######## block 1 ########
$ cat config.mk
export PLATFORM = sky130hd
export DESIGN_NAME = m3_dequant
export DESIGN_NICKNAME = d
export VERILOG_FILES = /design/src/rtl/m3_dequant.sv
export SDC_FILE = /design/constraint.sdc
export NUM_CORES = 1
export LEC_CHECK = 0
export ABC_CLOCK_PERIOD_IN_PS = 5850
export CAP_MARGIN = 20
export CORE_UTILIZATION = 59
export CTS_CLUSTER_SIZE = 25
export DETAILED_ROUTE_END_ITERATION = 8
export PLACE_DENSITY = 0.82
export SETUP_SLACK_MARGIN = 0.2
export SYNTH_ARGS = -nofsm -noshare
export SYNTH_HDL_FRONTEND = slang
export SYNTH_SLANG_ARGS = --single-unit
$ cat constraint.sdc
create_clock -name CLOCK_50_I -period 5.85 [get_ports CLOCK_50_I]
set_clock_uncertainty 0.1 [all_clocks]
set_input_delay 1.4625 -clock CLOCK_50_I [delete_from_list [all_inputs] [get_ports CLOCK_50_I]]
set_output_delay 1.4625 -clock CLOCK_50_I [all_outputs]
set_load 0.01 [all_outputs]
$ cat src/rtl/m3_dequant.sv
`default_nettype none
// ============================================================================
// Module   : m3_dequant
// Brief    : Accepts zig-zag ordered quantized coefficients for a frame of
//            8x8 blocks (Y, then U, then V), dequantizes each with a
//            diagonal-dependent left shift and writes it to its position
//            in the pre-IDCT SRAM region. A block that ends early with an
//            end-of-block marker is completed with zero writes.
// Options  : define M3_SAT_EN to saturate shifted results to 16 bits
//            (default build writes the low 16 bits, i.e. wraps).
// Revision : 1.0 - initial release
// ============================================================================
module m3_dequant #(
  parameter logic [17:0] PRE_IDCT_OFFSET = 18'd76800,
  parameter logic [17:0] U_PRE_OFFSET    = 18'd153600,
  parameter logic [17:0] V_PRE_OFFSET    = 18'd192000,
  // Frame geometry in blocks; chroma planes are half the luma width.
  parameter int          Y_BLOCK_COLS    = 40,
  parameter int          BLOCK_ROWS      = 30
) (
  input  logic        CLOCK_50_I,
  input  logic        Reset,
  input  logic        m3_start,
  input  logic        quant_sel,
  input  logic [15:0] coeff_data,
  input  logic        coeff_eob,
  input  logic        coeff_valid,
  output logic        coeff_ready,
  output logic [17:0] SRAM_address,
  output logic [15:0] SRAM_write_data,
  output logic        write_en_n,
  output logic        m3_finish
);

  localparam logic [1:0]  c_S_IDLE     = 2'd0;
  localparam logic [1:0]  c_S_RUN      = 2'd1;
  localparam logic [1:0]  c_S_ZFILL    = 2'd2;
  localparam logic [1:0]  c_S_DONE     = 2'd3;

  localparam logic [7:0]  c_Y_COL_LAST = 8'(Y_BLOCK_COLS - 1);
  localparam logic [7:0]  c_C_COL_LAST = 8'(Y_BLOCK_COLS / 2 - 1);
  localparam logic [7:0]  c_ROW_LAST   = 8'(BLOCK_ROWS - 1);
  localparam logic [17:0] c_Y_STRIDE   = 18'(8 * Y_BLOCK_COLS);
  localparam logic [17:0] c_C_STRIDE   = 18'(4 * Y_BLOCK_COLS);
  localparam logic [5:0]  c_K_LAST     = 6'd63;

  logic [1:0]  r_state;
  logic [1:0]  w_state_next;
  logic [5:0]  r_k;
  logic [7:0]  r_blk_col;
  logic [7:0]  r_blk_row;
  logic [1:0]  r_plane;
  logic        r_qsel;
  logic        r_frame_end;

  logic        w_ready;
  logic        w_accept;
  logic        w_fill;
  logic        w_wr;
  logic [7:0]  w_col_last;
  logic        w_frame_last;
  logic [5:0]  w_pos;
  logic [2:0]  w_r;
  logic [2:0]  w_c;
  logic [3:0]  w_diag;
  logic [2:0]  w_shift;
  logic [17:0] w_base;
  logic [17:0] w_stride;
  logic [17:0] w_row;
  logic [17:0] w_col_off;
  logic [17:0] w_addr;
  logic [21:0] w_ext;
  logic [21:0] w_shifted;
  logic [15:0] w_q;
  logic [15:0] w_data;

  // JPEG zig-zag scan: index k -> raster position r*8+c inside the block.
  function automatic logic [5:0] f_zigzag(input logic [5:0] k);
    logic [5:0] p;
    case (k)
      6'd0:  p = 6'd0;   6'd1:  p = 6'd1;   6'd2:  p = 6'd8;   6'd3:  p = 6'd16;
      6'd4:  p = 6'd9;   6'd5:  p = 6'd2;   6'd6:  p = 6'd3;   6'd7:  p = 6'd10;
      6'd8:  p = 6'd17;  6'd9:  p = 6'd24;  6'd10: p = 6'd32;  6'd11: p = 6'd25;
      6'd12: p = 6'd18;  6'd13: p = 6'd11;  6'd14: p = 6'd4;   6'd15: p = 6'd5;
      6'd16: p = 6'd12;  6'd17: p = 6'd19;  6'd18: p = 6'd26;  6'd19: p = 6'd33;
      6'd20: p = 6'd40;  6'd21: p = 6'd48;  6'd22: p = 6'd41;  6'd23: p = 6'd34;
      6'd24: p = 6'd27;  6'd25: p = 6'd20;  6'd26: p = 6'd13;  6'd27: p = 6'd6;
      6'd28: p = 6'd7;   6'd29: p = 6'd14;  6'd30: p = 6'd21;  6'd31: p = 6'd28;
      6'd32: p = 6'd35;  6'd33: p = 6'd42;  6'd34: p = 6'd49;  6'd35: p = 6'd56;
      6'd36: p = 6'd57;  6'd37: p = 6'd50;  6'd38: p = 6'd43;  6'd39: p = 6'd36;
      6'd40: p = 6'd29;  6'd41: p = 6'd22;  6'd42: p = 6'd15;  6'd43: p = 6'd23;
      6'd44: p = 6'd30;  6'd45: p = 6'd37;  6'd46: p = 6'd44;  6'd47: p = 6'd51;
      6'd48: p = 6'd58;  6'd49: p = 6'd59;  6'd50: p = 6'd52;  6'd51: p = 6'd45;
      6'd52: p = 6'd38;  6'd53: p = 6'd31;  6'd54: p = 6'd39;  6'd55: p = 6'd46;
      6'd56: p = 6'd53;  6'd57: p = 6'd60;  6'd58: p = 6'd61;  6'd59: p = 6'd54;
      6'd60: p = 6'd47;  6'd61: p = 6'd55;  6'd62: p = 6'd62;  default: p = 6'd63;
    endcase
    return p;
  endfunction

  // Shift amount per anti-diagonal d=r+c for the two quantization matrices.
  function automatic logic [2:0] f_shift(input logic q, input logic [3:0] d);
    logic [2:0] s;
    if (!q) begin
      case (d)
        4'd0:        s = 3'd3;
        4'd1:        s = 3'd2;
        4'd2, 4'd3:  s = 3'd3;
        4'd4, 4'd5:  s = 3'd4;
        4'd6, 4'd7:  s = 3'd5;
        default:     s = 3'd6;
      endcase
    end else begin
      case (d)
        4'd0:              s = 3'd3;
        4'd1, 4'd2, 4'd3:  s = 3'd1;
        4'd4, 4'd5:        s = 3'd2;
        4'd6, 4'd7:        s = 3'd3;
        default:           s = 3'd4;
      endcase
    end
    return s;
  endfunction

  // Write qualification, block/frame position and address/data generation.
  always_comb begin
    w_ready      = (r_state == c_S_RUN) && !r_frame_end;
    w_accept     = w_ready && coeff_valid;
    w_fill       = (r_state == c_S_ZFILL);
    w_wr         = w_accept || w_fill;
    w_col_last   = (r_plane == 2'd0) ? c_Y_COL_LAST : c_C_COL_LAST;
    w_frame_last = (r_plane == 2'd2) && (r_blk_row == c_ROW_LAST) &&
                   (r_blk_col == w_col_last);

    w_pos        = f_zigzag(r_k);
    w_r          = w_pos[5:3];
    w_c          = w_pos[2:0];
    w_diag       = {1'b0, w_r} + {1'b0, w_c};
    w_shift      = f_shift(r_qsel, w_diag);

    case (r_plane)
      2'd0:    begin w_base = PRE_IDCT_OFFSET; w_stride = c_Y_STRIDE; end
      2'd1:    begin w_base = U_PRE_OFFSET;    w_stride = c_C_STRIDE; end
      default: begin w_base = V_PRE_OFFSET;    w_stride = c_C_STRIDE; end
    endcase
    w_row        = {7'd0, r_blk_row, 3'd0} + {15'd0, w_r};
    w_col_off    = {7'd0, r_blk_col, 3'd0} + {15'd0, w_c};
    w_addr       = w_base + w_row * w_stride + w_col_off;

    // Shift of at most 6 on a 16-bit value always fits in 22 bits.
    w_ext        = {{6{coeff_data[15]}}, coeff_data};
    w_shifted    = w_ext << w_shift;
`ifdef M3_SAT_EN
    if (w_shifted[21:15] == {7{w_shifted[21]}}) begin
      w_q = w_shifted[15:0];
    end else if (w_shifted[21]) begin
      w_q = 16'h8000;
    end else begin
      w_q = 16'h7FFF;
    end
`else
    w_q          = w_shifted[15:0];
`endif
    w_data       = w_fill ? 16'd0 : w_q;
  end

  // State register.
  always_ff @(posedge CLOCK_50_I) begin
    if (Reset) begin
      r_state <= c_S_IDLE;
    end else begin
      r_state <= w_state_next;
    end
  end

  // Next-state logic; a frame ends one cycle after its final write is issued.
  always_comb begin
    w_state_next = r_state;
    case (r_state)
      c_S_IDLE: begin
        if (m3_start) begin
          w_state_next = c_S_RUN;
        end
      end
      c_S_RUN: begin
        if (r_frame_end) begin
          w_state_next = c_S_DONE;
        end else if (w_accept && coeff_eob && (r_k != c_K_LAST)) begin
          w_state_next = c_S_ZFILL;
        end
      end
      c_S_ZFILL: begin
        if (r_k == c_K_LAST) begin
          w_state_next = c_S_RUN;
        end
      end
      default: begin
        w_state_next = c_S_IDLE;
      end
    endcase
  end

  // Outputs decoded from state.
  always_comb begin
    coeff_ready = w_ready;
    m3_finish   = (r_state == c_S_DONE);
  end

  // Counters, block walk and the registered SRAM write port.
  always_ff @(posedge CLOCK_50_I) begin
    if (Reset) begin
      r_k             <= 6'd0;
      r_blk_col       <= 8'd0;
      r_blk_row       <= 8'd0;
      r_plane         <= 2'd0;
      r_qsel          <= 1'b0;
      r_frame_end     <= 1'b0;
      SRAM_address    <= 18'd0;
      SRAM_write_data <= 16'd0;
      write_en_n      <= 1'b1;
    end else begin
      write_en_n <= ~w_wr;
      if (w_wr) begin
        SRAM_address    <= w_addr;
        SRAM_write_data <= w_data;
      end
      if (r_state == c_S_IDLE) begin
        if (m3_start) begin
          r_qsel      <= quant_sel;
          r_k         <= 6'd0;
          r_blk_col   <= 8'd0;
          r_blk_row   <= 8'd0;
          r_plane     <= 2'd0;
          r_frame_end <= 1'b0;
        end
      end else if (r_state == c_S_DONE) begin
        r_frame_end <= 1'b0;
      end else if (w_wr) begin
        if (r_k == c_K_LAST) begin
          r_k <= 6'd0;
          if (w_frame_last) begin
            r_frame_end <= 1'b1;
          end else if (r_blk_col == w_col_last) begin
            r_blk_col <= 8'd0;
            if (r_blk_row == c_ROW_LAST) begin
              r_blk_row <= 8'd0;
              r_plane   <= r_plane + 2'd1;
            end else begin
              r_blk_row <= r_blk_row + 8'd1;
            end
          end else begin
            r_blk_col <= r_blk_col + 8'd1;
          end
        end else begin
          r_k <= r_k + 6'd1;
        end
      end
    end
  end

endmodule
`default_nettype wire

Block 1, signal wires on met1:
Bar = 20 microns. Supply wires on this layer in gray.
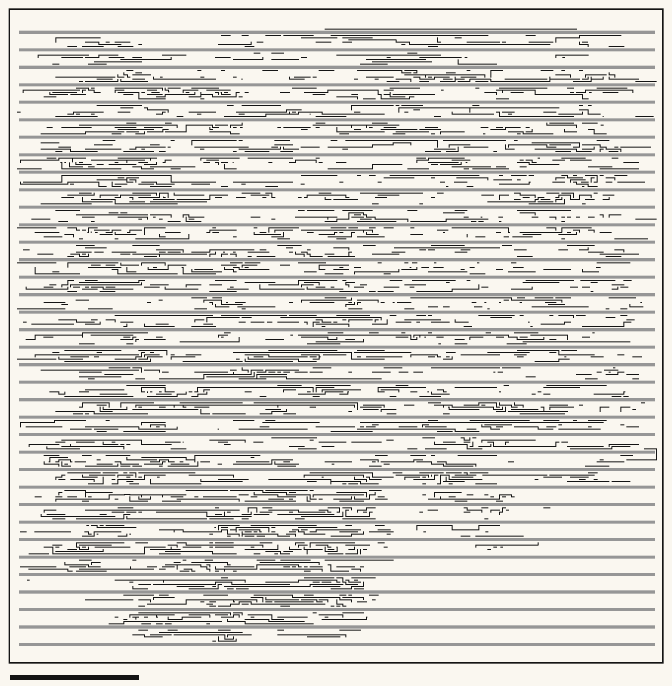
- nets with wire on the layer: 770
- longest straight run: 39.1 microns
- share of all routed wire: 43%
- wire length on this layer: 5600 microns
- main direction: horizontal
met1 GRT Util: 0.334
Routed Wire Length: 13000 microns
Vias: 5004

Block 1, signal wires on met3:
Bar = 20 microns. Cells faint in the background.
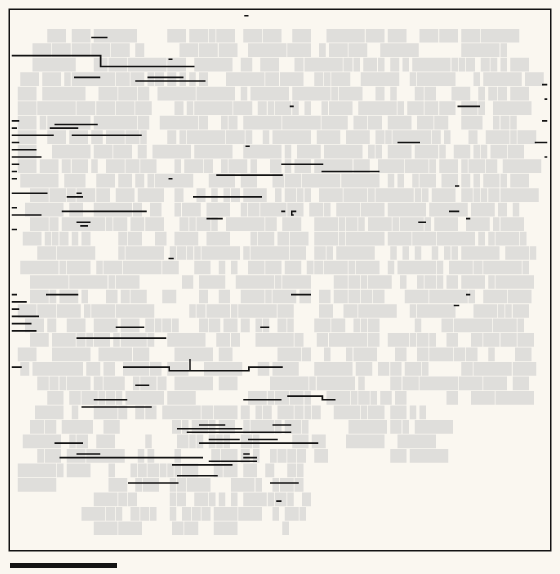
- main direction: horizontal
- wire length on this layer: 487 microns
- share of all routed wire: 3.8%
- nets with wire on the layer: 66
M3 GR Usage: 0.0469

Block 1, clock nets:
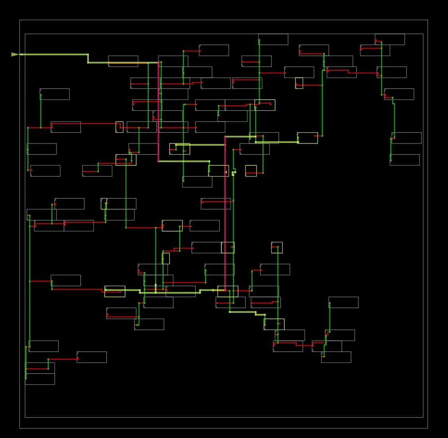
Clock group: 0.343 mW
Sink Count: 69
clk ins delay skew pair: 0.35 ns
Seq cells: 69
CTS Buf Count: 9

==> notes.md <==
flow finished, numbers: fin cells=861, Max-slew headroom=0.346, Synth-to-Final Area Change=13.8%, Maximum Capacitance Violations=0, Yosys top cell area share=0.237, largest net degree at the start of global routing=44, CTS H-tree lvls=3, Layout fillers=roughly 730, vias in the first global route=4960, max reg flops=18, M2 GR Usage=0.474, vias per cell=slightly below 6, dpl ws=0.388 ns, adder share=0.227, critical path class=flip-flop to flip-flop, ao+oa area frac=0.170, Cell Area, Synth=approximately 5800 sq um, critical path's most frequent cell=inv_1, PostCTS Resize Cnt=0, WL met1=roughly 5600 microns, r2r setup slk=~0.52 ns, max incr delay on CP=approximately 0.53 ns, DRT iter0 DRCs=approximately 330, Placed Cells=around 850, GPL Wtd Cong=between 0.9 and 1, Post-synth EDFFs=0, Pwr per Cell Area=around 290 nW/um^2, Fmax=about 0.19 GHz, outcome=finished, final reports clean, ys cells=around 700, Die Y=between 100 and 150 microns, Unique cell types=around 78, antenna cells=0, Worst EP required=about 6.0 ns, die area=10300 sq um, antenna violations before repair=0, RSZ-0062 raised after global routing=no, I/O pin cnt=about 60, reg-to-reg endpoint=SRAM_address[17]$_SDFFE_PP0N_, Die W=101 microns, Nets=roughly 840, reg2reg path depth=22, drt wl/cell=about 15 microns, CP max FO=17, XOR/XNOR Area Share=0.0466, Pre-antenna DRT Iters=4, sequential share of the synthesized area=0.237, Synth warnings=0, met2 wire len=6620 microns, overall power=approximately 1.9 mW
==> report_power, final <==
part	switching, mW	internal [mW]
logic	0.565	0.439
registers	0.0522	0.536
clock network	0.190	0.153
total	0.807	1.13
==> placed cells by master, fill, tap and decap left out, drive strengths merged, types with 3 or more instances in the layout <==
master	n
a21oi	53
nor3	6
a22oi	11
nor3b	3
o21ai	17
mux2	3
dfxtp	69
nand2b	13
conb	3
a221oi	3
o21bai	3
mux2i	16
a211oi	6
mux4	7
buf	6
fa	21
clkbuf	10
a211o	3
or2	6
a32oi	7
a31oi	4
xor2	14
nor2b	10
clkdlybuf4s50	57
and2	11
nand4	10
o21a	3
ha	72
inv	65
clkinv	3
a21o	7
and3	9
nor2	47
nand3	12
nand2	90
xnor2	17
==> cell type report <==
type | instances | area (sq um) | area share
inverter | 64 | 240 | 0.0362
clock buffer | 10 | 128 | 0.0192
tap | 129 | 161 | 0.0243
clock inverter | 6 | 38.8 | 0.00585
sequential | 69 | 1380 | 0.208
multi-input combinational | 520 | 4070 | 0.614
timing repair buffer | 63 | 613 | 0.0924

######## block 2 ########
Block 2, signal wires on met1:
Bar = 20 microns. Supply wires on this layer in gray.
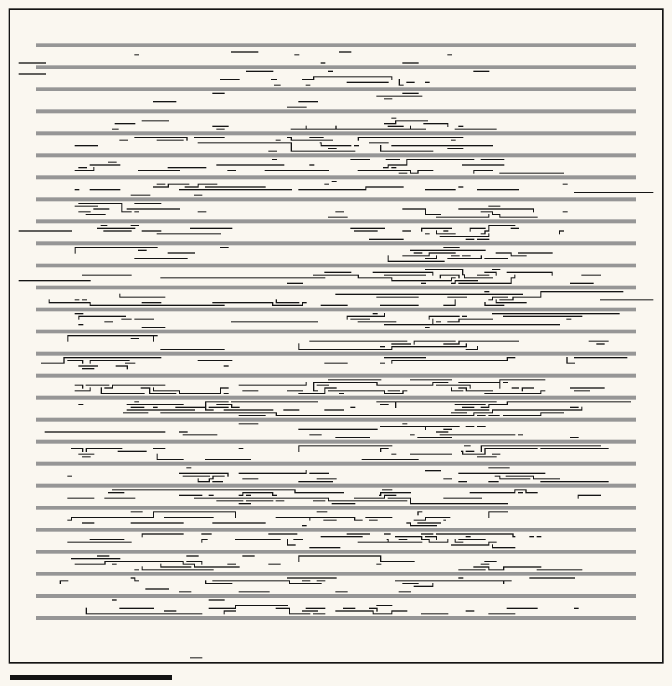
Block 2, M2 wires:
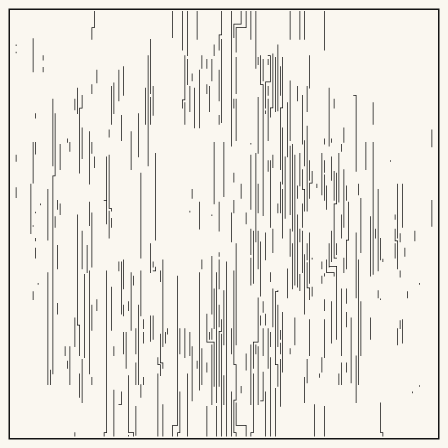
## src/rtl/row_crop_if.sv

```systemverilog
// AXI4-Stream video bus used on both sides of row_crop.
// Master drives payload and valid; slave drives ready.
interface row_crop_if #(
  parameter int TUSER_WIDTH = 5,
  parameter int TDEST_WIDTH = 2,
  parameter int TDATA_WIDTH = 8,
  parameter int PPC         = 2
);
  logic [TUSER_WIDTH-1:0]     tuser;
  logic [TDEST_WIDTH-1:0]     tdest;
  logic                       tvalid;
  logic                       tready;
  logic                       tlast;
  logic [PPC*TDATA_WIDTH-1:0] tdata;

  modport master (
    output tuser, tdest, tvalid, tlast, tdata,
    input  tready
  );

  modport slave (
    input  tuser, tdest, tvalid, tlast, tdata,
    output tready
  );
endinterface

```

## src/rtl/row_crop.sv

```systemverilog
// Strips PAD border pixels from both ends of each row of a video stream.
// Optional rows_done statistics counter: define ROW_CROP_STATS_EN.
module row_crop #(
  parameter int TUSER_WIDTH = 5,
  parameter int TDEST_WIDTH = 2,
  parameter int TDATA_WIDTH = 8,
  parameter int PPC         = 2,
  parameter int PAD         = 2
) (
  input  logic        clk,
  input  logic        rst_n,
  row_crop_if.slave   s_axis,
  row_crop_if.master  m_axis,
  output logic        row_err,
  output logic [15:0] rows_done
);

  localparam int BW = PPC * TDATA_WIDTH;
  localparam int D  = PAD / PPC;
  localparam int CW = $clog2(D + 1);
  localparam int UW = TUSER_WIDTH - 1;
  // entry = {tdata, tuser[top:1], tdest}; SOF lives in sof_q
  localparam int EW = BW + UW + TDEST_WIDTH;

  typedef enum logic [1:0] {
    S_HEAD,
    S_FILL,
    S_RUN
  } state_e;

  state_e                state_q, state_d;
  logic [CW-1:0]         cnt_q, cnt_d;
  logic [D-1:0][EW-1:0]  buf_q, buf_d;
  logic                  sof_q, sof_d;
  logic                  mv_q, mv_d;
  logic [BW-1:0]         md_q, md_d;
  logic [TUSER_WIDTH-1:0] mu_q, mu_d;
  logic [TDEST_WIDTH-1:0] mt_q, mt_d;
  logic                  ml_q, ml_d;
  logic                  err_q, err_d;

  logic                  s_rdy;
  logic                  acc;
  logic                  emit;
  logic [EW-1:0]         in_e;
  logic [EW-1:0]         pop;

  assign s_rdy = rst_n & (~mv_q | m_axis.tready);
  assign acc   = s_axis.tvalid & s_rdy;
  assign in_e  = {s_axis.tdata,
                  s_axis.tuser[TUSER_WIDTH-1:1],
                  s_axis.tdest};
  assign pop   = buf_q[D-1];

  always_comb begin
    state_d = state_q;
    cnt_d   = cnt_q;
    buf_d   = buf_q;
    mv_d    = mv_q;
    md_d    = md_q;
    mu_d    = mu_q;
    mt_d    = mt_q;
    ml_d    = ml_q;
    err_d   = 1'b0;
    emit    = 1'b0;
    if (m_axis.tready) mv_d = 1'b0;
    if (acc) begin
      unique case (state_q)
        S_HEAD: begin
          if (s_axis.tlast) begin
            err_d = 1'b1;
            cnt_d = '0;
          end else if (cnt_q == CW'(D - 1)) begin
            cnt_d   = '0;
            state_d = S_FILL;
          end else begin
            cnt_d = cnt_q + CW'(1);
          end
        end
        S_FILL: begin
          if (s_axis.tlast) begin
            err_d   = 1'b1;
            cnt_d   = '0;
            buf_d   = '0;
            state_d = S_HEAD;
          end else begin
            buf_d[0] = in_e;
            for (int i = 1; i < D; i++) buf_d[i] = buf_q[i-1];
            if (cnt_q == CW'(D - 1)) begin
              cnt_d   = '0;
              state_d = S_RUN;
            end else begin
              cnt_d = cnt_q + CW'(1);
            end
          end
        end
        S_RUN: begin
          emit = 1'b1;
          mv_d = 1'b1;
          md_d = pop[EW-1 -: BW];
          mu_d = {pop[TDEST_WIDTH +: UW], sof_q};
          mt_d = pop[TDEST_WIDTH-1:0];
          ml_d = s_axis.tlast;
          if (s_axis.tlast) begin
            // trailing pad still in the buffer is thrown away
            buf_d   = '0;
            cnt_d   = '0;
            state_d = S_HEAD;
          end else begin
            buf_d[0] = in_e;
            for (int i = 1; i < D; i++) buf_d[i] = buf_q[i-1];
          end
        end
        default: begin
          state_d = S_HEAD;
          cnt_d   = '0;
          buf_d   = '0;
        end
      endcase
    end
    sof_d = (sof_q & ~emit) | (acc & s_axis.tuser[0]);
  end

  always_ff @(posedge clk or negedge rst_n) begin
    if (!rst_n) begin
      state_q <= S_HEAD;
      cnt_q   <= '0;
      buf_q   <= '0;
      sof_q   <= 1'b0;
      mv_q    <= 1'b0;
      md_q    <= '0;
      mu_q    <= '0;
      mt_q    <= '0;
      ml_q    <= 1'b0;
      err_q   <= 1'b0;
    end else begin
      state_q <= state_d;
      cnt_q   <= cnt_d;
      buf_q   <= buf_d;
      sof_q   <= sof_d;
      mv_q    <= mv_d;
      md_q    <= md_d;
      mu_q    <= mu_d;
      mt_q    <= mt_d;
      ml_q    <= ml_d;
      err_q   <= err_d;
    end
  end

  assign s_axis.tready = s_rdy;
  assign m_axis.tvalid = mv_q;
  assign m_axis.tdata  = md_q;
  assign m_axis.tuser  = mu_q;
  assign m_axis.tdest  = mt_q;
  assign m_axis.tlast  = ml_q;
  assign row_err       = err_q;

`ifdef ROW_CROP_STATS_EN
  logic [15:0] rd_q;

  // a frame start restarts the count at this row
  always_ff @(posedge clk or negedge rst_n) begin
    if (!rst_n) begin
      rd_q <= '0;
    end else if (mv_q & m_axis.tready) begin
      if (mu_q[0])   rd_q <= {15'd0, ml_q};
      else if (ml_q) rd_q <= rd_q + 16'd1;
    end
  end

  assign rows_done = rd_q;
`else
  assign rows_done = '0;
`endif

endmodule

```

## src/flat_wrapper.sv

```systemverilog
// flat-port wrapper written by rule: the top's interface ports become plain ports
module row_crop_flat 
#(
  parameter int TUSER_WIDTH = 5,
  parameter int TDEST_WIDTH = 2,
  parameter int TDATA_WIDTH = 8,
  parameter int PPC         = 2,
  parameter int PAD         = 2
)
  (clk, rst_n, row_err, rows_done, s_axis_tuser, s_axis_tdest, s_axis_tvalid, s_axis_tlast, s_axis_tdata, s_axis_tready, m_axis_tuser, m_axis_tdest, m_axis_tvalid, m_axis_tlast, m_axis_tdata, m_axis_tready);
  row_crop_if #(.TUSER_WIDTH(TUSER_WIDTH), .TDEST_WIDTH(TDEST_WIDTH), .TDATA_WIDTH(TDATA_WIDTH), .PPC(PPC)) s_axis_i ();
  row_crop_if #(.TUSER_WIDTH(TUSER_WIDTH), .TDEST_WIDTH(TDEST_WIDTH), .TDATA_WIDTH(TDATA_WIDTH), .PPC(PPC)) m_axis_i ();
  input  logic clk;
  input  logic rst_n;
  output logic row_err;
  output logic [15:0] rows_done;
  input wire logic [$bits(s_axis_i.tuser)-1:0] s_axis_tuser;
  input wire logic [$bits(s_axis_i.tdest)-1:0] s_axis_tdest;
  input wire logic [$bits(s_axis_i.tvalid)-1:0] s_axis_tvalid;
  input wire logic [$bits(s_axis_i.tlast)-1:0] s_axis_tlast;
  input wire logic [$bits(s_axis_i.tdata)-1:0] s_axis_tdata;
  output wire logic [$bits(s_axis_i.tready)-1:0] s_axis_tready;
  output wire logic [$bits(m_axis_i.tuser)-1:0] m_axis_tuser;
  output wire logic [$bits(m_axis_i.tdest)-1:0] m_axis_tdest;
  output wire logic [$bits(m_axis_i.tvalid)-1:0] m_axis_tvalid;
  output wire logic [$bits(m_axis_i.tlast)-1:0] m_axis_tlast;
  output wire logic [$bits(m_axis_i.tdata)-1:0] m_axis_tdata;
  input wire logic [$bits(m_axis_i.tready)-1:0] m_axis_tready;
  assign s_axis_i.tuser = s_axis_tuser;
  assign s_axis_i.tdest = s_axis_tdest;
  assign s_axis_i.tvalid = s_axis_tvalid;
  assign s_axis_i.tlast = s_axis_tlast;
  assign s_axis_i.tdata = s_axis_tdata;
  assign s_axis_tready = s_axis_i.tready;
  assign m_axis_tuser = m_axis_i.tuser;
  assign m_axis_tdest = m_axis_i.tdest;
  assign m_axis_tvalid = m_axis_i.tvalid;
  assign m_axis_tlast = m_axis_i.tlast;
  assign m_axis_tdata = m_axis_i.tdata;
  assign m_axis_i.tready = m_axis_tready;
  row_crop #(.TUSER_WIDTH(TUSER_WIDTH), .TDEST_WIDTH(TDEST_WIDTH), .TDATA_WIDTH(TDATA_WIDTH), .PPC(PPC), .PAD(PAD)) u_core (.clk(clk), .rst_n(rst_n), .s_axis(s_axis_i), .m_axis(m_axis_i), .row_err(row_err), .rows_done(rows_done));
endmodule
```

## config.mk

```make
export PLATFORM = sky130hd
export DESIGN_NAME = row_crop_flat
export DESIGN_NICKNAME = d
export VERILOG_FILES = /design/src/rtl/row_crop_if.sv /design/src/rtl/row_crop.sv /design/src/flat_wrapper.sv
export SDC_FILE = /design/constraint.sdc
export NUM_CORES = 1
export LEC_CHECK = 0
export CORE_MARGIN = 3
export CORE_UTILIZATION = 42
export DETAILED_ROUTE_END_ITERATION = 6
export PLACE_DENSITY = 0.79
export SLEW_MARGIN = 10
export SYNTH_ARGS = -nofsm -noshare
export SYNTH_HDL_FRONTEND = slang
export SYNTH_SLANG_ARGS = --single-unit
```

## constraint.sdc

```tcl
create_clock -name clk -period 1.3 [get_ports clk]
set_input_delay 0.39 -clock clk [delete_from_list [all_inputs] [get_ports clk]]
set_output_delay 0.39 -clock clk [all_outputs]
set_load 0.005 [all_outputs]
```

==> notes.md <==
flow finished, numbers: Tap Count=70, CP Capture Type=output port, failing checks=setup timing, worst-path cell chain=buf_6, nand2b_4, and2_4, buf_6, Final clock-cell share=0.0411, Commonest Layout Cell=dfrtp_1, bufs w/o clock=between 80 and 90, top cells by instance count after synthesis=51 x dfrtp_1, 24 x inv_1, 24 x mux2_2, 24 x nand2_1, 22 x mux2i_1, critical path's most frequent cell=buf_6, GPL Wtd Cong=about 0.78, Yosys top cell area share=0.548, post-synth top area cell=dfrtp_1, Worst VDD drop=between 800 and 900 uV, Die Y=80.5 microns, Reg clk slew, reported paths=roughly 0.09 ns, final setup fails=about 51, CTS Hold Buffers Added=0, #FFs+latches synth=51, CTS tree=yes, Final Cycle Share=1.16, WP depth=4, Critical Path Source=u_core.m_axis.tvalid$_DFF_PN0_, antenna cells=0, Max clock buf depth=2, Layout fillers=around 430, top cells, area=dfrtp_1 55%, mux2_2 12%, mux2i_1 9.4%, DRC viols=0, non-clk buf share=0.228, antenna-violating nets left=0, Comb/total area=0.280, global-route usage over all layers=0.164, fin worst setup slack=-0.206 ns, global-route wire length before repair=7980 microns, remaining global-route overflow=0, Placed Cells=approximately 330, I/O pin cnt=approximately 71, Cell Area, Synth=2330 sq um, Unique cell types=28, Tool Warnings=31, reg2reg path depth=6, share of cells above drive strength 1=0.379, overall power=between 6 and 7 mW, RSZ-0062 raised after global routing=yes, worst setup path end=s_axis_tready, IO Port Bufs=~54, die area=around 6500 sq um, CTS H-tree lvls=2, dominant logic cell types in the final layout=50 x dfrtp_1, 24 x nand2_1, 24 x mux2_2, reg-to-reg endpoint=u_core.buf_q[0]$_DFFE_PN0P_, Finished Core Util=0.616, post-route cell area=roughly 3200 sq um, Post-synth EDFFs=0, outcome=complete, but fails checks, RR Startpoint=u_core.state_q[1]$_DFFE_PN0P_, Nets=slightly above 300, fin cells=347, hpwl dp=3350 microns, clock period minus worst slack=roughly 1.5 ns, hold_ws=0.0286 ns, antenna violations before repair=0, storage element area=~1300 sq um, Pre-antenna DRT Iters=4, postcts setup bufs=6, Maximum Capacitance Violations=0, Synth-to-Final Area Change=38.5%, sequential share of the synthesized area=0.548, Seq/total area=0.396, Hold Crit Class=primary input to asynchronous set/reset pin
About 'signal wires on met1' of block 2:
- share of all routed wire: 43%
- wire length on this layer: 2060 microns
- longest straight run: 24.4 microns
Vias: 1565
met1 GRT Util: 0.199
Routed Wire Length: 4820 microns

About 'M2 wires' of block 2:
- wire length on this layer: 2440 microns
- nets with wire on the layer: 269
- longest straight run: 37.2 microns
- main direction: vertical
M2 GR Usage: 0.283

## state kept, by name, indices dropped and copies added, names as in the netlist
| signal | flops |
|---|---|
| u_core.buf_q | 22 |
| u_core.m_axis.tdata | 16 |
| u_core.m_axis.tdest | 2 |
| u_core.m_axis.tlast | 1 |
| u_core.m_axis.tuser | 5 |
| u_core.m_axis.tvalid | 1 |
| u_core.row_err | 1 |
| u_core.sof_q | 1 |
| u_core.state_q | 2 |
## cells by family after synthesis
logic type               count (synthesis)  share of synthesized area
flip-flops                              51                      0.548
multiplexers                            46                      0.210
buffers and inverters                   46                      0.117
AND-OR/OR-AND                            5                     0.0156
adder cells (fa/ha/maj)                  3                     0.0161
AND/OR/NAND/NOR                         39                     0.0918
other                                    1                    0.00161
## routing by layer
metal | vias to the layer above | GRT usage | wire length, microns
met2 | 45 | 0.283 | 2440
met3 | 9 | 0.0224 | 198
met1 | 760 | 0.199 | 2060
met4 | 0 | 0.0845 | 115
met5 | - | 0 | 0
li1 | 751 | - | -
## report_power, final
group	leakage, nW	switching, mW	internal (mW)
clock network	0.0654	0.522	0.769
logic	0.833	0.933	1.29
registers	0.680	0.317	2.18
total	1.58	1.77	4.25

######## block 3 ########
Block 3, M2 wires:
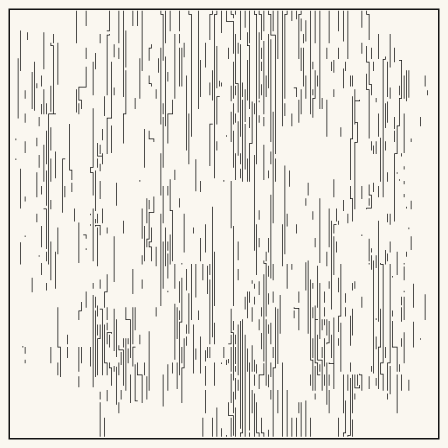
Block 3, gate-type map:
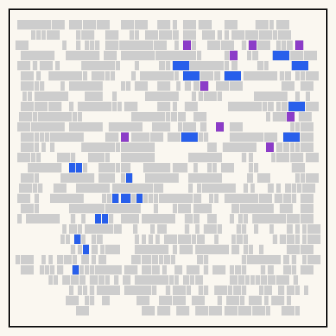
$ cat config.mk
export PLATFORM = sky130hd
export DESIGN_NAME = mult8_sched_flat
export DESIGN_NICKNAME = d
export VERILOG_FILES = /design/src/rtl/mult8_pkg.sv /design/src/rtl/mult8_sched_if.sv /design/src/rtl/rr_arb.sv /design/src/rtl/mult8_sched.sv /design/src/flat_wrapper.sv
export SDC_FILE = /design/constraint.sdc
export NUM_CORES = 1
export LEC_CHECK = 0
export ABC_AREA = 1
export CORE_UTILIZATION = 42
export DETAILED_ROUTE_END_ITERATION = 10
export PLACE_DENSITY_LB_ADDON = 0.1
export SYNTH_ARGS = -nofsm -noshare
export SYNTH_HDL_FRONTEND = slang
export SYNTH_SLANG_ARGS = --single-unit
$ cat constraint.sdc
create_clock -name clk -period 2.7 [get_ports clk]
set_input_delay 0.54 -clock clk [delete_from_list [all_inputs] [get_ports clk]]
set_output_delay 0.54 -clock clk [all_outputs]
set_load 0.005 [all_outputs]
$ cat src/rtl/mult8_pkg.sv
// Shared types and widths for the mult8 round-robin scheduler.
package mult8_pkg;

    typedef enum logic [1:0] {IDLE, ISSUE, WAIT, RESP} state_e;

    localparam int OP_W   = 8;
    localparam int PROD_W = 16;

endpackage

$ cat src/rtl/mult8_sched_if.sv
// Requester-side bus of mult8_sched: operand requests in, tagged products out.
interface mult8_sched_if
    import mult8_pkg::*;
#(
    parameter int NREQ = 4,
    parameter int ID_W = 2
) ();

    logic [NREQ-1:0]           req;
    logic [NREQ-1:0][OP_W-1:0] req_a;
    logic [NREQ-1:0][OP_W-1:0] req_b;
    logic [NREQ-1:0]           ack;
    logic                      rsp_valid;
    logic [ID_W-1:0]           rsp_id;
    logic [PROD_W-1:0]         rsp_data;
    logic                      rsp_err;

    modport master (
        output req, req_a, req_b,
        input  ack, rsp_valid, rsp_id, rsp_data, rsp_err
    );

    modport slave (
        input  req, req_a, req_b,
        output ack, rsp_valid, rsp_id, rsp_data, rsp_err
    );

endinterface

$ cat src/rtl/rr_arb.sv
// Combinational round-robin picker: first set req bit after ptr, wrapping mod NREQ.
module rr_arb #(
    parameter int NREQ = 4,
    parameter int ID_W = 2
) (
    input  logic [NREQ-1:0] req,
    input  logic [ID_W-1:0] ptr,
    output logic            gnt_valid,
    output logic [ID_W-1:0] gnt_idx
);

    // cand[k] is the index visited k+1 steps after ptr
    logic [NREQ-1:0][ID_W-1:0] cand;

    for (genvar k = 0; k < NREQ; k++) begin : g_cand
        assign cand[k] = ID_W'((int'(ptr) + k + 1) % NREQ);
    end

    always_comb begin
        gnt_valid = 1'b0;
        gnt_idx   = '0;
        for (int k = 0; k < NREQ; k++) begin
            if (!gnt_valid && req[cand[k]]) begin
                gnt_valid = 1'b1;
                gnt_idx   = cand[k];
            end
        end
    end

endmodule

$ cat src/rtl/mult8_sched.sv
// Shares one mult8 core among NREQ requesters, round-robin, IDLE->ISSUE->WAIT->RESP.
// Define MULT8_SCHED_TIMEOUT_EN to bound WAIT to TIMEOUT cycles with an error response.
module mult8_sched
    import mult8_pkg::*;
#(
    parameter int NREQ    = 4,
    parameter int ID_W    = 2,
    parameter int TIMEOUT = 32
) (
    input  logic              clk,
    input  logic              rst_n,
    mult8_sched_if.slave      rq,
    output logic              busy,
    output logic              mul_start,
    output logic [OP_W-1:0]   mul_ina,
    output logic [OP_W-1:0]   mul_inb,
    input  logic              mul_done,
    input  logic [PROD_W-1:0] mul_out
);

    if (ID_W != $clog2(NREQ)) begin : g_bad_id_w
        $error("mult8_sched: ID_W must equal clog2(NREQ)");
    end
    if (TIMEOUT < 1) begin : g_bad_timeout
        $error("mult8_sched: TIMEOUT must be at least 1");
    end

    state_e              state_q, state_d;
    logic [ID_W-1:0]     ptr_q, ptr_d;
    logic [ID_W-1:0]     gid_q, gid_d;
    logic [NREQ-1:0]     ack_q, ack_d;
    logic                start_q, start_d;
    logic                busy_q, busy_d;
    logic [OP_W-1:0]     ina_q, ina_d, inb_q, inb_d;
    logic                rsp_valid_q, rsp_valid_d;
    logic [ID_W-1:0]     rsp_id_q, rsp_id_d;
    logic [PROD_W-1:0]   rsp_data_q, rsp_data_d;
    logic                gnt_valid;
    logic [ID_W-1:0]     gnt_idx;

`ifdef MULT8_SCHED_TIMEOUT_EN
    localparam int CNT_W = $clog2(TIMEOUT + 1);
    logic [CNT_W-1:0] cnt_q, cnt_d;
    logic             rsp_err_q, rsp_err_d;
`endif

    rr_arb #(.NREQ(NREQ), .ID_W(ID_W)) u_arb (
        .req       (rq.req),
        .ptr       (ptr_q),
        .gnt_valid (gnt_valid),
        .gnt_idx   (gnt_idx)
    );

    always_comb begin
        state_d     = state_q;
        ptr_d       = ptr_q;
        gid_d       = gid_q;
        ina_d       = ina_q;
        inb_d       = inb_q;
        rsp_id_d    = rsp_id_q;
        rsp_data_d  = rsp_data_q;
        ack_d       = '0;
        start_d     = 1'b0;
        rsp_valid_d = 1'b0;
`ifdef MULT8_SCHED_TIMEOUT_EN
        cnt_d       = cnt_q;
        rsp_err_d   = rsp_err_q;
`endif
        case (state_q)
            IDLE: if (gnt_valid) begin
                state_d = ISSUE;
                gid_d   = gnt_idx;
                ina_d   = rq.req_a[gnt_idx];
                inb_d   = rq.req_b[gnt_idx];
                ack_d   = NREQ'(1) << gnt_idx;
                start_d = 1'b1;
            end
            ISSUE: begin
                state_d = WAIT;
`ifdef MULT8_SCHED_TIMEOUT_EN
                cnt_d   = '0;
`endif
            end
            WAIT: begin
                // done on the limit cycle still counts as a normal completion
                if (mul_done) begin
                    state_d     = RESP;
                    rsp_valid_d = 1'b1;
                    rsp_data_d  = mul_out;
                    rsp_id_d    = gid_q;
`ifdef MULT8_SCHED_TIMEOUT_EN
                    rsp_err_d   = 1'b0;
                end else if (cnt_q == CNT_W'(TIMEOUT - 1)) begin
                    state_d     = RESP;
                    rsp_valid_d = 1'b1;
                    rsp_data_d  = '0;
                    rsp_id_d    = gid_q;
                    rsp_err_d   = 1'b1;
                end else begin
                    cnt_d       = cnt_q + 1'b1;
`endif
                end
            end
            RESP: begin
                state_d = IDLE;
                ptr_d   = gid_q;
            end
            default: state_d = IDLE;
        endcase
        busy_d = (state_d != IDLE);
    end

    always_ff @(posedge clk or negedge rst_n) begin
        if (!rst_n) begin
            state_q     <= IDLE;
            ptr_q       <= ID_W'(NREQ - 1);
            gid_q       <= '0;
            ack_q       <= '0;
            start_q     <= 1'b0;
            busy_q      <= 1'b0;
            ina_q       <= '0;
            inb_q       <= '0;
            rsp_valid_q <= 1'b0;
            rsp_id_q    <= '0;
            rsp_data_q  <= '0;
`ifdef MULT8_SCHED_TIMEOUT_EN
            cnt_q       <= '0;
            rsp_err_q   <= 1'b0;
`endif
        end else begin
            state_q     <= state_d;
            ptr_q       <= ptr_d;
            gid_q       <= gid_d;
            ack_q       <= ack_d;
            start_q     <= start_d;
            busy_q      <= busy_d;
            ina_q       <= ina_d;
            inb_q       <= inb_d;
            rsp_valid_q <= rsp_valid_d;
            rsp_id_q    <= rsp_id_d;
            rsp_data_q  <= rsp_data_d;
`ifdef MULT8_SCHED_TIMEOUT_EN
            cnt_q       <= cnt_d;
            rsp_err_q   <= rsp_err_d;
`endif
        end
    end

    assign rq.ack       = ack_q;
    assign rq.rsp_valid = rsp_valid_q;
    assign rq.rsp_id    = rsp_id_q;
    assign rq.rsp_data  = rsp_data_q;
`ifdef MULT8_SCHED_TIMEOUT_EN
    assign rq.rsp_err   = rsp_err_q;
`else
    assign rq.rsp_err   = 1'b0;
`endif
    assign busy         = busy_q;
    assign mul_start    = start_q;
    assign mul_ina      = ina_q;
    assign mul_inb      = inb_q;

endmodule

$ cat src/flat_wrapper.sv
// flat-port wrapper written by rule: the top's interface ports become plain ports
module mult8_sched_flat import mult8_pkg::*;
#(
    parameter int NREQ    = 4,
    parameter int ID_W    = 2,
    parameter int TIMEOUT = 32
)
  (clk, rst_n, busy, mul_start, mul_ina, mul_inb, mul_done, mul_out, rq_req, rq_req_a, rq_req_b, rq_ack, rq_rsp_valid, rq_rsp_id, rq_rsp_data, rq_rsp_err);
  mult8_sched_if #(.NREQ(NREQ), .ID_W(ID_W)) rq_i ();
  input  logic clk;
  input  logic rst_n;
  output logic busy;
  output logic mul_start;
  output logic [OP_W-1:0] mul_ina;
  output logic [OP_W-1:0] mul_inb;
  input  logic mul_done;
  input  logic [PROD_W-1:0] mul_out;
  input wire logic [$bits(rq_i.req)-1:0] rq_req;
  input wire logic [$bits(rq_i.req_a)-1:0] rq_req_a;
  input wire logic [$bits(rq_i.req_b)-1:0] rq_req_b;
  output wire logic [$bits(rq_i.ack)-1:0] rq_ack;
  output wire logic [$bits(rq_i.rsp_valid)-1:0] rq_rsp_valid;
  output wire logic [$bits(rq_i.rsp_id)-1:0] rq_rsp_id;
  output wire logic [$bits(rq_i.rsp_data)-1:0] rq_rsp_data;
  output wire logic [$bits(rq_i.rsp_err)-1:0] rq_rsp_err;
  assign rq_i.req = rq_req;
  assign rq_i.req_a = rq_req_a;
  assign rq_i.req_b = rq_req_b;
  assign rq_ack = rq_i.ack;
  assign rq_rsp_valid = rq_i.rsp_valid;
  assign rq_rsp_id = rq_i.rsp_id;
  assign rq_rsp_data = rq_i.rsp_data;
  assign rq_rsp_err = rq_i.rsp_err;
  mult8_sched #(.NREQ(NREQ), .ID_W(ID_W), .TIMEOUT(TIMEOUT)) u_core (.clk(clk), .rst_n(rst_n), .rq(rq_i), .busy(busy), .mul_start(mul_start), .mul_ina(mul_ina), .mul_inb(mul_inb), .mul_done(mul_done), .mul_out(mul_out));
endmodule
==> notes.md <==
flow finished, numbers: outcome=complete, but fails checks, failing checks=DRC, Multiplexer share=0, CTS tree=yes, worst setup path end=u_core.gid_q[0]$_DFFE_PN0P_, vias per cell=approximately 4.8, CP Capture Type=flip-flop, Die Y=84.2 microns, I/O pin cnt=between 100 and 150, adder share=0.0132, Pre-antenna DRT Iters=7, DRC viols=18, Finished Core Util=0.668, Logic family by area=simple AND/OR/NAND/NOR gates, RSZ-0062 raised after global routing=no, Maximum Capacitance Violations=0, setup TNS=0 ns, CTS Buf Count=5, antenna cells=0
Notes on 'M2 wires' of block 3 above:
- main direction: vertical
- nets with wire on the layer: 448
- share of all routed wire: 47%
- longest straight run: 32.1 microns
- wire length on this layer: 3380 microns
M2 GR Usage: 0.352
Vias: 2794
Routed Wire Length: 7210 microns

Notes on 'gate-type map' of block 3 above:
- and/or cells: purple (cells 9)
- aoi and oai cells: blue (cells 19)
Commonest Layout Cell: nand2_1
Comb/total area: 0.302

-- layer usage --
metal,global-route usage,vias to the layer above,part of all wire
li1,-,1436,-
met1,0.277,1250,0.44
met2,0.352,94,0.47
met3,0.0452,14,0.073
met4,0.0690,0,0.022
met5,0,-,0
-- placed cells by master, fill, tap and decap left out, types with 2 or more instances in the layout --
cell type	instances
inv_1	59
or2_1	9
dfstp_2	2
inv_2	3
o21ai_1	3
ha_1	3
nand2_2	8
nand4_1	19
bufinv_16	2
dfrtp_1	45
nand2_1	148
buf_4	8
clkdlybuf4s50_1	126
nand3_1	38
o21ai_0	6
nor2_8	2
clkbuf_8	5
nor2_1	4
o211ai_2	8
-- final cells by class --
cell class                      instances  area, sq um
Clock buffer                            6         72.6
Clock inverter                          2         60.1
Fill cell                             557         2130
Inverter                               64          243
Multi-Input combinational cell        256         1300
Sequential cell                        47         1180
Tap cell                               77         96.3
Timing Repair Buffer                  136         1350
-- where the power goes --
group / switching, mW / internal (mW) / total [mW]
logic: 1.95 / 1.50 / 3.44
registers: 0.196 / 1.06 / 1.25
clock network: 0.236 / 0.370 / 0.606
total: 2.38 / 2.93 / 5.31

######## block 4 ########
<file path="config.mk">
export PLATFORM = sky130hd
export DESIGN_NAME = keypad_scan_ctrl
export DESIGN_NICKNAME = d
export VERILOG_FILES = /design/src/rtl/keypad_scan_ctrl.sv
export SDC_FILE = /design/constraint.sdc
export NUM_CORES = 1
export LEC_CHECK = 0
export ABC_AREA = 0
export CORE_MARGIN = 3
export CORE_UTILIZATION = 55
export DETAILED_ROUTE_END_ITERATION = 10
export GPL_ROUTABILITY_DRIVEN = 1
export GPL_TIMING_DRIVEN = 1
export PLACE_DENSITY = 0.88
export SLEW_MARGIN = 20
export SYNTH_ARGS = -nofsm -noshare
export SYNTH_HDL_FRONTEND = slang
export SYNTH_SLANG_ARGS = --single-unit
export TNS_END_PERCENT = 50
</file>
<file path="constraint.sdc">
create_clock -name clk -period 2.94 [get_ports clk]
set_clock_uncertainty 0.15 [all_clocks]
set_input_delay 0.588 -clock clk [delete_from_list [all_inputs] [get_ports clk]]
set_output_delay 0.588 -clock clk [all_outputs]
set_load 0.03 [all_outputs]
</file>
<file path="src/rtl/keypad_scan_ctrl.sv">
// 4x4 matrix keypad scanner: column drive, row sampling, press/release
// debounce and key-face decode for the DE2 keypad.
module keypad_scan_ctrl #(
    parameter int SCAN_DIV     = 50000,
    parameter int DEBOUNCE_CNT = 4
) (
    input  logic       clk,
    input  logic       rst_n,
    input  logic [3:0] row_in,
    output logic [3:0] col_out,
    output logic [3:0] key_col,
    output logic [3:0] key_row,
    output logic [3:0] hexcode,
    output logic       key_valid,
    output logic       key_held
);

    localparam int DW = (SCAN_DIV > 2) ? $clog2(SCAN_DIV) : 1;
    localparam logic [DW-1:0] DIV_LAST = DW'(SCAN_DIV - 1);
    localparam logic [7:0] DB_TGT = 8'(DEBOUNCE_CNT);

    typedef enum logic [1:0] {
        SCAN,
        DEBOUNCE,
        PRESSED,
        RELEASE
    } state_t;

    state_t        state_q, state_d;
    logic [DW-1:0] div_q, div_d;
    logic [3:0]    col_q, col_d;
    logic [3:0]    cand_col_q, cand_col_d;
    logic [3:0]    cand_row_q, cand_row_d;
    logic [7:0]    cnt_q, cnt_d;
    logic [3:0]    kcol_q, kcol_d;
    logic [3:0]    krow_q, krow_d;
    logic [3:0]    hex_q, hex_d;
    logic          valid_q, valid_d;
    logic          held_q, held_d;

    logic       tick;
    logic       row_one_low;
    logic       row_all_high;
    logic [7:0] cnt_inc;
    logic       cnt_done;
    logic [3:0] col_rot;

    function automatic logic one_low(input logic [3:0] v);
        case (v)
            4'b1110, 4'b1101, 4'b1011, 4'b0111: one_low = 1'b1;
            default:                            one_low = 1'b0;
        endcase
    endfunction

    function automatic logic [1:0] low_idx(input logic [3:0] v);
        case (v)
            4'b1101: low_idx = 2'd1;
            4'b1011: low_idx = 2'd2;
            4'b0111: low_idx = 2'd3;
            default: low_idx = 2'd0;
        endcase
    endfunction

    // Index is {row, col}; matches the printed key faces.
    function automatic logic [3:0] face(input logic [1:0] r,
                                       input logic [1:0] c);
        case ({r, c})
            4'h0: face = 4'h1;
            4'h1: face = 4'h2;
            4'h2: face = 4'h3;
            4'h3: face = 4'hF;
            4'h4: face = 4'h4;
            4'h5: face = 4'h5;
            4'h6: face = 4'h6;
            4'h7: face = 4'hE;
            4'h8: face = 4'h7;
            4'h9: face = 4'h8;
            4'hA: face = 4'h9;
            4'hB: face = 4'hD;
            4'hC: face = 4'hA;
            4'hD: face = 4'h0;
            4'hE: face = 4'hB;
            default: face = 4'hC;
        endcase
    endfunction

    assign tick         = (div_q == DIV_LAST);
    assign row_one_low  = one_low(row_in);
    assign row_all_high = &row_in;
    assign cnt_inc      = (cnt_q == 8'hFF) ? 8'hFF : cnt_q + 8'd1;
    assign cnt_done     = (cnt_inc >= DB_TGT);
    assign col_rot      = {col_q[2:0], col_q[3]};

    always_comb begin
        state_d    = state_q;
        div_d      = tick ? '0 : div_q + DW'(1);
        col_d      = col_q;
        cand_col_d = cand_col_q;
        cand_row_d = cand_row_q;
        cnt_d      = cnt_q;
        kcol_d     = kcol_q;
        krow_d     = krow_q;
        hex_d      = hex_q;
        valid_d    = 1'b0;
        held_d     = held_q;
        if (tick) begin
            unique case (state_q)
                SCAN: begin
                    if (row_one_low) begin
                        cand_col_d = col_q;
                        cand_row_d = row_in;
                        cnt_d      = 8'd1;
                        state_d    = DEBOUNCE;
                    end else begin
                        col_d = col_rot;
                    end
                end
                DEBOUNCE: begin
                    if (row_in == cand_row_q) begin
                        cnt_d = cnt_inc;
                        if (cnt_done) begin
                            kcol_d  = cand_col_q;
                            krow_d  = cand_row_q;
                            hex_d   = face(low_idx(cand_row_q),
                                           low_idx(cand_col_q));
                            valid_d = 1'b1;
                            held_d  = 1'b1;
                            state_d = PRESSED;
                        end
                    end else begin
                        cnt_d   = 8'd0;
                        col_d   = col_rot;
                        state_d = SCAN;
                    end
                end
                PRESSED: begin
                    if (row_all_high) begin
                        cnt_d   = 8'd1;
                        state_d = RELEASE;
                    end
                end
                RELEASE: begin
                    if (row_all_high) begin
                        cnt_d = cnt_inc;
                        if (cnt_done) begin
                            cnt_d   = 8'd0;
                            held_d  = 1'b0;
                            col_d   = col_rot;
                            state_d = SCAN;
                        end
                    end else begin
                        // A bounce back to low is the same press, not a new one.
                        cnt_d   = 8'd0;
                        state_d = PRESSED;
                    end
                end
                default: state_d = SCAN;
            endcase
        end
    end

    always_ff @(posedge clk or negedge rst_n) begin
        if (!rst_n) begin
            state_q    <= SCAN;
            div_q      <= '0;
            col_q      <= 4'b1110;
            cand_col_q <= 4'hF;
            cand_row_q <= 4'hF;
            cnt_q      <= 8'd0;
            kcol_q     <= 4'hF;
            krow_q     <= 4'hF;
            hex_q      <= 4'h0;
            valid_q    <= 1'b0;
            held_q     <= 1'b0;
        end else begin
            state_q    <= state_d;
            div_q      <= div_d;
            col_q      <= col_d;
            cand_col_q <= cand_col_d;
            cand_row_q <= cand_row_d;
            cnt_q      <= cnt_d;
            kcol_q     <= kcol_d;
            krow_q     <= krow_d;
            hex_q      <= hex_d;
            valid_q    <= valid_d;
            held_q     <= held_d;
        end
    end

    assign col_out   = col_q;
    assign key_col   = kcol_q;
    assign key_row   = krow_q;
    assign hexcode   = hex_q;
    assign key_valid = valid_q;
    assign key_held  = held_q;

endmodule
</file>
Block 4, signal wires on met1:
Bar = 20 microns. Supply wires on this layer in gray.
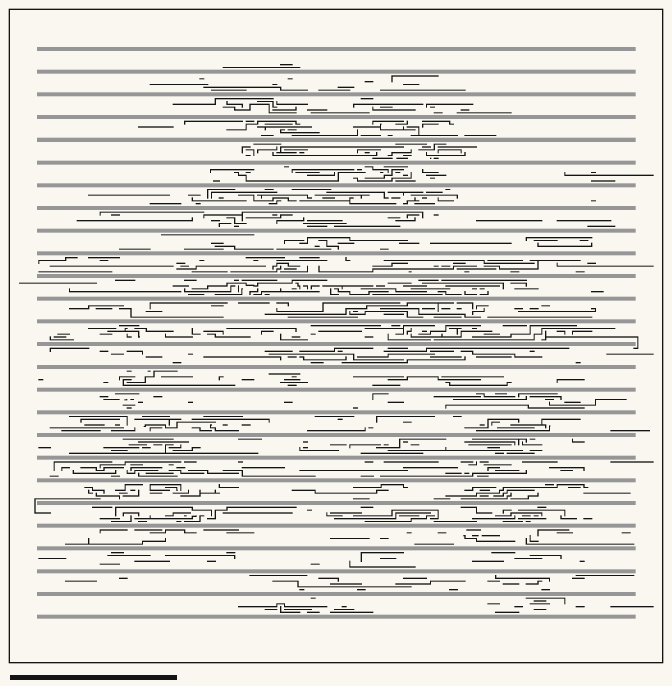
- wire length on this layer: 2580 microns
- nets with wire on the layer: 273
Routed Wire Length: 5400 microns
met1 GRT Util: 0.248
Vias: 2048

==> notes.md <==
flow finished, numbers: outcome=finished, final reports clean, Reg clk slew, reported paths=approximately 0.09 ns, die area=6100 sq um, Synth warnings=0, measured slew at the worst slew-check pin=roughly 0.94 ns, DRC viols=0, async set-or-reset flop fraction in the synthesized netlist=1.00, Die Y=between 70 and 80 microns, WL met1=between 2000 and 3000 microns, core region area=a little under 5000 sq um, hold_ws=between 0.2 and 0.3 ns, IO Port Bufs=23, busiest grt layer=met2, reg-to-reg endpoint=col_out[0]$_DFFE_PN0P_, met3 routed WL=around 160 microns, CP max FO=8, antenna cells=0, dpl ws=0.0972 ns, FP Util=0.586, met2 wire len=between 2000 and 3000 microns, Unique cell types=between 40 and 50, NetSw=0.252 mW, Fmax=approximately 0.39 GHz, Die W=slightly below 80 microns, final hold vios=0, Cell Area, Synth=2860 sq um, Yosys top cell area share=0.289, #FFs+latches synth=52, Sink Count=approximately 52, overall power=roughly 1.2 mW
Block 4, M2 wires:
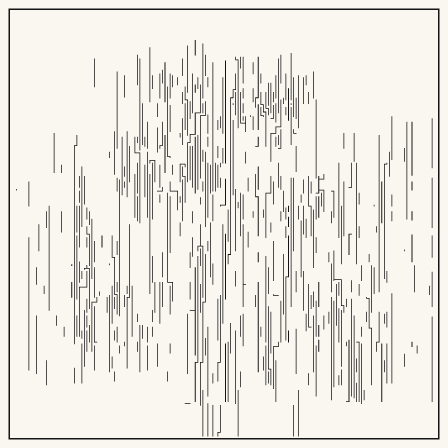
- share of all routed wire: 48%
- longest straight run: 36.2 microns
- main direction: vertical
- nets with wire on the layer: 269
- wire length on this layer: 2580 microns
M2 GR Usage: 0.317

==> registers in the layout (all words and copies together), names as in the netlist <==
name and cells:
key_valid 1, state_q 2, div_q 16, key_row 4, cand_col_q 4, col_out 4
cand_row_q 4, cnt_q 8, key_col 4, hexcode 4, key_held 1
==> area by class of cell <==
type	instances	area [sq um]	area share
clock inverters	2	35.0	0.0108
flip-flops and latches	52	1330	0.407
inverters	9	33.8	0.0104
clock buffers	6	72.6	0.0223
well taps	67	83.8	0.0258
multi-input cells	197	1410	0.433
repair buffers	32	293	0.0900
==> worst max-delay path: stages <==
cell	delay, ns
clkdlybuf4s50_1	0.66
xor2_1	0.17
nand3_1	0.12
a211oi_1	0.42
nand2_1	0.35
mux2_2	0.37
==> cell families (layout without fill, tap and decap cells) <==
| family | count (synthesis) | in the layout | synth area share |
|---|---|---|---|
| muxes | 27 | 27 | 0.118 |
| DFF | 52 | 52 | 0.463 |
| AOI/OAI and AO/OA | 48 | 48 | 0.105 |
| and+or+nand+nor | 92 | 92 | 0.168 |
| xor gates and xnor gates | 22 | 22 | 0.0674 |
| adders and majority gates | 8 | 8 | 0.0350 |
| buffers and inverters | 27 | 49 | 0.0442 |

######## block 5 ########
Block 5, signal wires on met1:
Bar = 20 microns. Supply wires on this layer in gray.
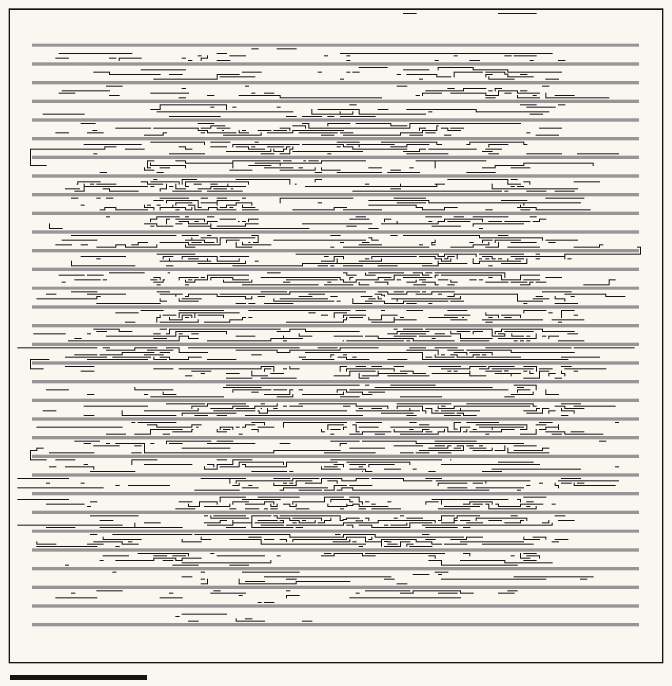
[config.mk]
export PLATFORM = sky130hd
export DESIGN_NAME = spi_mem_responder
export DESIGN_NICKNAME = d
export VERILOG_FILES = /design/src/rtl/spi_pkg.sv /design/src/rtl/spi_sync_edge.sv /design/src/rtl/spi_mem_responder.sv
export SDC_FILE = /design/constraint.sdc
export NUM_CORES = 1
export LEC_CHECK = 0
export ABC_CLOCK_PERIOD_IN_PS = 3900
export CORE_MARGIN = 3
export CORE_UTILIZATION = 58
export CTS_CLUSTER_DIAMETER = 40
export DETAILED_ROUTE_END_ITERATION = 10
export PLACE_DENSITY = 0.79
export SETUP_SLACK_MARGIN = 0.15
export SLEW_MARGIN = 10
export SYNTH_ARGS = -nofsm -noshare
export SYNTH_HDL_FRONTEND = slang
export SYNTH_SLANG_ARGS = --single-unit
[constraint.sdc]
create_clock -name clk -period 3.9 [get_ports clk]
set_input_delay 1.17 -clock clk [delete_from_list [all_inputs] [get_ports clk]]
set_output_delay 1.17 -clock clk [all_outputs]
set_load 0.01 [all_outputs]
[src/rtl/spi_pkg.sv]
// -----------------------------------------------------------------------------
// spi_pkg
// Shared definitions for the SPI serial-memory responder: default opcodes,
// the fixed length of the address phase, and the responder state encoding.
// No ports (package).
// -----------------------------------------------------------------------------
package spi_pkg;

    localparam logic [7:0] SPI_OP_READ  = 8'h03;
    localparam logic [7:0] SPI_OP_WRITE = 8'h02;

    // The address phase is always two bytes on the wire, whatever ADDR_W is.
    localparam int SPI_ADDR_PHASE_BITS = 16;

    typedef enum logic [2:0] {
        ST_IDLE    = 3'd0,
        ST_CMD     = 3'd1,
        ST_ADDR_HI = 3'd2,
        ST_ADDR_LO = 3'd3,
        ST_RD_DATA = 3'd4,
        ST_WR_DATA = 3'd5,
        ST_IGNORE  = 3'd6
    } spi_state_t;

endpackage

[src/rtl/spi_sync_edge.sv]
// -----------------------------------------------------------------------------
// spi_sync_edge
// Two-flop synchronizer for one asynchronous input plus single-cycle rise and
// fall pulses derived from the synchronized level.
// Ports:
//   clk    in   system clock
//   rst    in   asynchronous active-high reset
//   d_in   in   asynchronous input
//   level  out  synchronized level
//   rise   out  one-clk pulse on synchronized 0->1
//   fall   out  one-clk pulse on synchronized 1->0
// -----------------------------------------------------------------------------
module spi_sync_edge #(
    // Idle level of the input; loading it at reset avoids a false edge
    // when the first real sample arrives.
    parameter logic RST_VAL = 1'b0
) (
    input  logic clk,
    input  logic rst,
    input  logic d_in,
    output logic level,
    output logic rise,
    output logic fall
);

    logic meta_q, meta_d;
    logic sync_q, sync_d;
    logic prev_q, prev_d;

    always_comb begin
        meta_d = d_in;
        sync_d = meta_q;
        prev_d = sync_q;
    end

    always_ff @(posedge clk or posedge rst) begin
        if (rst) begin
            meta_q <= RST_VAL;
            sync_q <= RST_VAL;
            prev_q <= RST_VAL;
        end else begin
            meta_q <= meta_d;
            sync_q <= sync_d;
            prev_q <= prev_d;
        end
    end

    assign level = sync_q;
    assign rise  = sync_q & ~prev_q;
    assign fall  = ~sync_q & prev_q;

endmodule

[src/rtl/spi_mem_responder.sv]
// -----------------------------------------------------------------------------
// spi_mem_responder
// SPI mode-0 target emulating a 23LC-style serial SRAM. Decodes READ/WRITE
// plus a 16-bit address, then streams bytes with address auto-increment,
// bridged to a synchronous parallel memory port (1-cycle read latency).
// Ports:
//   clk, rst               system clock (>= 4x sclk), async active-high reset
//   cs_n, sclk, mosi       SPI link inputs, asynchronous to clk
//   miso, miso_oe          SPI data out and its drive enable (read data phase)
//   mem_addr               memory address, holds last value when idle
//   mem_re, mem_rdata      read strobe; data returned on the following clk
//   mem_we, mem_wdata      write strobe and data
//   busy                   high whenever the responder is not idle
//
// state      | meaning
// -----------+-----------------------------------------------------------
// ST_IDLE    | waiting for cs_n to fall
// ST_CMD     | shifting in the opcode byte
// ST_ADDR_HI | shifting in address bits 15:8
// ST_ADDR_LO | shifting in address bits 7:0
// ST_RD_DATA | streaming memory bytes out on miso
// ST_WR_DATA | shifting in bytes and writing them to memory
// ST_IGNORE  | unknown opcode, wait for cs_n to rise
// -----------------------------------------------------------------------------
module spi_mem_responder
    import spi_pkg::*;
#(
    parameter int         ADDR_W   = SPI_ADDR_PHASE_BITS,
    parameter logic [7:0] OP_READ  = SPI_OP_READ,
    parameter logic [7:0] OP_WRITE = SPI_OP_WRITE
) (
    input  logic              clk,
    input  logic              rst,
    input  logic              cs_n,
    input  logic              sclk,
    input  logic              mosi,
    output logic              miso,
    output logic              miso_oe,
    output logic [ADDR_W-1:0] mem_addr,
    output logic              mem_re,
    input  logic [7:0]        mem_rdata,
    output logic              mem_we,
    output logic [7:0]        mem_wdata,
    output logic              busy
);

    logic cs_n_s, cs_fall, cs_rise_unused;
    logic sclk_level_unused, sclk_rise, sclk_fall;
    logic mosi_s, mosi_rise_unused, mosi_fall_unused;

    spi_sync_edge #(.RST_VAL(1'b1)) u_sync_cs (
        .clk(clk), .rst(rst), .d_in(cs_n),
        .level(cs_n_s), .rise(cs_rise_unused), .fall(cs_fall)
    );

    spi_sync_edge #(.RST_VAL(1'b0)) u_sync_sclk (
        .clk(clk), .rst(rst), .d_in(sclk),
        .level(sclk_level_unused), .rise(sclk_rise), .fall(sclk_fall)
    );

    // Same synchronizer depth as sclk, so mosi_s is the value present at
    // the sclk rise that sclk_rise reports.
    spi_sync_edge #(.RST_VAL(1'b0)) u_sync_mosi (
        .clk(clk), .rst(rst), .d_in(mosi),
        .level(mosi_s), .rise(mosi_rise_unused), .fall(mosi_fall_unused)
    );

    spi_state_t        state_q, state_d;
    logic [2:0]        bit_cnt_q, bit_cnt_d;
    logic [7:0]        rx_q, rx_d;
    logic [7:0]        tx_q, tx_d;
    logic [7:0]        addr_hi_q, addr_hi_d;
    logic [ADDR_W-1:0] addr_q, addr_d;
    logic [ADDR_W-1:0] mem_addr_q, mem_addr_d;
    logic [7:0]        mem_wdata_q, mem_wdata_d;
    logic              is_read_q, is_read_d;
    logic              mem_re_q, mem_re_d;
    logic              mem_we_q, mem_we_d;
    logic              load_q, load_d;
    logic              miso_q, miso_d;
    logic              miso_oe_q, miso_oe_d;

    logic [7:0]        rx_byte;
    logic [7:0]        tx_src;
    logic [15:0]       addr_full;
    logic              last_bit;

    assign rx_byte   = {rx_q[6:0], mosi_s};
    assign last_bit  = (bit_cnt_q == 3'd7);
    assign addr_full = {addr_hi_q, rx_byte};
    // Read data may arrive in the same clk as the sclk fall that must show
    // its MSB, so the shifter source bypasses straight from the memory.
    assign tx_src    = load_q ? mem_rdata : tx_q;

    always_comb begin
        state_d     = state_q;
        bit_cnt_d   = bit_cnt_q;
        rx_d        = rx_q;
        tx_d        = tx_q;
        addr_hi_d   = addr_hi_q;
        addr_d      = addr_q;
        mem_addr_d  = mem_addr_q;
        mem_wdata_d = mem_wdata_q;
        is_read_d   = is_read_q;
        mem_re_d    = 1'b0;
        mem_we_d    = 1'b0;
        load_d      = mem_re_q;
        miso_d      = miso_q;
        miso_oe_d   = miso_oe_q;

        if (state_q != ST_IDLE && cs_n_s) begin
            // Deselect aborts everything; a partial write byte is dropped.
            state_d   = ST_IDLE;
            bit_cnt_d = 3'd0;
            load_d    = 1'b0;
            miso_d    = 1'b0;
            miso_oe_d = 1'b0;
        end else begin
            case (state_q)
                ST_IDLE: begin
                    if (cs_fall) begin
                        state_d   = ST_CMD;
                        bit_cnt_d = 3'd0;
                    end
                end
                ST_CMD, ST_ADDR_HI, ST_ADDR_LO, ST_WR_DATA, ST_RD_DATA: begin
                    if (sclk_rise) begin
                        rx_d      = rx_byte;
                        bit_cnt_d = bit_cnt_q + 3'd1;
                        if (last_bit) begin
                            case (state_q)
                                ST_CMD: begin
                                    is_read_d = (rx_byte == OP_READ);
                                    if (rx_byte == OP_READ || rx_byte == OP_WRITE)
                                        state_d = ST_ADDR_HI;
                                    else
                                        state_d = ST_IGNORE;
                                end
                                ST_ADDR_HI: begin
                                    addr_hi_d = rx_byte;
                                    state_d   = ST_ADDR_LO;
                                end
                                ST_ADDR_LO: begin
                                    addr_d = addr_full[ADDR_W-1:0];
                                    if (is_read_q) begin
                                        state_d    = ST_RD_DATA;
                                        mem_re_d   = 1'b1;
                                        mem_addr_d = addr_full[ADDR_W-1:0];
                                    end else begin
                                        state_d = ST_WR_DATA;
                                    end
                                end
                                ST_WR_DATA: begin
                                    mem_we_d    = 1'b1;
                                    mem_wdata_d = rx_byte;
                                    mem_addr_d  = addr_q;
                                    addr_d      = addr_q + ADDR_W'(1);
                                end
                                ST_RD_DATA: begin
                                    // Prefetch the next byte so it is loaded
                                    // before the fall that shows its MSB.
                                    addr_d     = addr_q + ADDR_W'(1);
                                    mem_addr_d = addr_q + ADDR_W'(1);
                                    mem_re_d   = 1'b1;
                                end
                                default: ;
                            endcase
                        end
                    end
                end
                default: ;
            endcase

            if (state_q == ST_RD_DATA) begin
                if (load_q) begin
                    tx_d      = mem_rdata;
                    miso_oe_d = 1'b1;
                end
                if (sclk_fall && (miso_oe_q || load_q)) begin
                    miso_d = tx_src[7];
                    tx_d   = {tx_src[6:0], 1'b0};
                end
            end
        end
    end

    always_ff @(posedge clk or posedge rst) begin
        if (rst) begin
            state_q     <= ST_IDLE;
            bit_cnt_q   <= 3'd0;
            rx_q        <= 8'd0;
            tx_q        <= 8'd0;
            addr_hi_q   <= 8'd0;
            addr_q      <= '0;
            mem_addr_q  <= '0;
            mem_wdata_q <= 8'd0;
            is_read_q   <= 1'b0;
            mem_re_q    <= 1'b0;
            mem_we_q    <= 1'b0;
            load_q      <= 1'b0;
            miso_q      <= 1'b0;
            miso_oe_q   <= 1'b0;
        end else begin
            state_q     <= state_d;
            bit_cnt_q   <= bit_cnt_d;
            rx_q        <= rx_d;
            tx_q        <= tx_d;
            addr_hi_q   <= addr_hi_d;
            addr_q      <= addr_d;
            mem_addr_q  <= mem_addr_d;
            mem_wdata_q <= mem_wdata_d;
            is_read_q   <= is_read_d;
            mem_re_q    <= mem_re_d;
            mem_we_q    <= mem_we_d;
            load_q      <= load_d;
            miso_q      <= miso_d;
            miso_oe_q   <= miso_oe_d;
        end
    end

    assign miso      = miso_q & miso_oe_q;
    assign miso_oe   = miso_oe_q;
    assign mem_addr  = mem_addr_q;
    assign mem_re    = mem_re_q;
    assign mem_we    = mem_we_q;
    assign mem_wdata = mem_wdata_q;
    assign busy      = (state_q != ST_IDLE);

endmodule

==> notes.md <==
flow finished, numbers: Hold Crit Class=flip-flop to flip-flop, setup TNS=0 ns, Clock Power Share=0.273, non-clk buf share=0.0885, Syn Nets=~460, CP Capture Type=output port, postcts setup bufs=0, Final clock-cell share=0.0406, CTS root buffer=clkbuf_8, clock skew=0.0107 ns, #FFs+latches synth=approximately 83, Clock group=0.660 mW, antenna violations before repair=0, clock buffer count=11, Die W=about 95 microns, reg2reg path depth=5, Synth warnings=0, adder share=0.00819, Pre-antenna DRT Iters=5, r2r setup slk=0.89 ns, sequential share of the synthesized area=0.454, Seq cells=slightly above 80, final setup fails=0, Commonest Layout Cell=dfrtp_1, WP data arrival=approximately 2.2 ns, Fmax=0.301 GHz, Layout fillers=between 500 and 600, Final Cycle Share=0.851, CP max FO=23, Most used DFF post-synth=dfrtp_1, Logic area=roughly 2300 sq um, post-synth top area cell=dfrtp_1, critical path class=flip-flop to output port, top layer in use=met4, synthesized instance count=about 440, Unique cell types=69, Tool Warnings=26, Pint=approximately 1.6 mW, share of cells above drive strength 1=0.186, CTS Hold Buffers Added=0, bufs w/o clock=46, Pwr per Cell Area=approximately 470 nW/um^2, async set-or-reset flop fraction in the synthesized netlist=1.00, XOR/XNOR Area Share=0.00573, Logic Gate Count=just over 300, outcome=finished, final reports clean, Site Rows=31, largest class=combinational gates, Multiplexer share=0.125
About 'signal wires on met1' of block 5:
- share of all routed wire: 45%
- wire length on this layer: 4680 microns
- main direction: horizontal
- longest straight run: 30.8 microns
- nets with wire on the layer: 442
Routed Wire Length: 10400 microns
met1 GRT Util: 0.354

==> metrics by stage <==
step           instances  total power, mW  utilization  area (sq um)  setup WS, ns
6_report             567             2.42        0.699          5200         0.580
4_1_cts              567             2.42        0.699          5200         0.586
3_3_place_gp         551             1.74        0.670          4990          1.08
3_5_place_dp         551             1.77        0.670          4990         0.946
5_1_grt              567             2.56        0.699          5200         0.438
2_1_floorplan        443             1.60            -          4580         0.598
==> how the worst max path moves through the flow <==
stage,startpoint,to
floorplan,rst,addr_hi_q[0]$_DFFE_PP0P_
global placement,state_q[0]$_DFFE_PP0P_,busy
detailed placement,state_q[0]$_DFFE_PP0P_,mem_addr[4]$_DFFE_PP0P_
CTS,state_q[0]$_DFFE_PP0P_,busy
global route,state_q[0]$_DFFE_PP0P_,busy
finish,state_q[0]$_DFFE_PP0P_,busy
==> state kept, by name, indices dropped and copies added, names as in the netlist, 3 cells and up <==
signal / cells
addr_q: 16
mem_addr: 16
addr_hi_q: 8
mem_wdata: 8
tx_q: 8
rx_q: 7
bit_cnt_q: 3
state_q: 3
==> worst max-delay path, cell delays in order (launching register included) <==
cell             delay (ns)
dfrtp_1                0.65
nor3_2                 0.46
inv_1                  0.17
clkdlybuf4s50_1        0.51

######## block 6 ########
Block 6, signal wires on met1:
Bar = 20 microns. Supply wires on this layer in gray.
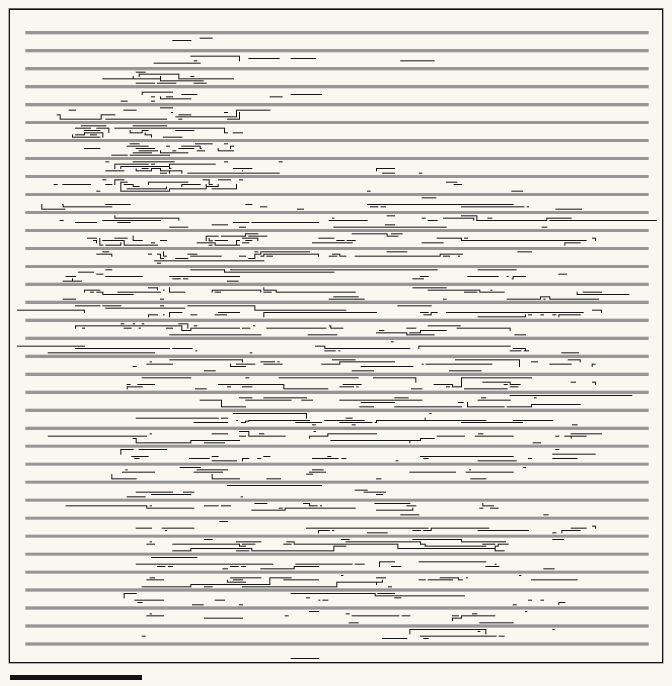
**config.mk**
```make
export PLATFORM = sky130hd
export DESIGN_NAME = inst_encoder
export DESIGN_NICKNAME = d
export VERILOG_FILES = /design/src/rtl/cool_isa_pkg.sv /design/src/rtl/inst_fifo.sv /design/src/rtl/inst_encoder.sv
export SDC_FILE = /design/constraint.sdc
export NUM_CORES = 1
export LEC_CHECK = 0
export CAP_MARGIN = 40
export CORE_MARGIN = 2
export CORE_UTILIZATION = 35
export DETAILED_ROUTE_END_ITERATION = 8
export GPL_ROUTABILITY_DRIVEN = 1
export PLACE_DENSITY_LB_ADDON = 0.3
export SYNTH_ARGS = -nofsm -noshare
export SYNTH_HDL_FRONTEND = slang
export SYNTH_HIERARCHICAL = 1
export SYNTH_SLANG_ARGS = --single-unit
```
**constraint.sdc**
```tcl
create_clock -name clk -period 3.2 [get_ports clk]
set_input_delay 0.48 -clock clk [delete_from_list [all_inputs] [get_ports clk]]
set_output_delay 0.48 -clock clk [all_outputs]
set_load 0.1 [all_outputs]
```
**src/rtl/cool_isa_pkg.sv**
```systemverilog
// Shared instruction-set definitions for the encode and decode sides:
// field widths, bit positions within the 16-bit word, the illegal-opcode
// threshold, and helpers to pack a word and classify an opcode.
package cool_isa_pkg;

   localparam int INST_W    = 16;
   localparam int COND_W    = 2;
   localparam int OP_W      = 4;
   localparam int REG_W     = 3;

   // Field LSB positions inside the packed word
   localparam int COND_LSB  = 14;
   localparam int OP_LSB    = 10;
   localparam int DEST_LSB  = 7;
   localparam int SRC1_LSB  = 4;
   localparam int SRC2_LSB  = 1;
   localparam int SHIFT_BIT = 0;

   // Opcodes at or above this value are reserved
   localparam logic [OP_W-1:0] OP_ILLEGAL_MIN = 4'hC;

   function automatic logic [INST_W-1:0] pack_inst(
      input logic [COND_W-1:0] cond,
      input logic [OP_W-1:0]   op_code,
      input logic [REG_W-1:0]  dest_reg,
      input logic [REG_W-1:0]  src_reg_1,
      input logic [REG_W-1:0]  src_reg_2,
      input logic              shift
   );
      logic [INST_W-1:0] w;
      w                      = '0;
      w[COND_LSB +: COND_W]  = cond;
      w[OP_LSB +: OP_W]      = op_code;
      w[DEST_LSB +: REG_W]   = dest_reg;
      w[SRC1_LSB +: REG_W]   = src_reg_1;
      w[SRC2_LSB +: REG_W]   = src_reg_2;
      w[SHIFT_BIT]           = shift;
      return w;
   endfunction

   function automatic logic op_is_illegal(input logic [OP_W-1:0] op_code);
      return (op_code >= OP_ILLEGAL_MIN);
   endfunction

endpackage

```
**src/rtl/inst_fifo.sv**
```systemverilog
// Circular buffer of instruction words. Pointers wrap modulo DEPTH; the
// head word is presented registered (zero when empty), so there is no
// fall-through from write to read. flush clears pointers and count.
module inst_fifo #(
   parameter int DEPTH = 4,
   parameter int WIDTH = 16
) (
   input  logic             clk,
   input  logic             rst,
   input  logic             flush,
   input  logic             wr_en,
   input  logic [WIDTH-1:0] wr_data,
   input  logic             rd_en,
   output logic [WIDTH-1:0] rd_data,
   output logic [4:0]       count,
   output logic             full,
   output logic             empty
);

   localparam int              PTR_W    = (DEPTH > 1) ? $clog2(DEPTH) : 1;
   localparam logic [4:0]      DEPTH_C  = 5'(DEPTH);
   localparam logic [PTR_W-1:0] PTR_LAST = PTR_W'(DEPTH - 1);

   logic [WIDTH-1:0] mem_q [DEPTH];
   logic [PTR_W-1:0] wr_ptr_q, wr_ptr_d;
   logic [PTR_W-1:0] rd_ptr_q, rd_ptr_d;
   logic [4:0]       count_q, count_d;
   logic             push, pop, mem_we;

   assign full    = (count_q == DEPTH_C);
   assign empty   = (count_q == 5'd0);
   assign count   = count_q;
   assign rd_data = empty ? '0 : mem_q[rd_ptr_q];

   // Next pointer/count state; flush overrides any push or pop
   always_comb begin
      push     = wr_en && !full;
      pop      = rd_en && !empty;
      mem_we   = 1'b0;
      wr_ptr_d = wr_ptr_q;
      rd_ptr_d = rd_ptr_q;
      count_d  = count_q;
      if (flush) begin
         wr_ptr_d = '0;
         rd_ptr_d = '0;
         count_d  = 5'd0;
      end else begin
         mem_we = push;
         if (push) begin
            wr_ptr_d = (wr_ptr_q == PTR_LAST) ? '0 : wr_ptr_q + 1'b1;
         end
         if (pop) begin
            rd_ptr_d = (rd_ptr_q == PTR_LAST) ? '0 : rd_ptr_q + 1'b1;
         end
         if (push && !pop) begin
            count_d = count_q + 5'd1;
         end else if (pop && !push) begin
            count_d = count_q - 5'd1;
         end
      end
   end

   // Control state register with synchronous reset
   always_ff @(posedge clk) begin
      if (rst) begin
         wr_ptr_q <= '0;
         rd_ptr_q <= '0;
         count_q  <= 5'd0;
      end else begin
         wr_ptr_q <= wr_ptr_d;
         rd_ptr_q <= rd_ptr_d;
         count_q  <= count_d;
      end
   end

   // Storage array; contents are don't-care until written
   always_ff @(posedge clk) begin
      if (mem_we && !rst) begin
         mem_q[wr_ptr_q] <= wr_data;
      end
   end

endmodule

```
**src/rtl/inst_encoder.sv**
```systemverilog
// Packs instruction fields into a 16-bit word and queues it in inst_fifo.
// Build option INST_ENCODER_OPCHECK_EN: opcodes 4'hC..4'hF are accepted on
// the handshake but dropped, and a sticky err flag is raised until rst or
// flush. Without it every opcode is written and err is tied low.
module inst_encoder
   import cool_isa_pkg::*;
#(
   parameter int DEPTH = 4
) (
   input  logic              clk,
   input  logic              rst,
   input  logic              in_valid,
   output logic              in_ready,
   input  logic [COND_W-1:0] cond,
   input  logic [OP_W-1:0]   op_code,
   input  logic [REG_W-1:0]  dest_reg,
   input  logic [REG_W-1:0]  src_reg_1,
   input  logic [REG_W-1:0]  src_reg_2,
   input  logic              shift,
   input  logic              flush,
   output logic [INST_W-1:0] inst,
   output logic              inst_valid,
   input  logic              inst_ready,
   output logic [4:0]        count,
   output logic              err
);

   logic [INST_W-1:0] word;
   logic              accept;
   logic              fifo_wr;
   logic              fifo_full;
   logic              fifo_empty;

   assign in_ready   = !fifo_full;
   assign inst_valid = !fifo_empty;

`ifdef INST_ENCODER_OPCHECK_EN
   logic err_q, err_d;
   logic illegal;

   // Pack fields, gate reserved opcodes out of the buffer, track sticky err
   always_comb begin
      word    = pack_inst(cond, op_code, dest_reg, src_reg_1, src_reg_2, shift);
      accept  = in_valid && in_ready;
      illegal = op_is_illegal(op_code);
      fifo_wr = accept && !illegal;
      err_d   = err_q;
      if (flush) begin
         err_d = 1'b0;
      end else if (accept && illegal) begin
         err_d = 1'b1;
      end
   end

   // Sticky error register
   always_ff @(posedge clk) begin
      if (rst) begin
         err_q <= 1'b0;
      end else begin
         err_q <= err_d;
      end
   end

   assign err = err_q;
`else
   // Pack fields; every accepted tuple is written
   always_comb begin
      word    = pack_inst(cond, op_code, dest_reg, src_reg_1, src_reg_2, shift);
      accept  = in_valid && in_ready;
      fifo_wr = accept;
   end

   assign err = 1'b0;
`endif

   inst_fifo #(
      .DEPTH (DEPTH),
      .WIDTH (INST_W)
   ) u_fifo (
      .clk     (clk),
      .rst     (rst),
      .flush   (flush),
      .wr_en   (fifo_wr),
      .wr_data (word),
      .rd_en   (inst_valid && inst_ready),
      .rd_data (inst),
      .count   (count),
      .full    (fifo_full),
      .empty   (fifo_empty)
   );

endmodule

```
==> notes.md <==
flow finished, numbers: post-route cell area=4010 sq um, Tap Count=roughly 110, Syn Nets=about 210, Die Y=98.6 microns, global-route wire length before repair=8610 microns, CTS root buffer=clkbuf_8, CTS Hold Buffers Added=0, sequential share of the synthesized area=0.683, Clock Power Share=0.199, antenna cells=0, ys cells=between 150 and 200, Most used DFF post-synth=edfxtp_1, part of the power in registers=0.375, hold_ws=0.500 ns, overall power=a little under 3 mW, Seq cells=between 70 and 80, worst-path cell chain=nor4_1, and2_1, nor2b_1, a21boi_2, ha_1, fa_1, nand3b_1, a211o_1, a211oi_1, a31o_2, leading power group=combinational logic, CTS tree=yes, CP delay by family, top=simple AND/OR/NAND/NOR gates, adder share=0.0463, Worst VDD drop=~320 uV, Tool Warnings=30, DRC viols=0, setup TNS=0 ns, storage element area=2150 sq um, global-route usage over all layers=0.117, Pint=between 1.5 and 2 mW, outcome=finished, final reports clean, startpoint class of the critical path=flip-flop, Layout fillers=between 700 and 800, RR Startpoint=u_fifo/count[0]$_SDFFE_PP0P_, final hold vios=0, simple-gate area share of the yosys netlist=0.0850, core region area=slightly below 9000 sq um, r2r setup slk=0.35 ns, most common cell in the netlist=edfxtp_1, placed instance area=between 3000 and 4000 sq um, async set-or-reset flop fraction in the synthesized netlist=0, FP Util=0.359, die area=a little under 10000 sq um, Max clock buf depth=2, Syn Area/Cell=about 17 sq um, GPL Wtd Cong=between 0.7 and 0.8, Inverters=7, DRT iter0 DRCs=roughly 51, Cell Area, Synth=3130 sq um, Clock group=0.591 mW, ao+oa area frac=0.0275, hpwl dp=around 3500 microns, Sink Count=around 75, final setup fails=0
About 'signal wires on met1' of block 6:
- nets with wire on the layer: 230
- longest straight run: 31.3 microns
- share of all routed wire: 44%
- wire length on this layer: 2330 microns
- main direction: horizontal
Vias: 1651
met1 GRT Util: 0.142
Routed Wire Length: 5340 microns

[metal layers]
layer / part of all wire / track usage / wire, microns
met1: 0.44 / 0.142 / 2330
met2: 0.51 / 0.200 / 2740
met3: 0.034 / 0.0220 / 180
met4: 0.018 / 0.0569 / 96
met5: 0 / 0 / 0
[tightest hold or removal path, cell delays in order (launching register included)]
cell and delay (ns):
dfxtp_2 0.34, nand2_1 0.07, o2bb2ai_1 0.06
[flip-flops by register name, indices dropped and copies added, names as in the netlist, named ones only]
register / cells
u_fifo/count: 5
u_fifo/rd_ptr_q: 2
u_fifo/mem_q: 64
u_fifo/wr_ptr_q: 2
[layout by cell type, fill, tap and decap left out, types with 3 or more instances in the layout]
cell type,Yosys,layout
dfxtp_1,11,6
a21oi_1,5,5
clkbuf_8,0,9
clkinv_2,0,3
mux4_2,16,16
and3_1,4,4
nor2b_1,18,18
buf_4,4,13
nand2_1,3,3
xor2_1,3,3
inv_1,7,7
mux2i_1,3,3
buf_12,0,16
dfxtp_2,0,5
clkdlybuf4s50_1,0,20
edfxtp_1,64,64
nor2_1,12,12
ha_1,10,10

######## block 7 ########
Block 7, signal wires on met1:
Bar = 100 microns. Supply wires on this layer in gray.
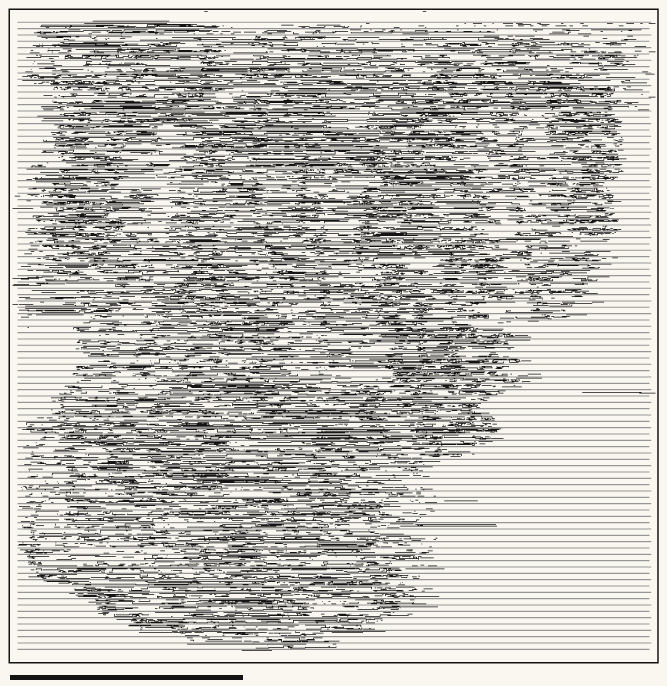
Block 7, M2 wires:
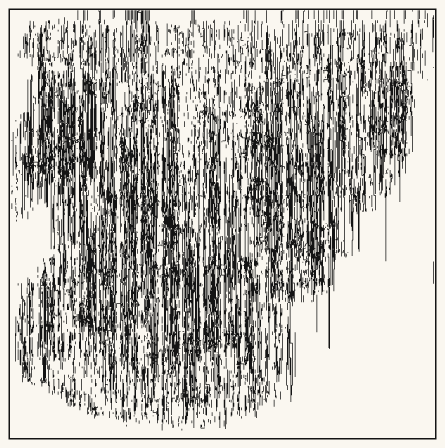
Block 7, clock nets:
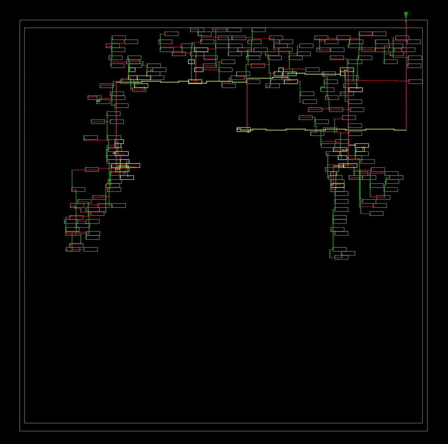
<file path="config.mk">
export PLATFORM = sky130hd
export DESIGN_NAME = fpalu_pipe
export DESIGN_NICKNAME = d
export VERILOG_FILES = /design/src/rtl/fpalu_pipe.sv
export SDC_FILE = /design/constraint.sdc
export NUM_CORES = 2
export LEC_CHECK = 0
export CAP_MARGIN = 5
export CORE_AREA = 3 3 275 277
export DETAILED_ROUTE_END_ITERATION = 16
export DIE_AREA = 0 0 278 280
export GPL_TIMING_DRIVEN = 0
export PLACE_DENSITY = 0.58
export SLEW_MARGIN = 20
export SYNTH_ARGS = -nofsm -noshare
export SYNTH_HDL_FRONTEND = slang
export SYNTH_SLANG_ARGS = --single-unit
</file>
<file path="constraint.sdc">
create_clock -name clk -period 13.73 [get_ports clk]
set_input_delay 2.746 -clock clk [delete_from_list [all_inputs] [get_ports clk]]
set_output_delay 2.746 -clock clk [all_outputs]
set_load 0.01 [all_outputs]
</file>
<file path="src/rtl/fpalu_pipe.sv">
// fpalu_pipe: four-stage pipelined float add/sub/mul/pass with valid/ready stall.
// Results are normalised (man msb set) or exact zero; exponent saturates or flushes.
module fpalu_pipe #(
    parameter int EXP_W = 6,
    parameter int MAN_W = 22,
    parameter int TAG_W = 4
) (
    input  logic             clk,
    input  logic             rst_n,
    input  logic             in_valid,
    output logic             in_ready,
    input  logic [1:0]       in_op,
    input  logic [TAG_W-1:0] in_tag,
    input  logic             a_sgn,
    input  logic             b_sgn,
    input  logic [EXP_W-1:0] a_exp,
    input  logic [EXP_W-1:0] b_exp,
    input  logic [MAN_W-1:0] a_man,
    input  logic [MAN_W-1:0] b_man,
    output logic             out_valid,
    input  logic             out_ready,
    output logic             y_sgn,
    output logic [EXP_W-1:0] y_exp,
    output logic [MAN_W-1:0] y_man,
    output logic [TAG_W-1:0] y_tag,
    output logic             y_ovf,
    output logic             y_unf
);
    localparam int BIAS = (1 << (EXP_W - 1)) - 1;
    localparam int XW   = EXP_W + 2;
    localparam int LZ_W = $clog2(MAN_W + 1);
    localparam logic [1:0] OP_SUB  = 2'b01;
    localparam logic [1:0] OP_MUL  = 2'b10;
    localparam logic [1:0] OP_PASS = 2'b11;
    localparam logic signed [XW-1:0] EXP_MAX = XW'((1 << EXP_W) - 1);

    logic                 w_en;
    logic                 r1_v, r1_mul, r1_sgn_l, r1_sgn_r;
    logic [MAN_W-1:0]     r1_man_l, r1_man_r;
    logic signed [XW-1:0] r1_exp;
    logic [TAG_W-1:0]     r1_tag;
    logic                 r2_v, r2_sgn;
    logic [MAN_W-1:0]     r2_man;
    logic signed [XW-1:0] r2_exp;
    logic [TAG_W-1:0]     r2_tag;
    logic                 r3_v, r3_sgn;
    logic [MAN_W-1:0]     r3_man;
    logic signed [XW-1:0] r3_exp;
    logic [TAG_W-1:0]     r3_tag;
    logic [LZ_W-1:0]      r3_lzc;

    assign w_en     = !(out_valid && !out_ready);
    assign in_ready = w_en;

    // S1: pick the larger-exponent operand L and align the other one (R) to it.
    logic                 w_b_sgn, w_a_ge;
    logic [EXP_W-1:0]     w_diff;
    logic                 w1_sgn_l, w1_sgn_r;
    logic [MAN_W-1:0]     w1_man_l, w1_man_r;
    logic signed [XW-1:0] w1_exp;

    always_comb begin
        w_b_sgn  = b_sgn ^ (in_op == OP_SUB);
        w_a_ge   = (a_exp >= b_exp);
        w_diff   = w_a_ge ? (a_exp - b_exp) : (b_exp - a_exp);
        w1_sgn_l = a_sgn;
        w1_sgn_r = a_sgn;
        w1_man_l = a_man;
        w1_man_r = '0;
        w1_exp   = {2'b00, a_exp};
        if (in_op == OP_MUL) begin
            w1_sgn_l = a_sgn ^ b_sgn;
            w1_man_r = b_man;
            w1_exp   = {2'b00, a_exp} + {2'b00, b_exp} - XW'(BIAS);
        end else if (in_op != OP_PASS && b_man != '0) begin
            // a zero mantissa is exact zero, so its exponent must not win alignment
            if (a_man == '0) begin
                w1_sgn_l = w_b_sgn;
                w1_sgn_r = w_b_sgn;
                w1_man_l = b_man;
                w1_exp   = {2'b00, b_exp};
            end else if (w_a_ge) begin
                w1_sgn_r = w_b_sgn;
                w1_man_r = b_man >> w_diff;
            end else begin
                w1_sgn_l = w_b_sgn;
                w1_man_l = b_man;
                w1_exp   = {2'b00, b_exp};
                w1_sgn_r = a_sgn;
                w1_man_r = a_man >> w_diff;
            end
        end
    end

    // S2: magnitude add/subtract or truncating multiply.
    logic [2*MAN_W-1:0]   w_prod;
    logic [MAN_W:0]       w_sum;
    logic                 w2_sgn;
    logic [MAN_W-1:0]     w2_man;
    logic signed [XW-1:0] w2_exp;

    always_comb begin
        w_prod = {{MAN_W{1'b0}}, r1_man_l} * {{MAN_W{1'b0}}, r1_man_r};
        w_sum  = {1'b0, r1_man_l} + {1'b0, r1_man_r};
        w2_sgn = r1_sgn_l;
        w2_man = w_sum[MAN_W-1:0];
        w2_exp = r1_exp;
        if (r1_mul) begin
            w2_man = w_prod[2*MAN_W-1:MAN_W];
        end else if (r1_sgn_l == r1_sgn_r) begin
            if (w_sum[MAN_W]) begin
                w2_man = w_sum[MAN_W:1];
                w2_exp = r1_exp + XW'(1);
            end
        end else if (r1_man_l >= r1_man_r) begin
            w2_man = r1_man_l - r1_man_r;
        end else begin
            w2_man = r1_man_r - r1_man_l;
            w2_sgn = r1_sgn_r;
        end
    end

    // S3: leading-zero count; the highest set bit is the last one to assign.
    logic [LZ_W-1:0] w_lzc;

    always_comb begin
        w_lzc = LZ_W'(MAN_W);
        for (int i = 0; i < MAN_W; i++) begin
            if (r2_man[i]) w_lzc = LZ_W'(MAN_W - 1 - i);
        end
    end

    logic signed [XW-1:0] w_exp_adj;
    logic [MAN_W-1:0]     w_man_norm;

    assign w_exp_adj  = r3_exp - XW'(r3_lzc);
    assign w_man_norm = r3_man << r3_lzc;

    always_ff @(posedge clk or negedge rst_n) begin
        if (!rst_n) begin
            r1_v <= 1'b0; r1_mul <= 1'b0; r1_sgn_l <= 1'b0; r1_sgn_r <= 1'b0;
            r1_man_l <= '0; r1_man_r <= '0; r1_exp <= '0; r1_tag <= '0;
            r2_v <= 1'b0; r2_sgn <= 1'b0; r2_man <= '0; r2_exp <= '0; r2_tag <= '0;
            r3_v <= 1'b0; r3_sgn <= 1'b0; r3_man <= '0; r3_exp <= '0; r3_tag <= '0;
            r3_lzc <= '0;
            out_valid <= 1'b0; y_sgn <= 1'b0; y_exp <= '0; y_man <= '0;
            y_tag <= '0; y_ovf <= 1'b0; y_unf <= 1'b0;
        end else if (w_en) begin
            r1_v <= in_valid;
            if (in_valid) begin
                r1_mul   <= (in_op == OP_MUL);
                r1_sgn_l <= w1_sgn_l;
                r1_sgn_r <= w1_sgn_r;
                r1_man_l <= w1_man_l;
                r1_man_r <= w1_man_r;
                r1_exp   <= w1_exp;
                r1_tag   <= in_tag;
            end
            r2_v <= r1_v;
            if (r1_v) begin
                r2_sgn <= w2_sgn;
                r2_man <= w2_man;
                r2_exp <= w2_exp;
                r2_tag <= r1_tag;
            end
            r3_v <= r2_v;
            if (r2_v) begin
                r3_sgn <= r2_sgn;
                r3_man <= r2_man;
                r3_exp <= r2_exp;
                r3_tag <= r2_tag;
                r3_lzc <= w_lzc;
            end
            out_valid <= r3_v;
            if (r3_v) begin
                y_tag <= r3_tag;
                y_ovf <= 1'b0;
                y_unf <= 1'b0;
                if (r3_man == '0) begin
                    y_sgn <= 1'b0;
                    y_exp <= '0;
                    y_man <= '0;
                end else if (w_exp_adj[XW-1]) begin
                    y_sgn <= 1'b0;
                    y_exp <= '0;
                    y_man <= '0;
                    y_unf <= 1'b1;
                end else if (w_exp_adj > EXP_MAX) begin
                    y_sgn <= r3_sgn;
                    y_exp <= '1;
                    y_man <= '1;
                    y_ovf <= 1'b1;
                end else begin
                    y_sgn <= r3_sgn;
                    y_exp <= w_exp_adj[EXP_W-1:0];
                    y_man <= w_man_norm;
                end
            end
        end
    end
endmodule

</file>
==> notes.md <==
flow finished, numbers: reg2reg path depth=24, CP delay by family, top=adder cells, top cells, area=fa_1 28%, dfrtp_1 15%, ha_1 11%, outcome=finished, final reports clean, worst setup path end=r2_man[20]$_DFFE_PN0P_, CTS root buffer=clkbuf_16, dpl ws=4.30 ns, antenna violations before repair=1, Commonest Layout Cell=nand2_1, Unique cell types=roughly 86, r2r setup slk=4.12 ns, CTS H-tree lvls=4, CTS tree=yes, DRC viols=0, Tool Warnings=80, most common cell in the netlist=nand2_1, hold_ws=between 0.4 and 0.5 ns, Post-synth EDFFs=0, Reg clk slew, reported paths=0.09 ns, WP depth=24, Synth-to-Final Area Change=9.91%
Notes on 'signal wires on met1' of block 7 above:
- share of all routed wire: 43%
- wire length on this layer: 45.9 mm
Routed Wire Length: 107000 microns
Vias: 25300
met1 GRT Util: 0.377

Notes on 'M2 wires' of block 7 above:
- share of all routed wire: 45%
- nets with wire on the layer: 3468
- longest straight run: 95.2 microns
- main direction: vertical
- wire length on this layer: 47.5 mm
M2 GR Usage: 0.427

Notes on 'clock nets' of block 7 above:
clock skew: 0.0163 ns
CTS Buf Count: 17
clk ins delay skew pair: 0.46 ns
Seq cells: 173

[routing by layer]
layer,GRT usage,routed length [microns],up-vias
met3,0.0508,8440,200
met4,0.113,4860,0
met1,0.377,45900,12600
met2,0.427,47500,1066
met5,0,0,-
li1,-,-,11400
[final cells by class]
class                           count  area (sq um)
Multi-Input combinational cell   2553         22200
Clock inverter                     15           201
Sequential cell                   173          4330
Clock buffer                       17           425
Tap cell                          959          1200
Fill cell                        7422         41000
Antenna cell                        1          2.50
Inverter                          511          1920
Buffer                            188           766
Timing Repair Buffer              104          1060
[flip-flops by register name, indices dropped and copies added, names as in the netlist, 5 cells and up]
register	flops
r3_man	22
y_exp	6
r3_exp	8
r1_man_r	22
r1_exp	8
r3_lzc	5
r2_exp	8
y_man	22
r1_man_l	22
r2_man	22

######## block 8 ########
==> config.mk <==
export PLATFORM = sky130hd
export DESIGN_NAME = psec6_counter_readout
export DESIGN_NICKNAME = d
export VERILOG_FILES = /design/src/rtl/psec6_counter_readout.sv
export SDC_FILE = /design/constraint.sdc
export NUM_CORES = 1
export LEC_CHECK = 0
export ABC_AREA = 0
export CAP_MARGIN = 15
export CELL_PAD_IN_SITES_DETAIL_PLACEMENT = 0
export CELL_PAD_IN_SITES_GLOBAL_PLACEMENT = 1
export CORE_UTILIZATION = 33
export DETAILED_ROUTE_END_ITERATION = 8
export PLACE_DENSITY_LB_ADDON = 0.05
export SLEW_MARGIN = 15
export SYNTH_ARGS = -nofsm -noshare
export SYNTH_HDL_FRONTEND = slang
export SYNTH_SLANG_ARGS = --single-unit
==> constraint.sdc <==
create_clock -name spi_clk -period 6 [get_ports spi_clk]
set_clock_uncertainty 0.2 [all_clocks]
set_input_delay 0.9 -clock spi_clk [delete_from_list [all_inputs] [get_ports spi_clk]]
set_output_delay 0.9 -clock spi_clk [all_outputs]
set_load 0.005 [all_outputs]
==> src/rtl/psec6_counter_readout.sv <==
// ---------------------------------------------------------------------------
// psec6_counter_readout
//
// Readout stage that sits behind the SPI register/address decode. When a read
// of a channel address is requested, it waits for the channel counters to be
// frozen, captures that channel's counter word once, and shifts it out
// MSB-first on poci_cnt. An optional even-parity bit follows the word. The
// frame ends with a one-cycle done pulse. If cs rises, the frame aborts
// cleanly with no done pulse.
//
// Ports
//   spi_clk     in   sole clock, rising edge
//   rst         in   synchronous, active-high reset
//   cs          in   SPI chip select, active-low (1 = frame ended/aborted)
//   rd_start    in   one-cycle pulse: address phase of a read finished
//   rd_addr     in   SPI address, sampled only together with rd_start
//   cnt_stable  in   channel counters frozen and valid
//   ch_data     in   packed counter words, channel k at [k*CNT_W +: CNT_W]
//   poci_cnt    out  serial data out, registered, 0 outside SHIFT
//   busy        out  1 while in WAIT or SHIFT
//   done        out  one-cycle pulse after the last bit (parity included)
//   err_addr    out  sticky: a read addressed something outside the channels
//   err_timeout out  sticky: cnt_stable did not arrive within WAIT_MAX cycles
//
// Handshake: rd_start is a request without back-pressure. It is accepted
// only in IDLE with cs low. While busy is high or done is pulsing, further
// rd_start pulses are dropped. done marks completion for exactly one cycle.
// ---------------------------------------------------------------------------
module psec6_counter_readout #(
    parameter int         NUM_CH    = 8,
    parameter int         CNT_W     = 16,
    parameter logic [6:0] CH_BASE   = 7'd16,
    parameter int         WAIT_MAX  = 255,
    parameter int         PARITY_EN = 1
) (
    input  logic                    spi_clk,
    input  logic                    rst,
    input  logic                    cs,
    input  logic                    rd_start,
    input  logic [6:0]              rd_addr,
    input  logic                    cnt_stable,
    input  logic [NUM_CH*CNT_W-1:0] ch_data,
    output logic                    poci_cnt,
    output logic                    busy,
    output logic                    done,
    output logic                    err_addr,
    output logic                    err_timeout
);

    // Number of SHIFT cycles: the word plus the optional parity bit.
    localparam int SHIFT_LEN = CNT_W + ((PARITY_EN != 0) ? 1 : 0);
    // The shift register always carries one slot below the word for parity.
    // With parity disabled, that slot is loaded with 0 and never reaches the
    // output before DONE.
    localparam int SR_W   = CNT_W + 1;
    localparam int SEL_W  = (NUM_CH > 1) ? $clog2(NUM_CH) : 1;
    localparam int WAIT_W = (WAIT_MAX > 1) ? $clog2(WAIT_MAX + 1) : 1;
    localparam int BIT_W  = $clog2(SHIFT_LEN + 1);

    localparam logic [WAIT_W-1:0] WAIT_LAST = WAIT_W'(WAIT_MAX - 1);
    localparam logic [BIT_W-1:0]  BIT_LAST  = BIT_W'(SHIFT_LEN - 1);

    typedef enum logic [1:0] {
        ST_IDLE  = 2'd0,
        ST_WAIT  = 2'd1,
        ST_SHIFT = 2'd2,
        ST_DONE  = 2'd3
    } state_t;

    state_t            state_q,       state_d;
    logic [SR_W-1:0]   sr_q,          sr_d;
    logic [BIT_W-1:0]  bit_cnt_q,     bit_cnt_d;
    logic [WAIT_W-1:0] wait_cnt_q,    wait_cnt_d;
    logic [SEL_W-1:0]  sel_q,         sel_d;
    logic              err_addr_q,    err_addr_d;
    logic              err_timeout_q, err_timeout_d;
    logic              poci_cnt_q,    poci_cnt_d;
    logic              busy_q,        busy_d;
    logic              done_q,        done_d;

    logic              addr_in_range;
    logic [CNT_W-1:0]  word_sel;
    logic              word_par;

    // Compare with 9 bits so CH_BASE + NUM_CH cannot wrap.
    always_comb begin
        addr_in_range = ({2'b00, rd_addr} >= {2'b00, CH_BASE}) &&
                        ({2'b00, rd_addr} <  ({2'b00, CH_BASE} + 9'(NUM_CH)));
    end

    // Channel select mux on the latched channel index.
    always_comb begin
        word_sel = '0;
        for (int k = 0; k < NUM_CH; k++) begin
            if (sel_q == SEL_W'(k)) begin
                word_sel = ch_data[k*CNT_W +: CNT_W];
            end
        end
        word_par = (PARITY_EN != 0) ? ^word_sel : 1'b0;
    end

    // Next-state, datapath and output logic.
    always_comb begin
        state_d       = state_q;
        sr_d          = sr_q;
        bit_cnt_d     = bit_cnt_q;
        wait_cnt_d    = wait_cnt_q;
        sel_d         = sel_q;
        err_addr_d    = err_addr_q;
        err_timeout_d = err_timeout_q;

        case (state_q)
            ST_IDLE: begin
                if (rd_start && !cs) begin
                    sel_d      = SEL_W'(rd_addr - CH_BASE);
                    wait_cnt_d = '0;
                    bit_cnt_d  = '0;
                    if (addr_in_range) begin
                        state_d = ST_WAIT;
                    end else begin
                        // Unknown address: still complete a frame, all zeros.
                        err_addr_d = 1'b1;
                        sr_d       = '0;
                        state_d    = ST_SHIFT;
                    end
                end
            end

            ST_WAIT: begin
                if (cs) begin
                    state_d = ST_IDLE;
                end else if (cnt_stable) begin
                    // The word is captured exactly once. Later ch_data changes are ignored.
                    sr_d      = {word_sel, word_par};
                    bit_cnt_d = '0;
                    state_d   = ST_SHIFT;
                end else if (wait_cnt_q == WAIT_LAST) begin
                    err_timeout_d = 1'b1;
                    sr_d          = '0;
                    bit_cnt_d     = '0;
                    state_d       = ST_SHIFT;
                end else begin
                    wait_cnt_d = wait_cnt_q + WAIT_W'(1);
                end
            end

            ST_SHIFT: begin
                if (cs) begin
                    sr_d    = '0;
                    state_d = ST_IDLE;
                end else begin
                    sr_d = {sr_q[SR_W-2:0], 1'b0};
                    if (bit_cnt_q == BIT_LAST) begin
                        state_d = ST_DONE;
                    end else begin
                        bit_cnt_d = bit_cnt_q + BIT_W'(1);
                    end
                end
            end

            ST_DONE: begin
                state_d = ST_IDLE;
            end

            default: begin
                state_d = ST_IDLE;
            end
        endcase

        // Outputs are derived from the next state so that, once registered,
        // they line up with state_q. This gives no input-to-output path.
        poci_cnt_d = (state_d == ST_SHIFT) ? sr_d[SR_W-1] : 1'b0;
        busy_d     = (state_d == ST_WAIT) || (state_d == ST_SHIFT);
        done_d     = (state_d == ST_DONE);
    end

    always_ff @(posedge spi_clk) begin
        if (rst) begin
            state_q       <= ST_IDLE;
            sr_q          <= '0;
            bit_cnt_q     <= '0;
            wait_cnt_q    <= '0;
            sel_q         <= '0;
            err_addr_q    <= 1'b0;
            err_timeout_q <= 1'b0;
            poci_cnt_q    <= 1'b0;
            busy_q        <= 1'b0;
            done_q        <= 1'b0;
        end else begin
            state_q       <= state_d;
            sr_q          <= sr_d;
            bit_cnt_q     <= bit_cnt_d;
            wait_cnt_q    <= wait_cnt_d;
            sel_q         <= sel_d;
            err_addr_q    <= err_addr_d;
            err_timeout_q <= err_timeout_d;
            poci_cnt_q    <= poci_cnt_d;
            busy_q        <= busy_d;
            done_q        <= done_d;
        end
    end

    assign poci_cnt    = poci_cnt_q;
    assign busy        = busy_q;
    assign done        = done_q;
    assign err_addr    = err_addr_q;
    assign err_timeout = err_timeout_q;

endmodule

Block 8, signal wires on met1:
Bar = 20 microns. Supply wires on this layer in gray.
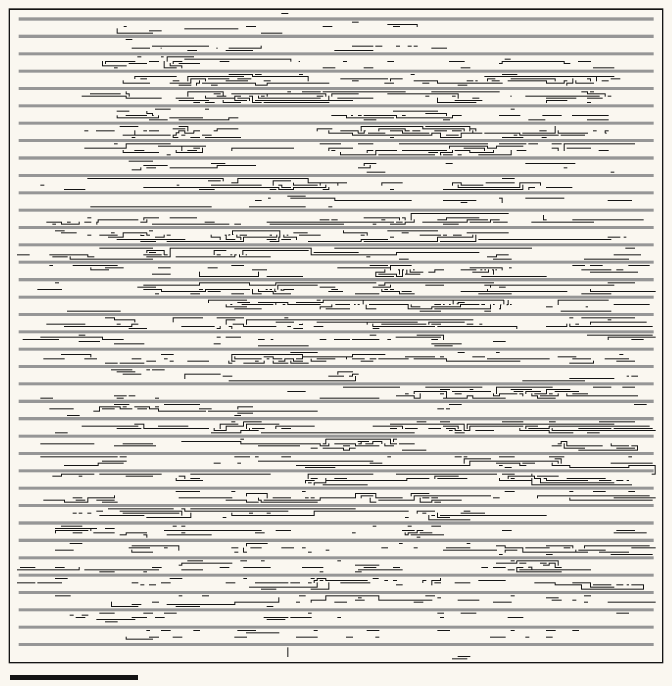
- nets with wire on the layer: 549
- wire length on this layer: 4310 microns
- main direction: horizontal
- share of all routed wire: 43%
Routed Wire Length: 9990 microns
met1 GRT Util: 0.232
Vias: 3220

==> notes.md <==
flow finished, numbers: outcome=finished, final reports clean, simple-gate area share of the yosys netlist=0.176, Unique cell types=59, FP Util=0.340, Final clock-cell share=0.0248, antenna cells=0, Worst VDD drop=around 83 uV, measured slew at the worst slew-check pin=between 1 and 1.5 ns, top layer in use=met4, Synth-to-Final Area Change=48.2%, Clock Power Share=0.291, Leak=about 1.7 nW, Gate power share=0.350, Site Rows=36, Most used DFF post-synth=dfxtp_1, startpoint class of the critical path=flip-flop, WL met1=roughly 4300 microns, RR Startpoint=sel_q[1]$_SDFFE_PP0P_, placed instance area=~4800 sq um, CTS tree=yes, Final Cycle Share=0.566, Comb/total area=0.470, Worst EP required=6.02 ns, Layout fillers=965, leading power group=registers, Nets=between 600 and 700, Maximum Capacitance Violations=0, largest class=combinational gates, adder share=0.0227, antenna-violating nets left=0, DRC viols=0, setup TNS=0 ns, critical path class=flip-flop to flip-flop, Inverters=9, Logic Gate Count=between 200 and 300, sequential share of the synthesized area=0.242, Logic family by area=multiplexers, overall power=~0.8 mW, max-slew violation count=0, clock period minus worst slack=roughly 3.4 ns, largest register by flop count=sr_q, dpl ws=2.35 ns, Tap Count=around 130, max reg flops=17, #FFs+latches synth=40, Syn Nets=507, biggest regs=sr_q: 17 flops, wait_cnt_q: 8 flops, bit_cnt_q: 5 flops, worst-path cell chain=buf_4, mux4_2, xor2_1, mux2i_1, xnor2_1, xnor2_1, xnor2_1, xnor3_1, o31ai_2, largest net degree at the start of global routing=51, Cell Area, Synth=between 3000 and 4000 sq um, remaining global-route overflow=0, RSZ-0062 raised after global routing=no, Placed Cells=between 600 and 700, Sink Count=around 40, Fmax=approximately 0.3 GHz, max incr delay on CP=0.87 ns, post-synth top area cell=dfxtp_1, Die Y=102 microns
-- layout by cell type, fill, tap and decap left out, types with 2 or more instances in the layout --
cell,count
nor2b_1,6
and2_1,2
dfxtp_2,3
o31ai_2,2
dfxtp_1,37
inv_1,8
clkdlybuf4s50_1,144
a22oi_1,6
mux4_1,5
xnor2_1,17
nand3b_1,2
mux2_1,2
ha_1,6
a221oi_1,7
a31oi_1,2
mux2_2,7
a21oi_1,22
nand2_1,43
clkbuf_8,6
o22ai_1,2
nand4_1,5
or2_2,4
xor2_1,17
or3_1,3
nand2b_1,2
a222oi_1,9
o21ai_0,9
nor2_1,43
nor3_1,4
a211oi_1,3
and3_1,2
mux4_2,17
o211ai_1,2
mux2i_1,13
buf_4,2
-- final timing paths --
check                                              to  slack (ns)
worst max-delay path             sr_q[0]$_SDFFE_PP0P_        2.60
worst min register to register  sr_q[13]$_SDFFE_PP0P_        0.26
worst max register to register   sr_q[0]$_SDFFE_PP0P_        2.60
worst min-delay path            sr_q[13]$_SDFFE_PP0P_        0.26
-- worst min-delay path, stage by stage, from the launching register on --
cell	delay, ns
dfxtp_1	0.32
nand2_1	0.05
a21oi_1	0.05

######## block 9 ########
### src/rtl/miniled_stream_monitor.sv
`default_nettype none
// ============================================================================
// Module      : miniled_stream_monitor
// Description : Receive-side loopback monitor for the MiniLED driver-chip
//               serial interface. Samples the LE/DCLK/SDI/GCLK/scan pin
//               copies on the system clock and decodes them back into
//               grayscale words, frame-start events and config writes.
//
// Ports
//   I_clk, I_rst     system clock, synchronous active-high reset
//   I_le, I_dclk,    pin copies exactly as driven toward the LED board
//   I_sdi, I_gclk,
//   I_scan[3:0]      {scan4,scan3,scan2,scan1}
//   O_word_valid     one-cycle pulse, O_word/O_word_idx/O_scan_idx valid
//   O_word           decoded grayscale word (MSB first on the wire)
//   O_word_idx       word index since the last frame start, saturating
//   O_scan_idx       encoded active scan line at the data latch
//   O_frame_start    one-cycle pulse on a vsync command
//   O_gclk_cnt       GCLK rising edges counted in the previous frame
//   O_cfg_valid      one-cycle pulse on a config-write command
//   O_cfg_word       shift register contents at the config latch
//   O_err_bitcnt     sticky: data latch with a bit count other than WORD_W
//   O_err_scan       sticky: scan lines not one-hot at a data latch
//
// Revision    : 1.0 - initial release
// ============================================================================
module miniled_stream_monitor #(
    parameter int WORD_W      = 16,
    parameter int SYNC_STAGES = 2
) (
    input  logic              I_clk,
    input  logic              I_rst,
    input  logic              I_le,
    input  logic              I_dclk,
    input  logic              I_sdi,
    input  logic              I_gclk,
    input  logic [3:0]        I_scan,
    output logic              O_word_valid,
    output logic [WORD_W-1:0] O_word,
    output logic [7:0]        O_word_idx,
    output logic [1:0]        O_scan_idx,
    output logic              O_frame_start,
    output logic [15:0]       O_gclk_cnt,
    output logic              O_cfg_valid,
    output logic [WORD_W-1:0] O_cfg_word,
    output logic              O_err_bitcnt,
    output logic              O_err_scan
);

    // Pin bundle layout inside the synchroniser chain
    localparam int PIN_W  = 8;
    localparam int P_LE   = 0;
    localparam int P_DCLK = 1;
    localparam int P_SDI  = 2;
    localparam int P_GCLK = 3;
    localparam int P_SCAN = 4;

    localparam logic [1:0]  CMD_NONE  = 2'd0;
    localparam logic [1:0]  CMD_DATA  = 2'd1;
    localparam logic [1:0]  CMD_VSYNC = 2'd2;
    localparam logic [1:0]  CMD_CFG   = 2'd3;

    localparam logic [4:0]  BIT_CNT_MAX  = 5'd31;
    localparam logic [2:0]  LE_CNT_MAX   = 3'd7;
    localparam logic [7:0]  WORD_CNT_MAX = 8'd255;
    localparam logic [15:0] GCLK_MAX     = 16'hFFFF;

    typedef enum logic [1:0] {
        ST_IDLE  = 2'd0,
        ST_SHIFT = 2'd1,
        ST_LATCH = 2'd2
    } state_t;

    // Stage index SYNC_STAGES is the extra delay register used for edges
    logic [SYNC_STAGES:0][PIN_W-1:0] sync_q;
    logic [PIN_W-1:0]                w_pins;

    state_t              state_q, state_d;
    logic [WORD_W-1:0]   shreg_q;
    logic [4:0]          bit_cnt_q;
    logic [2:0]          le_cnt_q;
    logic [7:0]          word_cnt_q;
    logic [15:0]         gclk_acc_q;

    // Command captured at the LE fall, emitted while in LATCH
    logic [1:0]          pend_cmd_q;
    logic [WORD_W-1:0]   pend_data_q;
    logic                pend_bit_ok_q;
    logic [3:0]          pend_scan_q;
    logic [15:0]         pend_gclk_q;

    logic                w_dclk_rise;
    logic                w_le_fall;
    logic                w_gclk_rise;
    logic                w_sdi;
    logic                w_le_lvl;
    logic [3:0]          w_scan;
    logic [WORD_W-1:0]   w_shreg_upd;
    logic [4:0]          w_bit_cnt_upd;
    logic [2:0]          w_le_cnt_upd;
    logic [1:0]          w_cmd;
    logic [1:0]          w_scan_enc;
    logic                w_scan_ok;

    assign w_pins = {I_scan, I_gclk, I_sdi, I_dclk, I_le};

    assign w_dclk_rise = sync_q[SYNC_STAGES-1][P_DCLK] & ~sync_q[SYNC_STAGES][P_DCLK];
    assign w_gclk_rise = sync_q[SYNC_STAGES-1][P_GCLK] & ~sync_q[SYNC_STAGES][P_GCLK];
    assign w_le_fall   = sync_q[SYNC_STAGES][P_LE]     & ~sync_q[SYNC_STAGES-1][P_LE];
    assign w_sdi       = sync_q[SYNC_STAGES][P_SDI];
    assign w_le_lvl    = sync_q[SYNC_STAGES][P_LE];
    assign w_scan      = sync_q[SYNC_STAGES][P_SCAN +: 4];

    // Values after this cycle's DCLK rise; a coincident LE fall decodes these
    always_comb begin
        w_shreg_upd   = shreg_q;
        w_bit_cnt_upd = bit_cnt_q;
        w_le_cnt_upd  = le_cnt_q;
        if (w_dclk_rise) begin
            w_shreg_upd = {shreg_q[WORD_W-2:0], w_sdi};
            if (bit_cnt_q != BIT_CNT_MAX) begin
                w_bit_cnt_upd = bit_cnt_q + 5'd1;
            end
            if (w_le_lvl && (le_cnt_q != LE_CNT_MAX)) begin
                w_le_cnt_upd = le_cnt_q + 3'd1;
            end
        end
    end

    // Command decode from the number of DCLK rises seen with LE high
    always_comb begin
        w_cmd = CMD_NONE;
        if (w_le_fall) begin
            if (w_le_cnt_upd == 3'd0) begin
                w_cmd = CMD_NONE;
            end else if (w_le_cnt_upd == 3'd1) begin
                w_cmd = CMD_DATA;
            end else if (w_le_cnt_upd <= 3'd3) begin
                w_cmd = CMD_VSYNC;
            end else begin
                w_cmd = CMD_CFG;
            end
        end
    end

    always_comb begin
        w_scan_ok  = 1'b1;
        w_scan_enc = 2'd0;
        case (pend_scan_q)
            4'b0001: w_scan_enc = 2'd0;
            4'b0010: w_scan_enc = 2'd1;
            4'b0100: w_scan_enc = 2'd2;
            4'b1000: w_scan_enc = 2'd3;
            default: w_scan_ok  = 1'b0;
        endcase
    end

    // ------------------------------------------------------------------
    // FSM
    // ------------------------------------------------------------------
    always_ff @(posedge I_clk) begin
        if (I_rst) begin
            state_q <= ST_IDLE;
        end else begin
            state_q <= state_d;
        end
    end

    always_comb begin
        state_d = state_q;
        case (state_q)
            ST_IDLE: begin
                // A DCLK rise coincident with the LE fall can already form a command
                if (w_cmd != CMD_NONE) begin
                    state_d = ST_LATCH;
                end else if (w_dclk_rise) begin
                    state_d = ST_SHIFT;
                end
            end
            ST_SHIFT: begin
                if (w_le_fall) begin
                    state_d = (w_cmd != CMD_NONE) ? ST_LATCH : ST_IDLE;
                end
            end
            ST_LATCH: state_d = ST_IDLE;
            default:  state_d = ST_IDLE;
        endcase
    end

    // ------------------------------------------------------------------
    // Datapath and registered outputs
    // ------------------------------------------------------------------
    always_ff @(posedge I_clk) begin
        if (I_rst) begin
            sync_q        <= '0;
            shreg_q       <= '0;
            bit_cnt_q     <= '0;
            le_cnt_q      <= '0;
            word_cnt_q    <= '0;
            gclk_acc_q    <= '0;
            pend_cmd_q    <= CMD_NONE;
            pend_data_q   <= '0;
            pend_bit_ok_q <= 1'b0;
            pend_scan_q   <= '0;
            pend_gclk_q   <= '0;
            O_word_valid  <= 1'b0;
            O_word        <= '0;
            O_word_idx    <= '0;
            O_scan_idx    <= '0;
            O_frame_start <= 1'b0;
            O_gclk_cnt    <= '0;
            O_cfg_valid   <= 1'b0;
            O_cfg_word    <= '0;
            O_err_bitcnt  <= 1'b0;
            O_err_scan    <= 1'b0;
        end else begin
            sync_q  <= {sync_q[SYNC_STAGES-1:0], w_pins};
            shreg_q <= w_shreg_upd;

            if (w_le_fall) begin
                bit_cnt_q <= '0;
                le_cnt_q  <= '0;
            end else begin
                bit_cnt_q <= w_bit_cnt_upd;
                le_cnt_q  <= w_le_cnt_upd;
            end

            // A GCLK edge coincident with vsync belongs to the new frame
            if (w_cmd == CMD_VSYNC) begin
                gclk_acc_q <= w_gclk_rise ? 16'd1 : 16'd0;
            end else if (w_gclk_rise && (gclk_acc_q != GCLK_MAX)) begin
                gclk_acc_q <= gclk_acc_q + 16'd1;
            end

            if (w_cmd != CMD_NONE) begin
                pend_cmd_q    <= w_cmd;
                pend_data_q   <= w_shreg_upd;
                pend_bit_ok_q <= (w_bit_cnt_upd == 5'(WORD_W));
                pend_scan_q   <= w_scan;
                pend_gclk_q   <= gclk_acc_q;
            end

            O_word_valid  <= 1'b0;
            O_frame_start <= 1'b0;
            O_cfg_valid   <= 1'b0;

            if (state_q == ST_LATCH) begin
                case (pend_cmd_q)
                    CMD_DATA: begin
                        O_word_valid <= 1'b1;
                        O_word       <= pend_data_q;
                        O_word_idx   <= word_cnt_q;
                        O_scan_idx   <= w_scan_ok ? w_scan_enc : 2'd0;
                        if (word_cnt_q != WORD_CNT_MAX) begin
                            word_cnt_q <= word_cnt_q + 8'd1;
                        end
                        if (!pend_bit_ok_q) begin
                            O_err_bitcnt <= 1'b1;
                        end
                        if (!w_scan_ok) begin
                            O_err_scan <= 1'b1;
                        end
                    end
                    CMD_VSYNC: begin
                        O_frame_start <= 1'b1;
                        O_gclk_cnt    <= pend_gclk_q;
                        word_cnt_q    <= '0;
                    end
                    CMD_CFG: begin
                        O_cfg_valid <= 1'b1;
                        O_cfg_word  <= pend_data_q;
                    end
                    default: ;
                endcase
            end
        end
    end

endmodule
`default_nettype wire

### config.mk
export PLATFORM = sky130hd
export DESIGN_NAME = miniled_stream_monitor
export DESIGN_NICKNAME = d
export VERILOG_FILES = /design/src/rtl/miniled_stream_monitor.sv
export SDC_FILE = /design/constraint.sdc
export NUM_CORES = 1
export LEC_CHECK = 0
export ABC_AREA = 1
export CORE_ASPECT_RATIO = 2
export CORE_MARGIN = 3
export CORE_UTILIZATION = 48
export DETAILED_ROUTE_END_ITERATION = 6
export PLACE_DENSITY_LB_ADDON = 0.2
export SLEW_MARGIN = 40
export SYNTH_ARGS = -nofsm -noshare
export SYNTH_HDL_FRONTEND = slang
export SYNTH_SLANG_ARGS = --single-unit
### constraint.sdc
create_clock -name I_clk -period 1.98 [get_ports I_clk]
set_clock_uncertainty 0.1 [all_clocks]
set_input_delay 0.198 -clock I_clk [delete_from_list [all_inputs] [get_ports I_clk]]
set_output_delay 0.198 -clock I_clk [all_outputs]
set_load 0.02 [all_outputs]
Block 9, M4 wires:
Supply wires on this layer in gray.
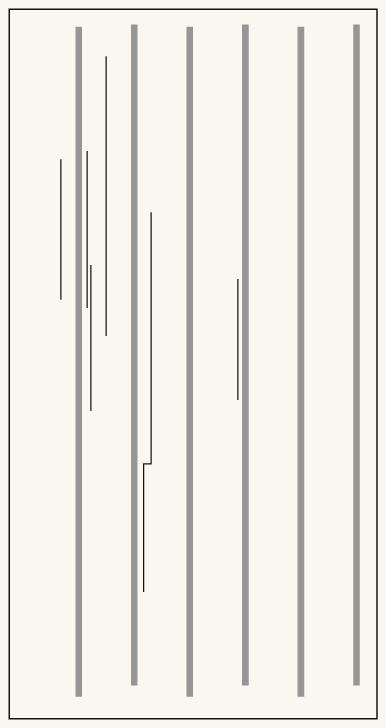
- nets with wire on the layer: 6
- main direction: vertical
Vias: 5812
Routed Wire Length: 15800 microns

Block 9, M2 wires:
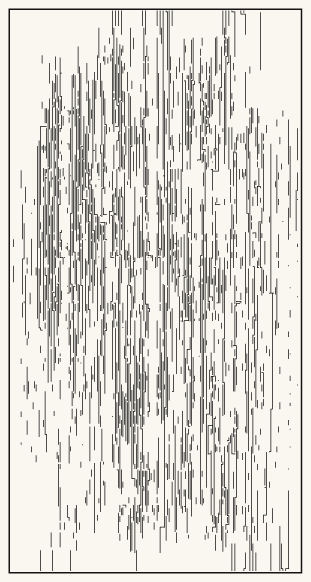
- main direction: vertical
- wire length on this layer: 8850 microns
- longest straight run: 53.0 microns
M2 GR Usage: 0.379

Block 9, signal wires on met3:
Bar = 20 microns. Cells faint in the background.
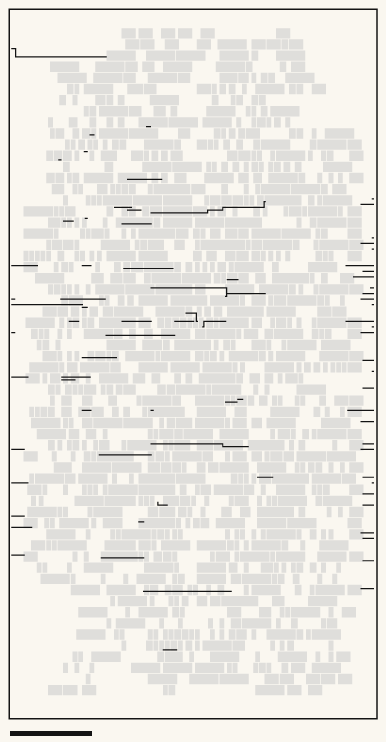
- longest straight run: 22.1 microns
- nets with wire on the layer: 60
M3 GR Usage: 0.0463

==> notes.md <==
flow finished, numbers: drt wl/cell=13.6 microns, measured slew at the worst slew-check pin=roughly 0.71 ns, simple-gate area share of the yosys netlist=0.246, YS chip area=between 6000 and 7000 sq um, clock period minus worst slack=about 2 ns, outcome=finished, final reports clean, final setup fails=0, max incr delay on CP=roughly 0.34 ns, CP max FO=17, Sequential Power=approximately 3.6 mW, reg-to-reg endpoint=pend_data_q[8]$_SDFFE_PP0P_, share of cells above drive strength 1=0.146, Synth-to-Final Area Change=30.2%, Clock group=3.18 mW, Leak=between 3 and 4 nW, sequential share of the synthesized area=0.527, busiest grt layer=met2, CTS Buf Count=17
## per-stage QoR
| stage | total power, mW | TNS, ns |
|---|---|---|
| 2_1_floorplan | 3.80 | 0 |
| 3_3_place_gp | 3.87 | -0.0138 |
| 3_5_place_dp | 3.88 | -2.04 |
| 4_1_cts | 7.03 | 0 |
| 5_1_grt | 7.22 | -2.53 |
| 6_report | 6.98 | 0 |
## flip-flops by register name, summed over array words and instances (netlist names), 2 cells and up
name and flops:
pend_data_q 16, shreg_q 16, sync_q 24, O_word_idx 8, O_scan_idx 2, pend_gclk_q 16
gclk_acc_q 16, O_cfg_word 16, state_q 2, le_cnt_q 3, pend_scan_q 4, bit_cnt_q 5
word_cnt_q 8, O_word 16, O_gclk_cnt 16, pend_cmd_q 2
## final cells by class
class	instances	area (sq um)
Fill cell	1184	4870
Sequential cell	176	3530
Multi-Input combinational cell	563	2880
Timing Repair Buffer	122	1230
Clock buffer	20	457
Inverter	77	289
Tap cell	186	233
Clock inverter	11	108
## metal layers
metal	part of all wire	wire length (microns)
met4	0.019	299
met3	0.026	411
met5	0	0
met1	0.39	6200
met2	0.56	8850

######## block 10 ########
--- config.mk ---
export PLATFORM = sky130hd
export DESIGN_NAME = c1908_key_sequencer
export DESIGN_NICKNAME = d
export VERILOG_FILES = /design/src/rtl/c1908_lock_pkg.sv /design/src/rtl/c1908_key_shreg.sv /design/src/rtl/c1908_key_sequencer.sv
export SDC_FILE = /design/constraint.sdc
export NUM_CORES = 1
export LEC_CHECK = 0
export CAP_MARGIN = 20
export CORE_ASPECT_RATIO = 1.75
export CORE_UTILIZATION = 50
export CTS_BUF_LIST = sky130_fd_sc_hd__clkbuf_8
export DETAILED_ROUTE_END_ITERATION = 6
export PLACE_DENSITY = 0.81
export SLEW_MARGIN = 20
export SYNTH_ARGS = -nofsm -noshare
export SYNTH_HDL_FRONTEND = slang
export SYNTH_SLANG_ARGS = --single-unit
--- constraint.sdc ---
create_clock -name clk -period 6.01 [get_ports clk]
set_clock_uncertainty 0.15 [all_clocks]
set_input_delay 1.202 -clock clk [delete_from_list [all_inputs] [get_ports clk]]
set_output_delay 1.202 -clock clk [all_outputs]
set_load 0.01 [all_outputs]
--- src/rtl/c1908_lock_pkg.sv ---
// rtl/c1908_lock_pkg.sv - shared constants and state type for the c1908 key sequencer
package c1908_lock_pkg;

  localparam int KEY_W = 54;
  localparam int PI_W  = 33;
  localparam int PO_W  = 25;

  localparam int CNT_W = 6;
  localparam int TRY_W = 3;
  localparam int SET_W = 4;

  typedef enum logic [2:0] {
    IDLE     = 3'd0,
    LOAD     = 3'd1,
    SETTLE   = 3'd2,
    CHECK    = 3'd3,
    UNLOCKED = 3'd4,
    FAIL     = 3'd5,
    LOCKOUT  = 3'd6
  } state_e;

endpackage

--- src/rtl/c1908_key_shreg.sv ---
// rtl/c1908_key_shreg.sv - serial-in key shadow register with bit counter and done pulse
module c1908_key_shreg
  import c1908_lock_pkg::*;
#(
  parameter int W = 54
) (
  input  logic         clk,
  input  logic         rst,
  input  logic         clr_i,
  input  logic         shift_i,
  input  logic         bit_i,
  output logic [W-1:0] next_o,
  output logic         done_o
);

  logic [W-1:0]     shadow_q, shadow_d;
  logic [CNT_W-1:0] cnt_q, cnt_d;

  // Bits enter at the top and walk down, so the first accepted bit ends at index 0.
  assign next_o = {bit_i, shadow_q[W-1:1]};
  assign done_o = shift_i && (cnt_q == CNT_W'(W - 1));

  always_comb begin
    shadow_d = shadow_q;
    cnt_d    = cnt_q;
    if (clr_i) begin
      shadow_d = '0;
      cnt_d    = '0;
    end else if (shift_i) begin
      shadow_d = next_o;
      cnt_d    = done_o ? '0 : cnt_q + 1'b1;
    end
  end

  always_ff @(posedge clk or posedge rst) begin
    if (rst) begin
      shadow_q <= '0;
      cnt_q    <= '0;
    end else begin
      shadow_q <= shadow_d;
      cnt_q    <= cnt_d;
    end
  end

endmodule

--- src/rtl/c1908_key_sequencer.sv ---
// rtl/c1908_key_sequencer.sv - key load, known-answer check and I/O gating for the locked c1908 core
module c1908_key_sequencer #(
  parameter int          KEY_W      = 54,
  parameter int          PI_W       = 33,
  parameter int          PO_W       = 25,
  parameter logic [32:0] CHK_VEC    = 33'h0,
  parameter logic [24:0] CHK_RESP   = 25'h0,
  parameter int          SETTLE_CYC = 2,
  parameter int          MAX_TRIES  = 3
) (
  input  logic             clk,
  input  logic             rst,
  input  logic             start,
  input  logic             key_bit,
  input  logic             key_valid,
  output logic             key_ready,
  output logic [KEY_W-1:0] key_out,
  output logic [PI_W-1:0]  core_pi,
  input  logic [PO_W-1:0]  core_po,
  input  logic [PI_W-1:0]  func_pi,
  output logic [PO_W-1:0]  func_po,
  output logic             busy,
  output logic             unlocked,
  output logic             fail,
  output logic             lockout
);

  localparam int SET_W = c1908_lock_pkg::SET_W;
  localparam int TRY_W = c1908_lock_pkg::TRY_W;

  typedef c1908_lock_pkg::state_e state_t;

  state_t             state_q, state_d;
  logic [SET_W-1:0]   settle_q, settle_d;
  logic [TRY_W-1:0]   tries_q, tries_d;
  logic [KEY_W-1:0]   key_out_q, key_out_d;
  logic               key_ready_q, busy_q, unlocked_q, fail_q, lockout_q;

  logic               sh_clr, sh_shift, sh_done;
  logic [KEY_W-1:0]   sh_next;

  assign sh_clr   = start && ((state_q == c1908_lock_pkg::IDLE) || (state_q == c1908_lock_pkg::FAIL));
  assign sh_shift = (state_q == c1908_lock_pkg::LOAD) && key_valid;

  c1908_key_shreg #(
    .W(KEY_W)
  ) u_shreg (
    .clk     (clk),
    .rst     (rst),
    .clr_i   (sh_clr),
    .shift_i (sh_shift),
    .bit_i   (key_bit),
    .next_o  (sh_next),
    .done_o  (sh_done)
  );

  always_comb begin
    state_d   = state_q;
    settle_d  = settle_q;
    tries_d   = tries_q;
    key_out_d = key_out_q;
    case (state_q)
      c1908_lock_pkg::IDLE: begin
        if (start) state_d = c1908_lock_pkg::LOAD;
      end
      c1908_lock_pkg::LOAD: begin
        if (sh_done) begin
          key_out_d = sh_next;
          settle_d  = SET_W'(SETTLE_CYC);
          state_d   = c1908_lock_pkg::SETTLE;
        end
      end
      c1908_lock_pkg::SETTLE: begin
        if (settle_q <= SET_W'(1)) state_d = c1908_lock_pkg::CHECK;
        else                       settle_d = settle_q - 1'b1;
      end
      c1908_lock_pkg::CHECK: begin
        if (core_po == CHK_RESP) begin
          state_d = c1908_lock_pkg::UNLOCKED;
        end else begin
          tries_d = tries_q + 1'b1;
          state_d = (tries_d == TRY_W'(MAX_TRIES)) ? c1908_lock_pkg::LOCKOUT
                                                   : c1908_lock_pkg::FAIL;
        end
      end
      c1908_lock_pkg::FAIL: begin
        if (start) state_d = c1908_lock_pkg::LOAD;
      end
      c1908_lock_pkg::UNLOCKED, c1908_lock_pkg::LOCKOUT: ;
      default: state_d = c1908_lock_pkg::IDLE;
    endcase
    // A locked-out part must never present a key to the core, including the entry edge.
    if (state_d == c1908_lock_pkg::LOCKOUT) key_out_d = '0;
  end

  always_ff @(posedge clk or posedge rst) begin
    if (rst) begin
      state_q     <= c1908_lock_pkg::IDLE;
      settle_q    <= '0;
      tries_q     <= '0;
      key_out_q   <= '0;
      key_ready_q <= 1'b0;
      busy_q      <= 1'b0;
      unlocked_q  <= 1'b0;
      fail_q      <= 1'b0;
      lockout_q   <= 1'b0;
    end else begin
      state_q     <= state_d;
      settle_q    <= settle_d;
      tries_q     <= tries_d;
      key_out_q   <= key_out_d;
      key_ready_q <= (state_d == c1908_lock_pkg::LOAD);
      busy_q      <= (state_d == c1908_lock_pkg::LOAD) || (state_d == c1908_lock_pkg::SETTLE) ||
                     (state_d == c1908_lock_pkg::CHECK);
      unlocked_q  <= (state_d == c1908_lock_pkg::UNLOCKED);
      fail_q      <= (state_d == c1908_lock_pkg::FAIL);
      lockout_q   <= (state_d == c1908_lock_pkg::LOCKOUT);
    end
  end

  assign key_ready = key_ready_q;
  assign key_out   = key_out_q;
  assign busy      = busy_q;
  assign unlocked  = unlocked_q;
  assign fail      = fail_q;
  assign lockout   = lockout_q;

  assign core_pi = (state_q == c1908_lock_pkg::UNLOCKED) ? func_pi : PI_W'(CHK_VEC);
  assign func_po = (state_q == c1908_lock_pkg::UNLOCKED) ? core_po : '0;

endmodule

Block 10, signal wires on met1:
Bar = 20 microns. Supply wires on this layer in gray.
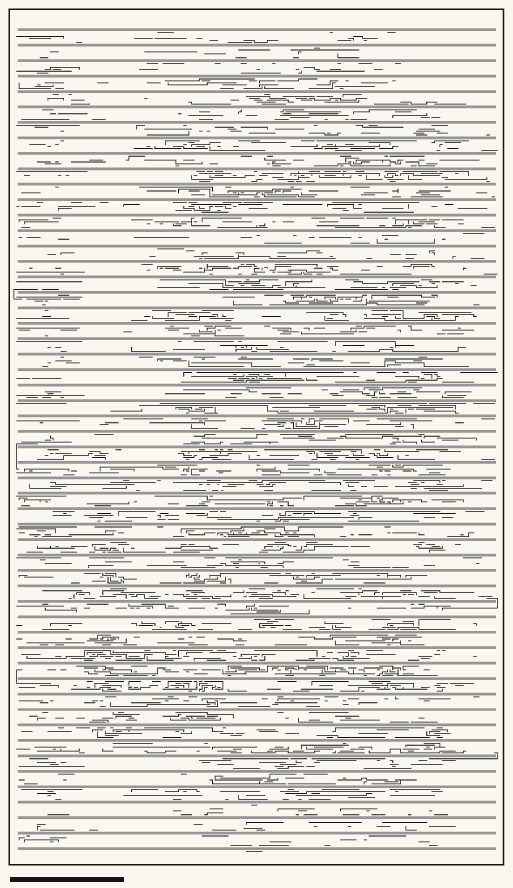
- wire length on this layer: 6170 microns
- longest straight run: 46.9 microns
- nets with wire on the layer: 732
- main direction: horizontal
Routed Wire Length: 16500 microns
Vias: 5480
met1 GRT Util: 0.277

Block 10, M2 wires:
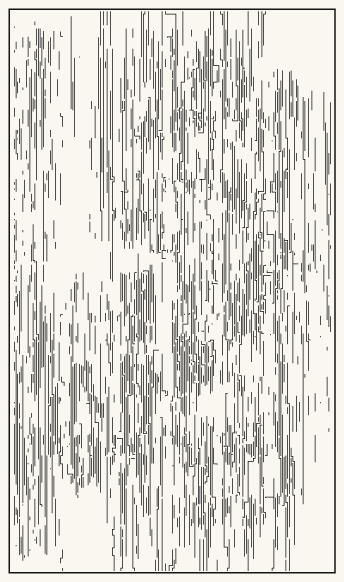
- share of all routed wire: 53%
- nets with wire on the layer: 759
- wire length on this layer: 8840 microns
M2 GR Usage: 0.484

==> notes.md <==
flow finished, numbers: Die W=between 80 and 90 microns, sequential share of the synthesized area=0.509, synthesized instance count=approximately 640, Unique cell types=51, WL met1=slightly above 6000 microns, Logic area=2850 sq um, critical path's most frequent cell=buf_4, DRC viols=0, critical path class=primary input to flip-flop, CTS Buf Count=17, Worst EP required=6.19 ns, Max-slew headroom=0.283, outcome=finished, final reports clean, largest class=sequential cells, storage element area=around 3200 sq um, NetSw=between 0.5 and 0.6 mW, hpwl dp=approximately 11000 microns, max incr delay on CP=between 0.6 and 0.7 ns, non-clk buf share=0.215, Pint=between 1 and 1.5 mW, Sink Count=128, DRT iter0 DRCs=375, CTS H-tree lvls=4, IO Port Bufs=between 150 and 200, Synth warnings=0, worst setup path end=key_out[36]$_DFFE_PP0P_, top cells by instance count after synthesis=128 x dfrtp_1, 124 x nand2_1, 63 x a21oi_1, Hold Path Stages=2, Seq/total area=0.373, Syn Area/Cell=9.90 sq um, CTS root buffer=clkbuf_8, postcts setup bufs=0, Tool Warnings=29, top layer in use=met4, FP Util=0.518, measured slew at the worst slew-check pin=between 1 and 1.5 ns, switching share of power=0.273, top cells, area=dfrtp_1 51%, mux2i_1 8.8%, nand2_1 7.4%, Reg clk slew, reported paths=approximately 0.080 ns, Maximum Capacitance Violations=0, vias per cell=about 5.7, Hold Startpoint=u_shreg.shadow_q[8]$_DFFE_PP0P_, Comb/total area=0.332, setup TNS=0 ns, clock period minus worst slack=about 4 ns, Die Y=~150 microns, YS chip area=between 6000 and 7000 sq um
Block 10, signal wires on met3:
Bar = 20 microns. Cells faint in the background.
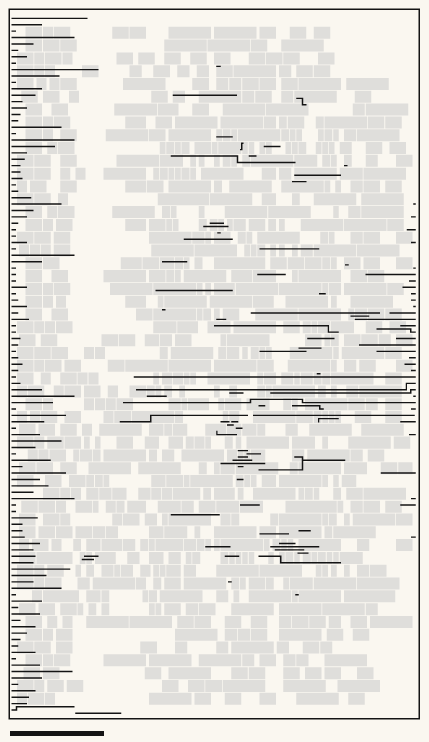
- main direction: horizontal
- longest straight run: 59.6 microns
M3 GR Usage: 0.0800

-- stage by stage --
stage	setup slack (ns)	util	hold WS, ns	cells	power, mW
floorplan	1.25	-	0.328	635	1.14
global placement	1.79	0.670	0.351	930	1.22
detailed placement	1.63	0.670	0.381	930	1.24
CTS	2.06	0.707	0.394	962	2.06
global route	1.88	0.707	0.419	962	2.14
finish	2.01	0.707	0.398	962	2.06
-- cell families (layout without fill, tap and decap cells) --
family	after synthesis	in the layout	share of synthesized area
adders and majority gates	6	6	0.0119
muxes	55	55	0.0875
xor gates and xnor gates	1	1	0.00139
DFF	128	128	0.509
AOI/OAI and AO/OA	145	145	0.157
buffers and inverters	64	226	0.0434
and+or+nand+nor	236	236	0.190
-- power groups by stage --
stage | combinational (mW) | clock [mW] | sequential (mW)
after global placement | 0.217 | 0 | 1.01
after detailed placement | 0.231 | 0 | 1.01
after global routing | 0.259 | 0.868 | 1.01
after floorplan | 0.148 | 0 | 0.989
after CTS | 0.232 | 0.831 | 0.998
final | 0.231 | 0.823 | 1.00

######## block 11 ########
### config.mk
export PLATFORM = sky130hd
export DESIGN_NAME = memory_key_controller_flat
export DESIGN_NICKNAME = d
export VERILOG_FILES = /design/src/rtl/calc_pkg.sv /design/src/rtl/memory_key_controller_if.sv /design/src/rtl/key_debouncer.sv /design/src/rtl/memory_key_controller.sv /design/src/flat_wrapper.sv
export SDC_FILE = /design/constraint.sdc
export NUM_CORES = 1
export LEC_CHECK = 0
export ABC_AREA = 1
export ABC_CLOCK_PERIOD_IN_PS = 2029
export CAP_MARGIN = 0
export CORE_MARGIN = 5
export CORE_UTILIZATION = 53
export DETAILED_ROUTE_END_ITERATION = 16
export PLACE_DENSITY = 0.91
export RECOVER_POWER = 50
export SETUP_SLACK_MARGIN = 0.15
export SLEW_MARGIN = 10
export SYNTH_ARGS = -nofsm -noshare
export SYNTH_HDL_FRONTEND = slang
export SYNTH_HIERARCHICAL = 1
export SYNTH_SLANG_ARGS = --single-unit
### constraint.sdc
create_clock -name clock -period 2.03 [get_ports clock]
set_input_delay 0.406 -clock clock [delete_from_list [all_inputs] [get_ports clock]]
set_output_delay 0.406 -clock clock [all_outputs]
set_load 0.005 [all_outputs]
### src/rtl/calc_pkg.sv
// Shared definitions for the calculator memory-key controller:
// key codes, FSM state encoding and default widths.
package calc_pkg;

    // Default width of stored, displayed and recalled values
    localparam int DEFAULT_DATA_WIDTH = 16;

    // Decoded pushbutton codes
    localparam logic [1:0] KEY_BACKSPACE = 2'b00;
    localparam logic [1:0] KEY_MS        = 2'b01;
    localparam logic [1:0] KEY_MR        = 2'b10;
    localparam logic [1:0] KEY_MC        = 2'b11;

    // Controller FSM states
    typedef enum logic [1:0] {
        IDLE     = 2'b00,
        DEBOUNCE = 2'b01,
        EXECUTE  = 2'b10,
        HOLD     = 2'b11
    } state_t;

    // Width needed for a counter that must be able to hold the value 'cycles'
    function automatic int debounceCountWidth(input int cycles);
        return $clog2(cycles + 1);
    endfunction

endpackage

### src/rtl/memory_key_controller_if.sv
// Key, display and recall-handshake signals of the memory-key controller.
// The master side drives the keypad/datapath inputs, the slave is the controller.
interface memory_key_controller_if #(
    parameter int DATA_WIDTH = calc_pkg::DEFAULT_DATA_WIDTH
);

    logic [1:0]            pushbuttons;
    logic                  pushButtonPressed;
    logic [DATA_WIDTH-1:0] display_value;
    logic                  recall_ready;
    logic                  recall_valid;
    logic [DATA_WIDTH-1:0] recall_data;
    logic                  backspace;
    logic                  mem_full;
    logic                  busy;

    modport master (
        output pushbuttons,
        output pushButtonPressed,
        output display_value,
        output recall_ready,
        input  recall_valid,
        input  recall_data,
        input  backspace,
        input  mem_full,
        input  busy
    );

    modport slave (
        input  pushbuttons,
        input  pushButtonPressed,
        input  display_value,
        input  recall_ready,
        output recall_valid,
        output recall_data,
        output backspace,
        output mem_full,
        output busy
    );

endinterface

### src/rtl/key_debouncer.sv
// Press/release qualification for the memory-key controller.
// One saturating counter is shared by both phases: in press mode it counts
// cycles where the held code still matches the captured one, in release mode
// it counts cycles with no key held. Any non-qualifying sample restarts it.
module key_debouncer
    import calc_pkg::*;
#(
    parameter int DEBOUNCE_CYCLES = 50000
) (
    input  logic       clock,
    input  logic       reset_n,
    input  logic       i_clear,
    input  logic       i_release_mode,
    input  logic       i_pressed,
    input  logic [1:0] i_code,
    input  logic [1:0] i_captured_code,
    output logic       o_stable,
    output logic       o_released
);

    localparam int             COUNT_WIDTH = debounceCountWidth(DEBOUNCE_CYCLES);
    localparam logic [COUNT_WIDTH-1:0] COUNT_MAX  = COUNT_WIDTH'(DEBOUNCE_CYCLES);
    localparam logic [COUNT_WIDTH-1:0] COUNT_LAST = COUNT_WIDTH'(DEBOUNCE_CYCLES - 1);

    logic [COUNT_WIDTH-1:0] r_count;
    logic                   w_match;
    logic                   w_done;

    // A sample qualifies when the key is still held with the same code (press)
    // or when nothing is held (release)
    assign w_match = i_release_mode ? !i_pressed
                                    : (i_pressed && (i_code == i_captured_code));

    // The current sample completes the run when it is the last one needed
    assign w_done = w_match && (r_count >= COUNT_LAST);

    // Count consecutive qualifying samples, restarting on clear or a bad sample, saturating at the top
    always_ff @(posedge clock or negedge reset_n) begin
        if (!reset_n) begin
            r_count <= '0;
        end else if (i_clear || !w_match) begin
            r_count <= '0;
        end else if (r_count != COUNT_MAX) begin
            r_count <= r_count + COUNT_WIDTH'(1);
        end
    end

    assign o_stable   = w_done && !i_release_mode;
    assign o_released = w_done && i_release_mode;

endmodule

### src/rtl/memory_key_controller.sv
// Calculator memory-key controller: qualifies a single key press, executes
// backspace / MS / MR / MC exactly once per press, holds the memory register
// and offers recalled values over a valid/ready handshake.
module memory_key_controller
    import calc_pkg::*;
#(
    parameter int DATA_WIDTH      = DEFAULT_DATA_WIDTH,
    parameter int DEBOUNCE_CYCLES = 50000
) (
    input  logic                    clock,
    input  logic                    reset_n,
    memory_key_controller_if.slave  bus
);

    state_t                r_state;
    state_t                w_next_state;
    logic [1:0]            r_code;
    logic [DATA_WIDTH-1:0] r_memory;
    logic                  r_mem_full;

    logic                  w_capture;
    logic                  w_clear;
    logic                  w_release_mode;
    logic                  w_stable;
    logic                  w_released;
    logic                  w_recall_valid;
    logic                  w_backspace;
    logic                  w_execute_ms;
    logic                  w_execute_mc;

    // The counter runs in release mode only while waiting for the key to be let go
    assign w_release_mode = (r_state == HOLD);

    key_debouncer #(
        .DEBOUNCE_CYCLES (DEBOUNCE_CYCLES)
    ) u_key_debouncer (
        .clock           (clock),
        .reset_n         (reset_n),
        .i_clear         (w_clear),
        .i_release_mode  (w_release_mode),
        .i_pressed       (bus.pushButtonPressed),
        .i_code          (bus.pushbuttons),
        .i_captured_code (r_code),
        .o_stable        (w_stable),
        .o_released      (w_released)
    );

    // FSM state register
    always_ff @(posedge clock or negedge reset_n) begin
        if (!reset_n) begin
            r_state <= IDLE;
        end else begin
            r_state <= w_next_state;
        end
    end

    // Next-state and Moore output decode; the counter is held clear in IDLE and EXECUTE
    always_comb begin
        w_next_state   = r_state;
        w_capture      = 1'b0;
        w_clear        = 1'b0;
        w_recall_valid = 1'b0;
        w_backspace    = 1'b0;
        case (r_state)
            IDLE: begin
                w_clear = 1'b1;
                if (bus.pushButtonPressed) begin
                    w_capture    = 1'b1;
                    w_next_state = DEBOUNCE;
                end
            end
            DEBOUNCE: begin
                if (!bus.pushButtonPressed || (bus.pushbuttons != r_code)) begin
                    w_next_state = IDLE;
                end else if (w_stable) begin
                    w_next_state = EXECUTE;
                end
            end
            EXECUTE: begin
                w_clear = 1'b1;
                case (r_code)
                    KEY_MR: begin
                        w_recall_valid = 1'b1;
                        if (bus.recall_ready) begin
                            w_next_state = HOLD;
                        end
                    end
                    KEY_BACKSPACE: begin
                        w_backspace  = 1'b1;
                        w_next_state = HOLD;
                    end
                    default: begin
                        w_next_state = HOLD;
                    end
                endcase
            end
            HOLD: begin
                if (w_released) begin
                    w_next_state = IDLE;
                end
            end
            default: begin
                w_next_state = IDLE;
            end
        endcase
    end

    // Latch the key code on the edge that starts qualification
    always_ff @(posedge clock or negedge reset_n) begin
        if (!reset_n) begin
            r_code <= KEY_BACKSPACE;
        end else if (w_capture) begin
            r_code <= bus.pushbuttons;
        end
    end

    assign w_execute_ms = (r_state == EXECUTE) && (r_code == KEY_MS);
    assign w_execute_mc = (r_state == EXECUTE) && (r_code == KEY_MC);

    // Memory register and "M" indicator: MS stores the display, MC clears, MR leaves them alone
    always_ff @(posedge clock or negedge reset_n) begin
        if (!reset_n) begin
            r_memory   <= '0;
            r_mem_full <= 1'b0;
        end else if (w_execute_ms) begin
            r_memory   <= bus.display_value;
            r_mem_full <= 1'b1;
        end else if (w_execute_mc) begin
            r_memory   <= '0;
            r_mem_full <= 1'b0;
        end
    end

    assign bus.recall_valid = w_recall_valid;
    assign bus.recall_data  = w_recall_valid ? r_memory : '0;
    assign bus.backspace    = w_backspace;
    assign bus.mem_full     = r_mem_full;
    assign bus.busy         = (r_state != IDLE);

endmodule

### src/flat_wrapper.sv
// flat-port wrapper written by rule: the top's interface ports become plain ports
module memory_key_controller_flat import calc_pkg::*;
#(
    parameter int DATA_WIDTH      = DEFAULT_DATA_WIDTH,
    parameter int DEBOUNCE_CYCLES = 50000
)
  (clock, reset_n, bus_pushbuttons, bus_pushButtonPressed, bus_display_value, bus_recall_ready, bus_recall_valid, bus_recall_data, bus_backspace, bus_mem_full, bus_busy);
  memory_key_controller_if #(.DATA_WIDTH(DATA_WIDTH)) bus_i ();
  input  logic clock;
  input  logic reset_n;
  input wire logic [$bits(bus_i.pushbuttons)-1:0] bus_pushbuttons;
  input wire logic [$bits(bus_i.pushButtonPressed)-1:0] bus_pushButtonPressed;
  input wire logic [$bits(bus_i.display_value)-1:0] bus_display_value;
  input wire logic [$bits(bus_i.recall_ready)-1:0] bus_recall_ready;
  output wire logic [$bits(bus_i.recall_valid)-1:0] bus_recall_valid;
  output wire logic [$bits(bus_i.recall_data)-1:0] bus_recall_data;
  output wire logic [$bits(bus_i.backspace)-1:0] bus_backspace;
  output wire logic [$bits(bus_i.mem_full)-1:0] bus_mem_full;
  output wire logic [$bits(bus_i.busy)-1:0] bus_busy;
  assign bus_i.pushbuttons = bus_pushbuttons;
  assign bus_i.pushButtonPressed = bus_pushButtonPressed;
  assign bus_i.display_value = bus_display_value;
  assign bus_i.recall_ready = bus_recall_ready;
  assign bus_recall_valid = bus_i.recall_valid;
  assign bus_recall_data = bus_i.recall_data;
  assign bus_backspace = bus_i.backspace;
  assign bus_mem_full = bus_i.mem_full;
  assign bus_busy = bus_i.busy;
  memory_key_controller #(.DATA_WIDTH(DATA_WIDTH), .DEBOUNCE_CYCLES(DEBOUNCE_CYCLES)) u_core (.clock(clock), .reset_n(reset_n), .bus(bus_i));
endmodule
Block 11, signal wires on met1:
Bar = 20 microns. Supply wires on this layer in gray.
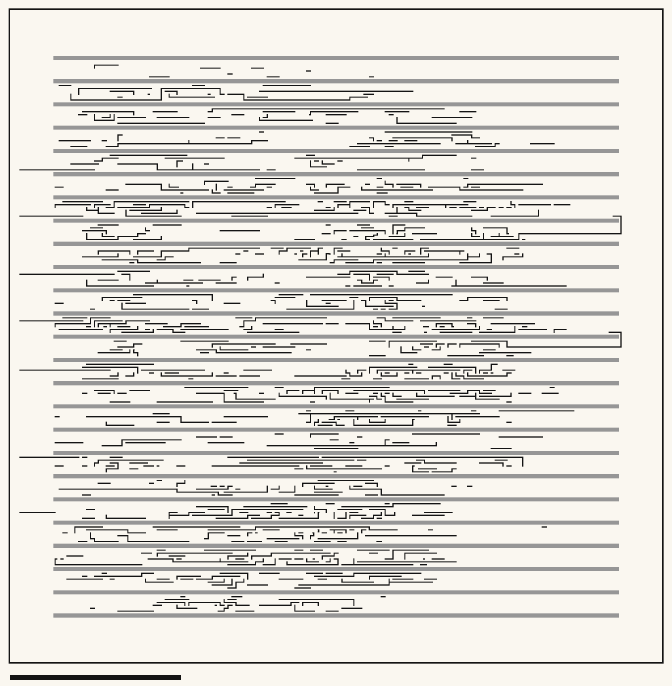
- wire length on this layer: 2390 microns
- main direction: horizontal
- longest straight run: 27.1 microns
- nets with wire on the layer: 346
Routed Wire Length: 5690 microns
met1 GRT Util: 0.277
Vias: 2136

==> notes.md <==
flow finished, numbers: outcome=complete, but fails checks, failing checks=setup timing, global-route wire length before repair=between 10000 and 15000 microns, met2 wire len=roughly 2800 microns, sequential share of the synthesized area=0.397, clk ins delay skew pair=between 0.2 and 0.3 ns, async set-or-reset flop fraction in the synthesized netlist=1.00, Unique cell types=30, Nets=385, Max-slew headroom=0.422, setup TNS=-0.394 ns, vias in the first global route=about 2200, Hold Crit Class=primary input to asynchronous set/reset pin, final setup fails=5, share of cells above drive strength 1=0.199, WL met1=2390 microns, Synth-to-Final Area Change=28.7%, CTS Buf Count=5, measured slew at the worst slew-check pin=between 0.8 and 0.9 ns, fin worst setup slack=-0.0917 ns, Worst VDD drop=around 620 uV, die area=~5800 sq um
Block 11, M2 wires:
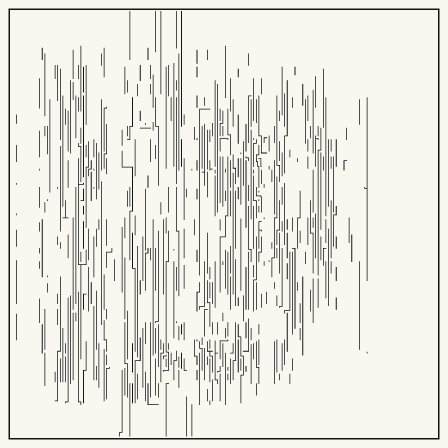
- main direction: vertical
- nets with wire on the layer: 312
- longest straight run: 32.6 microns
M2 GR Usage: 0.332

final cells by class:
type | instances | area (sq um)
Clock buffer | 6 | 82.6
Multi-Input combinational cell | 208 | 1170
Fill cell | 332 | 1320
Clock inverter | 2 | 37.5
Sequential cell | 37 | 926
Tap cell | 52 | 65.1
Inverter | 50 | 190
Timing Repair Buffer | 59 | 533
synthesized netlist by cell type (2+ instances only):
library cell,count
nand4_1,6
o21ai_2,15
nand3_1,23
inv_1,44
nor2_2,2
nand2_2,5
inv_2,6
xor2_1,7
nand3_2,14
nor2_1,56
o21ai_0,2
ha_1,2
nor3_1,2
nand2_1,55
o21ai_1,2
dfrtp_1,37
nor2_4,2
buf_6,4
xnor2_1,2
a21oi_1,3
nand3b_1,3
cell families after synthesis:
kind of cell,Yosys count,share of synthesized area
muxes,1,0.00644
adders and majority gates,2,0.0107
and+or+nand+nor,173,0.372
AOI/OAI and AO/OA,23,0.0746
DFF,37,0.397
xor gates and xnor gates,9,0.0338
buffers and inverters,56,0.105
critical path, stage by stage, from the launching register on:
cell	delay [ns]
dfrtp_1	0.39
inv_2	0.08
nand2_4	0.09
nor2_4	0.16
inv_4	0.10
nor2_1	0.11
clkdlybuf4s50_1	0.51

######## block 12 ########
Block 12, signal wires on met1:
Bar = 20 microns. Supply wires on this layer in gray.
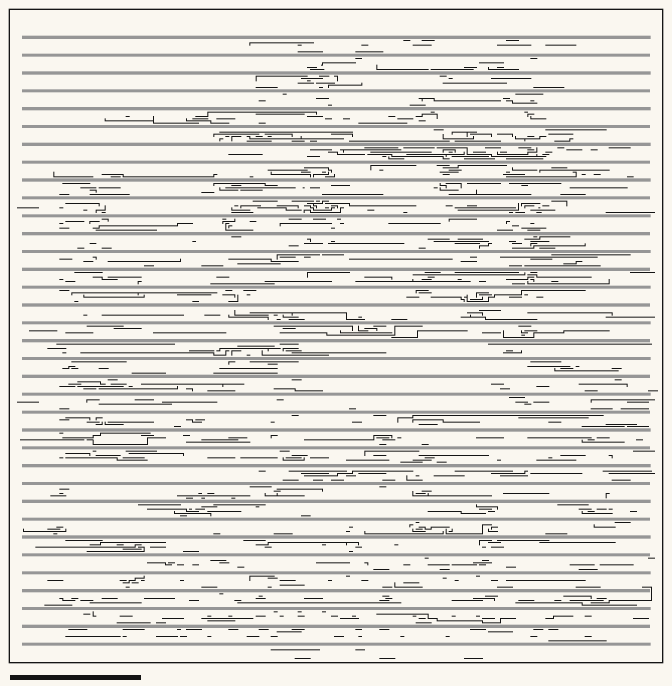
Block 12, M2 wires:
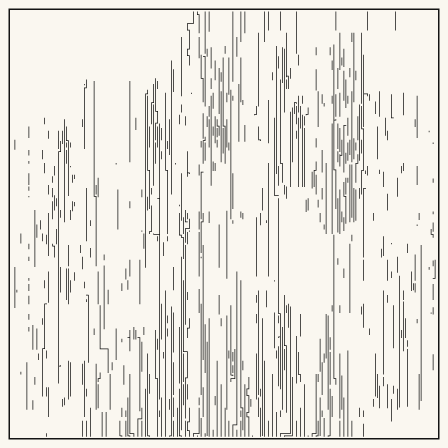
[src/rtl/write_back_arbiter.sv]
// write_back_arbiter: two-requester register-file write-port arbiter with ALU starvation guard
module write_back_arbiter #(
    parameter int STARVE_LIMIT = 3
) (
    input  logic        clk,
    input  logic        rst_n,
    input  logic        alu_valid,
    input  logic [4:0]  alu_rd,
    input  logic [31:0] alu_data,
    output logic        alu_ready,
    input  logic        mem_valid,
    input  logic [4:0]  mem_rd,
    input  logic [31:0] mem_data,
    output logic        mem_ready,
    output logic        reg_write,
    output logic [4:0]  write_reg,
    output logic [31:0] writeData,
    output logic        alu_stall,
    output logic [15:0] conflict_cnt
);
    typedef enum logic {MEM_PRI, ALU_PRI} state_t;
    localparam logic [3:0] LIM = 4'(STARVE_LIMIT);
    state_t      r_state, w_next;
    logic [3:0]  r_starve;
    logic        w_alu_ready, w_mem_ready, w_starved;
    logic        r_reg_write;
    logic [4:0]  r_write_reg;
    logic [31:0] r_write_data;
    logic [15:0] r_conflict;
    assign alu_ready    = w_alu_ready;
    assign mem_ready    = w_mem_ready;
    assign alu_stall    = alu_valid & ~w_alu_ready;
    assign reg_write    = r_reg_write;
    assign write_reg    = r_write_reg;
    assign writeData    = r_write_data;
    assign conflict_cnt = r_conflict;
    // grants are held low during reset; ALU wins ties only once it has been starved
    always_comb begin
        w_alu_ready = rst_n & alu_valid & ((r_state == ALU_PRI) | ~mem_valid);
        w_mem_ready = rst_n & mem_valid & ~w_alu_ready;
        w_starved   = alu_valid & ~w_alu_ready;
        w_next      = r_state;
        if (r_state == MEM_PRI && w_starved && r_starve == LIM - 4'd1)
            w_next = ALU_PRI;
        else if (r_state == ALU_PRI && w_alu_ready)
            w_next = MEM_PRI;
    end
    // priority state register
    always_ff @(posedge clk or negedge rst_n) begin
        if (!rst_n) r_state <= MEM_PRI;
        else        r_state <= w_next;
    end
    // consecutive-refusal counter for the ALU requester
    always_ff @(posedge clk or negedge rst_n) begin
        if (!rst_n)                          r_starve <= 4'd0;
        else if (w_alu_ready)                r_starve <= 4'd0;
        else if (w_starved && r_starve != LIM) r_starve <= r_starve + 4'd1;
    end
    // registered write port; x0 destination is accepted but never written
    always_ff @(posedge clk or negedge rst_n) begin
        if (!rst_n) begin
            r_reg_write  <= 1'b0;
            r_write_reg  <= 5'd0;
            r_write_data <= 32'd0;
        end else begin
            r_reg_write <= (w_alu_ready && alu_rd != 5'd0) || (w_mem_ready && mem_rd != 5'd0);
            if (w_alu_ready) begin
                r_write_reg  <= alu_rd;
                r_write_data <= alu_data;
            end else if (w_mem_ready) begin
                r_write_reg  <= mem_rd;
                r_write_data <= mem_data;
            end
        end
    end
    // saturating count of cycles with both requesters active
    always_ff @(posedge clk or negedge rst_n) begin
        if (!rst_n)                                         r_conflict <= 16'd0;
        else if (alu_valid && mem_valid && r_conflict != 16'hFFFF) r_conflict <= r_conflict + 16'd1;
    end
endmodule

[config.mk]
export PLATFORM = sky130hd
export DESIGN_NAME = write_back_arbiter
export DESIGN_NICKNAME = d
export VERILOG_FILES = /design/src/rtl/write_back_arbiter.sv
export SDC_FILE = /design/constraint.sdc
export NUM_CORES = 1
export LEC_CHECK = 0
export CAP_MARGIN = 20
export CORE_MARGIN = 1.5
export CORE_UTILIZATION = 30
export CTS_CLUSTER_DIAMETER = 30
export DETAILED_ROUTE_END_ITERATION = 10
export PLACE_DENSITY_LB_ADDON = 0.12
export SYNTH_ARGS = -nofsm -noshare
export SYNTH_HDL_FRONTEND = slang
export SYNTH_SLANG_ARGS = --single-unit
[constraint.sdc]
create_clock -name clk -period 2.35 [get_ports clk]
set_input_delay 0.47 -clock clk [delete_from_list [all_inputs] [get_ports clk]]
set_output_delay 0.47 -clock clk [all_outputs]
set_load 0.01 [all_outputs]
==> notes.md <==
flow finished, numbers: Final clock-cell share=0.0430, GPL Wtd Cong=0.753, postcts setup bufs=0, non-clk buf share=0.320, CTS Hold Buffers Added=0, top cells, area=dfrtp_1 53%, mux2i_1 12%, o21ai_0 5.6%, outcome=finished, final reports clean, bufs w/o clock=144, overall power=between 3 and 4 mW, Die W=99.4 microns, CTS Buf Count=9, antenna violations before repair=0, post-route cell area=4510 sq um, CP delay by family, top=buffers and inverters, Synth-to-Final Area Change=62.1%, sequential share of the synthesized area=0.530
Notes on 'signal wires on met1' of block 12 above:
- longest straight run: 29.0 microns
- main direction: horizontal
- wire length on this layer: 2950 microns
- nets with wire on the layer: 420
Vias: 2443
Routed Wire Length: 7580 microns

Notes on 'M2 wires' of block 12 above:
- share of all routed wire: 51%
- main direction: vertical
- longest straight run: 63.9 microns
- wire length on this layer: 3860 microns
- nets with wire on the layer: 401
M2 GR Usage: 0.282

-- synth_stat cells, types with 2 or more instances --
| cell | number |
|---|---|
| a21oi_1 | 2 |
| dfrtp_1 | 59 |
| clkbuf_1 | 8 |
| and2_1 | 2 |
| xor2_1 | 10 |
| o21ai_0 | 31 |
| nor2_1 | 8 |
| o21ai_1 | 4 |
| a21o_1 | 5 |
| nor3_1 | 7 |
| or4_1 | 2 |
| ha_1 | 3 |
| nand3_1 | 6 |
| mux2i_1 | 32 |
| a22o_1 | 5 |
| nand2_1 | 40 |
| nand4_1 | 5 |
| nor4b_2 | 2 |
| buf_2 | 3 |
| inv_1 | 3 |
| xnor2_1 | 6 |
-- cell families (layout without fill, tap and decap cells) --
logic type,count (synthesis),in the layout,share of synthesized area
flip-flops,59,59,0.530
multiplexers,33,33,0.119
buffers and inverters,17,164,0.0256
XOR/XNOR,16,16,0.0503
AND-OR/OR-AND,53,53,0.116
adder cells (fa/ha/maj),3,3,0.0135
AND/OR/NAND/NOR,81,81,0.145
-- where the power goes --
group / internal (mW) / switching, mW
registers: 1.19 / 0.137
logic: 0.552 / 0.369
clock network: 0.513 / 0.400

######## block 13 ########
==> config.mk <==
export PLATFORM = sky130hd
export DESIGN_NAME = sequenciador_multiciclo
export DESIGN_NICKNAME = d
export VERILOG_FILES = /design/src/rtl/seq_pkg.sv /design/src/rtl/seq_watchdog.sv /design/src/rtl/sequenciador_multiciclo.sv
export SDC_FILE = /design/constraint.sdc
export NUM_CORES = 1
export LEC_CHECK = 0
export CAP_MARGIN = 5
export CORE_MARGIN = 4
export CORE_UTILIZATION = 45
export DETAILED_ROUTE_END_ITERATION = 6
export GPL_ROUTABILITY_DRIVEN = 1
export MAX_ROUTING_LAYER = met4
export PLACE_DENSITY = 0.78
export SETUP_SLACK_MARGIN = 0.3
export SYNTH_ARGS = -nofsm -noshare
export SYNTH_HDL_FRONTEND = slang
export SYNTH_SLANG_ARGS = --single-unit
==> constraint.sdc <==
create_clock -name clock -period 5.36 [get_ports clock]
set_clock_uncertainty 0.2 [all_clocks]
set_input_delay 1.608 -clock clock [delete_from_list [all_inputs] [get_ports clock]]
set_output_delay 1.608 -clock clock [all_outputs]
set_load 0.02 [all_outputs]
==> src/rtl/seq_pkg.sv <==
// Shared definitions for the multi-cycle sequencer: state encoding, RV32I
// opcode constants, next-PC select encodings and an opcode classifier.
package seq_pkg;

  localparam int unsigned OPC_W   = 7;
  localparam int unsigned SEL_W   = 2;
  localparam int unsigned STATE_W = 3;

  typedef enum logic [STATE_W-1:0] {
    S_IDLE   = 3'd0,
    S_FETCH  = 3'd1,
    S_DECODE = 3'd2,
    S_EXEC   = 3'd3,
    S_MEM    = 3'd4,
    S_WB     = 3'd5,
    S_HALT   = 3'd6
  } state_t;

  localparam logic [OPC_W-1:0] OP_R      = 7'b0110011;
  localparam logic [OPC_W-1:0] OP_I      = 7'b0010011;
  localparam logic [OPC_W-1:0] OP_LOAD   = 7'b0000011;
  localparam logic [OPC_W-1:0] OP_STORE  = 7'b0100011;
  localparam logic [OPC_W-1:0] OP_BRANCH = 7'b1100011;
  localparam logic [OPC_W-1:0] OP_JAL    = 7'b1101111;
  localparam logic [OPC_W-1:0] OP_SYSTEM = 7'b1110011;

  localparam logic [SEL_W-1:0] SEL_PC4    = 2'd0;
  localparam logic [SEL_W-1:0] SEL_BRANCH = 2'd1;
  localparam logic [SEL_W-1:0] SEL_JAL    = 2'd2;

  // Phase-sequencing class of an opcode; R and I-ALU share one path.
  typedef enum logic [2:0] {
    C_ALU,
    C_LOAD,
    C_STORE,
    C_BRANCH,
    C_JAL,
    C_SYSTEM,
    C_ILLEGAL
  } op_class_t;

  function automatic op_class_t classify(input logic [OPC_W-1:0] op);
    op_class_t c;
    case (op)
      OP_R, OP_I: c = C_ALU;
      OP_LOAD:    c = C_LOAD;
      OP_STORE:   c = C_STORE;
      OP_BRANCH:  c = C_BRANCH;
      OP_JAL:     c = C_JAL;
      OP_SYSTEM:  c = C_SYSTEM;
      default:    c = C_ILLEGAL;
    endcase
    return c;
  endfunction

endpackage

==> src/rtl/seq_watchdog.sv <==
// Memory-wait watchdog: counts consecutive cycles spent waiting on mem_ready
// and flags a trip on the cycle the count would reach WDOG_CYCLES.
// Ports:
//   clock     - system clock, rising edge
//   reset     - asynchronous active-low reset
//   i_wait    - FSM is in FETCH/MEM and mem_ready is low this cycle
//   o_trip_c  - combinational trip; this is the WDOG_CYCLES-th wait cycle
module seq_watchdog #(
  parameter int unsigned WDOG_CYCLES = 16
) (
  input  logic clock,
  input  logic reset,
  input  logic i_wait,
  output logic o_trip_c
);

  localparam int unsigned WD_W = $clog2(WDOG_CYCLES + 1);

  logic [WD_W-1:0] r_cnt;

  // A wait state is only left on mem_ready=1 (or a trip), so clearing on any
  // non-waiting cycle is the same as clearing on entry to FETCH/MEM.
  always_ff @(posedge clock or negedge reset) begin
    if (!reset) begin
      r_cnt <= '0;
    end else if (i_wait) begin
      r_cnt <= r_cnt + WD_W'(1);
    end else begin
      r_cnt <= '0;
    end
  end

  assign o_trip_c = i_wait && (r_cnt == WD_W'(WDOG_CYCLES - 1));

endmodule

==> src/rtl/sequenciador_multiciclo.sv <==
// Multi-cycle control FSM for the single-issue RV32I datapath. Sequences
// FETCH/DECODE/EXEC/MEM/WB per opcode, handshakes with memory via mem_ready,
// issues one pc_we per retired instruction and selects the next-PC source.
// Optional feature macro: SEQ_WATCHDOG_EN (bounded wait on mem_ready).
// Ports:
//   clock, reset        - clock (rising) / async active-low reset
//   start               - leave IDLE when high
//   opcode              - instr[6:0], latched on ir_we
//   branch_taken        - ALU compare result, used in EXEC
//   mem_ready           - memory completes request this cycle
//   mem_req, mem_we     - memory request / write strobe
//   ir_we, rf_we, pc_we - IR / register file / PC load enables
//   sel_prox_pc         - 0 pc+4, 1 branch target, 2 jal target
//   estado              - current state encoding
//   halted, erro        - in HALT / sticky error flag
//   instr_count         - retired instruction count (wraps)
module sequenciador_multiciclo
  import seq_pkg::*;
#(
  parameter int unsigned CNT_W       = 32,
  parameter int unsigned WDOG_CYCLES = 16
) (
  input  logic               clock,
  input  logic               reset,
  input  logic               start,
  input  logic [OPC_W-1:0]   opcode,
  input  logic               branch_taken,
  input  logic               mem_ready,
  output logic               mem_req,
  output logic               mem_we,
  output logic               ir_we,
  output logic               rf_we,
  output logic               pc_we,
  output logic [SEL_W-1:0]   sel_prox_pc,
  output logic [STATE_W-1:0] estado,
  output logic               halted,
  output logic               erro,
  output logic [CNT_W-1:0]   instr_count
);

  state_t           r_state;
  state_t           w_next;
  logic [OPC_W-1:0] r_opcode;
  logic [CNT_W-1:0] r_count;
  logic             r_erro;
  logic             w_set_erro;
  logic             w_trip;
  op_class_t        w_class;

  assign w_class = classify(r_opcode);

`ifdef SEQ_WATCHDOG_EN
  logic w_wait;

  assign w_wait = ((r_state == S_FETCH) || (r_state == S_MEM)) && !mem_ready;

  seq_watchdog #(
    .WDOG_CYCLES (WDOG_CYCLES)
  ) u_wdog (
    .clock    (clock),
    .reset    (reset),
    .i_wait   (w_wait),
    .o_trip_c (w_trip)
  );
`else
  // Unbounded wait: no trip source.
  logic w_wdog_unused;

  assign w_wdog_unused = (WDOG_CYCLES == 0);
  assign w_trip        = 1'b0;
`endif

  // State register.
  always_ff @(posedge clock or negedge reset) begin
    if (!reset) begin
      r_state <= S_IDLE;
    end else begin
      r_state <= w_next;
    end
  end

  // Latched opcode, retired counter and sticky error.
  always_ff @(posedge clock or negedge reset) begin
    if (!reset) begin
      r_opcode <= '0;
      r_count  <= '0;
      r_erro   <= 1'b0;
    end else begin
      if (ir_we) begin
        r_opcode <= opcode;
      end
      if (pc_we) begin
        r_count <= r_count + CNT_W'(1);
      end
      if (w_set_erro) begin
        r_erro <= 1'b1;
      end
    end
  end

  // Next state and per-state enables.
  always_comb begin
    w_next      = r_state;
    mem_req     = 1'b0;
    mem_we      = 1'b0;
    ir_we       = 1'b0;
    rf_we       = 1'b0;
    pc_we       = 1'b0;
    sel_prox_pc = SEL_PC4;
    halted      = 1'b0;
    w_set_erro  = 1'b0;

    case (r_state)
      S_IDLE: begin
        if (start) begin
          w_next = S_FETCH;
        end
      end

      S_FETCH: begin
        mem_req = 1'b1;
        if (mem_ready) begin
          ir_we  = 1'b1;
          w_next = S_DECODE;
        end else if (w_trip) begin
          w_next     = S_HALT;
          w_set_erro = 1'b1;
        end
      end

      S_DECODE: begin
        case (w_class)
          C_SYSTEM: w_next = S_HALT;
          C_ILLEGAL: begin
            w_next     = S_HALT;
            w_set_erro = 1'b1;
          end
          default: w_next = S_EXEC;
        endcase
      end

      S_EXEC: begin
        case (w_class)
          C_BRANCH: begin
            pc_we       = 1'b1;
            sel_prox_pc = branch_taken ? SEL_BRANCH : SEL_PC4;
            w_next      = S_FETCH;
          end
          C_LOAD, C_STORE: w_next = S_MEM;
          default:         w_next = S_WB;
        endcase
      end

      S_MEM: begin
        mem_req = 1'b1;
        mem_we  = (w_class == C_STORE);
        if (mem_ready) begin
          if (w_class == C_STORE) begin
            pc_we  = 1'b1;
            w_next = S_FETCH;
          end else begin
            w_next = S_WB;
          end
        end else if (w_trip) begin
          w_next     = S_HALT;
          w_set_erro = 1'b1;
        end
      end

      S_WB: begin
        rf_we       = 1'b1;
        pc_we       = 1'b1;
        sel_prox_pc = (w_class == C_JAL) ? SEL_JAL : SEL_PC4;
        w_next      = S_FETCH;
      end

      S_HALT: begin
        halted = 1'b1;
      end

      default: begin
        w_next = S_IDLE;
      end
    endcase
  end

  assign estado      = r_state;
  assign erro        = r_erro;
  assign instr_count = r_count;

endmodule

Block 13, signal wires on met1:
Bar = 20 microns. Supply wires on this layer in gray.
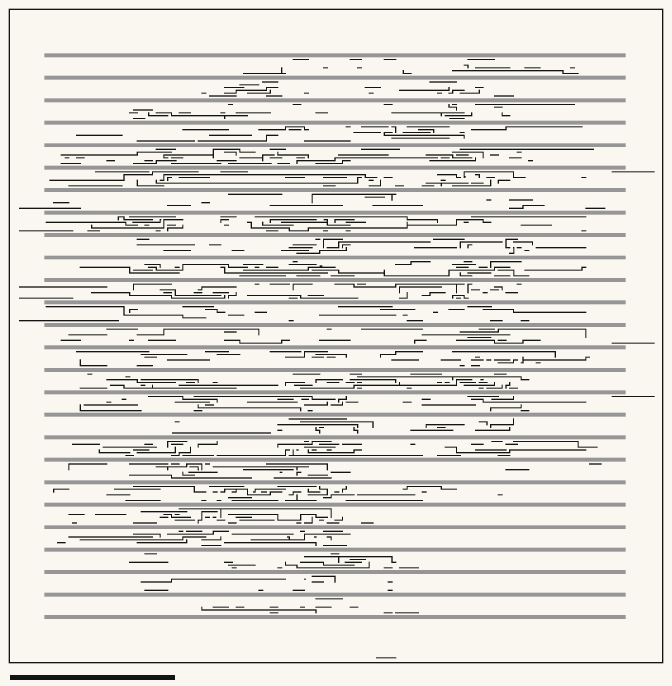
- longest straight run: 24.4 microns
- share of all routed wire: 45%
- nets with wire on the layer: 240
met1 GRT Util: 0.228
Routed Wire Length: 5010 microns
Vias: 1787

==> notes.md <==
flow finished, numbers: M3 GR Usage=0.0351, Clock group=about 0.26 mW, global-route wire length before repair=around 8500 microns, measured slew at the worst slew-check pin=about 0.92 ns, post-route cell area=approximately 3000 sq um, Pint=between 0.6 and 0.7 mW, share of cells above drive strength 1=0.121, Layout fillers=roughly 410, antenna-violating nets left=0, FP Util=0.473, critical path's most frequent cell=clkdlybuf4s50_1, RSZ-0062 raised after global routing=no, startpoint class of the critical path=primary input, RR Startpoint=r_opcode[4]$_DFFE_PN0P_, global-route usage over all layers=0.176, Seq cells=43, Max clock buf depth=2, WP buf/inv=2, I/O pin cnt=between 50 and 60, Pwr per Cell Area=around 340 nW/um^2, CP max FO=4, CTS root buffer=clkbuf_8, drt wl/cell=about 15 microns, clock period minus worst slack=between 4 and 5 ns, dpl ws=between 0.2 and 0.3 ns, #FFs+latches synth=approximately 43, CTS Buf Count=5, DRT iter0 DRCs=around 100, core region area=about 4800 sq um, Final clock-cell share=0.0397, Hold Crit Class=flip-flop to flip-flop, max-slew violation count=0, worst setup path end=ir_we, largest class=combinational gates, Logic Gate Count=between 150 and 200, vias per cell=5.40, final setup fails=0, Comb/total area=0.371, part of the power in registers=0.440, Final Cycle Share=0.913, Worst VDD drop=217 uV, hold_ws=approximately 0.26 ns, CP delay by family, top=buffers and inverters, placed instance area=2850 sq um, max incr delay on CP=about 0.64 ns, Most used DFF post-synth=dfrtp_1, storage element area=about 1100 sq um, final hold vios=0, leading power group=registers, met2 wire len=around 2500 microns, Clock Power Share=0.255, Nets=approximately 280, Post-synth EDFFs=0, worst-path cell chain=clkdlybuf4s50_1, nand2b_1, nor3_2, clkdlybuf4s50_1, met3 routed WL=roughly 200 microns, Syn Nets=about 220, clock buffer count=6, Finished Core Util=0.619, Site Rows=25, outcome=finished, final reports clean, Sequential Power=~0.44 mW, WL met1=~2200 microns, antenna cells=0, ys cells=around 210, reg2reg path depth=7, Fmax=just over 0.2 GHz, Unique cell types=between 40 and 50, Die W=78.9 microns
-- cells by family after synthesis --
family | share of synthesized area
muxes | 0.0343
and+or+nand+nor | 0.237
buffers and inverters | 0.0387
adders and majority gates | 0.00553
xor gates and xnor gates | 0.124
AOI/OAI and AO/OA | 0.0857
DFF | 0.475
-- synth_stat cells, drive strengths merged, types with 2 or more instances --
library cell  instances  area (sq um)
a21oi                 4          20.0
and2                  2          12.5
and3                 14          87.6
and4                  4          37.5
buf                   7          61.3
clkbuf                2          7.51
dfrtp                43          1080
inv                   3          18.8
mux2                  6          67.6
nand2                13          48.8
nand2b                3          18.8
nand3                12          80.1
nand4                11          83.8
nor2                  9          33.8
nor3                 10          71.3
nor4                  2          12.5
o211ai                6          45.0
o21ai                10          50.1
xnor2                26           228
xor2                  6          52.6
-- placed cells by master (no fill, tap or decap), drive strengths merged, types with 2 or more instances in the layout --
master         count
and2               2
clkbuf             6
clkdlybuf4s50     53
xor2               6
inv                3
a21oi              4
nand2             13
dfrtp             43
buf                4
and4               4
nand3             12
and3              14
nor4               2
nand4             11
o21ai             10
nand2b             3
o211ai             6
mux2               6
xnor2             26
nor3              10
nor2               9

######## block 14 ########
Block 14, signal wires on met1:
Bar = 50 microns. Supply wires on this layer in gray.
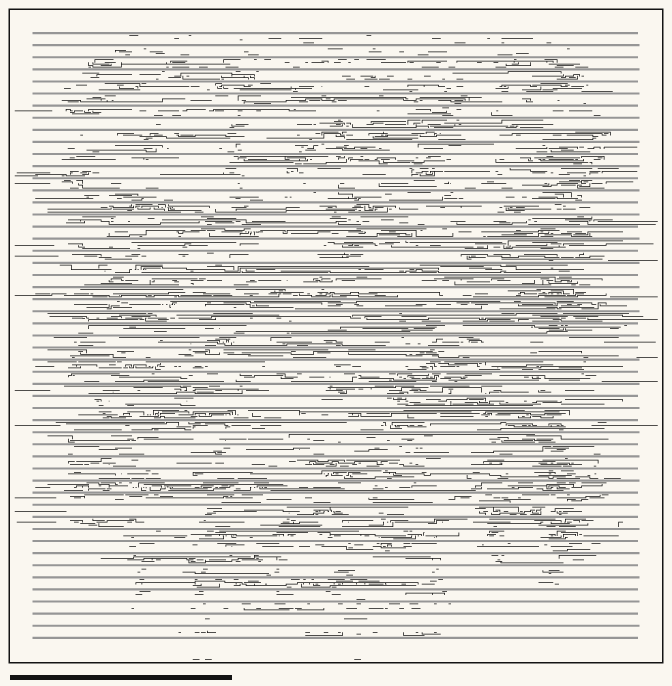
Block 14, M2 wires:
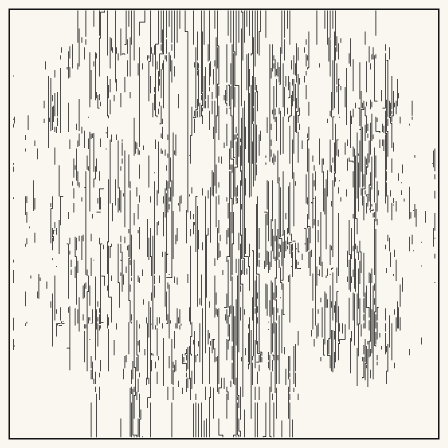
===== config.mk =====
export PLATFORM = sky130hd
export DESIGN_NAME = udma_uart_cfg_seq
export DESIGN_NICKNAME = d
export VERILOG_FILES = /design/src/rtl/udma_uart_cfg_pkg.sv /design/src/rtl/udma_uart_cfg_tbl.sv /design/src/rtl/udma_uart_cfg_seq.sv
export SDC_FILE = /design/constraint.sdc
export NUM_CORES = 1
export LEC_CHECK = 0
export CORE_MARGIN = 5
export CORE_UTILIZATION = 30
export DETAILED_ROUTE_END_ITERATION = 8
export GPL_ROUTABILITY_DRIVEN = 0
export PLACE_DENSITY_LB_ADDON = 0.05
export SLEW_MARGIN = 20
export SYNTH_ARGS = -nofsm -noshare
export SYNTH_HDL_FRONTEND = slang
export SYNTH_SLANG_ARGS = --single-unit
export TNS_END_PERCENT = 50

===== constraint.sdc =====
create_clock -name sys_clk_i -period 2.2 [get_ports sys_clk_i]
set_input_delay 0.22 -clock sys_clk_i [delete_from_list [all_inputs] [get_ports sys_clk_i]]
set_output_delay 0.22 -clock sys_clk_i [all_outputs]
set_load 0.01 [all_outputs]

===== src/rtl/udma_uart_cfg_pkg.sv =====
// udma_uart_cfg_pkg
//   Shared definitions for the uDMA UART configuration sequencer: UART
//   register word addresses, the channel enable value, the sequencer state
//   encoding and the per-step register table entry.
package udma_uart_cfg_pkg;

  localparam logic [4:0]  REG_RX_SADDR = 5'h00;
  localparam logic [4:0]  REG_RX_SIZE  = 5'h01;
  localparam logic [4:0]  REG_RX_CFG   = 5'h02;
  localparam logic [4:0]  REG_TX_SADDR = 5'h04;
  localparam logic [4:0]  REG_TX_SIZE  = 5'h05;
  localparam logic [4:0]  REG_TX_CFG   = 5'h06;
  localparam logic [4:0]  REG_SETUP    = 5'h09;

  localparam logic [31:0] CFG_EN       = 32'h0000_0010;
  localparam logic [2:0]  LAST_IDX     = 3'd6;

  typedef enum logic [1:0] {
    IDLE = 2'd0,
    XFER = 2'd1,
    DONE = 2'd2,
    ERR  = 2'd3
  } seq_state_t;

  typedef struct packed {
    logic [4:0]  addr;
    logic [31:0] data;
    logic        readback;
  } cfg_entry_t;

endpackage


===== src/rtl/udma_uart_cfg_tbl.sv =====
// udma_uart_cfg_tbl
//   Combinational table that turns a sequence index (0..6) and the latched
//   operands into the register address, write data and readback flag for
//   that step. Addresses and sizes are zero-extended to 32 bits.
// Ports
//   idx       in   3    step index
//   setup     in   32   SETUP register value
//   rx_saddr  in   L2_AWIDTH_NOAL  RX start address
//   rx_size   in   TRANS_SIZE      RX byte count
//   tx_saddr  in   L2_AWIDTH_NOAL  TX start address
//   tx_size   in   TRANS_SIZE      TX byte count
//   entry     out  cfg_entry_t     register access for this step
module udma_uart_cfg_tbl
  import udma_uart_cfg_pkg::*;
#(
  parameter int L2_AWIDTH_NOAL = 19,
  parameter int TRANS_SIZE     = 20
) (
  input  logic [2:0]                idx,
  input  logic [31:0]               setup,
  input  logic [L2_AWIDTH_NOAL-1:0] rx_saddr,
  input  logic [TRANS_SIZE-1:0]     rx_size,
  input  logic [L2_AWIDTH_NOAL-1:0] tx_saddr,
  input  logic [TRANS_SIZE-1:0]     tx_size,
  output cfg_entry_t                entry
);

  always_comb begin
    entry = '0;
    case (idx)
      3'd0:    entry = '{REG_SETUP,    setup,          1'b1};
      3'd1:    entry = '{REG_RX_SADDR, 32'(rx_saddr),  1'b1};
      3'd2:    entry = '{REG_RX_SIZE,  32'(rx_size),   1'b1};
      3'd3:    entry = '{REG_RX_CFG,   CFG_EN,         1'b0};
      3'd4:    entry = '{REG_TX_SADDR, 32'(tx_saddr),  1'b1};
      3'd5:    entry = '{REG_TX_SIZE,  32'(tx_size),   1'b1};
      3'd6:    entry = '{REG_TX_CFG,   CFG_EN,         1'b0};
      default: entry = '0;
    endcase
  end

endmodule


===== src/rtl/udma_uart_cfg_seq.sv =====
// udma_uart_cfg_seq
//   Masters the uDMA UART cfg_* register port. A start_i pulse in IDLE
//   latches the operands and writes SETUP, RX_SADDR, RX_SIZE, RX_CFG,
//   TX_SADDR, TX_SIZE, TX_CFG in that order, then pulses done_o. A request
//   left unaccepted for TIMEOUT cycles aborts the run with sticky err_o.
//   Optional build macro UDMA_UART_CFG_READBACK_EN: every SETUP/SADDR/SIZE
//   write is followed by a read of the same address; a data mismatch aborts
//   with err_o.
// Ports
//   sys_clk_i, rstn_i               clock, synchronous active-low reset
//   start_i                         begin sequence (IDLE only)
//   setup_i, rx_/tx_startaddr_i,
//   rx_/tx_size_i                   operands, latched at start
//   busy_o, done_o, err_o           status
//   cfg_addr_o, cfg_data_o,
//   cfg_rwn_o, cfg_valid_o          register request
//   cfg_ready_i, cfg_data_i         accept / read data
//
// state | meaning
// IDLE  | waiting for start_i, cfg port quiet
// XFER  | request idx_q (write, or readback when rd_q) on the cfg port
// DONE  | one-cycle done_o pulse
// ERR   | one-cycle abort after timeout or readback mismatch
module udma_uart_cfg_seq
  import udma_uart_cfg_pkg::*;
#(
  parameter int L2_AWIDTH_NOAL = 19,
  parameter int TRANS_SIZE     = 20,
  parameter int TIMEOUT        = 255
) (
  input  logic                      sys_clk_i,
  input  logic                      rstn_i,
  input  logic                      start_i,
  input  logic [31:0]               setup_i,
  input  logic [L2_AWIDTH_NOAL-1:0] rx_startaddr_i,
  input  logic [TRANS_SIZE-1:0]     rx_size_i,
  input  logic [L2_AWIDTH_NOAL-1:0] tx_startaddr_i,
  input  logic [TRANS_SIZE-1:0]     tx_size_i,
  output logic                      busy_o,
  output logic                      done_o,
  output logic                      err_o,
  output logic [4:0]                cfg_addr_o,
  output logic [31:0]               cfg_data_o,
  output logic                      cfg_rwn_o,
  output logic                      cfg_valid_o,
  input  logic                      cfg_ready_i,
  input  logic [31:0]               cfg_data_i
);

  localparam int            TW       = $clog2(TIMEOUT + 1);
  // Down-counter: loaded with TIMEOUT-1 per request, expiry when it sits at 0
  // with ready still low, i.e. after exactly TIMEOUT waiting cycles.
  localparam logic [TW-1:0] TMO_LOAD = TW'(TIMEOUT - 1);

  seq_state_t state_q, state_d;
  logic [2:0]    idx_q, idx_d;
  logic          rd_q, rd_d;
  logic [TW-1:0] tmo_q, tmo_d;
  logic          err_q, err_d;

  logic [31:0]               setup_q;
  logic [L2_AWIDTH_NOAL-1:0] rx_saddr_q, tx_saddr_q;
  logic [TRANS_SIZE-1:0]     rx_size_q, tx_size_q;

  cfg_entry_t entry;

  udma_uart_cfg_tbl #(
    .L2_AWIDTH_NOAL (L2_AWIDTH_NOAL),
    .TRANS_SIZE     (TRANS_SIZE)
  ) u_tbl (
    .idx      (idx_q),
    .setup    (setup_q),
    .rx_saddr (rx_saddr_q),
    .rx_size  (rx_size_q),
    .tx_saddr (tx_saddr_q),
    .tx_size  (tx_size_q),
    .entry    (entry)
  );

`ifndef UDMA_UART_CFG_READBACK_EN
  logic unused_rb;
  assign unused_rb = ^{cfg_data_i, entry.readback};
`endif

  always_ff @(posedge sys_clk_i) begin
    if (!rstn_i) begin
      state_q    <= IDLE;
      idx_q      <= '0;
      rd_q       <= 1'b0;
      tmo_q      <= '0;
      err_q      <= 1'b0;
      setup_q    <= '0;
      rx_saddr_q <= '0;
      rx_size_q  <= '0;
      tx_saddr_q <= '0;
      tx_size_q  <= '0;
    end else begin
      state_q <= state_d;
      idx_q   <= idx_d;
      rd_q    <= rd_d;
      tmo_q   <= tmo_d;
      err_q   <= err_d;
      if (state_q == IDLE && start_i) begin
        setup_q    <= setup_i;
        rx_saddr_q <= rx_startaddr_i;
        rx_size_q  <= rx_size_i;
        tx_saddr_q <= tx_startaddr_i;
        tx_size_q  <= tx_size_i;
      end
    end
  end

  always_comb begin
    state_d     = state_q;
    idx_d       = idx_q;
    rd_d        = rd_q;
    tmo_d       = tmo_q;
    err_d       = err_q;
    busy_o      = 1'b0;
    done_o      = 1'b0;
    cfg_valid_o = 1'b0;
    cfg_addr_o  = '0;
    cfg_data_o  = '0;
    cfg_rwn_o   = 1'b1;

    case (state_q)
      IDLE: begin
        if (start_i) begin
          state_d = XFER;
          idx_d   = '0;
          rd_d    = 1'b0;
          tmo_d   = TMO_LOAD;
          err_d   = 1'b0;
        end
      end
      XFER: begin
        busy_o      = 1'b1;
        cfg_valid_o = 1'b1;
        cfg_addr_o  = entry.addr;
        cfg_data_o  = entry.data;
        cfg_rwn_o   = rd_q;
        if (cfg_ready_i) begin
          tmo_d = TMO_LOAD;
`ifdef UDMA_UART_CFG_READBACK_EN
          if (rd_q && (cfg_data_i != entry.data)) begin
            state_d = ERR;
            err_d   = 1'b1;
          end else if (!rd_q && entry.readback) begin
            rd_d = 1'b1;
          end else
`endif
          begin
            rd_d = 1'b0;
            if (idx_q == LAST_IDX) state_d = DONE;
            else                   idx_d   = idx_q + 3'd1;
          end
        end else if (tmo_q == '0) begin
          state_d = ERR;
          err_d   = 1'b1;
        end else begin
          tmo_d = tmo_q - TW'(1);
        end
      end
      DONE: begin
        done_o  = 1'b1;
        state_d = IDLE;
      end
      ERR: begin
        state_d = IDLE;
      end
      default: state_d = IDLE;
    endcase
  end

  assign err_o = err_q;

endmodule


==> notes.md <==
flow finished, numbers: global-route usage over all layers=0.182, Clock group=~2.9 mW, YS chip area=~5600 sq um, Final clock-cell share=0.0727, outcome=complete, but fails checks, sequential share of the synthesized area=0.443, Worst EP required=between 1.5 and 2 ns, final setup fails=19, failing checks=setup timing, RR Startpoint=tmo_q[0]$_SDFFE_PN0P_, ao+oa area frac=0.277, met3 routed WL=925 microns, Leak=3.33 nW, combinational power=around 0.92 mW, clock period minus worst slack=approximately 2.6 ns, RSZ-0062 raised after global routing=yes, Hold Path Sink=err_o$_SDFFE_PN0P_, DRT iter0 DRCs=360, largest register by flop count=setup_q, fin worst setup slack=-0.370 ns, #FFs+latches synth=124, CTS Hold Buffers Added=0
## Picture notes: 'signal wires on met1' of block 14
- main direction: horizontal
- share of all routed wire: 46%
Routed Wire Length: 19500 microns
Vias: 5490
met1 GRT Util: 0.238

## Picture notes: 'M2 wires' of block 14
- share of all routed wire: 47%
- wire length on this layer: 9230 microns
- longest straight run: 61.9 microns
M2 GR Usage: 0.294

## cells in the final DEF (no fill, tap or decap), types with 4 or more instances in the layout
cell and count:
clkdlybuf4s15_1 9, a21boi_0 112, dfxtp_1 122, ha_4 4, clkinv_4 4, a211oi_2 14
nand2_1 233, buf_2 21, buf_6 5, a222oi_1 18, nor2_1 11, a21oi_1 4
buf_12 11, and2_1 12, a221oi_1 17, o21ai_0 4, clkdlybuf4s50_1 117, clkbuf_16 17
buf_4 47
## critical path, stage by stage (launching register included)
cell	delay [ns]
dfxtp_4	0.37
inv_4	0.05
ha_4	0.18
buf_12	0.14
a222oi_1	0.74
buf_4	0.23
a211oi_2	0.06
buf_2	0.15
## kinds of logic after synthesis
group / count (synthesis)
muxes: 3
AOI/OAI and AO/OA: 197
other: 1
adders and majority gates: 7
DFF: 124
buffers and inverters: 69
and+or+nand+nor: 282
xor gates and xnor gates: 1
## through the flow
| stage | setup WS (ns) | TNS [ns] |
|---|---|---|
| finish | -0.370 | -3.03 |
| global route | -0.430 | -4.72 |
| CTS | -0.384 | -4.29 |
| detailed placement | -0.429 | -3.01 |
| global placement | -0.429 | -2.86 |
| floorplan | 0.255 | 0 |

######## block 15 ########
### src/rtl/gate_truth_table_scanner.sv
`default_nettype none
// +--------------------------------------------------------------------------+
// | gate_truth_table_scanner                                                  |
// | N-input gate with selectable function, a registered direct path and a     |
// | sweep engine that captures the complete truth table.                     |
// | Revision: 1.0                                                            |
// +--------------------------------------------------------------------------+
module gate_truth_table_scanner #(
  parameter int N_INPUTS = 3,
  parameter int TT_W     = 2 ** N_INPUTS
) (
  input  logic                clk,
  input  logic                rst,
  input  logic [2:0]          i_mode,
  input  logic                i_ext_en,
  input  logic [N_INPUTS-1:0] i_ext_in,
  output logic                o_s,
  input  logic                i_start,
  output logic                o_busy,
  output logic                o_done,
  output logic [N_INPUTS-1:0] o_idx,
  output logic [TT_W-1:0]     o_table_out
);

  localparam logic [1:0] S_IDLE = 2'd0;
  localparam logic [1:0] S_SCAN = 2'd1;
  localparam logic [1:0] S_DONE = 2'd2;

  localparam logic [N_INPUTS-1:0] c_LAST_IDX = {N_INPUTS{1'b1}};

  logic [1:0]          r_state;
  logic [2:0]          r_mode_q;
  logic                r_s;
  logic                r_busy;
  logic                r_done;
  logic [N_INPUTS-1:0] r_idx;
  logic [TT_W-1:0]     r_table;

  logic                w_ext_result;
  logic                w_scan_result;

  // Reserved encodings (6, 7) evaluate to 0.
  function automatic logic gate_fn(input logic [2:0] m, input logic [N_INPUTS-1:0] v);
    logic r;
    r = 1'b0;
    case (m)
      3'd0:    r = ~|v;
      3'd1:    r = |v;
      3'd2:    r = ~&v;
      3'd3:    r = &v;
      3'd4:    r = ^v;
      3'd5:    r = ~^v;
      default: r = 1'b0;
    endcase
    return r;
  endfunction

  assign w_ext_result  = gate_fn(i_mode, i_ext_in);
  assign w_scan_result = gate_fn(r_mode_q, r_idx);

  always_ff @(posedge clk) begin
    if (rst) begin
      r_s <= 1'b0;
    end else if (i_ext_en) begin
      r_s <= w_ext_result;
    end
  end

  always_ff @(posedge clk) begin
    if (rst) begin
      r_state  <= S_IDLE;
      r_mode_q <= 3'd0;
      r_busy   <= 1'b0;
      r_done   <= 1'b0;
      r_idx    <= '0;
      r_table  <= '0;
    end else begin
      case (r_state)
        S_IDLE: begin
          if (i_start) begin
            r_mode_q <= i_mode;
            r_idx    <= '0;
            r_table  <= '0;
            r_busy   <= 1'b1;
            r_state  <= S_SCAN;
          end
        end
        S_SCAN: begin
          r_table[r_idx] <= w_scan_result;
          // idx parks on the last combination instead of wrapping.
          if (r_idx == c_LAST_IDX) begin
            r_busy  <= 1'b0;
            r_done  <= 1'b1;
            r_state <= S_DONE;
          end else begin
            r_idx <= r_idx + 1'b1;
          end
        end
        S_DONE: begin
          r_done  <= 1'b0;
          r_state <= S_IDLE;
        end
        default: begin
          r_busy  <= 1'b0;
          r_done  <= 1'b0;
          r_state <= S_IDLE;
        end
      endcase
    end
  end

  assign o_s         = r_s;
  assign o_busy      = r_busy;
  assign o_done      = r_done;
  assign o_idx       = r_idx;
  assign o_table_out = r_table;

endmodule
`default_nettype wire

### config.mk
export PLATFORM = sky130hd
export DESIGN_NAME = gate_truth_table_scanner
export DESIGN_NICKNAME = d
export VERILOG_FILES = /design/src/rtl/gate_truth_table_scanner.sv
export SDC_FILE = /design/constraint.sdc
export NUM_CORES = 1
export LEC_CHECK = 0
export CORE_UTILIZATION = 42
export DETAILED_ROUTE_END_ITERATION = 6
export PLACE_DENSITY = 0.75
export SYNTH_ARGS = -nofsm -noshare
export SYNTH_HDL_FRONTEND = slang
export SYNTH_SLANG_ARGS = --single-unit
### constraint.sdc
create_clock -name clk -period 1.7 [get_ports clk]
set_input_delay 0.34 -clock clk [delete_from_list [all_inputs] [get_ports clk]]
set_output_delay 0.34 -clock clk [all_outputs]
set_load 0.005 [all_outputs]
Block 15, signal wires on met1:
Bar = 10 microns. Supply wires on this layer in gray.
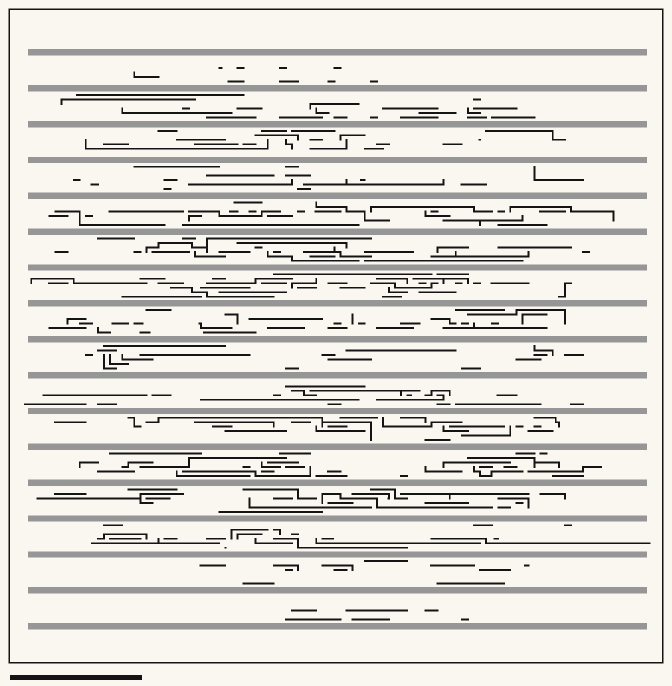
- longest straight run: 13.8 microns
- nets with wire on the layer: 143
- main direction: horizontal
- wire length on this layer: 973 microns
- share of all routed wire: 44%
Routed Wire Length: 2240 microns
Vias: 885
met1 GRT Util: 0.227

Block 15, M2 wires:
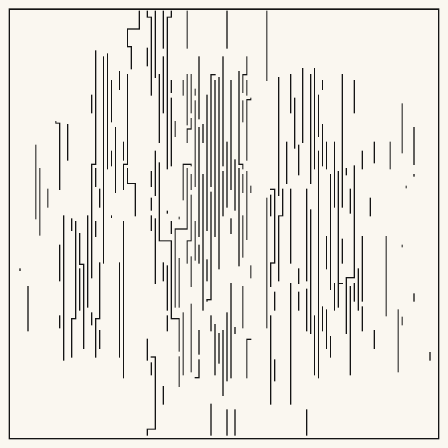
- wire length on this layer: 1190 microns
- nets with wire on the layer: 139
- share of all routed wire: 53%
- longest straight run: 26.2 microns
- main direction: vertical
M2 GR Usage: 0.347

==> notes.md <==
flow finished, numbers: final hold vios=0, I/O pin cnt=24, CTS Buf Count=3, Clock Power Share=0.242, final setup fails=0, CP delay by family, top=simple AND/OR/NAND/NOR gates, switching share of power=0.271, CP max FO=8, Placed Cells=~160, antenna-violating nets left=0, outcome=finished, final reports clean, WP buf/inv=0, synthesized instance count=~100, Seq/total area=0.265, max-slew violation count=0, vias in the first global route=816, WP data arrival=1.88 ns
cell usage after synthesis:
master and number:
nor3b_2 1, mux2i_1 3, a21boi_1 1, nor3b_1 1, a21o_1 1, ha_1 5, buf_6 2, nand2_1 4
nor4bb_1 1, a22oi_1 2, buf_2 1, nor2b_1 3, nor2_1 14, o21ai_0 3, a311oi_1 8, nor3_1 4
nand3b_1 3, or3b_1 4, or2b_1 1, dfxtp_1 19, clkbuf_1 2, inv_1 4, a311oi_2 1, nand2b_1 1
a21oi_1 10, xnor2_1 4
sequential cells by signal, summed over array words and instances (netlist names):
signal       flops
o_done           1
o_busy           1
o_table_out      8
o_idx            3
o_s              1
r_mode_q         3
r_state          2
logic make-up after synthesis:
family          after synthesis  share of synthesized area
flops                        19                      0.402
compound gates               26                      0.190
simple gates                 37                      0.220
xor+xnor                      4                     0.0370
mux                           3                     0.0317
fa+ha+maj                     5                     0.0661
buf+inv                       9                     0.0529
routing by layer:
metal,vias to the layer above,GRT usage
met4,0,0.0286
met1,416,0.227
met2,15,0.347
met5,-,0
li1,450,-
met3,4,0.0556
repair_timing:
item / CTS / global route
pin swaps: 4 / 5
endpoints found under the setup margin: 9 / 11
resized: 9 / 16
buffers inserted: 2 / 1

######## block 16 ########
Block 16, signal wires on met1:
Bar = 50 microns. Supply wires on this layer in gray.
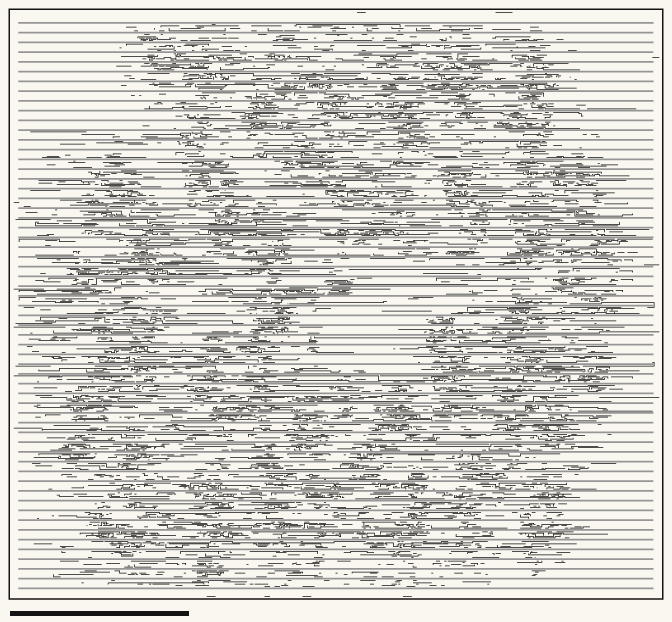
### src/rtl/pic_gw_pkg.sv
// Shared definitions for the PIC interrupt gateway: per-source FSM
// state encoding and the reserved "no interrupt" source ID.
package pic_gw_pkg;

   typedef enum logic [1:0] {
      ST_IDLE    = 2'b00,
      ST_PEND    = 2'b01,
      ST_CLAIMED = 2'b10
   } gw_state_e;

   localparam int ID_RSVD = 0;

endpackage

### src/rtl/pic_gateway_cell.sv
// One interrupt source of the gateway: synchroniser, edge detect,
// claim/complete FSM and saturating pending-edge counter.
// Ports:
//   pic_clk, pic_rst  clock, async active-high reset
//   src_i             raw async source
//   edge_i, en_i      mode (1=edge) and enable
//   claim_i, cmplt_i  decoded one-hot strobes for this source
//   pend_o, active_o  pending / in-service flags (from state register)
//   ovf_o             one-cycle pulse when an edge is dropped at saturation
module pic_gateway_cell
   import pic_gw_pkg::*;
#(
   parameter int SYNC_STAGES = 2,
   parameter int CNT_W       = 3
) (
   input  logic pic_clk,
   input  logic pic_rst,
   input  logic src_i,
   input  logic edge_i,
   input  logic en_i,
   input  logic claim_i,
   input  logic cmplt_i,
   output logic pend_o,
   output logic active_o,
   output logic ovf_o
);

   localparam logic [CNT_W-1:0] CNT_MAX = '1;

   logic [SYNC_STAGES-1:0] sync_q;
   logic                   dly_q;
   logic                   edge_q;
   gw_state_e              state_q, state_d;
   logic [CNT_W-1:0]       cnt_q, cnt_d;
   logic                   ovf_q, ovf_d;

   logic sync_w;
   logic req_edge;
   logic req;
   logic inc;
   logic dec;
   logic mode_chg;

   assign sync_w   = sync_q[SYNC_STAGES-1];
   assign req_edge = sync_w & ~dly_q;
   assign req      = edge_i ? req_edge : sync_w;
   assign mode_chg = edge_i ^ edge_q;

   always_ff @(posedge pic_clk or posedge pic_rst) begin
      if (pic_rst) begin
         sync_q  <= '0;
         dly_q   <= 1'b0;
         edge_q  <= 1'b0;
         state_q <= ST_IDLE;
         cnt_q   <= '0;
         ovf_q   <= 1'b0;
      end else begin
         sync_q  <= {sync_q[SYNC_STAGES-2:0], src_i};
         dly_q   <= sync_w;
         edge_q  <= edge_i;
         state_q <= state_d;
         cnt_q   <= cnt_d;
         ovf_q   <= ovf_d;
      end
   end

   always_comb begin
      state_d = state_q;
      cnt_d   = cnt_q;
      ovf_d   = 1'b0;
      dec     = 1'b0;
      unique case (state_q)
         ST_IDLE: begin
            if (en_i && req) state_d = ST_PEND;
         end
         ST_PEND: begin
            if (!en_i)        state_d = ST_IDLE;
            else if (claim_i) state_d = ST_CLAIMED;
         end
         ST_CLAIMED: begin
            // Queued edges re-arm the source directly on completion.
            if (cmplt_i) begin
               if (edge_i && en_i && (cnt_q != '0)) begin
                  state_d = ST_PEND;
                  dec     = 1'b1;
               end else begin
                  state_d = ST_IDLE;
               end
            end
         end
         default: state_d = ST_IDLE;
      endcase

      // Edges arriving while pending or in service are queued.
      inc = en_i && edge_i && req_edge && (state_q != ST_IDLE);

      if (!en_i || mode_chg) begin
         cnt_d = '0;
      end else if (inc && !dec) begin
         if (cnt_q == CNT_MAX) ovf_d = 1'b1;
         else                  cnt_d = cnt_q + 1'b1;
      end else if (dec && !inc) begin
         cnt_d = cnt_q - 1'b1;
      end
   end

   assign pend_o   = (state_q == ST_PEND);
   assign active_o = (state_q == ST_CLAIMED);
   assign ovf_o    = ovf_q;

endmodule

### src/rtl/pic_int_gateway.sv
// PIC input gateway: per-source level/edge qualification with a
// claim/complete handshake. ID 0 is reserved and never pends.
// Ports:
//   pic_clk, pic_rst            clock, async active-high reset
//   int_src_i                   raw async sources (bit 0 ignored)
//   cfg_edge_i, cfg_en_i        per-source mode and enable
//   claim_vld_i, claim_id_i     claim pulse and source ID
//   cmplt_vld_i, cmplt_id_i     completion pulse and source ID
//   pend_o, active_o            pending / in-service vectors (bit 0 = 0)
//   cnt_ovf_o                   pulse: an edge was dropped at saturation
module pic_int_gateway
   import pic_gw_pkg::*;
#(
   parameter int NUM_SRC     = 32,
   parameter int ID_W        = $clog2(NUM_SRC),
   parameter int SYNC_STAGES = 2,
   parameter int CNT_W       = 3
) (
   input  logic               pic_clk,
   input  logic               pic_rst,
   input  logic [NUM_SRC-1:0] int_src_i,
   input  logic [NUM_SRC-1:0] cfg_edge_i,
   input  logic [NUM_SRC-1:0] cfg_en_i,
   input  logic               claim_vld_i,
   input  logic [ID_W-1:0]    claim_id_i,
   input  logic               cmplt_vld_i,
   input  logic [ID_W-1:0]    cmplt_id_i,
   output logic [NUM_SRC-1:0] pend_o,
   output logic [NUM_SRC-1:0] active_o,
   output logic               cnt_ovf_o
);

   logic [NUM_SRC-1:0] claim_oh;
   logic [NUM_SRC-1:0] cmplt_oh;
   logic [NUM_SRC-1:0] pend_w;
   logic [NUM_SRC-1:0] act_w;
   logic [NUM_SRC-1:0] ovf_w;
   logic               unused_w;

   // IDs that match no cell (reserved or out of range) decode to nothing.
   always_comb begin
      claim_oh = '0;
      cmplt_oh = '0;
      for (int n = 0; n < NUM_SRC; n++) begin
         if (n != ID_RSVD) begin
            claim_oh[n] = claim_vld_i && (int'(claim_id_i) == n);
            cmplt_oh[n] = cmplt_vld_i && (int'(cmplt_id_i) == n);
         end
      end
   end

   assign pend_w[ID_RSVD] = 1'b0;
   assign act_w[ID_RSVD]  = 1'b0;
   assign ovf_w[ID_RSVD]  = 1'b0;

   for (genvar n = 1; n < NUM_SRC; n++) begin : g_cell
      pic_gateway_cell #(
         .SYNC_STAGES(SYNC_STAGES),
         .CNT_W      (CNT_W)
      ) u_cell (
         .pic_clk (pic_clk),
         .pic_rst (pic_rst),
         .src_i   (int_src_i[n]),
         .edge_i  (cfg_edge_i[n]),
         .en_i    (cfg_en_i[n]),
         .claim_i (claim_oh[n]),
         .cmplt_i (cmplt_oh[n]),
         .pend_o  (pend_w[n]),
         .active_o(act_w[n]),
         .ovf_o   (ovf_w[n])
      );
   end

   assign pend_o    = pend_w;
   assign active_o  = act_w;
   assign cnt_ovf_o = |ovf_w;

   assign unused_w = ^{int_src_i[ID_RSVD], cfg_edge_i[ID_RSVD],
                       cfg_en_i[ID_RSVD], claim_oh[ID_RSVD],
                       cmplt_oh[ID_RSVD]};

endmodule

### config.mk
export PLATFORM = sky130hd
export DESIGN_NAME = pic_int_gateway
export DESIGN_NICKNAME = d
export VERILOG_FILES = /design/src/rtl/pic_gw_pkg.sv /design/src/rtl/pic_gateway_cell.sv /design/src/rtl/pic_int_gateway.sv
export SDC_FILE = /design/constraint.sdc
export NUM_CORES = 1
export LEC_CHECK = 0
export CAP_MARGIN = 20
export CORE_ASPECT_RATIO = 0.9
export CORE_MARGIN = 2
export CORE_UTILIZATION = 55
export CTS_BUF_LIST = sky130_fd_sc_hd__clkbuf_4
export CTS_CLUSTER_DIAMETER = 50
export DETAILED_ROUTE_END_ITERATION = 7
export PLACE_DENSITY = 0.87
export SYNTH_ARGS = -nofsm -noshare
export SYNTH_HDL_FRONTEND = slang
export SYNTH_SLANG_ARGS = --single-unit
export TNS_END_PERCENT = 20
### constraint.sdc
create_clock -name pic_clk -period 26.3 [get_ports pic_clk]
set_clock_uncertainty 0.15 [all_clocks]
set_input_delay 5.26 -clock pic_clk [delete_from_list [all_inputs] [get_ports pic_clk]]
set_output_delay 5.26 -clock pic_clk [all_outputs]
set_load 0.05 [all_outputs]
==> notes.md <==
flow finished, numbers: antenna violations before repair=3, leading power group=registers, outcome=finished, final reports clean, ys cells=between 1500 and 2000, combinational power=between 0.1 and 0.15 mW, most common cell in the netlist=dfrtp_1, Site Rows=58, Die W=roughly 180 microns, ao+oa area frac=0.102, YS chip area=~16000 sq um, Layout fillers=between 2000 and 2500, post-synth top area cell=dfrtp_1, Commonest Layout Cell=dfrtp_1, Pint=0.770 mW, hpwl dp=26300 microns, Seq cells=~310, Comb/total area=0.382, Final Cycle Share=0.324, WL met1=roughly 16000 microns, setup TNS=0 ns, FP Util=0.560, clock buffer count=approximately 120, CP delay by family, top=simple AND/OR/NAND/NOR gates, DRC viols=0, hold_ws=around 0.15 ns, Nets=between 1500 and 2000, largest net degree at the start of global routing=112, bufs w/o clock=~180, remaining global-route overflow=0, Maximum Capacitance Violations=0, #FFs+latches synth=roughly 310, core region area=about 28000 sq um, Max-slew headroom=0.228, Fmax=0.118 GHz, critical path class=flip-flop to output port, Worst EP required=20.89 ns, Worst VDD drop=~46 uV, XOR/XNOR Area Share=0.0347, Seq/total area=0.422, CTS H-tree lvls=3, Placed Cells=1965, PostCTS Resize Cnt=0, Hold Path Stages=0, max-slew violation count=0, global-route usage over all layers=0.250, top cells by instance count after synthesis=310 x dfrtp_1, 119 x nor2_1, 109 x nand2_1, synthesized instance count=roughly 1500, Die Y=around 160 microns, reg2reg path depth=7, top cells, area=dfrtp_1 50%, nor2b_1 4.0%, fa_1 4.0%, Yosys top cell area share=0.495, NetSw=~0.29 mW, vias per cell=just under 6, clk ins delay skew pair=roughly 0.68 ns, fin worst setup slack=17.79 ns, met2 wire len=17800 microns
About 'signal wires on met1' of block 16:
- wire length on this layer: 15800 microns
- nets with wire on the layer: 1720
- share of all routed wire: 43%
- main direction: horizontal
Vias: 12400
met1 GRT Util: 0.329
Routed Wire Length: 36900 microns

[flip-flops by register name (all words and copies together), names as in the netlist]
name	flops
g_cell.u_cell.state_q	62
g_cell.u_cell.sync_q	62
g_cell.u_cell.edge_q	31
g_cell.u_cell.ovf_o	31
g_cell.u_cell.cnt_q	93
g_cell.u_cell.dly_q	31
[final timing paths]
| path | from | to |
|---|---|---|
| max in group asynchronous | pic_rst | g_cell[7].u_cell.edge_q$_DFF_PP0_ |
| min in group asynchronous | pic_rst | g_cell[17].u_cell.cnt_q[0]$_DFFE_PP0P_ |
| setup / recovery | g_cell[19].u_cell.ovf_o$_DFF_PP0_ | cnt_ovf_o |
| hold / removal | g_cell[10].u_cell.sync_q[0]$_DFF_PP0_ | g_cell[10].u_cell.sync_q[1]$_DFF_PP0_ |
| hold reg to reg | g_cell[10].u_cell.sync_q[0]$_DFF_PP0_ | g_cell[10].u_cell.sync_q[1]$_DFF_PP0_ |
| setup reg to reg | g_cell[23].u_cell.state_q[0]$_DFFE_PP0P_ | g_cell[23].u_cell.cnt_q[2]$_DFFE_PP0P_ |

######## block 17 ########
Block 17, signal wires on met1:
Bar = 20 microns. Supply wires on this layer in gray.
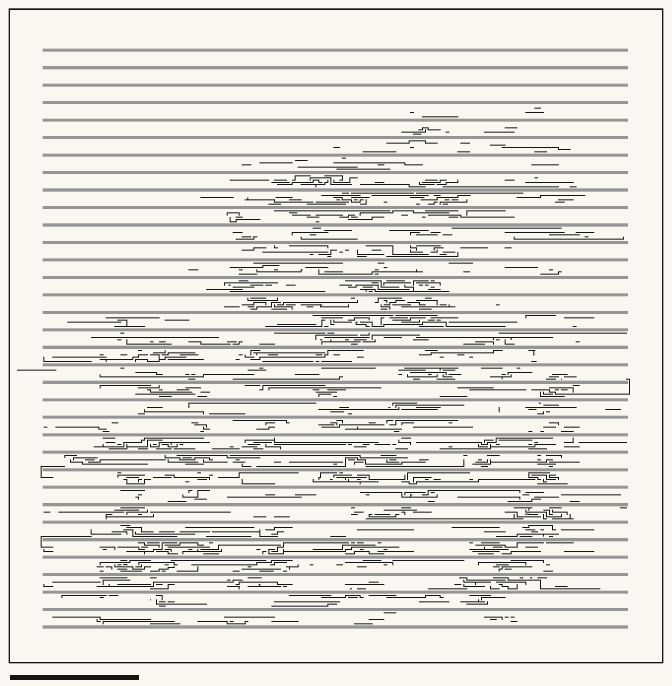
Block 17, M2 wires:
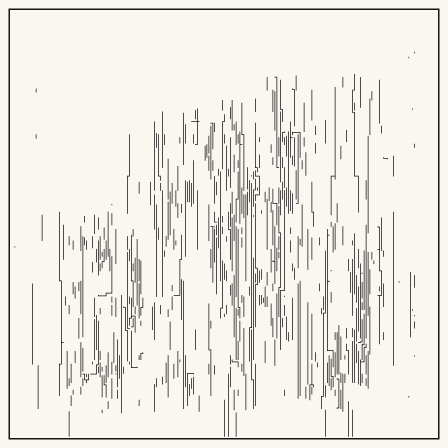
<file path="src/rtl/bounce_gen.sv">
// Contact-bounce emulator: turns a clean level request into a pseudo-random bouncing waveform.
// Define BOUNCE_GEN_STATS_EN to build the completed-event counter on event_count.
module bounce_gen #(
  parameter logic [15:0] LFSR_SEED     = 16'hACE1,
  parameter int unsigned MAX_BOUNCES   = 8,
  parameter int unsigned MIN_GAP       = 16,
  parameter logic [7:0]  GAP_MASK      = 8'h3F,
  parameter int unsigned SETTLE_CYCLES = 1024,
  parameter int unsigned CNT_W         = 16
) (
  input  logic        clk,
  input  logic        rst_n,
  input  logic        level_in,
  output logic        btn_out,
  output logic        busy,
  output logic        done,
  output logic [15:0] event_count
);

  localparam logic [15:0]      SeedEff  = (LFSR_SEED == 16'h0000) ? 16'h0001 : LFSR_SEED;
  localparam logic [15:0]      LfsrMask = 16'hB400;
  localparam logic [7:0]       BncMask  = 8'(MAX_BOUNCES - 1);
  localparam logic [CNT_W-1:0] MinGapM1 = CNT_W'(MIN_GAP - 1);
  localparam logic [CNT_W-1:0] SettleM1 = CNT_W'(SETTLE_CYCLES - 1);

  typedef enum logic [1:0] {StIdle, StBounce, StSettle} state_e;

  state_e           state_q, state_d;
  logic [15:0]      lfsr_q, lfsr_d;
  logic             btn_q, btn_d;
  logic             tgt_q, tgt_d;
  logic [8:0]       tog_q, tog_d;
  logic [CNT_W-1:0] gap_q, gap_d;
  logic [CNT_W-1:0] set_q, set_d;
  logic [CNT_W-1:0] phase_m1;
  logic [8:0]       tog_init;

  assign lfsr_d   = (lfsr_q >> 1) ^ (lfsr_q[0] ? LfsrMask : 16'h0000);
  // Counter reload is phase length minus one, drawn from the current LFSR value.
  assign phase_m1 = MinGapM1 + CNT_W'(lfsr_q[7:0] & GAP_MASK);
  // Remaining toggles after the first edge: 2n-2 with n = 1 + masked bits.
  assign tog_init = {lfsr_q[15:8] & BncMask, 1'b0};

  always_comb begin
    state_d = state_q;
    btn_d   = btn_q;
    tgt_d   = tgt_q;
    tog_d   = tog_q;
    gap_d   = gap_q;
    set_d   = set_q;
    done    = 1'b0;
    unique case (state_q)
      StIdle: begin
        if (level_in != tgt_q) begin
          tgt_d   = level_in;
          btn_d   = ~btn_q;
          tog_d   = tog_init;
          gap_d   = phase_m1;
          state_d = StBounce;
        end
      end
      StBounce: begin
        if (gap_q == '0) begin
          if (tog_q != '0) begin
            btn_d = ~btn_q;
            tog_d = tog_q - 9'd1;
            gap_d = phase_m1;
          end else begin
            set_d   = SettleM1;
            state_d = StSettle;
          end
        end else begin
          gap_d = gap_q - CNT_W'(1);
        end
      end
      StSettle: begin
        if (set_q == '0) begin
          done    = 1'b1;
          state_d = StIdle;
        end else begin
          set_d = set_q - CNT_W'(1);
        end
      end
      default: state_d = StIdle;
    endcase
  end

  always_ff @(posedge clk or negedge rst_n) begin
    if (!rst_n) begin
      state_q <= StIdle;
      lfsr_q  <= SeedEff;
      btn_q   <= 1'b0;
      tgt_q   <= 1'b0;
      tog_q   <= '0;
      gap_q   <= '0;
      set_q   <= '0;
    end else begin
      state_q <= state_d;
      lfsr_q  <= lfsr_d;
      btn_q   <= btn_d;
      tgt_q   <= tgt_d;
      tog_q   <= tog_d;
      gap_q   <= gap_d;
      set_q   <= set_d;
    end
  end

  assign btn_out = btn_q;
  assign busy    = (state_q != StIdle);

`ifdef BOUNCE_GEN_STATS_EN
  logic [15:0] cnt_q;

  always_ff @(posedge clk or negedge rst_n) begin
    if (!rst_n) begin
      cnt_q <= 16'h0000;
    end else if (done) begin
      cnt_q <= cnt_q + 16'd1;
    end
  end

  assign event_count = cnt_q;
`else
  assign event_count = 16'h0000;
`endif

endmodule

</file>
<file path="config.mk">
export PLATFORM = sky130hd
export DESIGN_NAME = bounce_gen
export DESIGN_NICKNAME = d
export VERILOG_FILES = /design/src/rtl/bounce_gen.sv
export SDC_FILE = /design/constraint.sdc
export NUM_CORES = 1
export LEC_CHECK = 0
export CAP_MARGIN = 25
export CORE_MARGIN = 5
export CORE_UTILIZATION = 38
export CTS_CLUSTER_DIAMETER = 50
export CTS_CLUSTER_SIZE = 40
export DETAILED_ROUTE_END_ITERATION = 6
export PLACE_DENSITY = 0.57
export SLEW_MARGIN = 30
export SYNTH_ARGS = -nofsm -noshare
export SYNTH_HDL_FRONTEND = slang
export SYNTH_SLANG_ARGS = --single-unit
export TNS_END_PERCENT = 100
</file>
<file path="constraint.sdc">
create_clock -name clk -period 2.5 [get_ports clk]
set_input_delay 0.625 -clock clk [delete_from_list [all_inputs] [get_ports clk]]
set_output_delay 0.625 -clock clk [all_outputs]
set_load 0.01 [all_outputs]
</file>
==> notes.md <==
flow finished, numbers: Post-synth EDFFs=0, FP Util=0.389, bufs w/o clock=29, GPL Wtd Cong=0.754, fin cells=460, Finished Core Util=0.452, Unique cell types=about 53, Sink Count=slightly above 60, critical path class=flip-flop to output port, overall power=between 3 and 4 mW, XOR/XNOR Area Share=0.0358, Logic area=approximately 1500 sq um, Pre-antenna DRT Iters=4, most common cell in the netlist=dfrtp_1, clock period minus worst slack=2.38 ns, CP max FO=5, Max-slew headroom=0.602, Inverters=13, Comb/total area=0.408, Final clock-cell share=0.0667, clock skew=about 0.0053 ns, Yosys top cell area share=0.417, adder share=0.0197, Logic family by area=simple AND/OR/NAND/NOR gates, Placed Cells=roughly 440, WP data arrival=between 1.5 and 2 ns, post-route cell area=around 3700 sq um, antenna violations before repair=0, share of cells above drive strength 1=0.172, synthesized instance count=between 300 and 400, vias per cell=about 5.2, Cell Area, Synth=3180 sq um, die area=slightly above 10000 sq um, CTS tree=yes, Synth-to-Final Area Change=16.3%, critical path's slowest cell=dfrtp_1, drt wl/cell=~14 microns, Multiplexer share=0.0291, storage element area=1540 sq um, #FFs+latches synth=61, antenna-violating nets left=0, worst-path cell chain=nor4_4, nand3_1, nor3_1, clkdlybuf4s15_1, outcome=finished, final reports clean, Most used DFF post-synth=dfrtp_1, Pwr per Cell Area=roughly 920 nW/um^2, Tap Count=roughly 110, core region area=8180 sq um, largest class=sequential cells, Max clock buf depth=2, largest net degree at the start of global routing=24, global-route wire length before repair=around 11000 microns, Nets=358, I/O pin cnt=22, global-route usage over all layers=0.142, WP buf/inv=1, Worst VDD drop=between 300 and 400 uV, biggest regs=gap_q: 16 flops, lfsr_q: 16 flops, set_q: 16 flops, ao+oa area frac=0.152, DRC viols=0, placed instance area=about 3400 sq um
## Picture notes: 'signal wires on met1' of block 17
- share of all routed wire: 48%
- main direction: horizontal
met1 GRT Util: 0.188
Routed Wire Length: 6570 microns

## Picture notes: 'M2 wires' of block 17
- longest straight run: 36.4 microns
- wire length on this layer: 3050 microns
Vias: 2381
M2 GR Usage: 0.216

## timing repair
action                                  in CTS  in global routing
endpoints found under the hold margin        0                  0
gates resized                                3                  2
setup buffers                                0                  0
endpoints found under the setup margin       1                  2
hold buffers                                 0                  0
## worst paths after layout
path	from	endpoint	slack, ns	depth (start not counted)
setup / recovery	set_q[4]$_DFFE_PN0P_	done	0.12	4
hold / removal	rst_n	set_q[15]$_DFFE_PN0P_	0.26	1
setup reg to reg	gap_q[8]$_DFFE_PN0P_	gap_q[15]$_DFFE_PN0P_	0.20	5
hold reg to reg	lfsr_q[7]$_DFF_PN1_	lfsr_q[6]$_DFF_PN1_	0.36	0
max in group asynchronous	rst_n	lfsr_q[13]$_DFF_PN1_	1.50	2
min in group clk	lfsr_q[7]$_DFF_PN1_	lfsr_q[6]$_DFF_PN1_	0.36	0
## worst register-to-register path, stage by stage (launching register included)
cell	delay (ns)
dfrtp_1	0.42
or4_4	0.57
or3_1	0.46
nor3_2	0.20
or4b_1	0.44
a21oi_1	0.15
## power by group
part	total, mW	internal, mW	switching [mW]
combinational	0.930	0.453	0.478
clock	1.07	0.667	0.407
sequential	1.41	1.19	0.222
total	3.41	2.31	1.11

######## block 18 ########
**config.mk**
```make
export PLATFORM = sky130hd
export DESIGN_NAME = output_buffer_flat
export DESIGN_NICKNAME = d
export VERILOG_FILES = /design/src/rtl/output_buffer_pkg.sv /design/src/rtl/output_buffer_if.sv /design/src/rtl/output_buffer_storage.sv /design/src/rtl/output_buffer.sv /design/src/flat_wrapper.sv
export SDC_FILE = /design/constraint.sdc
export NUM_CORES = 1
export LEC_CHECK = 0
export CORE_ASPECT_RATIO = 1.75
export CORE_MARGIN = 2
export CORE_UTILIZATION = 60
export CTS_CLUSTER_DIAMETER = 30
export DETAILED_ROUTE_END_ITERATION = 10
export GPL_ROUTABILITY_DRIVEN = 1
export PLACE_DENSITY = 0.81
export RECOVER_POWER = 50
export SLEW_MARGIN = 30
export SYNTH_ARGS = -nofsm -noshare
export SYNTH_HDL_FRONTEND = slang
export SYNTH_HIERARCHICAL = 1
export SYNTH_SLANG_ARGS = --single-unit
```
**constraint.sdc**
```tcl
create_clock -name clk -period 3.6 [get_ports clk]
set_input_delay 1.08 -clock clk [delete_from_list [all_inputs] [get_ports clk]]
set_output_delay 1.08 -clock clk [all_outputs]
set_load 0.01 [all_outputs]
```
**src/rtl/output_buffer_pkg.sv**
```systemverilog
// Shared types and default geometry for the systolic-array output buffer.
package output_buffer_pkg;

  typedef enum logic [1:0] {
    EMPTY = 2'd0,
    FILL  = 2'd1,
    FULL  = 2'd2,
    DRAIN = 2'd3
  } obuf_state_e;

  localparam int OBUF_DATA_W = 33;
  localparam int OBUF_ROWS   = 4;
  localparam int OBUF_COLS   = 4;

  // Index width that stays legal (>=1 bit) for a single-entry dimension.
  function automatic int obuf_idx_w(input int n);
    return (n > 1) ? $clog2(n) : 1;
  endfunction

endpackage

```
**src/rtl/output_buffer_if.sv**
```systemverilog
// Write, random-read and drain signal bundle of the output buffer.
interface output_buffer_if
  import output_buffer_pkg::*;
#(
  parameter int DATA_W = OBUF_DATA_W,
  parameter int ROWS   = OBUF_ROWS,
  parameter int COLS   = OBUF_COLS
);

  localparam int DEPTH  = ROWS * COLS;
  localparam int ADDR_W = obuf_idx_w(DEPTH);

  logic                     clear;
  logic                     wr_valid;
  logic [COLS*DATA_W-1:0]   wr_data;
  logic                     wr_ready;
  logic                     frame_done;
  logic                     rd_en;
  logic [ADDR_W-1:0]        rd_addr;
  logic [DATA_W-1:0]        rd_data;
  logic                     rd_valid;
  logic                     drain_start;
  logic                     drain_valid;
  logic                     drain_ready;
  logic [DATA_W-1:0]        drain_data;
  logic                     drain_last;
  logic                     busy;
  logic                     overflow;

  modport slave (
    input  clear, wr_valid, wr_data, rd_en, rd_addr, drain_start, drain_ready,
    output wr_ready, frame_done, rd_data, rd_valid, drain_valid, drain_data,
           drain_last, busy, overflow
  );

  modport master (
    output clear, wr_valid, wr_data, rd_en, rd_addr, drain_start, drain_ready,
    input  wr_ready, frame_done, rd_data, rd_valid, drain_valid, drain_data,
           drain_last, busy, overflow
  );

endinterface

```
**src/rtl/output_buffer_storage.sv**
```systemverilog
// ROWS x COLS element store: row-wide write, registered random read,
// combinational drain read, synchronous zeroing on clear.
module obuf_storage
  import output_buffer_pkg::*;
#(
  parameter int DATA_W = OBUF_DATA_W,
  parameter int ROWS   = OBUF_ROWS,
  parameter int COLS   = OBUF_COLS
) (
  input  logic                                  clk,
  input  logic                                  rst_n,
  input  logic                                  clear,
  input  logic                                  wr_en,
  input  logic [obuf_idx_w(ROWS)-1:0]           wr_row,
  input  logic [COLS*DATA_W-1:0]                wr_data,
  input  logic                                  rd_en,
  input  logic [obuf_idx_w(ROWS*COLS)-1:0]      rd_addr,
  output logic [DATA_W-1:0]                     rd_data,
  output logic                                  rd_valid,
  input  logic [obuf_idx_w(ROWS*COLS)-1:0]      dr_addr,
  output logic [DATA_W-1:0]                     dr_data
);

  localparam int DEPTH  = ROWS * COLS;
  localparam int ROW_W  = obuf_idx_w(ROWS);
  localparam int ADDR_W = obuf_idx_w(DEPTH);

  logic [DATA_W-1:0] mem [DEPTH];
  logic [DATA_W-1:0] rd_data_p1;
  logic              rd_vld_p1;
  logic              rd_in_range;

  // Flat row-major array; a write beat lands on the COLS entries of one row.
  always_ff @(posedge clk or negedge rst_n) begin
    if (!rst_n) begin
      for (int e = 0; e < DEPTH; e++) mem[e] <= '0;
    end else if (clear) begin
      for (int e = 0; e < DEPTH; e++) mem[e] <= '0;
    end else if (wr_en) begin
      for (int e = 0; e < DEPTH; e++) begin
        if (wr_row == ROW_W'(e / COLS))
          mem[e] <= wr_data[(e % COLS)*DATA_W +: DATA_W];
      end
    end
  end

  assign rd_in_range = ({1'b0, rd_addr} < (ADDR_W+1)'(DEPTH));

  // ---- stage p1: random read (samples pre-write contents) ----
  always_ff @(posedge clk or negedge rst_n) begin
    if (!rst_n) begin
      rd_data_p1 <= '0;
      rd_vld_p1  <= 1'b0;
    end else begin
      rd_vld_p1 <= rd_en;
      if (rd_en) rd_data_p1 <= rd_in_range ? mem[rd_addr] : '0;
    end
  end

  assign rd_data  = rd_data_p1;
  assign rd_valid = rd_vld_p1;
  assign dr_data  = mem[dr_addr];

endmodule

```
**src/rtl/output_buffer.sv**
```systemverilog
// Frame buffer behind the systolic array: fills row-per-beat, then serves
// random reads and a row-major valid/ready drain.
module output_buffer
  import output_buffer_pkg::*;
#(
  parameter int DATA_W = OBUF_DATA_W,
  parameter int ROWS   = OBUF_ROWS,
  parameter int COLS   = OBUF_COLS
) (
  input  logic             clk,
  input  logic             rst_n,
  output_buffer_if.slave   bus
);

  localparam int DEPTH  = ROWS * COLS;
  localparam int ROW_W  = obuf_idx_w(ROWS);
  localparam int ADDR_W = obuf_idx_w(DEPTH);

  obuf_state_e       state, state_nxt;
  logic [ROW_W-1:0]  wr_ptr, wr_ptr_nxt;
  logic [ADDR_W-1:0] drain_ptr, drain_ptr_nxt;
  logic              frame_done_q, frame_done_nxt;
  logic              overflow_q, overflow_nxt;
  logic              wr_ready, wr_fire, last_row;
  logic              drain_valid, drain_fire, last_elem;
  logic [DATA_W-1:0] dr_data;

  always_ff @(posedge clk or negedge rst_n) begin
    if (!rst_n) begin
      state        <= EMPTY;
      wr_ptr       <= '0;
      drain_ptr    <= '0;
      frame_done_q <= 1'b0;
      overflow_q   <= 1'b0;
    end else begin
      state        <= state_nxt;
      wr_ptr       <= wr_ptr_nxt;
      drain_ptr    <= drain_ptr_nxt;
      frame_done_q <= frame_done_nxt;
      overflow_q   <= overflow_nxt;
    end
  end

  always_comb begin
    wr_ready       = (state == EMPTY) || (state == FILL);
    drain_valid    = (state == DRAIN);
    wr_fire        = bus.wr_valid && wr_ready && !bus.clear;
    drain_fire     = drain_valid && bus.drain_ready && !bus.clear;
    last_row       = (wr_ptr == ROW_W'(ROWS - 1));
    last_elem      = (drain_ptr == ADDR_W'(DEPTH - 1));
    state_nxt      = state;
    wr_ptr_nxt     = wr_ptr;
    drain_ptr_nxt  = drain_ptr;
    frame_done_nxt = 1'b0;
    overflow_nxt   = overflow_q || (bus.wr_valid && !wr_ready);

    if (wr_fire) begin
      wr_ptr_nxt     = last_row ? '0 : wr_ptr + 1'b1;
      frame_done_nxt = last_row;
    end
    if (drain_fire) drain_ptr_nxt = last_elem ? '0 : drain_ptr + 1'b1;

    // EMPTY with ROWS=1 sees last_row true and skips FILL.
    unique case (state)
      EMPTY:   if (wr_fire) state_nxt = last_row ? FULL : FILL;
      FILL:    if (wr_fire && last_row) state_nxt = FULL;
      FULL: begin
        if (bus.drain_start) begin
          state_nxt     = DRAIN;
          drain_ptr_nxt = '0;
        end
      end
      DRAIN:   if (drain_fire && last_elem) state_nxt = EMPTY;
      default: state_nxt = EMPTY;
    endcase

    if (bus.clear) begin
      state_nxt      = EMPTY;
      wr_ptr_nxt     = '0;
      drain_ptr_nxt  = '0;
      frame_done_nxt = 1'b0;
      overflow_nxt   = 1'b0;
    end
  end

  obuf_storage #(
    .DATA_W (DATA_W),
    .ROWS   (ROWS),
    .COLS   (COLS)
  ) u_storage (
    .clk      (clk),
    .rst_n    (rst_n),
    .clear    (bus.clear),
    .wr_en    (wr_fire),
    .wr_row   (wr_ptr),
    .wr_data  (bus.wr_data),
    .rd_en    (bus.rd_en),
    .rd_addr  (bus.rd_addr),
    .rd_data  (bus.rd_data),
    .rd_valid (bus.rd_valid),
    .dr_addr  (drain_ptr),
    .dr_data  (dr_data)
  );

  assign bus.wr_ready    = wr_ready;
  assign bus.frame_done  = frame_done_q;
  assign bus.drain_valid = drain_valid;
  assign bus.drain_data  = dr_data;
  assign bus.drain_last  = drain_valid && last_elem;
  assign bus.busy        = (state == FILL) || (state == DRAIN);
  assign bus.overflow    = overflow_q;

endmodule

```
**src/flat_wrapper.sv**
```systemverilog
// flat-port wrapper written by rule: the top's interface ports become plain ports
module output_buffer_flat import output_buffer_pkg::*;
#(
  parameter int DATA_W = OBUF_DATA_W,
  parameter int ROWS   = OBUF_ROWS,
  parameter int COLS   = OBUF_COLS
)
  (clk, rst_n, bus_clear, bus_wr_valid, bus_wr_data, bus_rd_en, bus_rd_addr, bus_drain_start, bus_drain_ready, bus_wr_ready, bus_frame_done, bus_rd_data, bus_rd_valid, bus_drain_valid, bus_drain_data, bus_drain_last, bus_busy, bus_overflow);
  output_buffer_if #(.DATA_W(DATA_W), .ROWS(ROWS), .COLS(COLS)) bus_i ();
  input  logic clk;
  input  logic rst_n;
  input wire logic [$bits(bus_i.clear)-1:0] bus_clear;
  input wire logic [$bits(bus_i.wr_valid)-1:0] bus_wr_valid;
  input wire logic [$bits(bus_i.wr_data)-1:0] bus_wr_data;
  input wire logic [$bits(bus_i.rd_en)-1:0] bus_rd_en;
  input wire logic [$bits(bus_i.rd_addr)-1:0] bus_rd_addr;
  input wire logic [$bits(bus_i.drain_start)-1:0] bus_drain_start;
  input wire logic [$bits(bus_i.drain_ready)-1:0] bus_drain_ready;
  output wire logic [$bits(bus_i.wr_ready)-1:0] bus_wr_ready;
  output wire logic [$bits(bus_i.frame_done)-1:0] bus_frame_done;
  output wire logic [$bits(bus_i.rd_data)-1:0] bus_rd_data;
  output wire logic [$bits(bus_i.rd_valid)-1:0] bus_rd_valid;
  output wire logic [$bits(bus_i.drain_valid)-1:0] bus_drain_valid;
  output wire logic [$bits(bus_i.drain_data)-1:0] bus_drain_data;
  output wire logic [$bits(bus_i.drain_last)-1:0] bus_drain_last;
  output wire logic [$bits(bus_i.busy)-1:0] bus_busy;
  output wire logic [$bits(bus_i.overflow)-1:0] bus_overflow;
  assign bus_i.clear = bus_clear;
  assign bus_i.wr_valid = bus_wr_valid;
  assign bus_i.wr_data = bus_wr_data;
  assign bus_i.rd_en = bus_rd_en;
  assign bus_i.rd_addr = bus_rd_addr;
  assign bus_i.drain_start = bus_drain_start;
  assign bus_i.drain_ready = bus_drain_ready;
  assign bus_wr_ready = bus_i.wr_ready;
  assign bus_frame_done = bus_i.frame_done;
  assign bus_rd_data = bus_i.rd_data;
  assign bus_rd_valid = bus_i.rd_valid;
  assign bus_drain_valid = bus_i.drain_valid;
  assign bus_drain_data = bus_i.drain_data;
  assign bus_drain_last = bus_i.drain_last;
  assign bus_busy = bus_i.busy;
  assign bus_overflow = bus_i.overflow;
  output_buffer #(.DATA_W(DATA_W), .ROWS(ROWS), .COLS(COLS)) u_core (.clk(clk), .rst_n(rst_n), .bus(bus_i));
endmodule
```
Block 18, signal wires on met1:
Bar = 50 microns. Supply wires on this layer in gray.
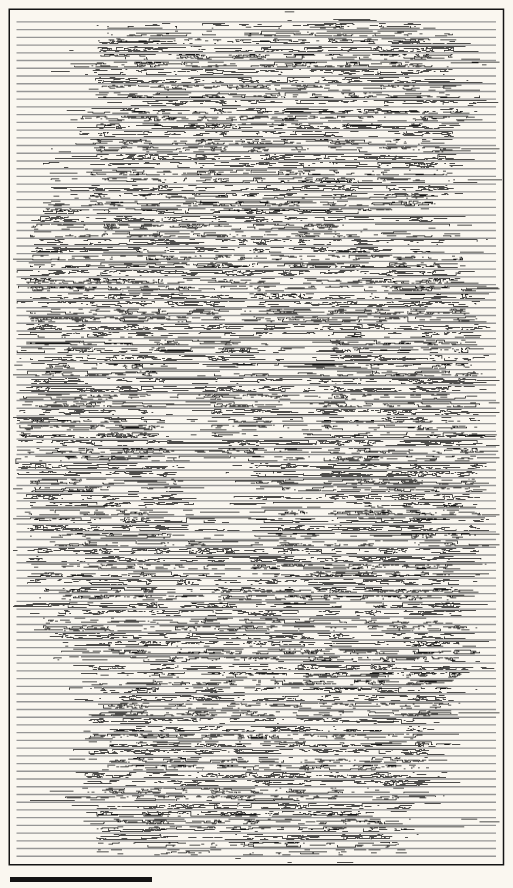
- longest straight run: 59.8 microns
- nets with wire on the layer: 2964
- share of all routed wire: 32%
- main direction: horizontal
Routed Wire Length: 99600 microns
Vias: 26200
met1 GRT Util: 0.444

==> notes.md <==
flow finished, numbers: #FFs+latches synth=around 570, WP buf/inv=5, antenna-violating nets left=0, postcts setup bufs=24, CTS Hold Buffers Added=0, worst-path cell chain=buf_12, buf_12, buf_12, buf_16, mux4_2, mux4_2, buf_6, ys cells=slightly below 3000, synthesized instance count=2921, most common cell in the netlist=nand2_1, top cells by instance count after synthesis=1062 x nand2_1, 572 x dfrtp_1, 534 x a21oi_1, async set-or-reset flop fraction in the synthesized netlist=1.00, GPL Wtd Cong=0.882, leading power group=clock, Worst EP required=2.52 ns, Sink Count=572, vias in the first global route=~28000, max-slew violation count=just under 600, failing checks=capacitance limit, slew limit, setup timing, dominant logic cell types in the final layout=1062 x nand2_1, 568 x dfrtp_1, 534 x a21oi_1, Hold Crit Class=flip-flop to flip-flop, Yosys top cell area share=0.474, Hold Startpoint=u_core/u_storage/mem[402]$_DFFE_PN0P_, Hold Path Stages=2, PostCTS Resize Cnt=between 150 and 200, Post-synth EDFFs=0, measured slew at the worst slew-check pin=between 2 and 2.5 ns, WP depth=7, Pwr per Cell Area=roughly 510 nW/um^2, Max clock buf depth=3, CTS Buf Count=between 80 and 90, Tool Warnings=about 41, Unique cell types=34, Logic Gate Count=2073, Max-slew headroom=-0.549, Fmax=0.259 GHz, Sequential Power=7.22 mW, YS chip area=between 30000 and 40000 sq um, critical path's most frequent cell=buf_12, final setup fails=33, r2r setup slk=just over 0.7 ns, combinational power=between 2 and 3 mW, Die Y=301 microns, Final Cycle Share=1.07, Cell Area, Synth=slightly above 30000 sq um, Synth warnings=6, outcome=complete, but fails checks, Comb/total area=0.401, NetSw=5.39 mW, hpwl dp=approximately 57000 microns, Seq cells=about 570, CP Capture Type=output port, clock buffer count=roughly 100, global-route usage over all layers=0.386, Maximum Capacitance Violations=5, fin worst setup slack=-0.262 ns
[metal layers]
metal | vias to the layer above | GRT usage | part of all wire
met5 | - | 0 | 0.00037
met4 | 6 | 0.283 | 0.076
met3 | 612 | 0.0953 | 0.12
met2 | 2150 | 0.632 | 0.49
met1 | 12900 | 0.444 | 0.32
li1 | 10600 | - | -
[worst reg2reg max path: cells and delay by family, from the launching register on]
kind / cells / cell delay (ns)
AND-OR/OR-AND: 2 / 0.87
flip-flops: 1 / 0.38
AND/OR/NAND/NOR: 3 / 0.33
buffers and inverters: 4 / 0.88
adder cells (fa/ha/maj): 1 / 0.29
[stage by stage]
step | hold slack, ns | cells | setup slack [ns] | total power, mW
floorplan | 0.510 | 2921 | 0.573 | 8.72
global placement | 0.485 | 3605 | 0.139 | 9.98
detailed placement | 0.530 | 3605 | 0.106 | 10.1
CTS | 0.314 | 3791 | -0.261 | 18.6
global route | 0.562 | 3792 | -0.272 | 19.2
finish | 0.541 | 3792 | -0.262 | 18.6
[kinds of logic after synthesis]
family,share of synthesized area
AND-OR/OR-AND,0.106
XOR/XNOR,0.000581
adder cells (fa/ha/maj),0.00249
buffers and inverters,0.0396
flip-flops,0.474
multiplexers,0.234
AND/OR/NAND/NOR,0.143

######## block 19 ########
Block 19, signal wires on met1:
Bar = 50 microns. Supply wires on this layer in gray.
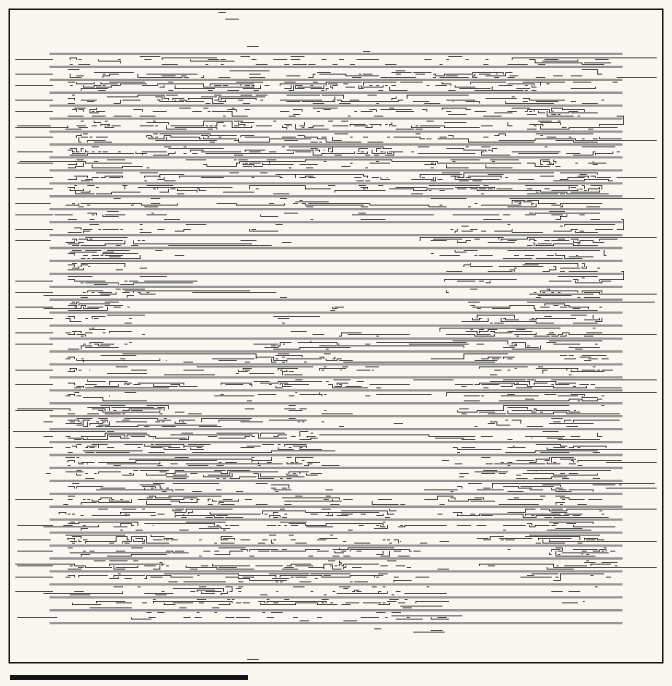
Block 19, M2 wires:
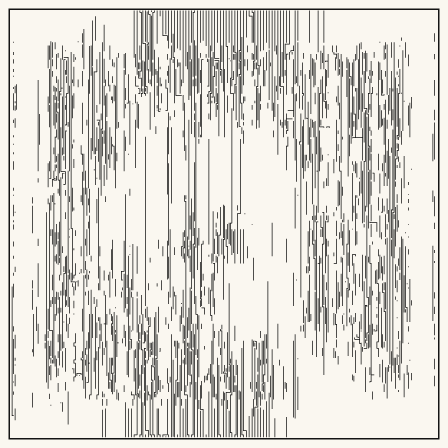
===== src/rtl/mem_arb2_if.sv =====
// mem_arb2_if: bundle of the requester and memory-side signals of mem_arb2.
//   Requester N (N=0,1): reqN_i, weN_i, addrN_i, wdataN_i  -> arbiter
//                        ackN_o, errN_o, rdataN_o           <- arbiter
//   Memory side:         mem_addr_o, mem_we_o, mem_wdata_o  <- arbiter
//                        mem_rdata_i                        -> arbiter
// Signal suffixes are from the arbiter's point of view.
// Modport slave is the arbiter; modport master is the requesters plus memory.
interface mem_arb2_if;
    logic        req0_i;
    logic        we0_i;
    logic [31:0] addr0_i;
    logic [31:0] wdata0_i;
    logic        ack0_o;
    logic        err0_o;
    logic [31:0] rdata0_o;

    logic        req1_i;
    logic        we1_i;
    logic [31:0] addr1_i;
    logic [31:0] wdata1_i;
    logic        ack1_o;
    logic        err1_o;
    logic [31:0] rdata1_o;

    logic [29:0] mem_addr_o;
    logic        mem_we_o;
    logic [31:0] mem_wdata_o;
    logic [31:0] mem_rdata_i;

    modport slave (
        input  req0_i, we0_i, addr0_i, wdata0_i,
        input  req1_i, we1_i, addr1_i, wdata1_i,
        input  mem_rdata_i,
        output ack0_o, err0_o, rdata0_o,
        output ack1_o, err1_o, rdata1_o,
        output mem_addr_o, mem_we_o, mem_wdata_o
    );

    modport master (
        output req0_i, we0_i, addr0_i, wdata0_i,
        output req1_i, we1_i, addr1_i, wdata1_i,
        output mem_rdata_i,
        input  ack0_o, err0_o, rdata0_o,
        input  ack1_o, err1_o, rdata1_o,
        input  mem_addr_o, mem_we_o, mem_wdata_o
    );
endinterface


===== src/rtl/mem_arb2.sv =====
// mem_arb2: two-requester round-robin arbiter in front of a single-port
// 32-bit word memory of MEM_WORDS words.
//   clk_i   : clock, all state updates on rising edge
//   rst_ni  : synchronous active-low reset
//   bus     : mem_arb2_if.slave (requester handshakes + memory port)
// Each transaction is IDLE -> ACCESS -> DONE -> IDLE (3 cycles).
//
// state  | meaning
// -------+-----------------------------------------------------------
// IDLE   | waiting for a request; picks winner, latches its command
// ACCESS | drives memory with latched command; read data captured
// DONE   | one-cycle ack (+err if illegal) to the granted requester
module mem_arb2 #(
    parameter int MEM_WORDS = 4096
) (
    input logic        clk_i,
    input logic        rst_ni,
    mem_arb2_if.slave  bus
);
    typedef enum logic [1:0] {IDLE, ACCESS, DONE} state_e;

    state_e      state_q;
    logic        rr_q;       // index of the last granted requester
    logic        gnt_q;
    logic [31:0] addr_q;
    logic        we_q;
    logic [31:0] wdata_q;
    logic        ack0_q, ack1_q;
    logic        err0_q, err1_q;
    logic [31:0] rdata0_q, rdata1_q;

    logic        gnt_vld_d;
    logic        gnt_d;
    logic        legal;

    localparam logic [29:0] MEM_WORDS_W = 30'(MEM_WORDS);

    // On a tie the requester that did not win last time gets the grant.
    always_comb begin
        gnt_vld_d = bus.req0_i | bus.req1_i;
        gnt_d     = 1'b0;
        if (bus.req0_i && bus.req1_i) begin
            gnt_d = ~rr_q;
        end else if (bus.req1_i) begin
            gnt_d = 1'b1;
        end
    end

    assign legal = (addr_q[1:0] == 2'b00) && (addr_q[31:2] < MEM_WORDS_W);

    always_ff @(posedge clk_i) begin
        if (!rst_ni) begin
            state_q  <= IDLE;
            rr_q     <= 1'b1;
            gnt_q    <= 1'b0;
            addr_q   <= '0;
            we_q     <= 1'b0;
            wdata_q  <= '0;
            ack0_q   <= 1'b0;
            ack1_q   <= 1'b0;
            err0_q   <= 1'b0;
            err1_q   <= 1'b0;
            rdata0_q <= '0;
            rdata1_q <= '0;
        end else begin
            case (state_q)
                IDLE: begin
                    if (gnt_vld_d) begin
                        gnt_q   <= gnt_d;
                        rr_q    <= gnt_d;
                        addr_q  <= gnt_d ? bus.addr1_i  : bus.addr0_i;
                        we_q    <= gnt_d ? bus.we1_i    : bus.we0_i;
                        wdata_q <= gnt_d ? bus.wdata1_i : bus.wdata0_i;
                        state_q <= ACCESS;
                    end
                end
                ACCESS: begin
                    if (legal && !we_q) begin
                        if (gnt_q) rdata1_q <= bus.mem_rdata_i;
                        else       rdata0_q <= bus.mem_rdata_i;
                    end
                    ack0_q  <= ~gnt_q;
                    ack1_q  <= gnt_q;
                    err0_q  <= ~gnt_q & ~legal;
                    err1_q  <= gnt_q & ~legal;
                    state_q <= DONE;
                end
                DONE: begin
                    ack0_q  <= 1'b0;
                    ack1_q  <= 1'b0;
                    err0_q  <= 1'b0;
                    err1_q  <= 1'b0;
                    state_q <= IDLE;
                end
                default: state_q <= IDLE;
            endcase
        end
    end

    // Write strobe is combinational so a reset asserted during ACCESS
    // blocks the write on the same edge that would have committed it.
    assign bus.mem_we_o    = (state_q == ACCESS) && we_q && legal && rst_ni;
    assign bus.mem_addr_o  = addr_q[31:2];
    assign bus.mem_wdata_o = wdata_q;

    assign bus.ack0_o   = ack0_q;
    assign bus.ack1_o   = ack1_q;
    assign bus.err0_o   = err0_q;
    assign bus.err1_o   = err1_q;
    assign bus.rdata0_o = rdata0_q;
    assign bus.rdata1_o = rdata1_q;
endmodule


===== src/flat_wrapper.sv =====
// flat-port wrapper written by rule: the top's interface ports become plain ports
module mem_arb2_flat 
#(
    parameter int MEM_WORDS = 4096
)
  (clk_i, rst_ni, bus_req0_i, bus_we0_i, bus_addr0_i, bus_wdata0_i, bus_req1_i, bus_we1_i, bus_addr1_i, bus_wdata1_i, bus_mem_rdata_i, bus_ack0_o, bus_err0_o, bus_rdata0_o, bus_ack1_o, bus_err1_o, bus_rdata1_o, bus_mem_addr_o, bus_mem_we_o, bus_mem_wdata_o);
  mem_arb2_if bus_i ();
  input logic clk_i;
  input logic rst_ni;
  input wire logic [$bits(bus_i.req0_i)-1:0] bus_req0_i;
  input wire logic [$bits(bus_i.we0_i)-1:0] bus_we0_i;
  input wire logic [$bits(bus_i.addr0_i)-1:0] bus_addr0_i;
  input wire logic [$bits(bus_i.wdata0_i)-1:0] bus_wdata0_i;
  input wire logic [$bits(bus_i.req1_i)-1:0] bus_req1_i;
  input wire logic [$bits(bus_i.we1_i)-1:0] bus_we1_i;
  input wire logic [$bits(bus_i.addr1_i)-1:0] bus_addr1_i;
  input wire logic [$bits(bus_i.wdata1_i)-1:0] bus_wdata1_i;
  input wire logic [$bits(bus_i.mem_rdata_i)-1:0] bus_mem_rdata_i;
  output wire logic [$bits(bus_i.ack0_o)-1:0] bus_ack0_o;
  output wire logic [$bits(bus_i.err0_o)-1:0] bus_err0_o;
  output wire logic [$bits(bus_i.rdata0_o)-1:0] bus_rdata0_o;
  output wire logic [$bits(bus_i.ack1_o)-1:0] bus_ack1_o;
  output wire logic [$bits(bus_i.err1_o)-1:0] bus_err1_o;
  output wire logic [$bits(bus_i.rdata1_o)-1:0] bus_rdata1_o;
  output wire logic [$bits(bus_i.mem_addr_o)-1:0] bus_mem_addr_o;
  output wire logic [$bits(bus_i.mem_we_o)-1:0] bus_mem_we_o;
  output wire logic [$bits(bus_i.mem_wdata_o)-1:0] bus_mem_wdata_o;
  assign bus_i.req0_i = bus_req0_i;
  assign bus_i.we0_i = bus_we0_i;
  assign bus_i.addr0_i = bus_addr0_i;
  assign bus_i.wdata0_i = bus_wdata0_i;
  assign bus_i.req1_i = bus_req1_i;
  assign bus_i.we1_i = bus_we1_i;
  assign bus_i.addr1_i = bus_addr1_i;
  assign bus_i.wdata1_i = bus_wdata1_i;
  assign bus_i.mem_rdata_i = bus_mem_rdata_i;
  assign bus_ack0_o = bus_i.ack0_o;
  assign bus_err0_o = bus_i.err0_o;
  assign bus_rdata0_o = bus_i.rdata0_o;
  assign bus_ack1_o = bus_i.ack1_o;
  assign bus_err1_o = bus_i.err1_o;
  assign bus_rdata1_o = bus_i.rdata1_o;
  assign bus_mem_addr_o = bus_i.mem_addr_o;
  assign bus_mem_we_o = bus_i.mem_we_o;
  assign bus_mem_wdata_o = bus_i.mem_wdata_o;
  mem_arb2 #(.MEM_WORDS(MEM_WORDS)) u_core (.clk_i(clk_i), .rst_ni(rst_ni), .bus(bus_i));
endmodule

===== config.mk =====
export PLATFORM = sky130hd
export DESIGN_NAME = mem_arb2_flat
export DESIGN_NICKNAME = d
export VERILOG_FILES = /design/src/rtl/mem_arb2_if.sv /design/src/rtl/mem_arb2.sv /design/src/flat_wrapper.sv
export SDC_FILE = /design/constraint.sdc
export NUM_CORES = 1
export LEC_CHECK = 0
export CAP_MARGIN = 20
export CORE_MARGIN = 8
export CORE_UTILIZATION = 40
export DETAILED_ROUTE_END_ITERATION = 7
export GPL_TIMING_DRIVEN = 0
export PLACE_DENSITY = 0.9
export SLEW_MARGIN = 20
export SYNTH_ARGS = -nofsm -noshare
export SYNTH_HDL_FRONTEND = slang
export SYNTH_SLANG_ARGS = --single-unit
export TNS_END_PERCENT = 50

===== constraint.sdc =====
create_clock -name clk_i -period 2.2 [get_ports clk_i]
set_input_delay 0.44 -clock clk_i [delete_from_list [all_inputs] [get_ports clk_i]]
set_output_delay 0.44 -clock clk_i [all_outputs]
set_load 0.01 [all_outputs]

==> notes.md <==
flow finished, numbers: max-slew violation count=0, r2r setup slk=0.10 ns, final setup fails=0, clk ins delay skew pair=0.42 ns, measured slew at the worst slew-check pin=approximately 0.7 ns, critical path's slowest cell=dfxtp_4, antenna cells=0, hpwl dp=about 17000 microns, Logic area=2660 sq um, Gate power share=0.208, Sequential Power=2.80 mW, sequential share of the synthesized area=0.468, reg-to-reg endpoint=u_core.bus.rdata0_o[13]$_SDFFE_PN0P_, outcome=finished, final reports clean, NetSw=2.00 mW, CP delay by family, top=simple AND/OR/NAND/NOR gates, dominant logic cell types in the final layout=294 x clkdlybuf4s50_1, 231 x nand2_1, 134 x dfxtp_1, Final Cycle Share=0.994, CP max FO=3, critical path class=flip-flop to output port, Clock Power Share=0.416, Inverters=4, Post-synth EDFFs=0, #FFs+latches synth=about 140, RR Startpoint=u_core.addr_q[23]$_SDFFE_PN0P_
## Picture notes: 'signal wires on met1' of block 19
- share of all routed wire: 37%
- main direction: horizontal
Vias: 5993
Routed Wire Length: 21300 microns
met1 GRT Util: 0.225

## Picture notes: 'M2 wires' of block 19
- wire length on this layer: 10500 microns
- share of all routed wire: 49%
- longest straight run: 66.6 microns
- nets with wire on the layer: 992
M2 GR Usage: 0.380

-- sequential cells by signal, indices dropped and copies added (netlist names) --
signal	count
u_core.addr_q	32
u_core.bus.ack0_o	1
u_core.bus.ack1_o	1
u_core.bus.err0_o	1
u_core.bus.err1_o	1
u_core.bus.mem_wdata_o	32
u_core.bus.rdata0_o	32
u_core.bus.rdata1_o	32
u_core.gnt_q	1
u_core.rr_q	1
u_core.state_q	2
u_core.we_q	1
-- logic make-up (layout without fill, tap and decap cells) --
family / Yosys count / after routing / synth area share
adders and majority gates: 4 / 4 / 0.00853
AOI/OAI and AO/OA: 84 / 84 / 0.110
buffers and inverters: 86 / 415 / 0.0830
and+or+nand+nor: 308 / 308 / 0.217
DFF: 137 / 137 / 0.468
muxes: 67 / 67 / 0.114
-- stage by stage --
| step | power (mW) | hold WS [ns] | instance area [sq um] | std cells |
|---|---|---|---|---|
| final | 7.45 | 0.457 | 9750 | 1199 |
| after global routing | 7.75 | 0.469 | 9750 | 1199 |
| after global placement | 4.35 | 0.442 | 9050 | 1165 |
| after CTS | 7.50 | 0.459 | 9730 | 1199 |
| after floorplan | 3.53 | 0.477 | 5860 | 686 |
| after detailed placement | 4.38 | 0.451 | 9050 | 1165 |

######## block 20 ########
<file path="src/rtl/mem_arb_pkg.sv">
// mem_arb_pkg
// Shared types and constants for the unified-memory arbiter.
//   arb_state_t : arbiter FSM states (IDLE, D_BUSY, I_BUSY)
//   CNT_W       : width of the latency counter
//   PERF_W      : width of the optional performance counters
//   sat_inc     : saturating increment used by the performance counters
package mem_arb_pkg;

   typedef enum logic [1:0] {
      IDLE   = 2'd0,
      D_BUSY = 2'd1,
      I_BUSY = 2'd2
   } arb_state_t;

   localparam int CNT_W  = 4;
   localparam int PERF_W = 16;

   function automatic logic [PERF_W-1:0] sat_inc(input logic [PERF_W-1:0] value);
      return (&value) ? value : value + 1'b1;
   endfunction

endpackage

</file>
<file path="src/rtl/mem_arb_timer.sv">
// mem_arb_timer
// Latency counter for one memory transaction.
// Ports:
//   clk   : clock
//   rst   : synchronous active-high reset
//   clear : forces the count back to zero (held while the arbiter is idle)
//   run   : count one cycle of an active transaction
//   done  : high in the last bus cycle (count == MEM_LATENCY-1 while running)
module mem_arb_timer
   import mem_arb_pkg::*;
#(
   parameter int MEM_LATENCY = 4
) (
   input  logic clk,
   input  logic rst,
   input  logic clear,
   input  logic run,
   output logic done
);

   localparam logic [CNT_W-1:0] LAST = CNT_W'(MEM_LATENCY - 1);

   logic [CNT_W-1:0] cnt_reg;

   always_ff @(posedge clk) begin
      if (rst || clear) begin
         cnt_reg <= '0;
      end else if (run) begin
         cnt_reg <= cnt_reg + 1'b1;
      end
   end

   assign done = run && (cnt_reg == LAST);

endmodule

</file>
<file path="src/rtl/mem_arbiter.sv">
// mem_arbiter
// Shares a single-ported 16-bit memory between instruction fetch (i_*) and
// load/store (d_*). One transaction at a time, data has priority, each
// transaction holds the bus for MEM_LATENCY cycles (legal 1..15).
// Ports:
//   clk, rst                          : clock, synchronous active-high reset
//   i_req/i_addr                      : fetch request (level) and address
//   i_valid/i_data/i_stall            : fetch completion pulse, data, stall
//   d_req/d_wr/d_addr/d_wdata         : load/store request and payload
//   d_valid/d_rdata/d_stall           : data completion pulse, load data, stall
//   mem_enable/mem_wr/mem_addr/mem_wdata/mem_rdata : memory bus
// Optional feature, macro MEM_ARB_PERF_CNT_EN: adds saturating 16-bit
//   perf_i_stall, perf_d_stall, perf_conflict counters.
module mem_arbiter
   import mem_arb_pkg::*;
#(
   parameter int MEM_LATENCY = 4
) (
   input  logic        clk,
   input  logic        rst,
   input  logic        i_req,
   input  logic [15:0] i_addr,
   output logic        i_valid,
   output logic [15:0] i_data,
   output logic        i_stall,
   input  logic        d_req,
   input  logic        d_wr,
   input  logic [15:0] d_addr,
   input  logic [15:0] d_wdata,
   output logic        d_valid,
   output logic [15:0] d_rdata,
   output logic        d_stall,
   output logic        mem_enable,
   output logic        mem_wr,
   output logic [15:0] mem_addr,
   output logic [15:0] mem_wdata,
   input  logic [15:0] mem_rdata
`ifdef MEM_ARB_PERF_CNT_EN
   ,
   output logic [PERF_W-1:0] perf_i_stall,
   output logic [PERF_W-1:0] perf_d_stall,
   output logic [PERF_W-1:0] perf_conflict
`endif
);

   arb_state_t  state_reg, state_next;
   logic        d_take, i_take, done;
   logic        i_valid_reg, d_valid_reg;
   logic [15:0] i_data_reg, d_rdata_reg;
   logic        mem_enable_reg, mem_wr_reg;
   logic [15:0] mem_addr_reg, mem_wdata_reg;

   // A port's request is masked in its own valid cycle: the requester has
   // not yet had a chance to drop or change it.
   logic i_req_eff, d_req_eff;
   assign i_req_eff = i_req && !i_valid_reg;
   assign d_req_eff = d_req && !d_valid_reg;

   mem_arb_timer #(
      .MEM_LATENCY(MEM_LATENCY)
   ) u_timer (
      .clk  (clk),
      .rst  (rst),
      .clear(state_reg == IDLE),
      .run  (state_reg != IDLE),
      .done (done)
   );

   always_comb begin
      state_next = state_reg;
      d_take     = 1'b0;
      i_take     = 1'b0;
      case (state_reg)
         IDLE: begin
            if (d_req_eff) begin
               d_take     = 1'b1;
               state_next = D_BUSY;
            end else if (i_req_eff) begin
               i_take     = 1'b1;
               state_next = I_BUSY;
            end
         end
         D_BUSY, I_BUSY: begin
            if (done) state_next = IDLE;
         end
         default: state_next = IDLE;
      endcase
   end

   // The mem_* registers double as the transaction latches: they are loaded
   // at accept and left alone while busy, so requester changes are ignored.
   always_ff @(posedge clk) begin
      if (rst) begin
         state_reg      <= IDLE;
         i_valid_reg    <= 1'b0;
         d_valid_reg    <= 1'b0;
         i_data_reg     <= '0;
         d_rdata_reg    <= '0;
         mem_enable_reg <= 1'b0;
         mem_wr_reg     <= 1'b0;
         mem_addr_reg   <= '0;
         mem_wdata_reg  <= '0;
      end else begin
         state_reg   <= state_next;
         i_valid_reg <= 1'b0;
         d_valid_reg <= 1'b0;
         if (d_take) begin
            mem_enable_reg <= 1'b1;
            mem_wr_reg     <= d_wr;
            mem_addr_reg   <= d_addr;
            mem_wdata_reg  <= d_wdata;
         end else if (i_take) begin
            mem_enable_reg <= 1'b1;
            mem_wr_reg     <= 1'b0;
            mem_addr_reg   <= i_addr;
         end
         if (done) begin
            mem_enable_reg <= 1'b0;
            mem_wr_reg     <= 1'b0;
            if (state_reg == D_BUSY) begin
               // Data transactions always complete, even if d_req dropped.
               d_valid_reg <= 1'b1;
               if (!mem_wr_reg) d_rdata_reg <= mem_rdata;
            end else if (i_req && (i_addr == mem_addr_reg)) begin
               // A fetch whose address moved away (redirect) is discarded.
               i_valid_reg <= 1'b1;
               i_data_reg  <= mem_rdata;
            end
         end
      end
   end

   assign i_valid    = i_valid_reg;
   assign i_data     = i_data_reg;
   assign d_valid    = d_valid_reg;
   assign d_rdata    = d_rdata_reg;
   assign mem_enable = mem_enable_reg;
   assign mem_wr     = mem_wr_reg;
   assign mem_addr   = mem_addr_reg;
   assign mem_wdata  = mem_wdata_reg;
   assign i_stall    = i_req && !i_valid_reg;
   assign d_stall    = d_req && !d_valid_reg;

`ifdef MEM_ARB_PERF_CNT_EN
   logic [PERF_W-1:0] perf_i_stall_reg, perf_d_stall_reg, perf_conflict_reg;

   always_ff @(posedge clk) begin
      if (rst) begin
         perf_i_stall_reg  <= '0;
         perf_d_stall_reg  <= '0;
         perf_conflict_reg <= '0;
      end else begin
         if (i_stall) perf_i_stall_reg <= sat_inc(perf_i_stall_reg);
         if (d_stall) perf_d_stall_reg <= sat_inc(perf_d_stall_reg);
         // A conflict is an arbitration decision with both live requests;
         // a request masked by its own valid pulse does not compete.
         if (state_reg == IDLE && i_req_eff && d_req_eff)
            perf_conflict_reg <= sat_inc(perf_conflict_reg);
      end
   end

   assign perf_i_stall  = perf_i_stall_reg;
   assign perf_d_stall  = perf_d_stall_reg;
   assign perf_conflict = perf_conflict_reg;
`endif

endmodule

</file>
<file path="config.mk">
export PLATFORM = sky130hd
export DESIGN_NAME = mem_arbiter
export DESIGN_NICKNAME = d
export VERILOG_FILES = /design/src/rtl/mem_arb_pkg.sv /design/src/rtl/mem_arb_timer.sv /design/src/rtl/mem_arbiter.sv
export SDC_FILE = /design/constraint.sdc
export NUM_CORES = 1
export LEC_CHECK = 0
export ABC_AREA = 1
export CAP_MARGIN = 20
export CORE_MARGIN = 2
export CORE_UTILIZATION = 35
export DETAILED_ROUTE_END_ITERATION = 8
export PLACE_DENSITY_LB_ADDON = 0.05
export SLEW_MARGIN = 20
export SYNTH_ARGS = -nofsm -noshare
export SYNTH_HDL_FRONTEND = slang
export SYNTH_SLANG_ARGS = --single-unit
</file>
<file path="constraint.sdc">
create_clock -name clk -period 3.3 [get_ports clk]
set_input_delay 0.66 -clock clk [delete_from_list [all_inputs] [get_ports clk]]
set_output_delay 0.66 -clock clk [all_outputs]
set_load 0.05 [all_outputs]
</file>
==> notes.md <==
flow finished, numbers: async set-or-reset flop fraction in the synthesized netlist=0, measured slew at the worst slew-check pin=between 0.7 and 0.8 ns, Yosys top cell area share=0.431, core region area=~9600 sq um, Reg clk slew, reported paths=0.08 ns, CTS H-tree lvls=3, clk ins delay skew pair=about 0.34 ns, antenna violations before repair=0, Max clock buf depth=2, top cells, area=dfxtp_1 43%, nand2_1 14%, a21oi_1 9.8%, postcts setup bufs=0, Pwr per Cell Area=481 nW/um^2, CTS Hold Buffers Added=0, Layout fillers=a little over 1000, worst-path cell chain=clkdlybuf4s50_1, inv_1, nor2_4, clkdlybuf4s50_1, WP buf/inv=3, dpl ws=around 0.54 ns, Placed Cells=approximately 750, CTS tree=yes, dominant logic cell types in the final layout=138 x clkdlybuf4s50_1, 131 x nand2_1, 74 x dfxtp_1, WP depth=4, ys cells=between 400 and 500, outcome=finished, final reports clean, most common cell in the netlist=nand2_1, YS chip area=~3400 sq um, vias in the first global route=roughly 3200, max incr delay on CP=slightly above 0.8 ns, remaining global-route overflow=0, #FFs+latches synth=74, DRC viols=0, post-route cell area=slightly above 5000 sq um, M3 GR Usage=0.0502, Hold Startpoint=d_rdata[5]$_SDFFE_PP0P_, Syn Area/Cell=about 6.9 sq um
==> kinds of logic after synthesis <==
family                     share of synthesized area
xor gates and xnor gates                      0.0102
DFF                                            0.431
buffers and inverters                          0.112
adders and majority gates                     0.0109
AOI/OAI and AO/OA                              0.152
and+or+nand+nor                                0.283
==> layout make-up <==
cell class | count | area [sq um] | share of cell area
Multi-Input combinational cell | 336 | 1570 | 0.312
Sequential cell | 74 | 1480 | 0.294
Timing Repair Buffer | 143 | 1420 | 0.282
Inverter | 61 | 229 | 0.0455
Tap cell | 133 | 166 | 0.0330
Clock buffer | 10 | 128 | 0.0253
Clock inverter | 6 | 42.5 | 0.00845
==> metal layers <==
| metal | share of wire | wire length, microns | up-vias |
|---|---|---|---|
| li1 | - | - | 1839 |
| met1 | 0.49 | 4860 | 1557 |
| met2 | 0.43 | 4230 | 98 |
| met3 | 0.071 | 700 | 11 |
| met4 | 0.011 | 113 | 0 |
| met5 | 0 | 0 | - |
==> power by group <==
group / internal, mW / switching (mW)
Sequential: 0.961 / 0.0562
Combinational: 0.277 / 0.502
Clock: 0.275 / 0.351
Total: 1.51 / 0.910
Block 20, signal wires on met1:
Bar = 20 microns. Supply wires on this layer in gray.
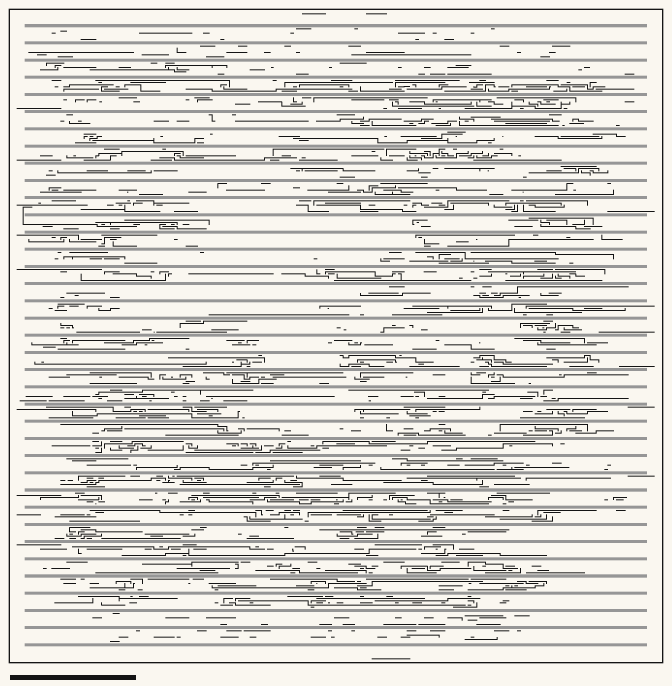
- nets with wire on the layer: 618
- main direction: horizontal
Vias: 3505
met1 GRT Util: 0.277
Routed Wire Length: 9910 microns



==> screenshots <==
Signal wires on met3.
picture 1
Bar = 50 microns. Cells faint in the background.
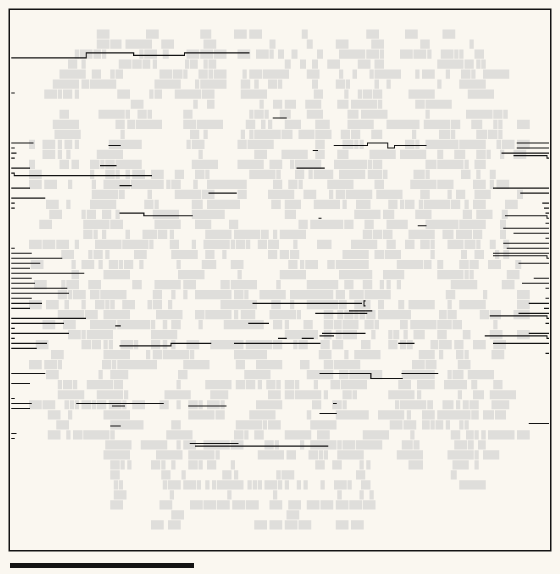
picture 2
Bar = 20 microns. Cells faint in the background.
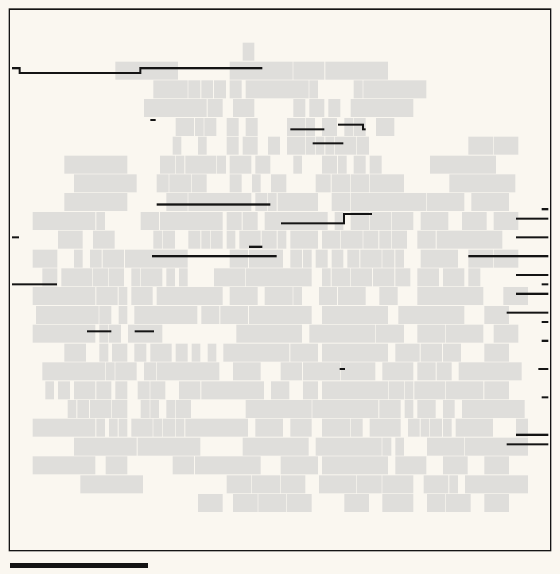
picture 3
Bar = 20 microns. Cells faint in the background.
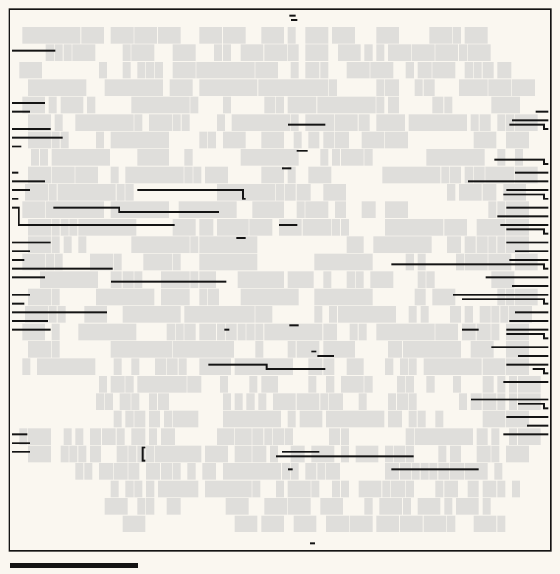
picture 4
Bar = 100 microns. Cells faint in the background.
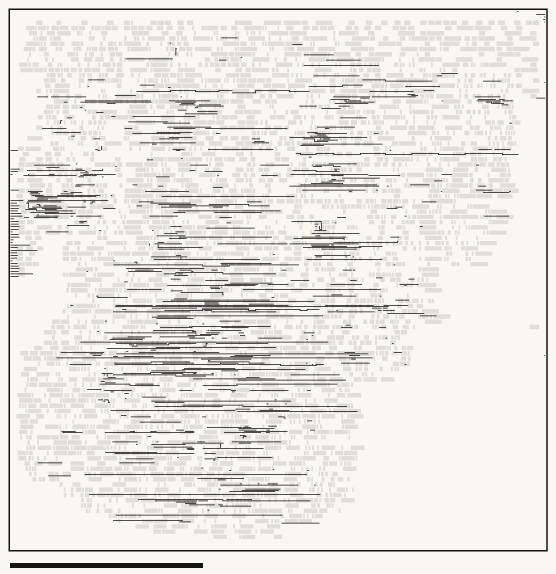
picture 5
Bar = 50 microns. Cells faint in the background.
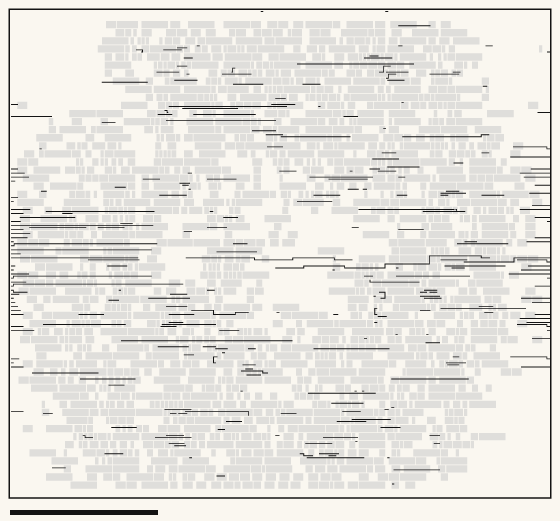
picture 6
Bar = 20 microns. Cells faint in the background.
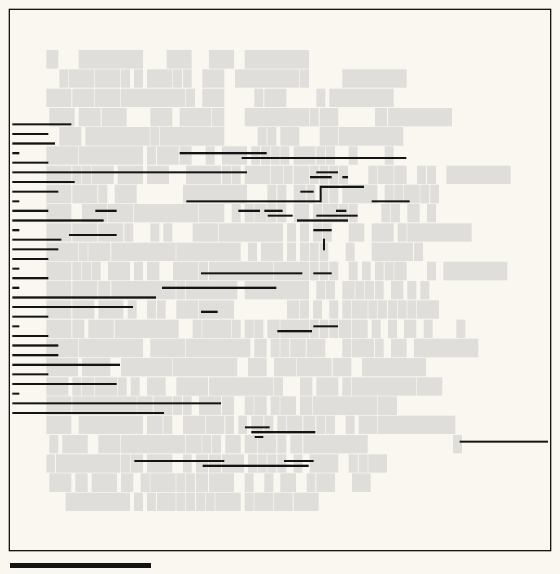
picture 4 -> block 7
picture 2 -> block 4
picture 6 -> block 11
picture 1 -> block 14
picture 3 -> block 3
picture 5 -> block 16
The one with the largest die is picture 4.

Key to picture 1:
- wire length on this layer: 926 microns
- share of all routed wire: 4.7%


==> screenshots <==
Gate-type map.
shot_01.png
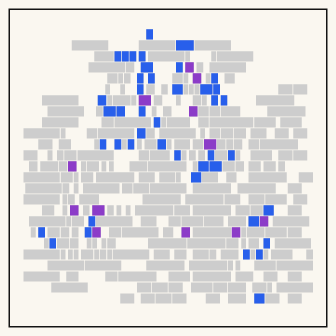
shot_02.png
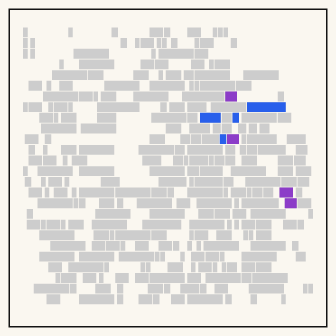
shot_03.png
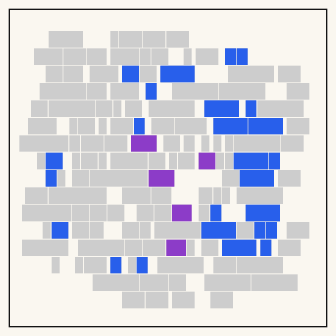
shot_04.png
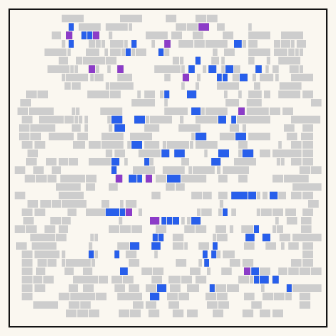
shot_05.png
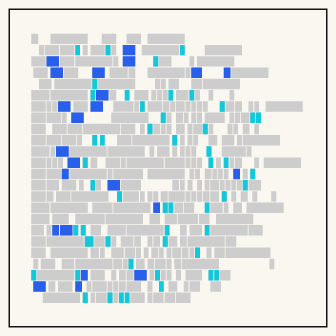
shot_06.png
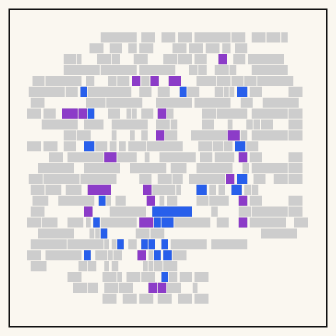
Of these, most cells: shot_04.png
shot_04.png is block 8.
shot_03.png is block 15.
shot_05.png is block 11.
shot_01.png is block 4.
shot_06.png is block 13.
shot_02.png is block 2.

Key to shot_03.png:
- and/or cells: purple (cells 5; where center)
- aoi and oai cells: blue (cells 25)

Power and IR drop assume default switching activity.
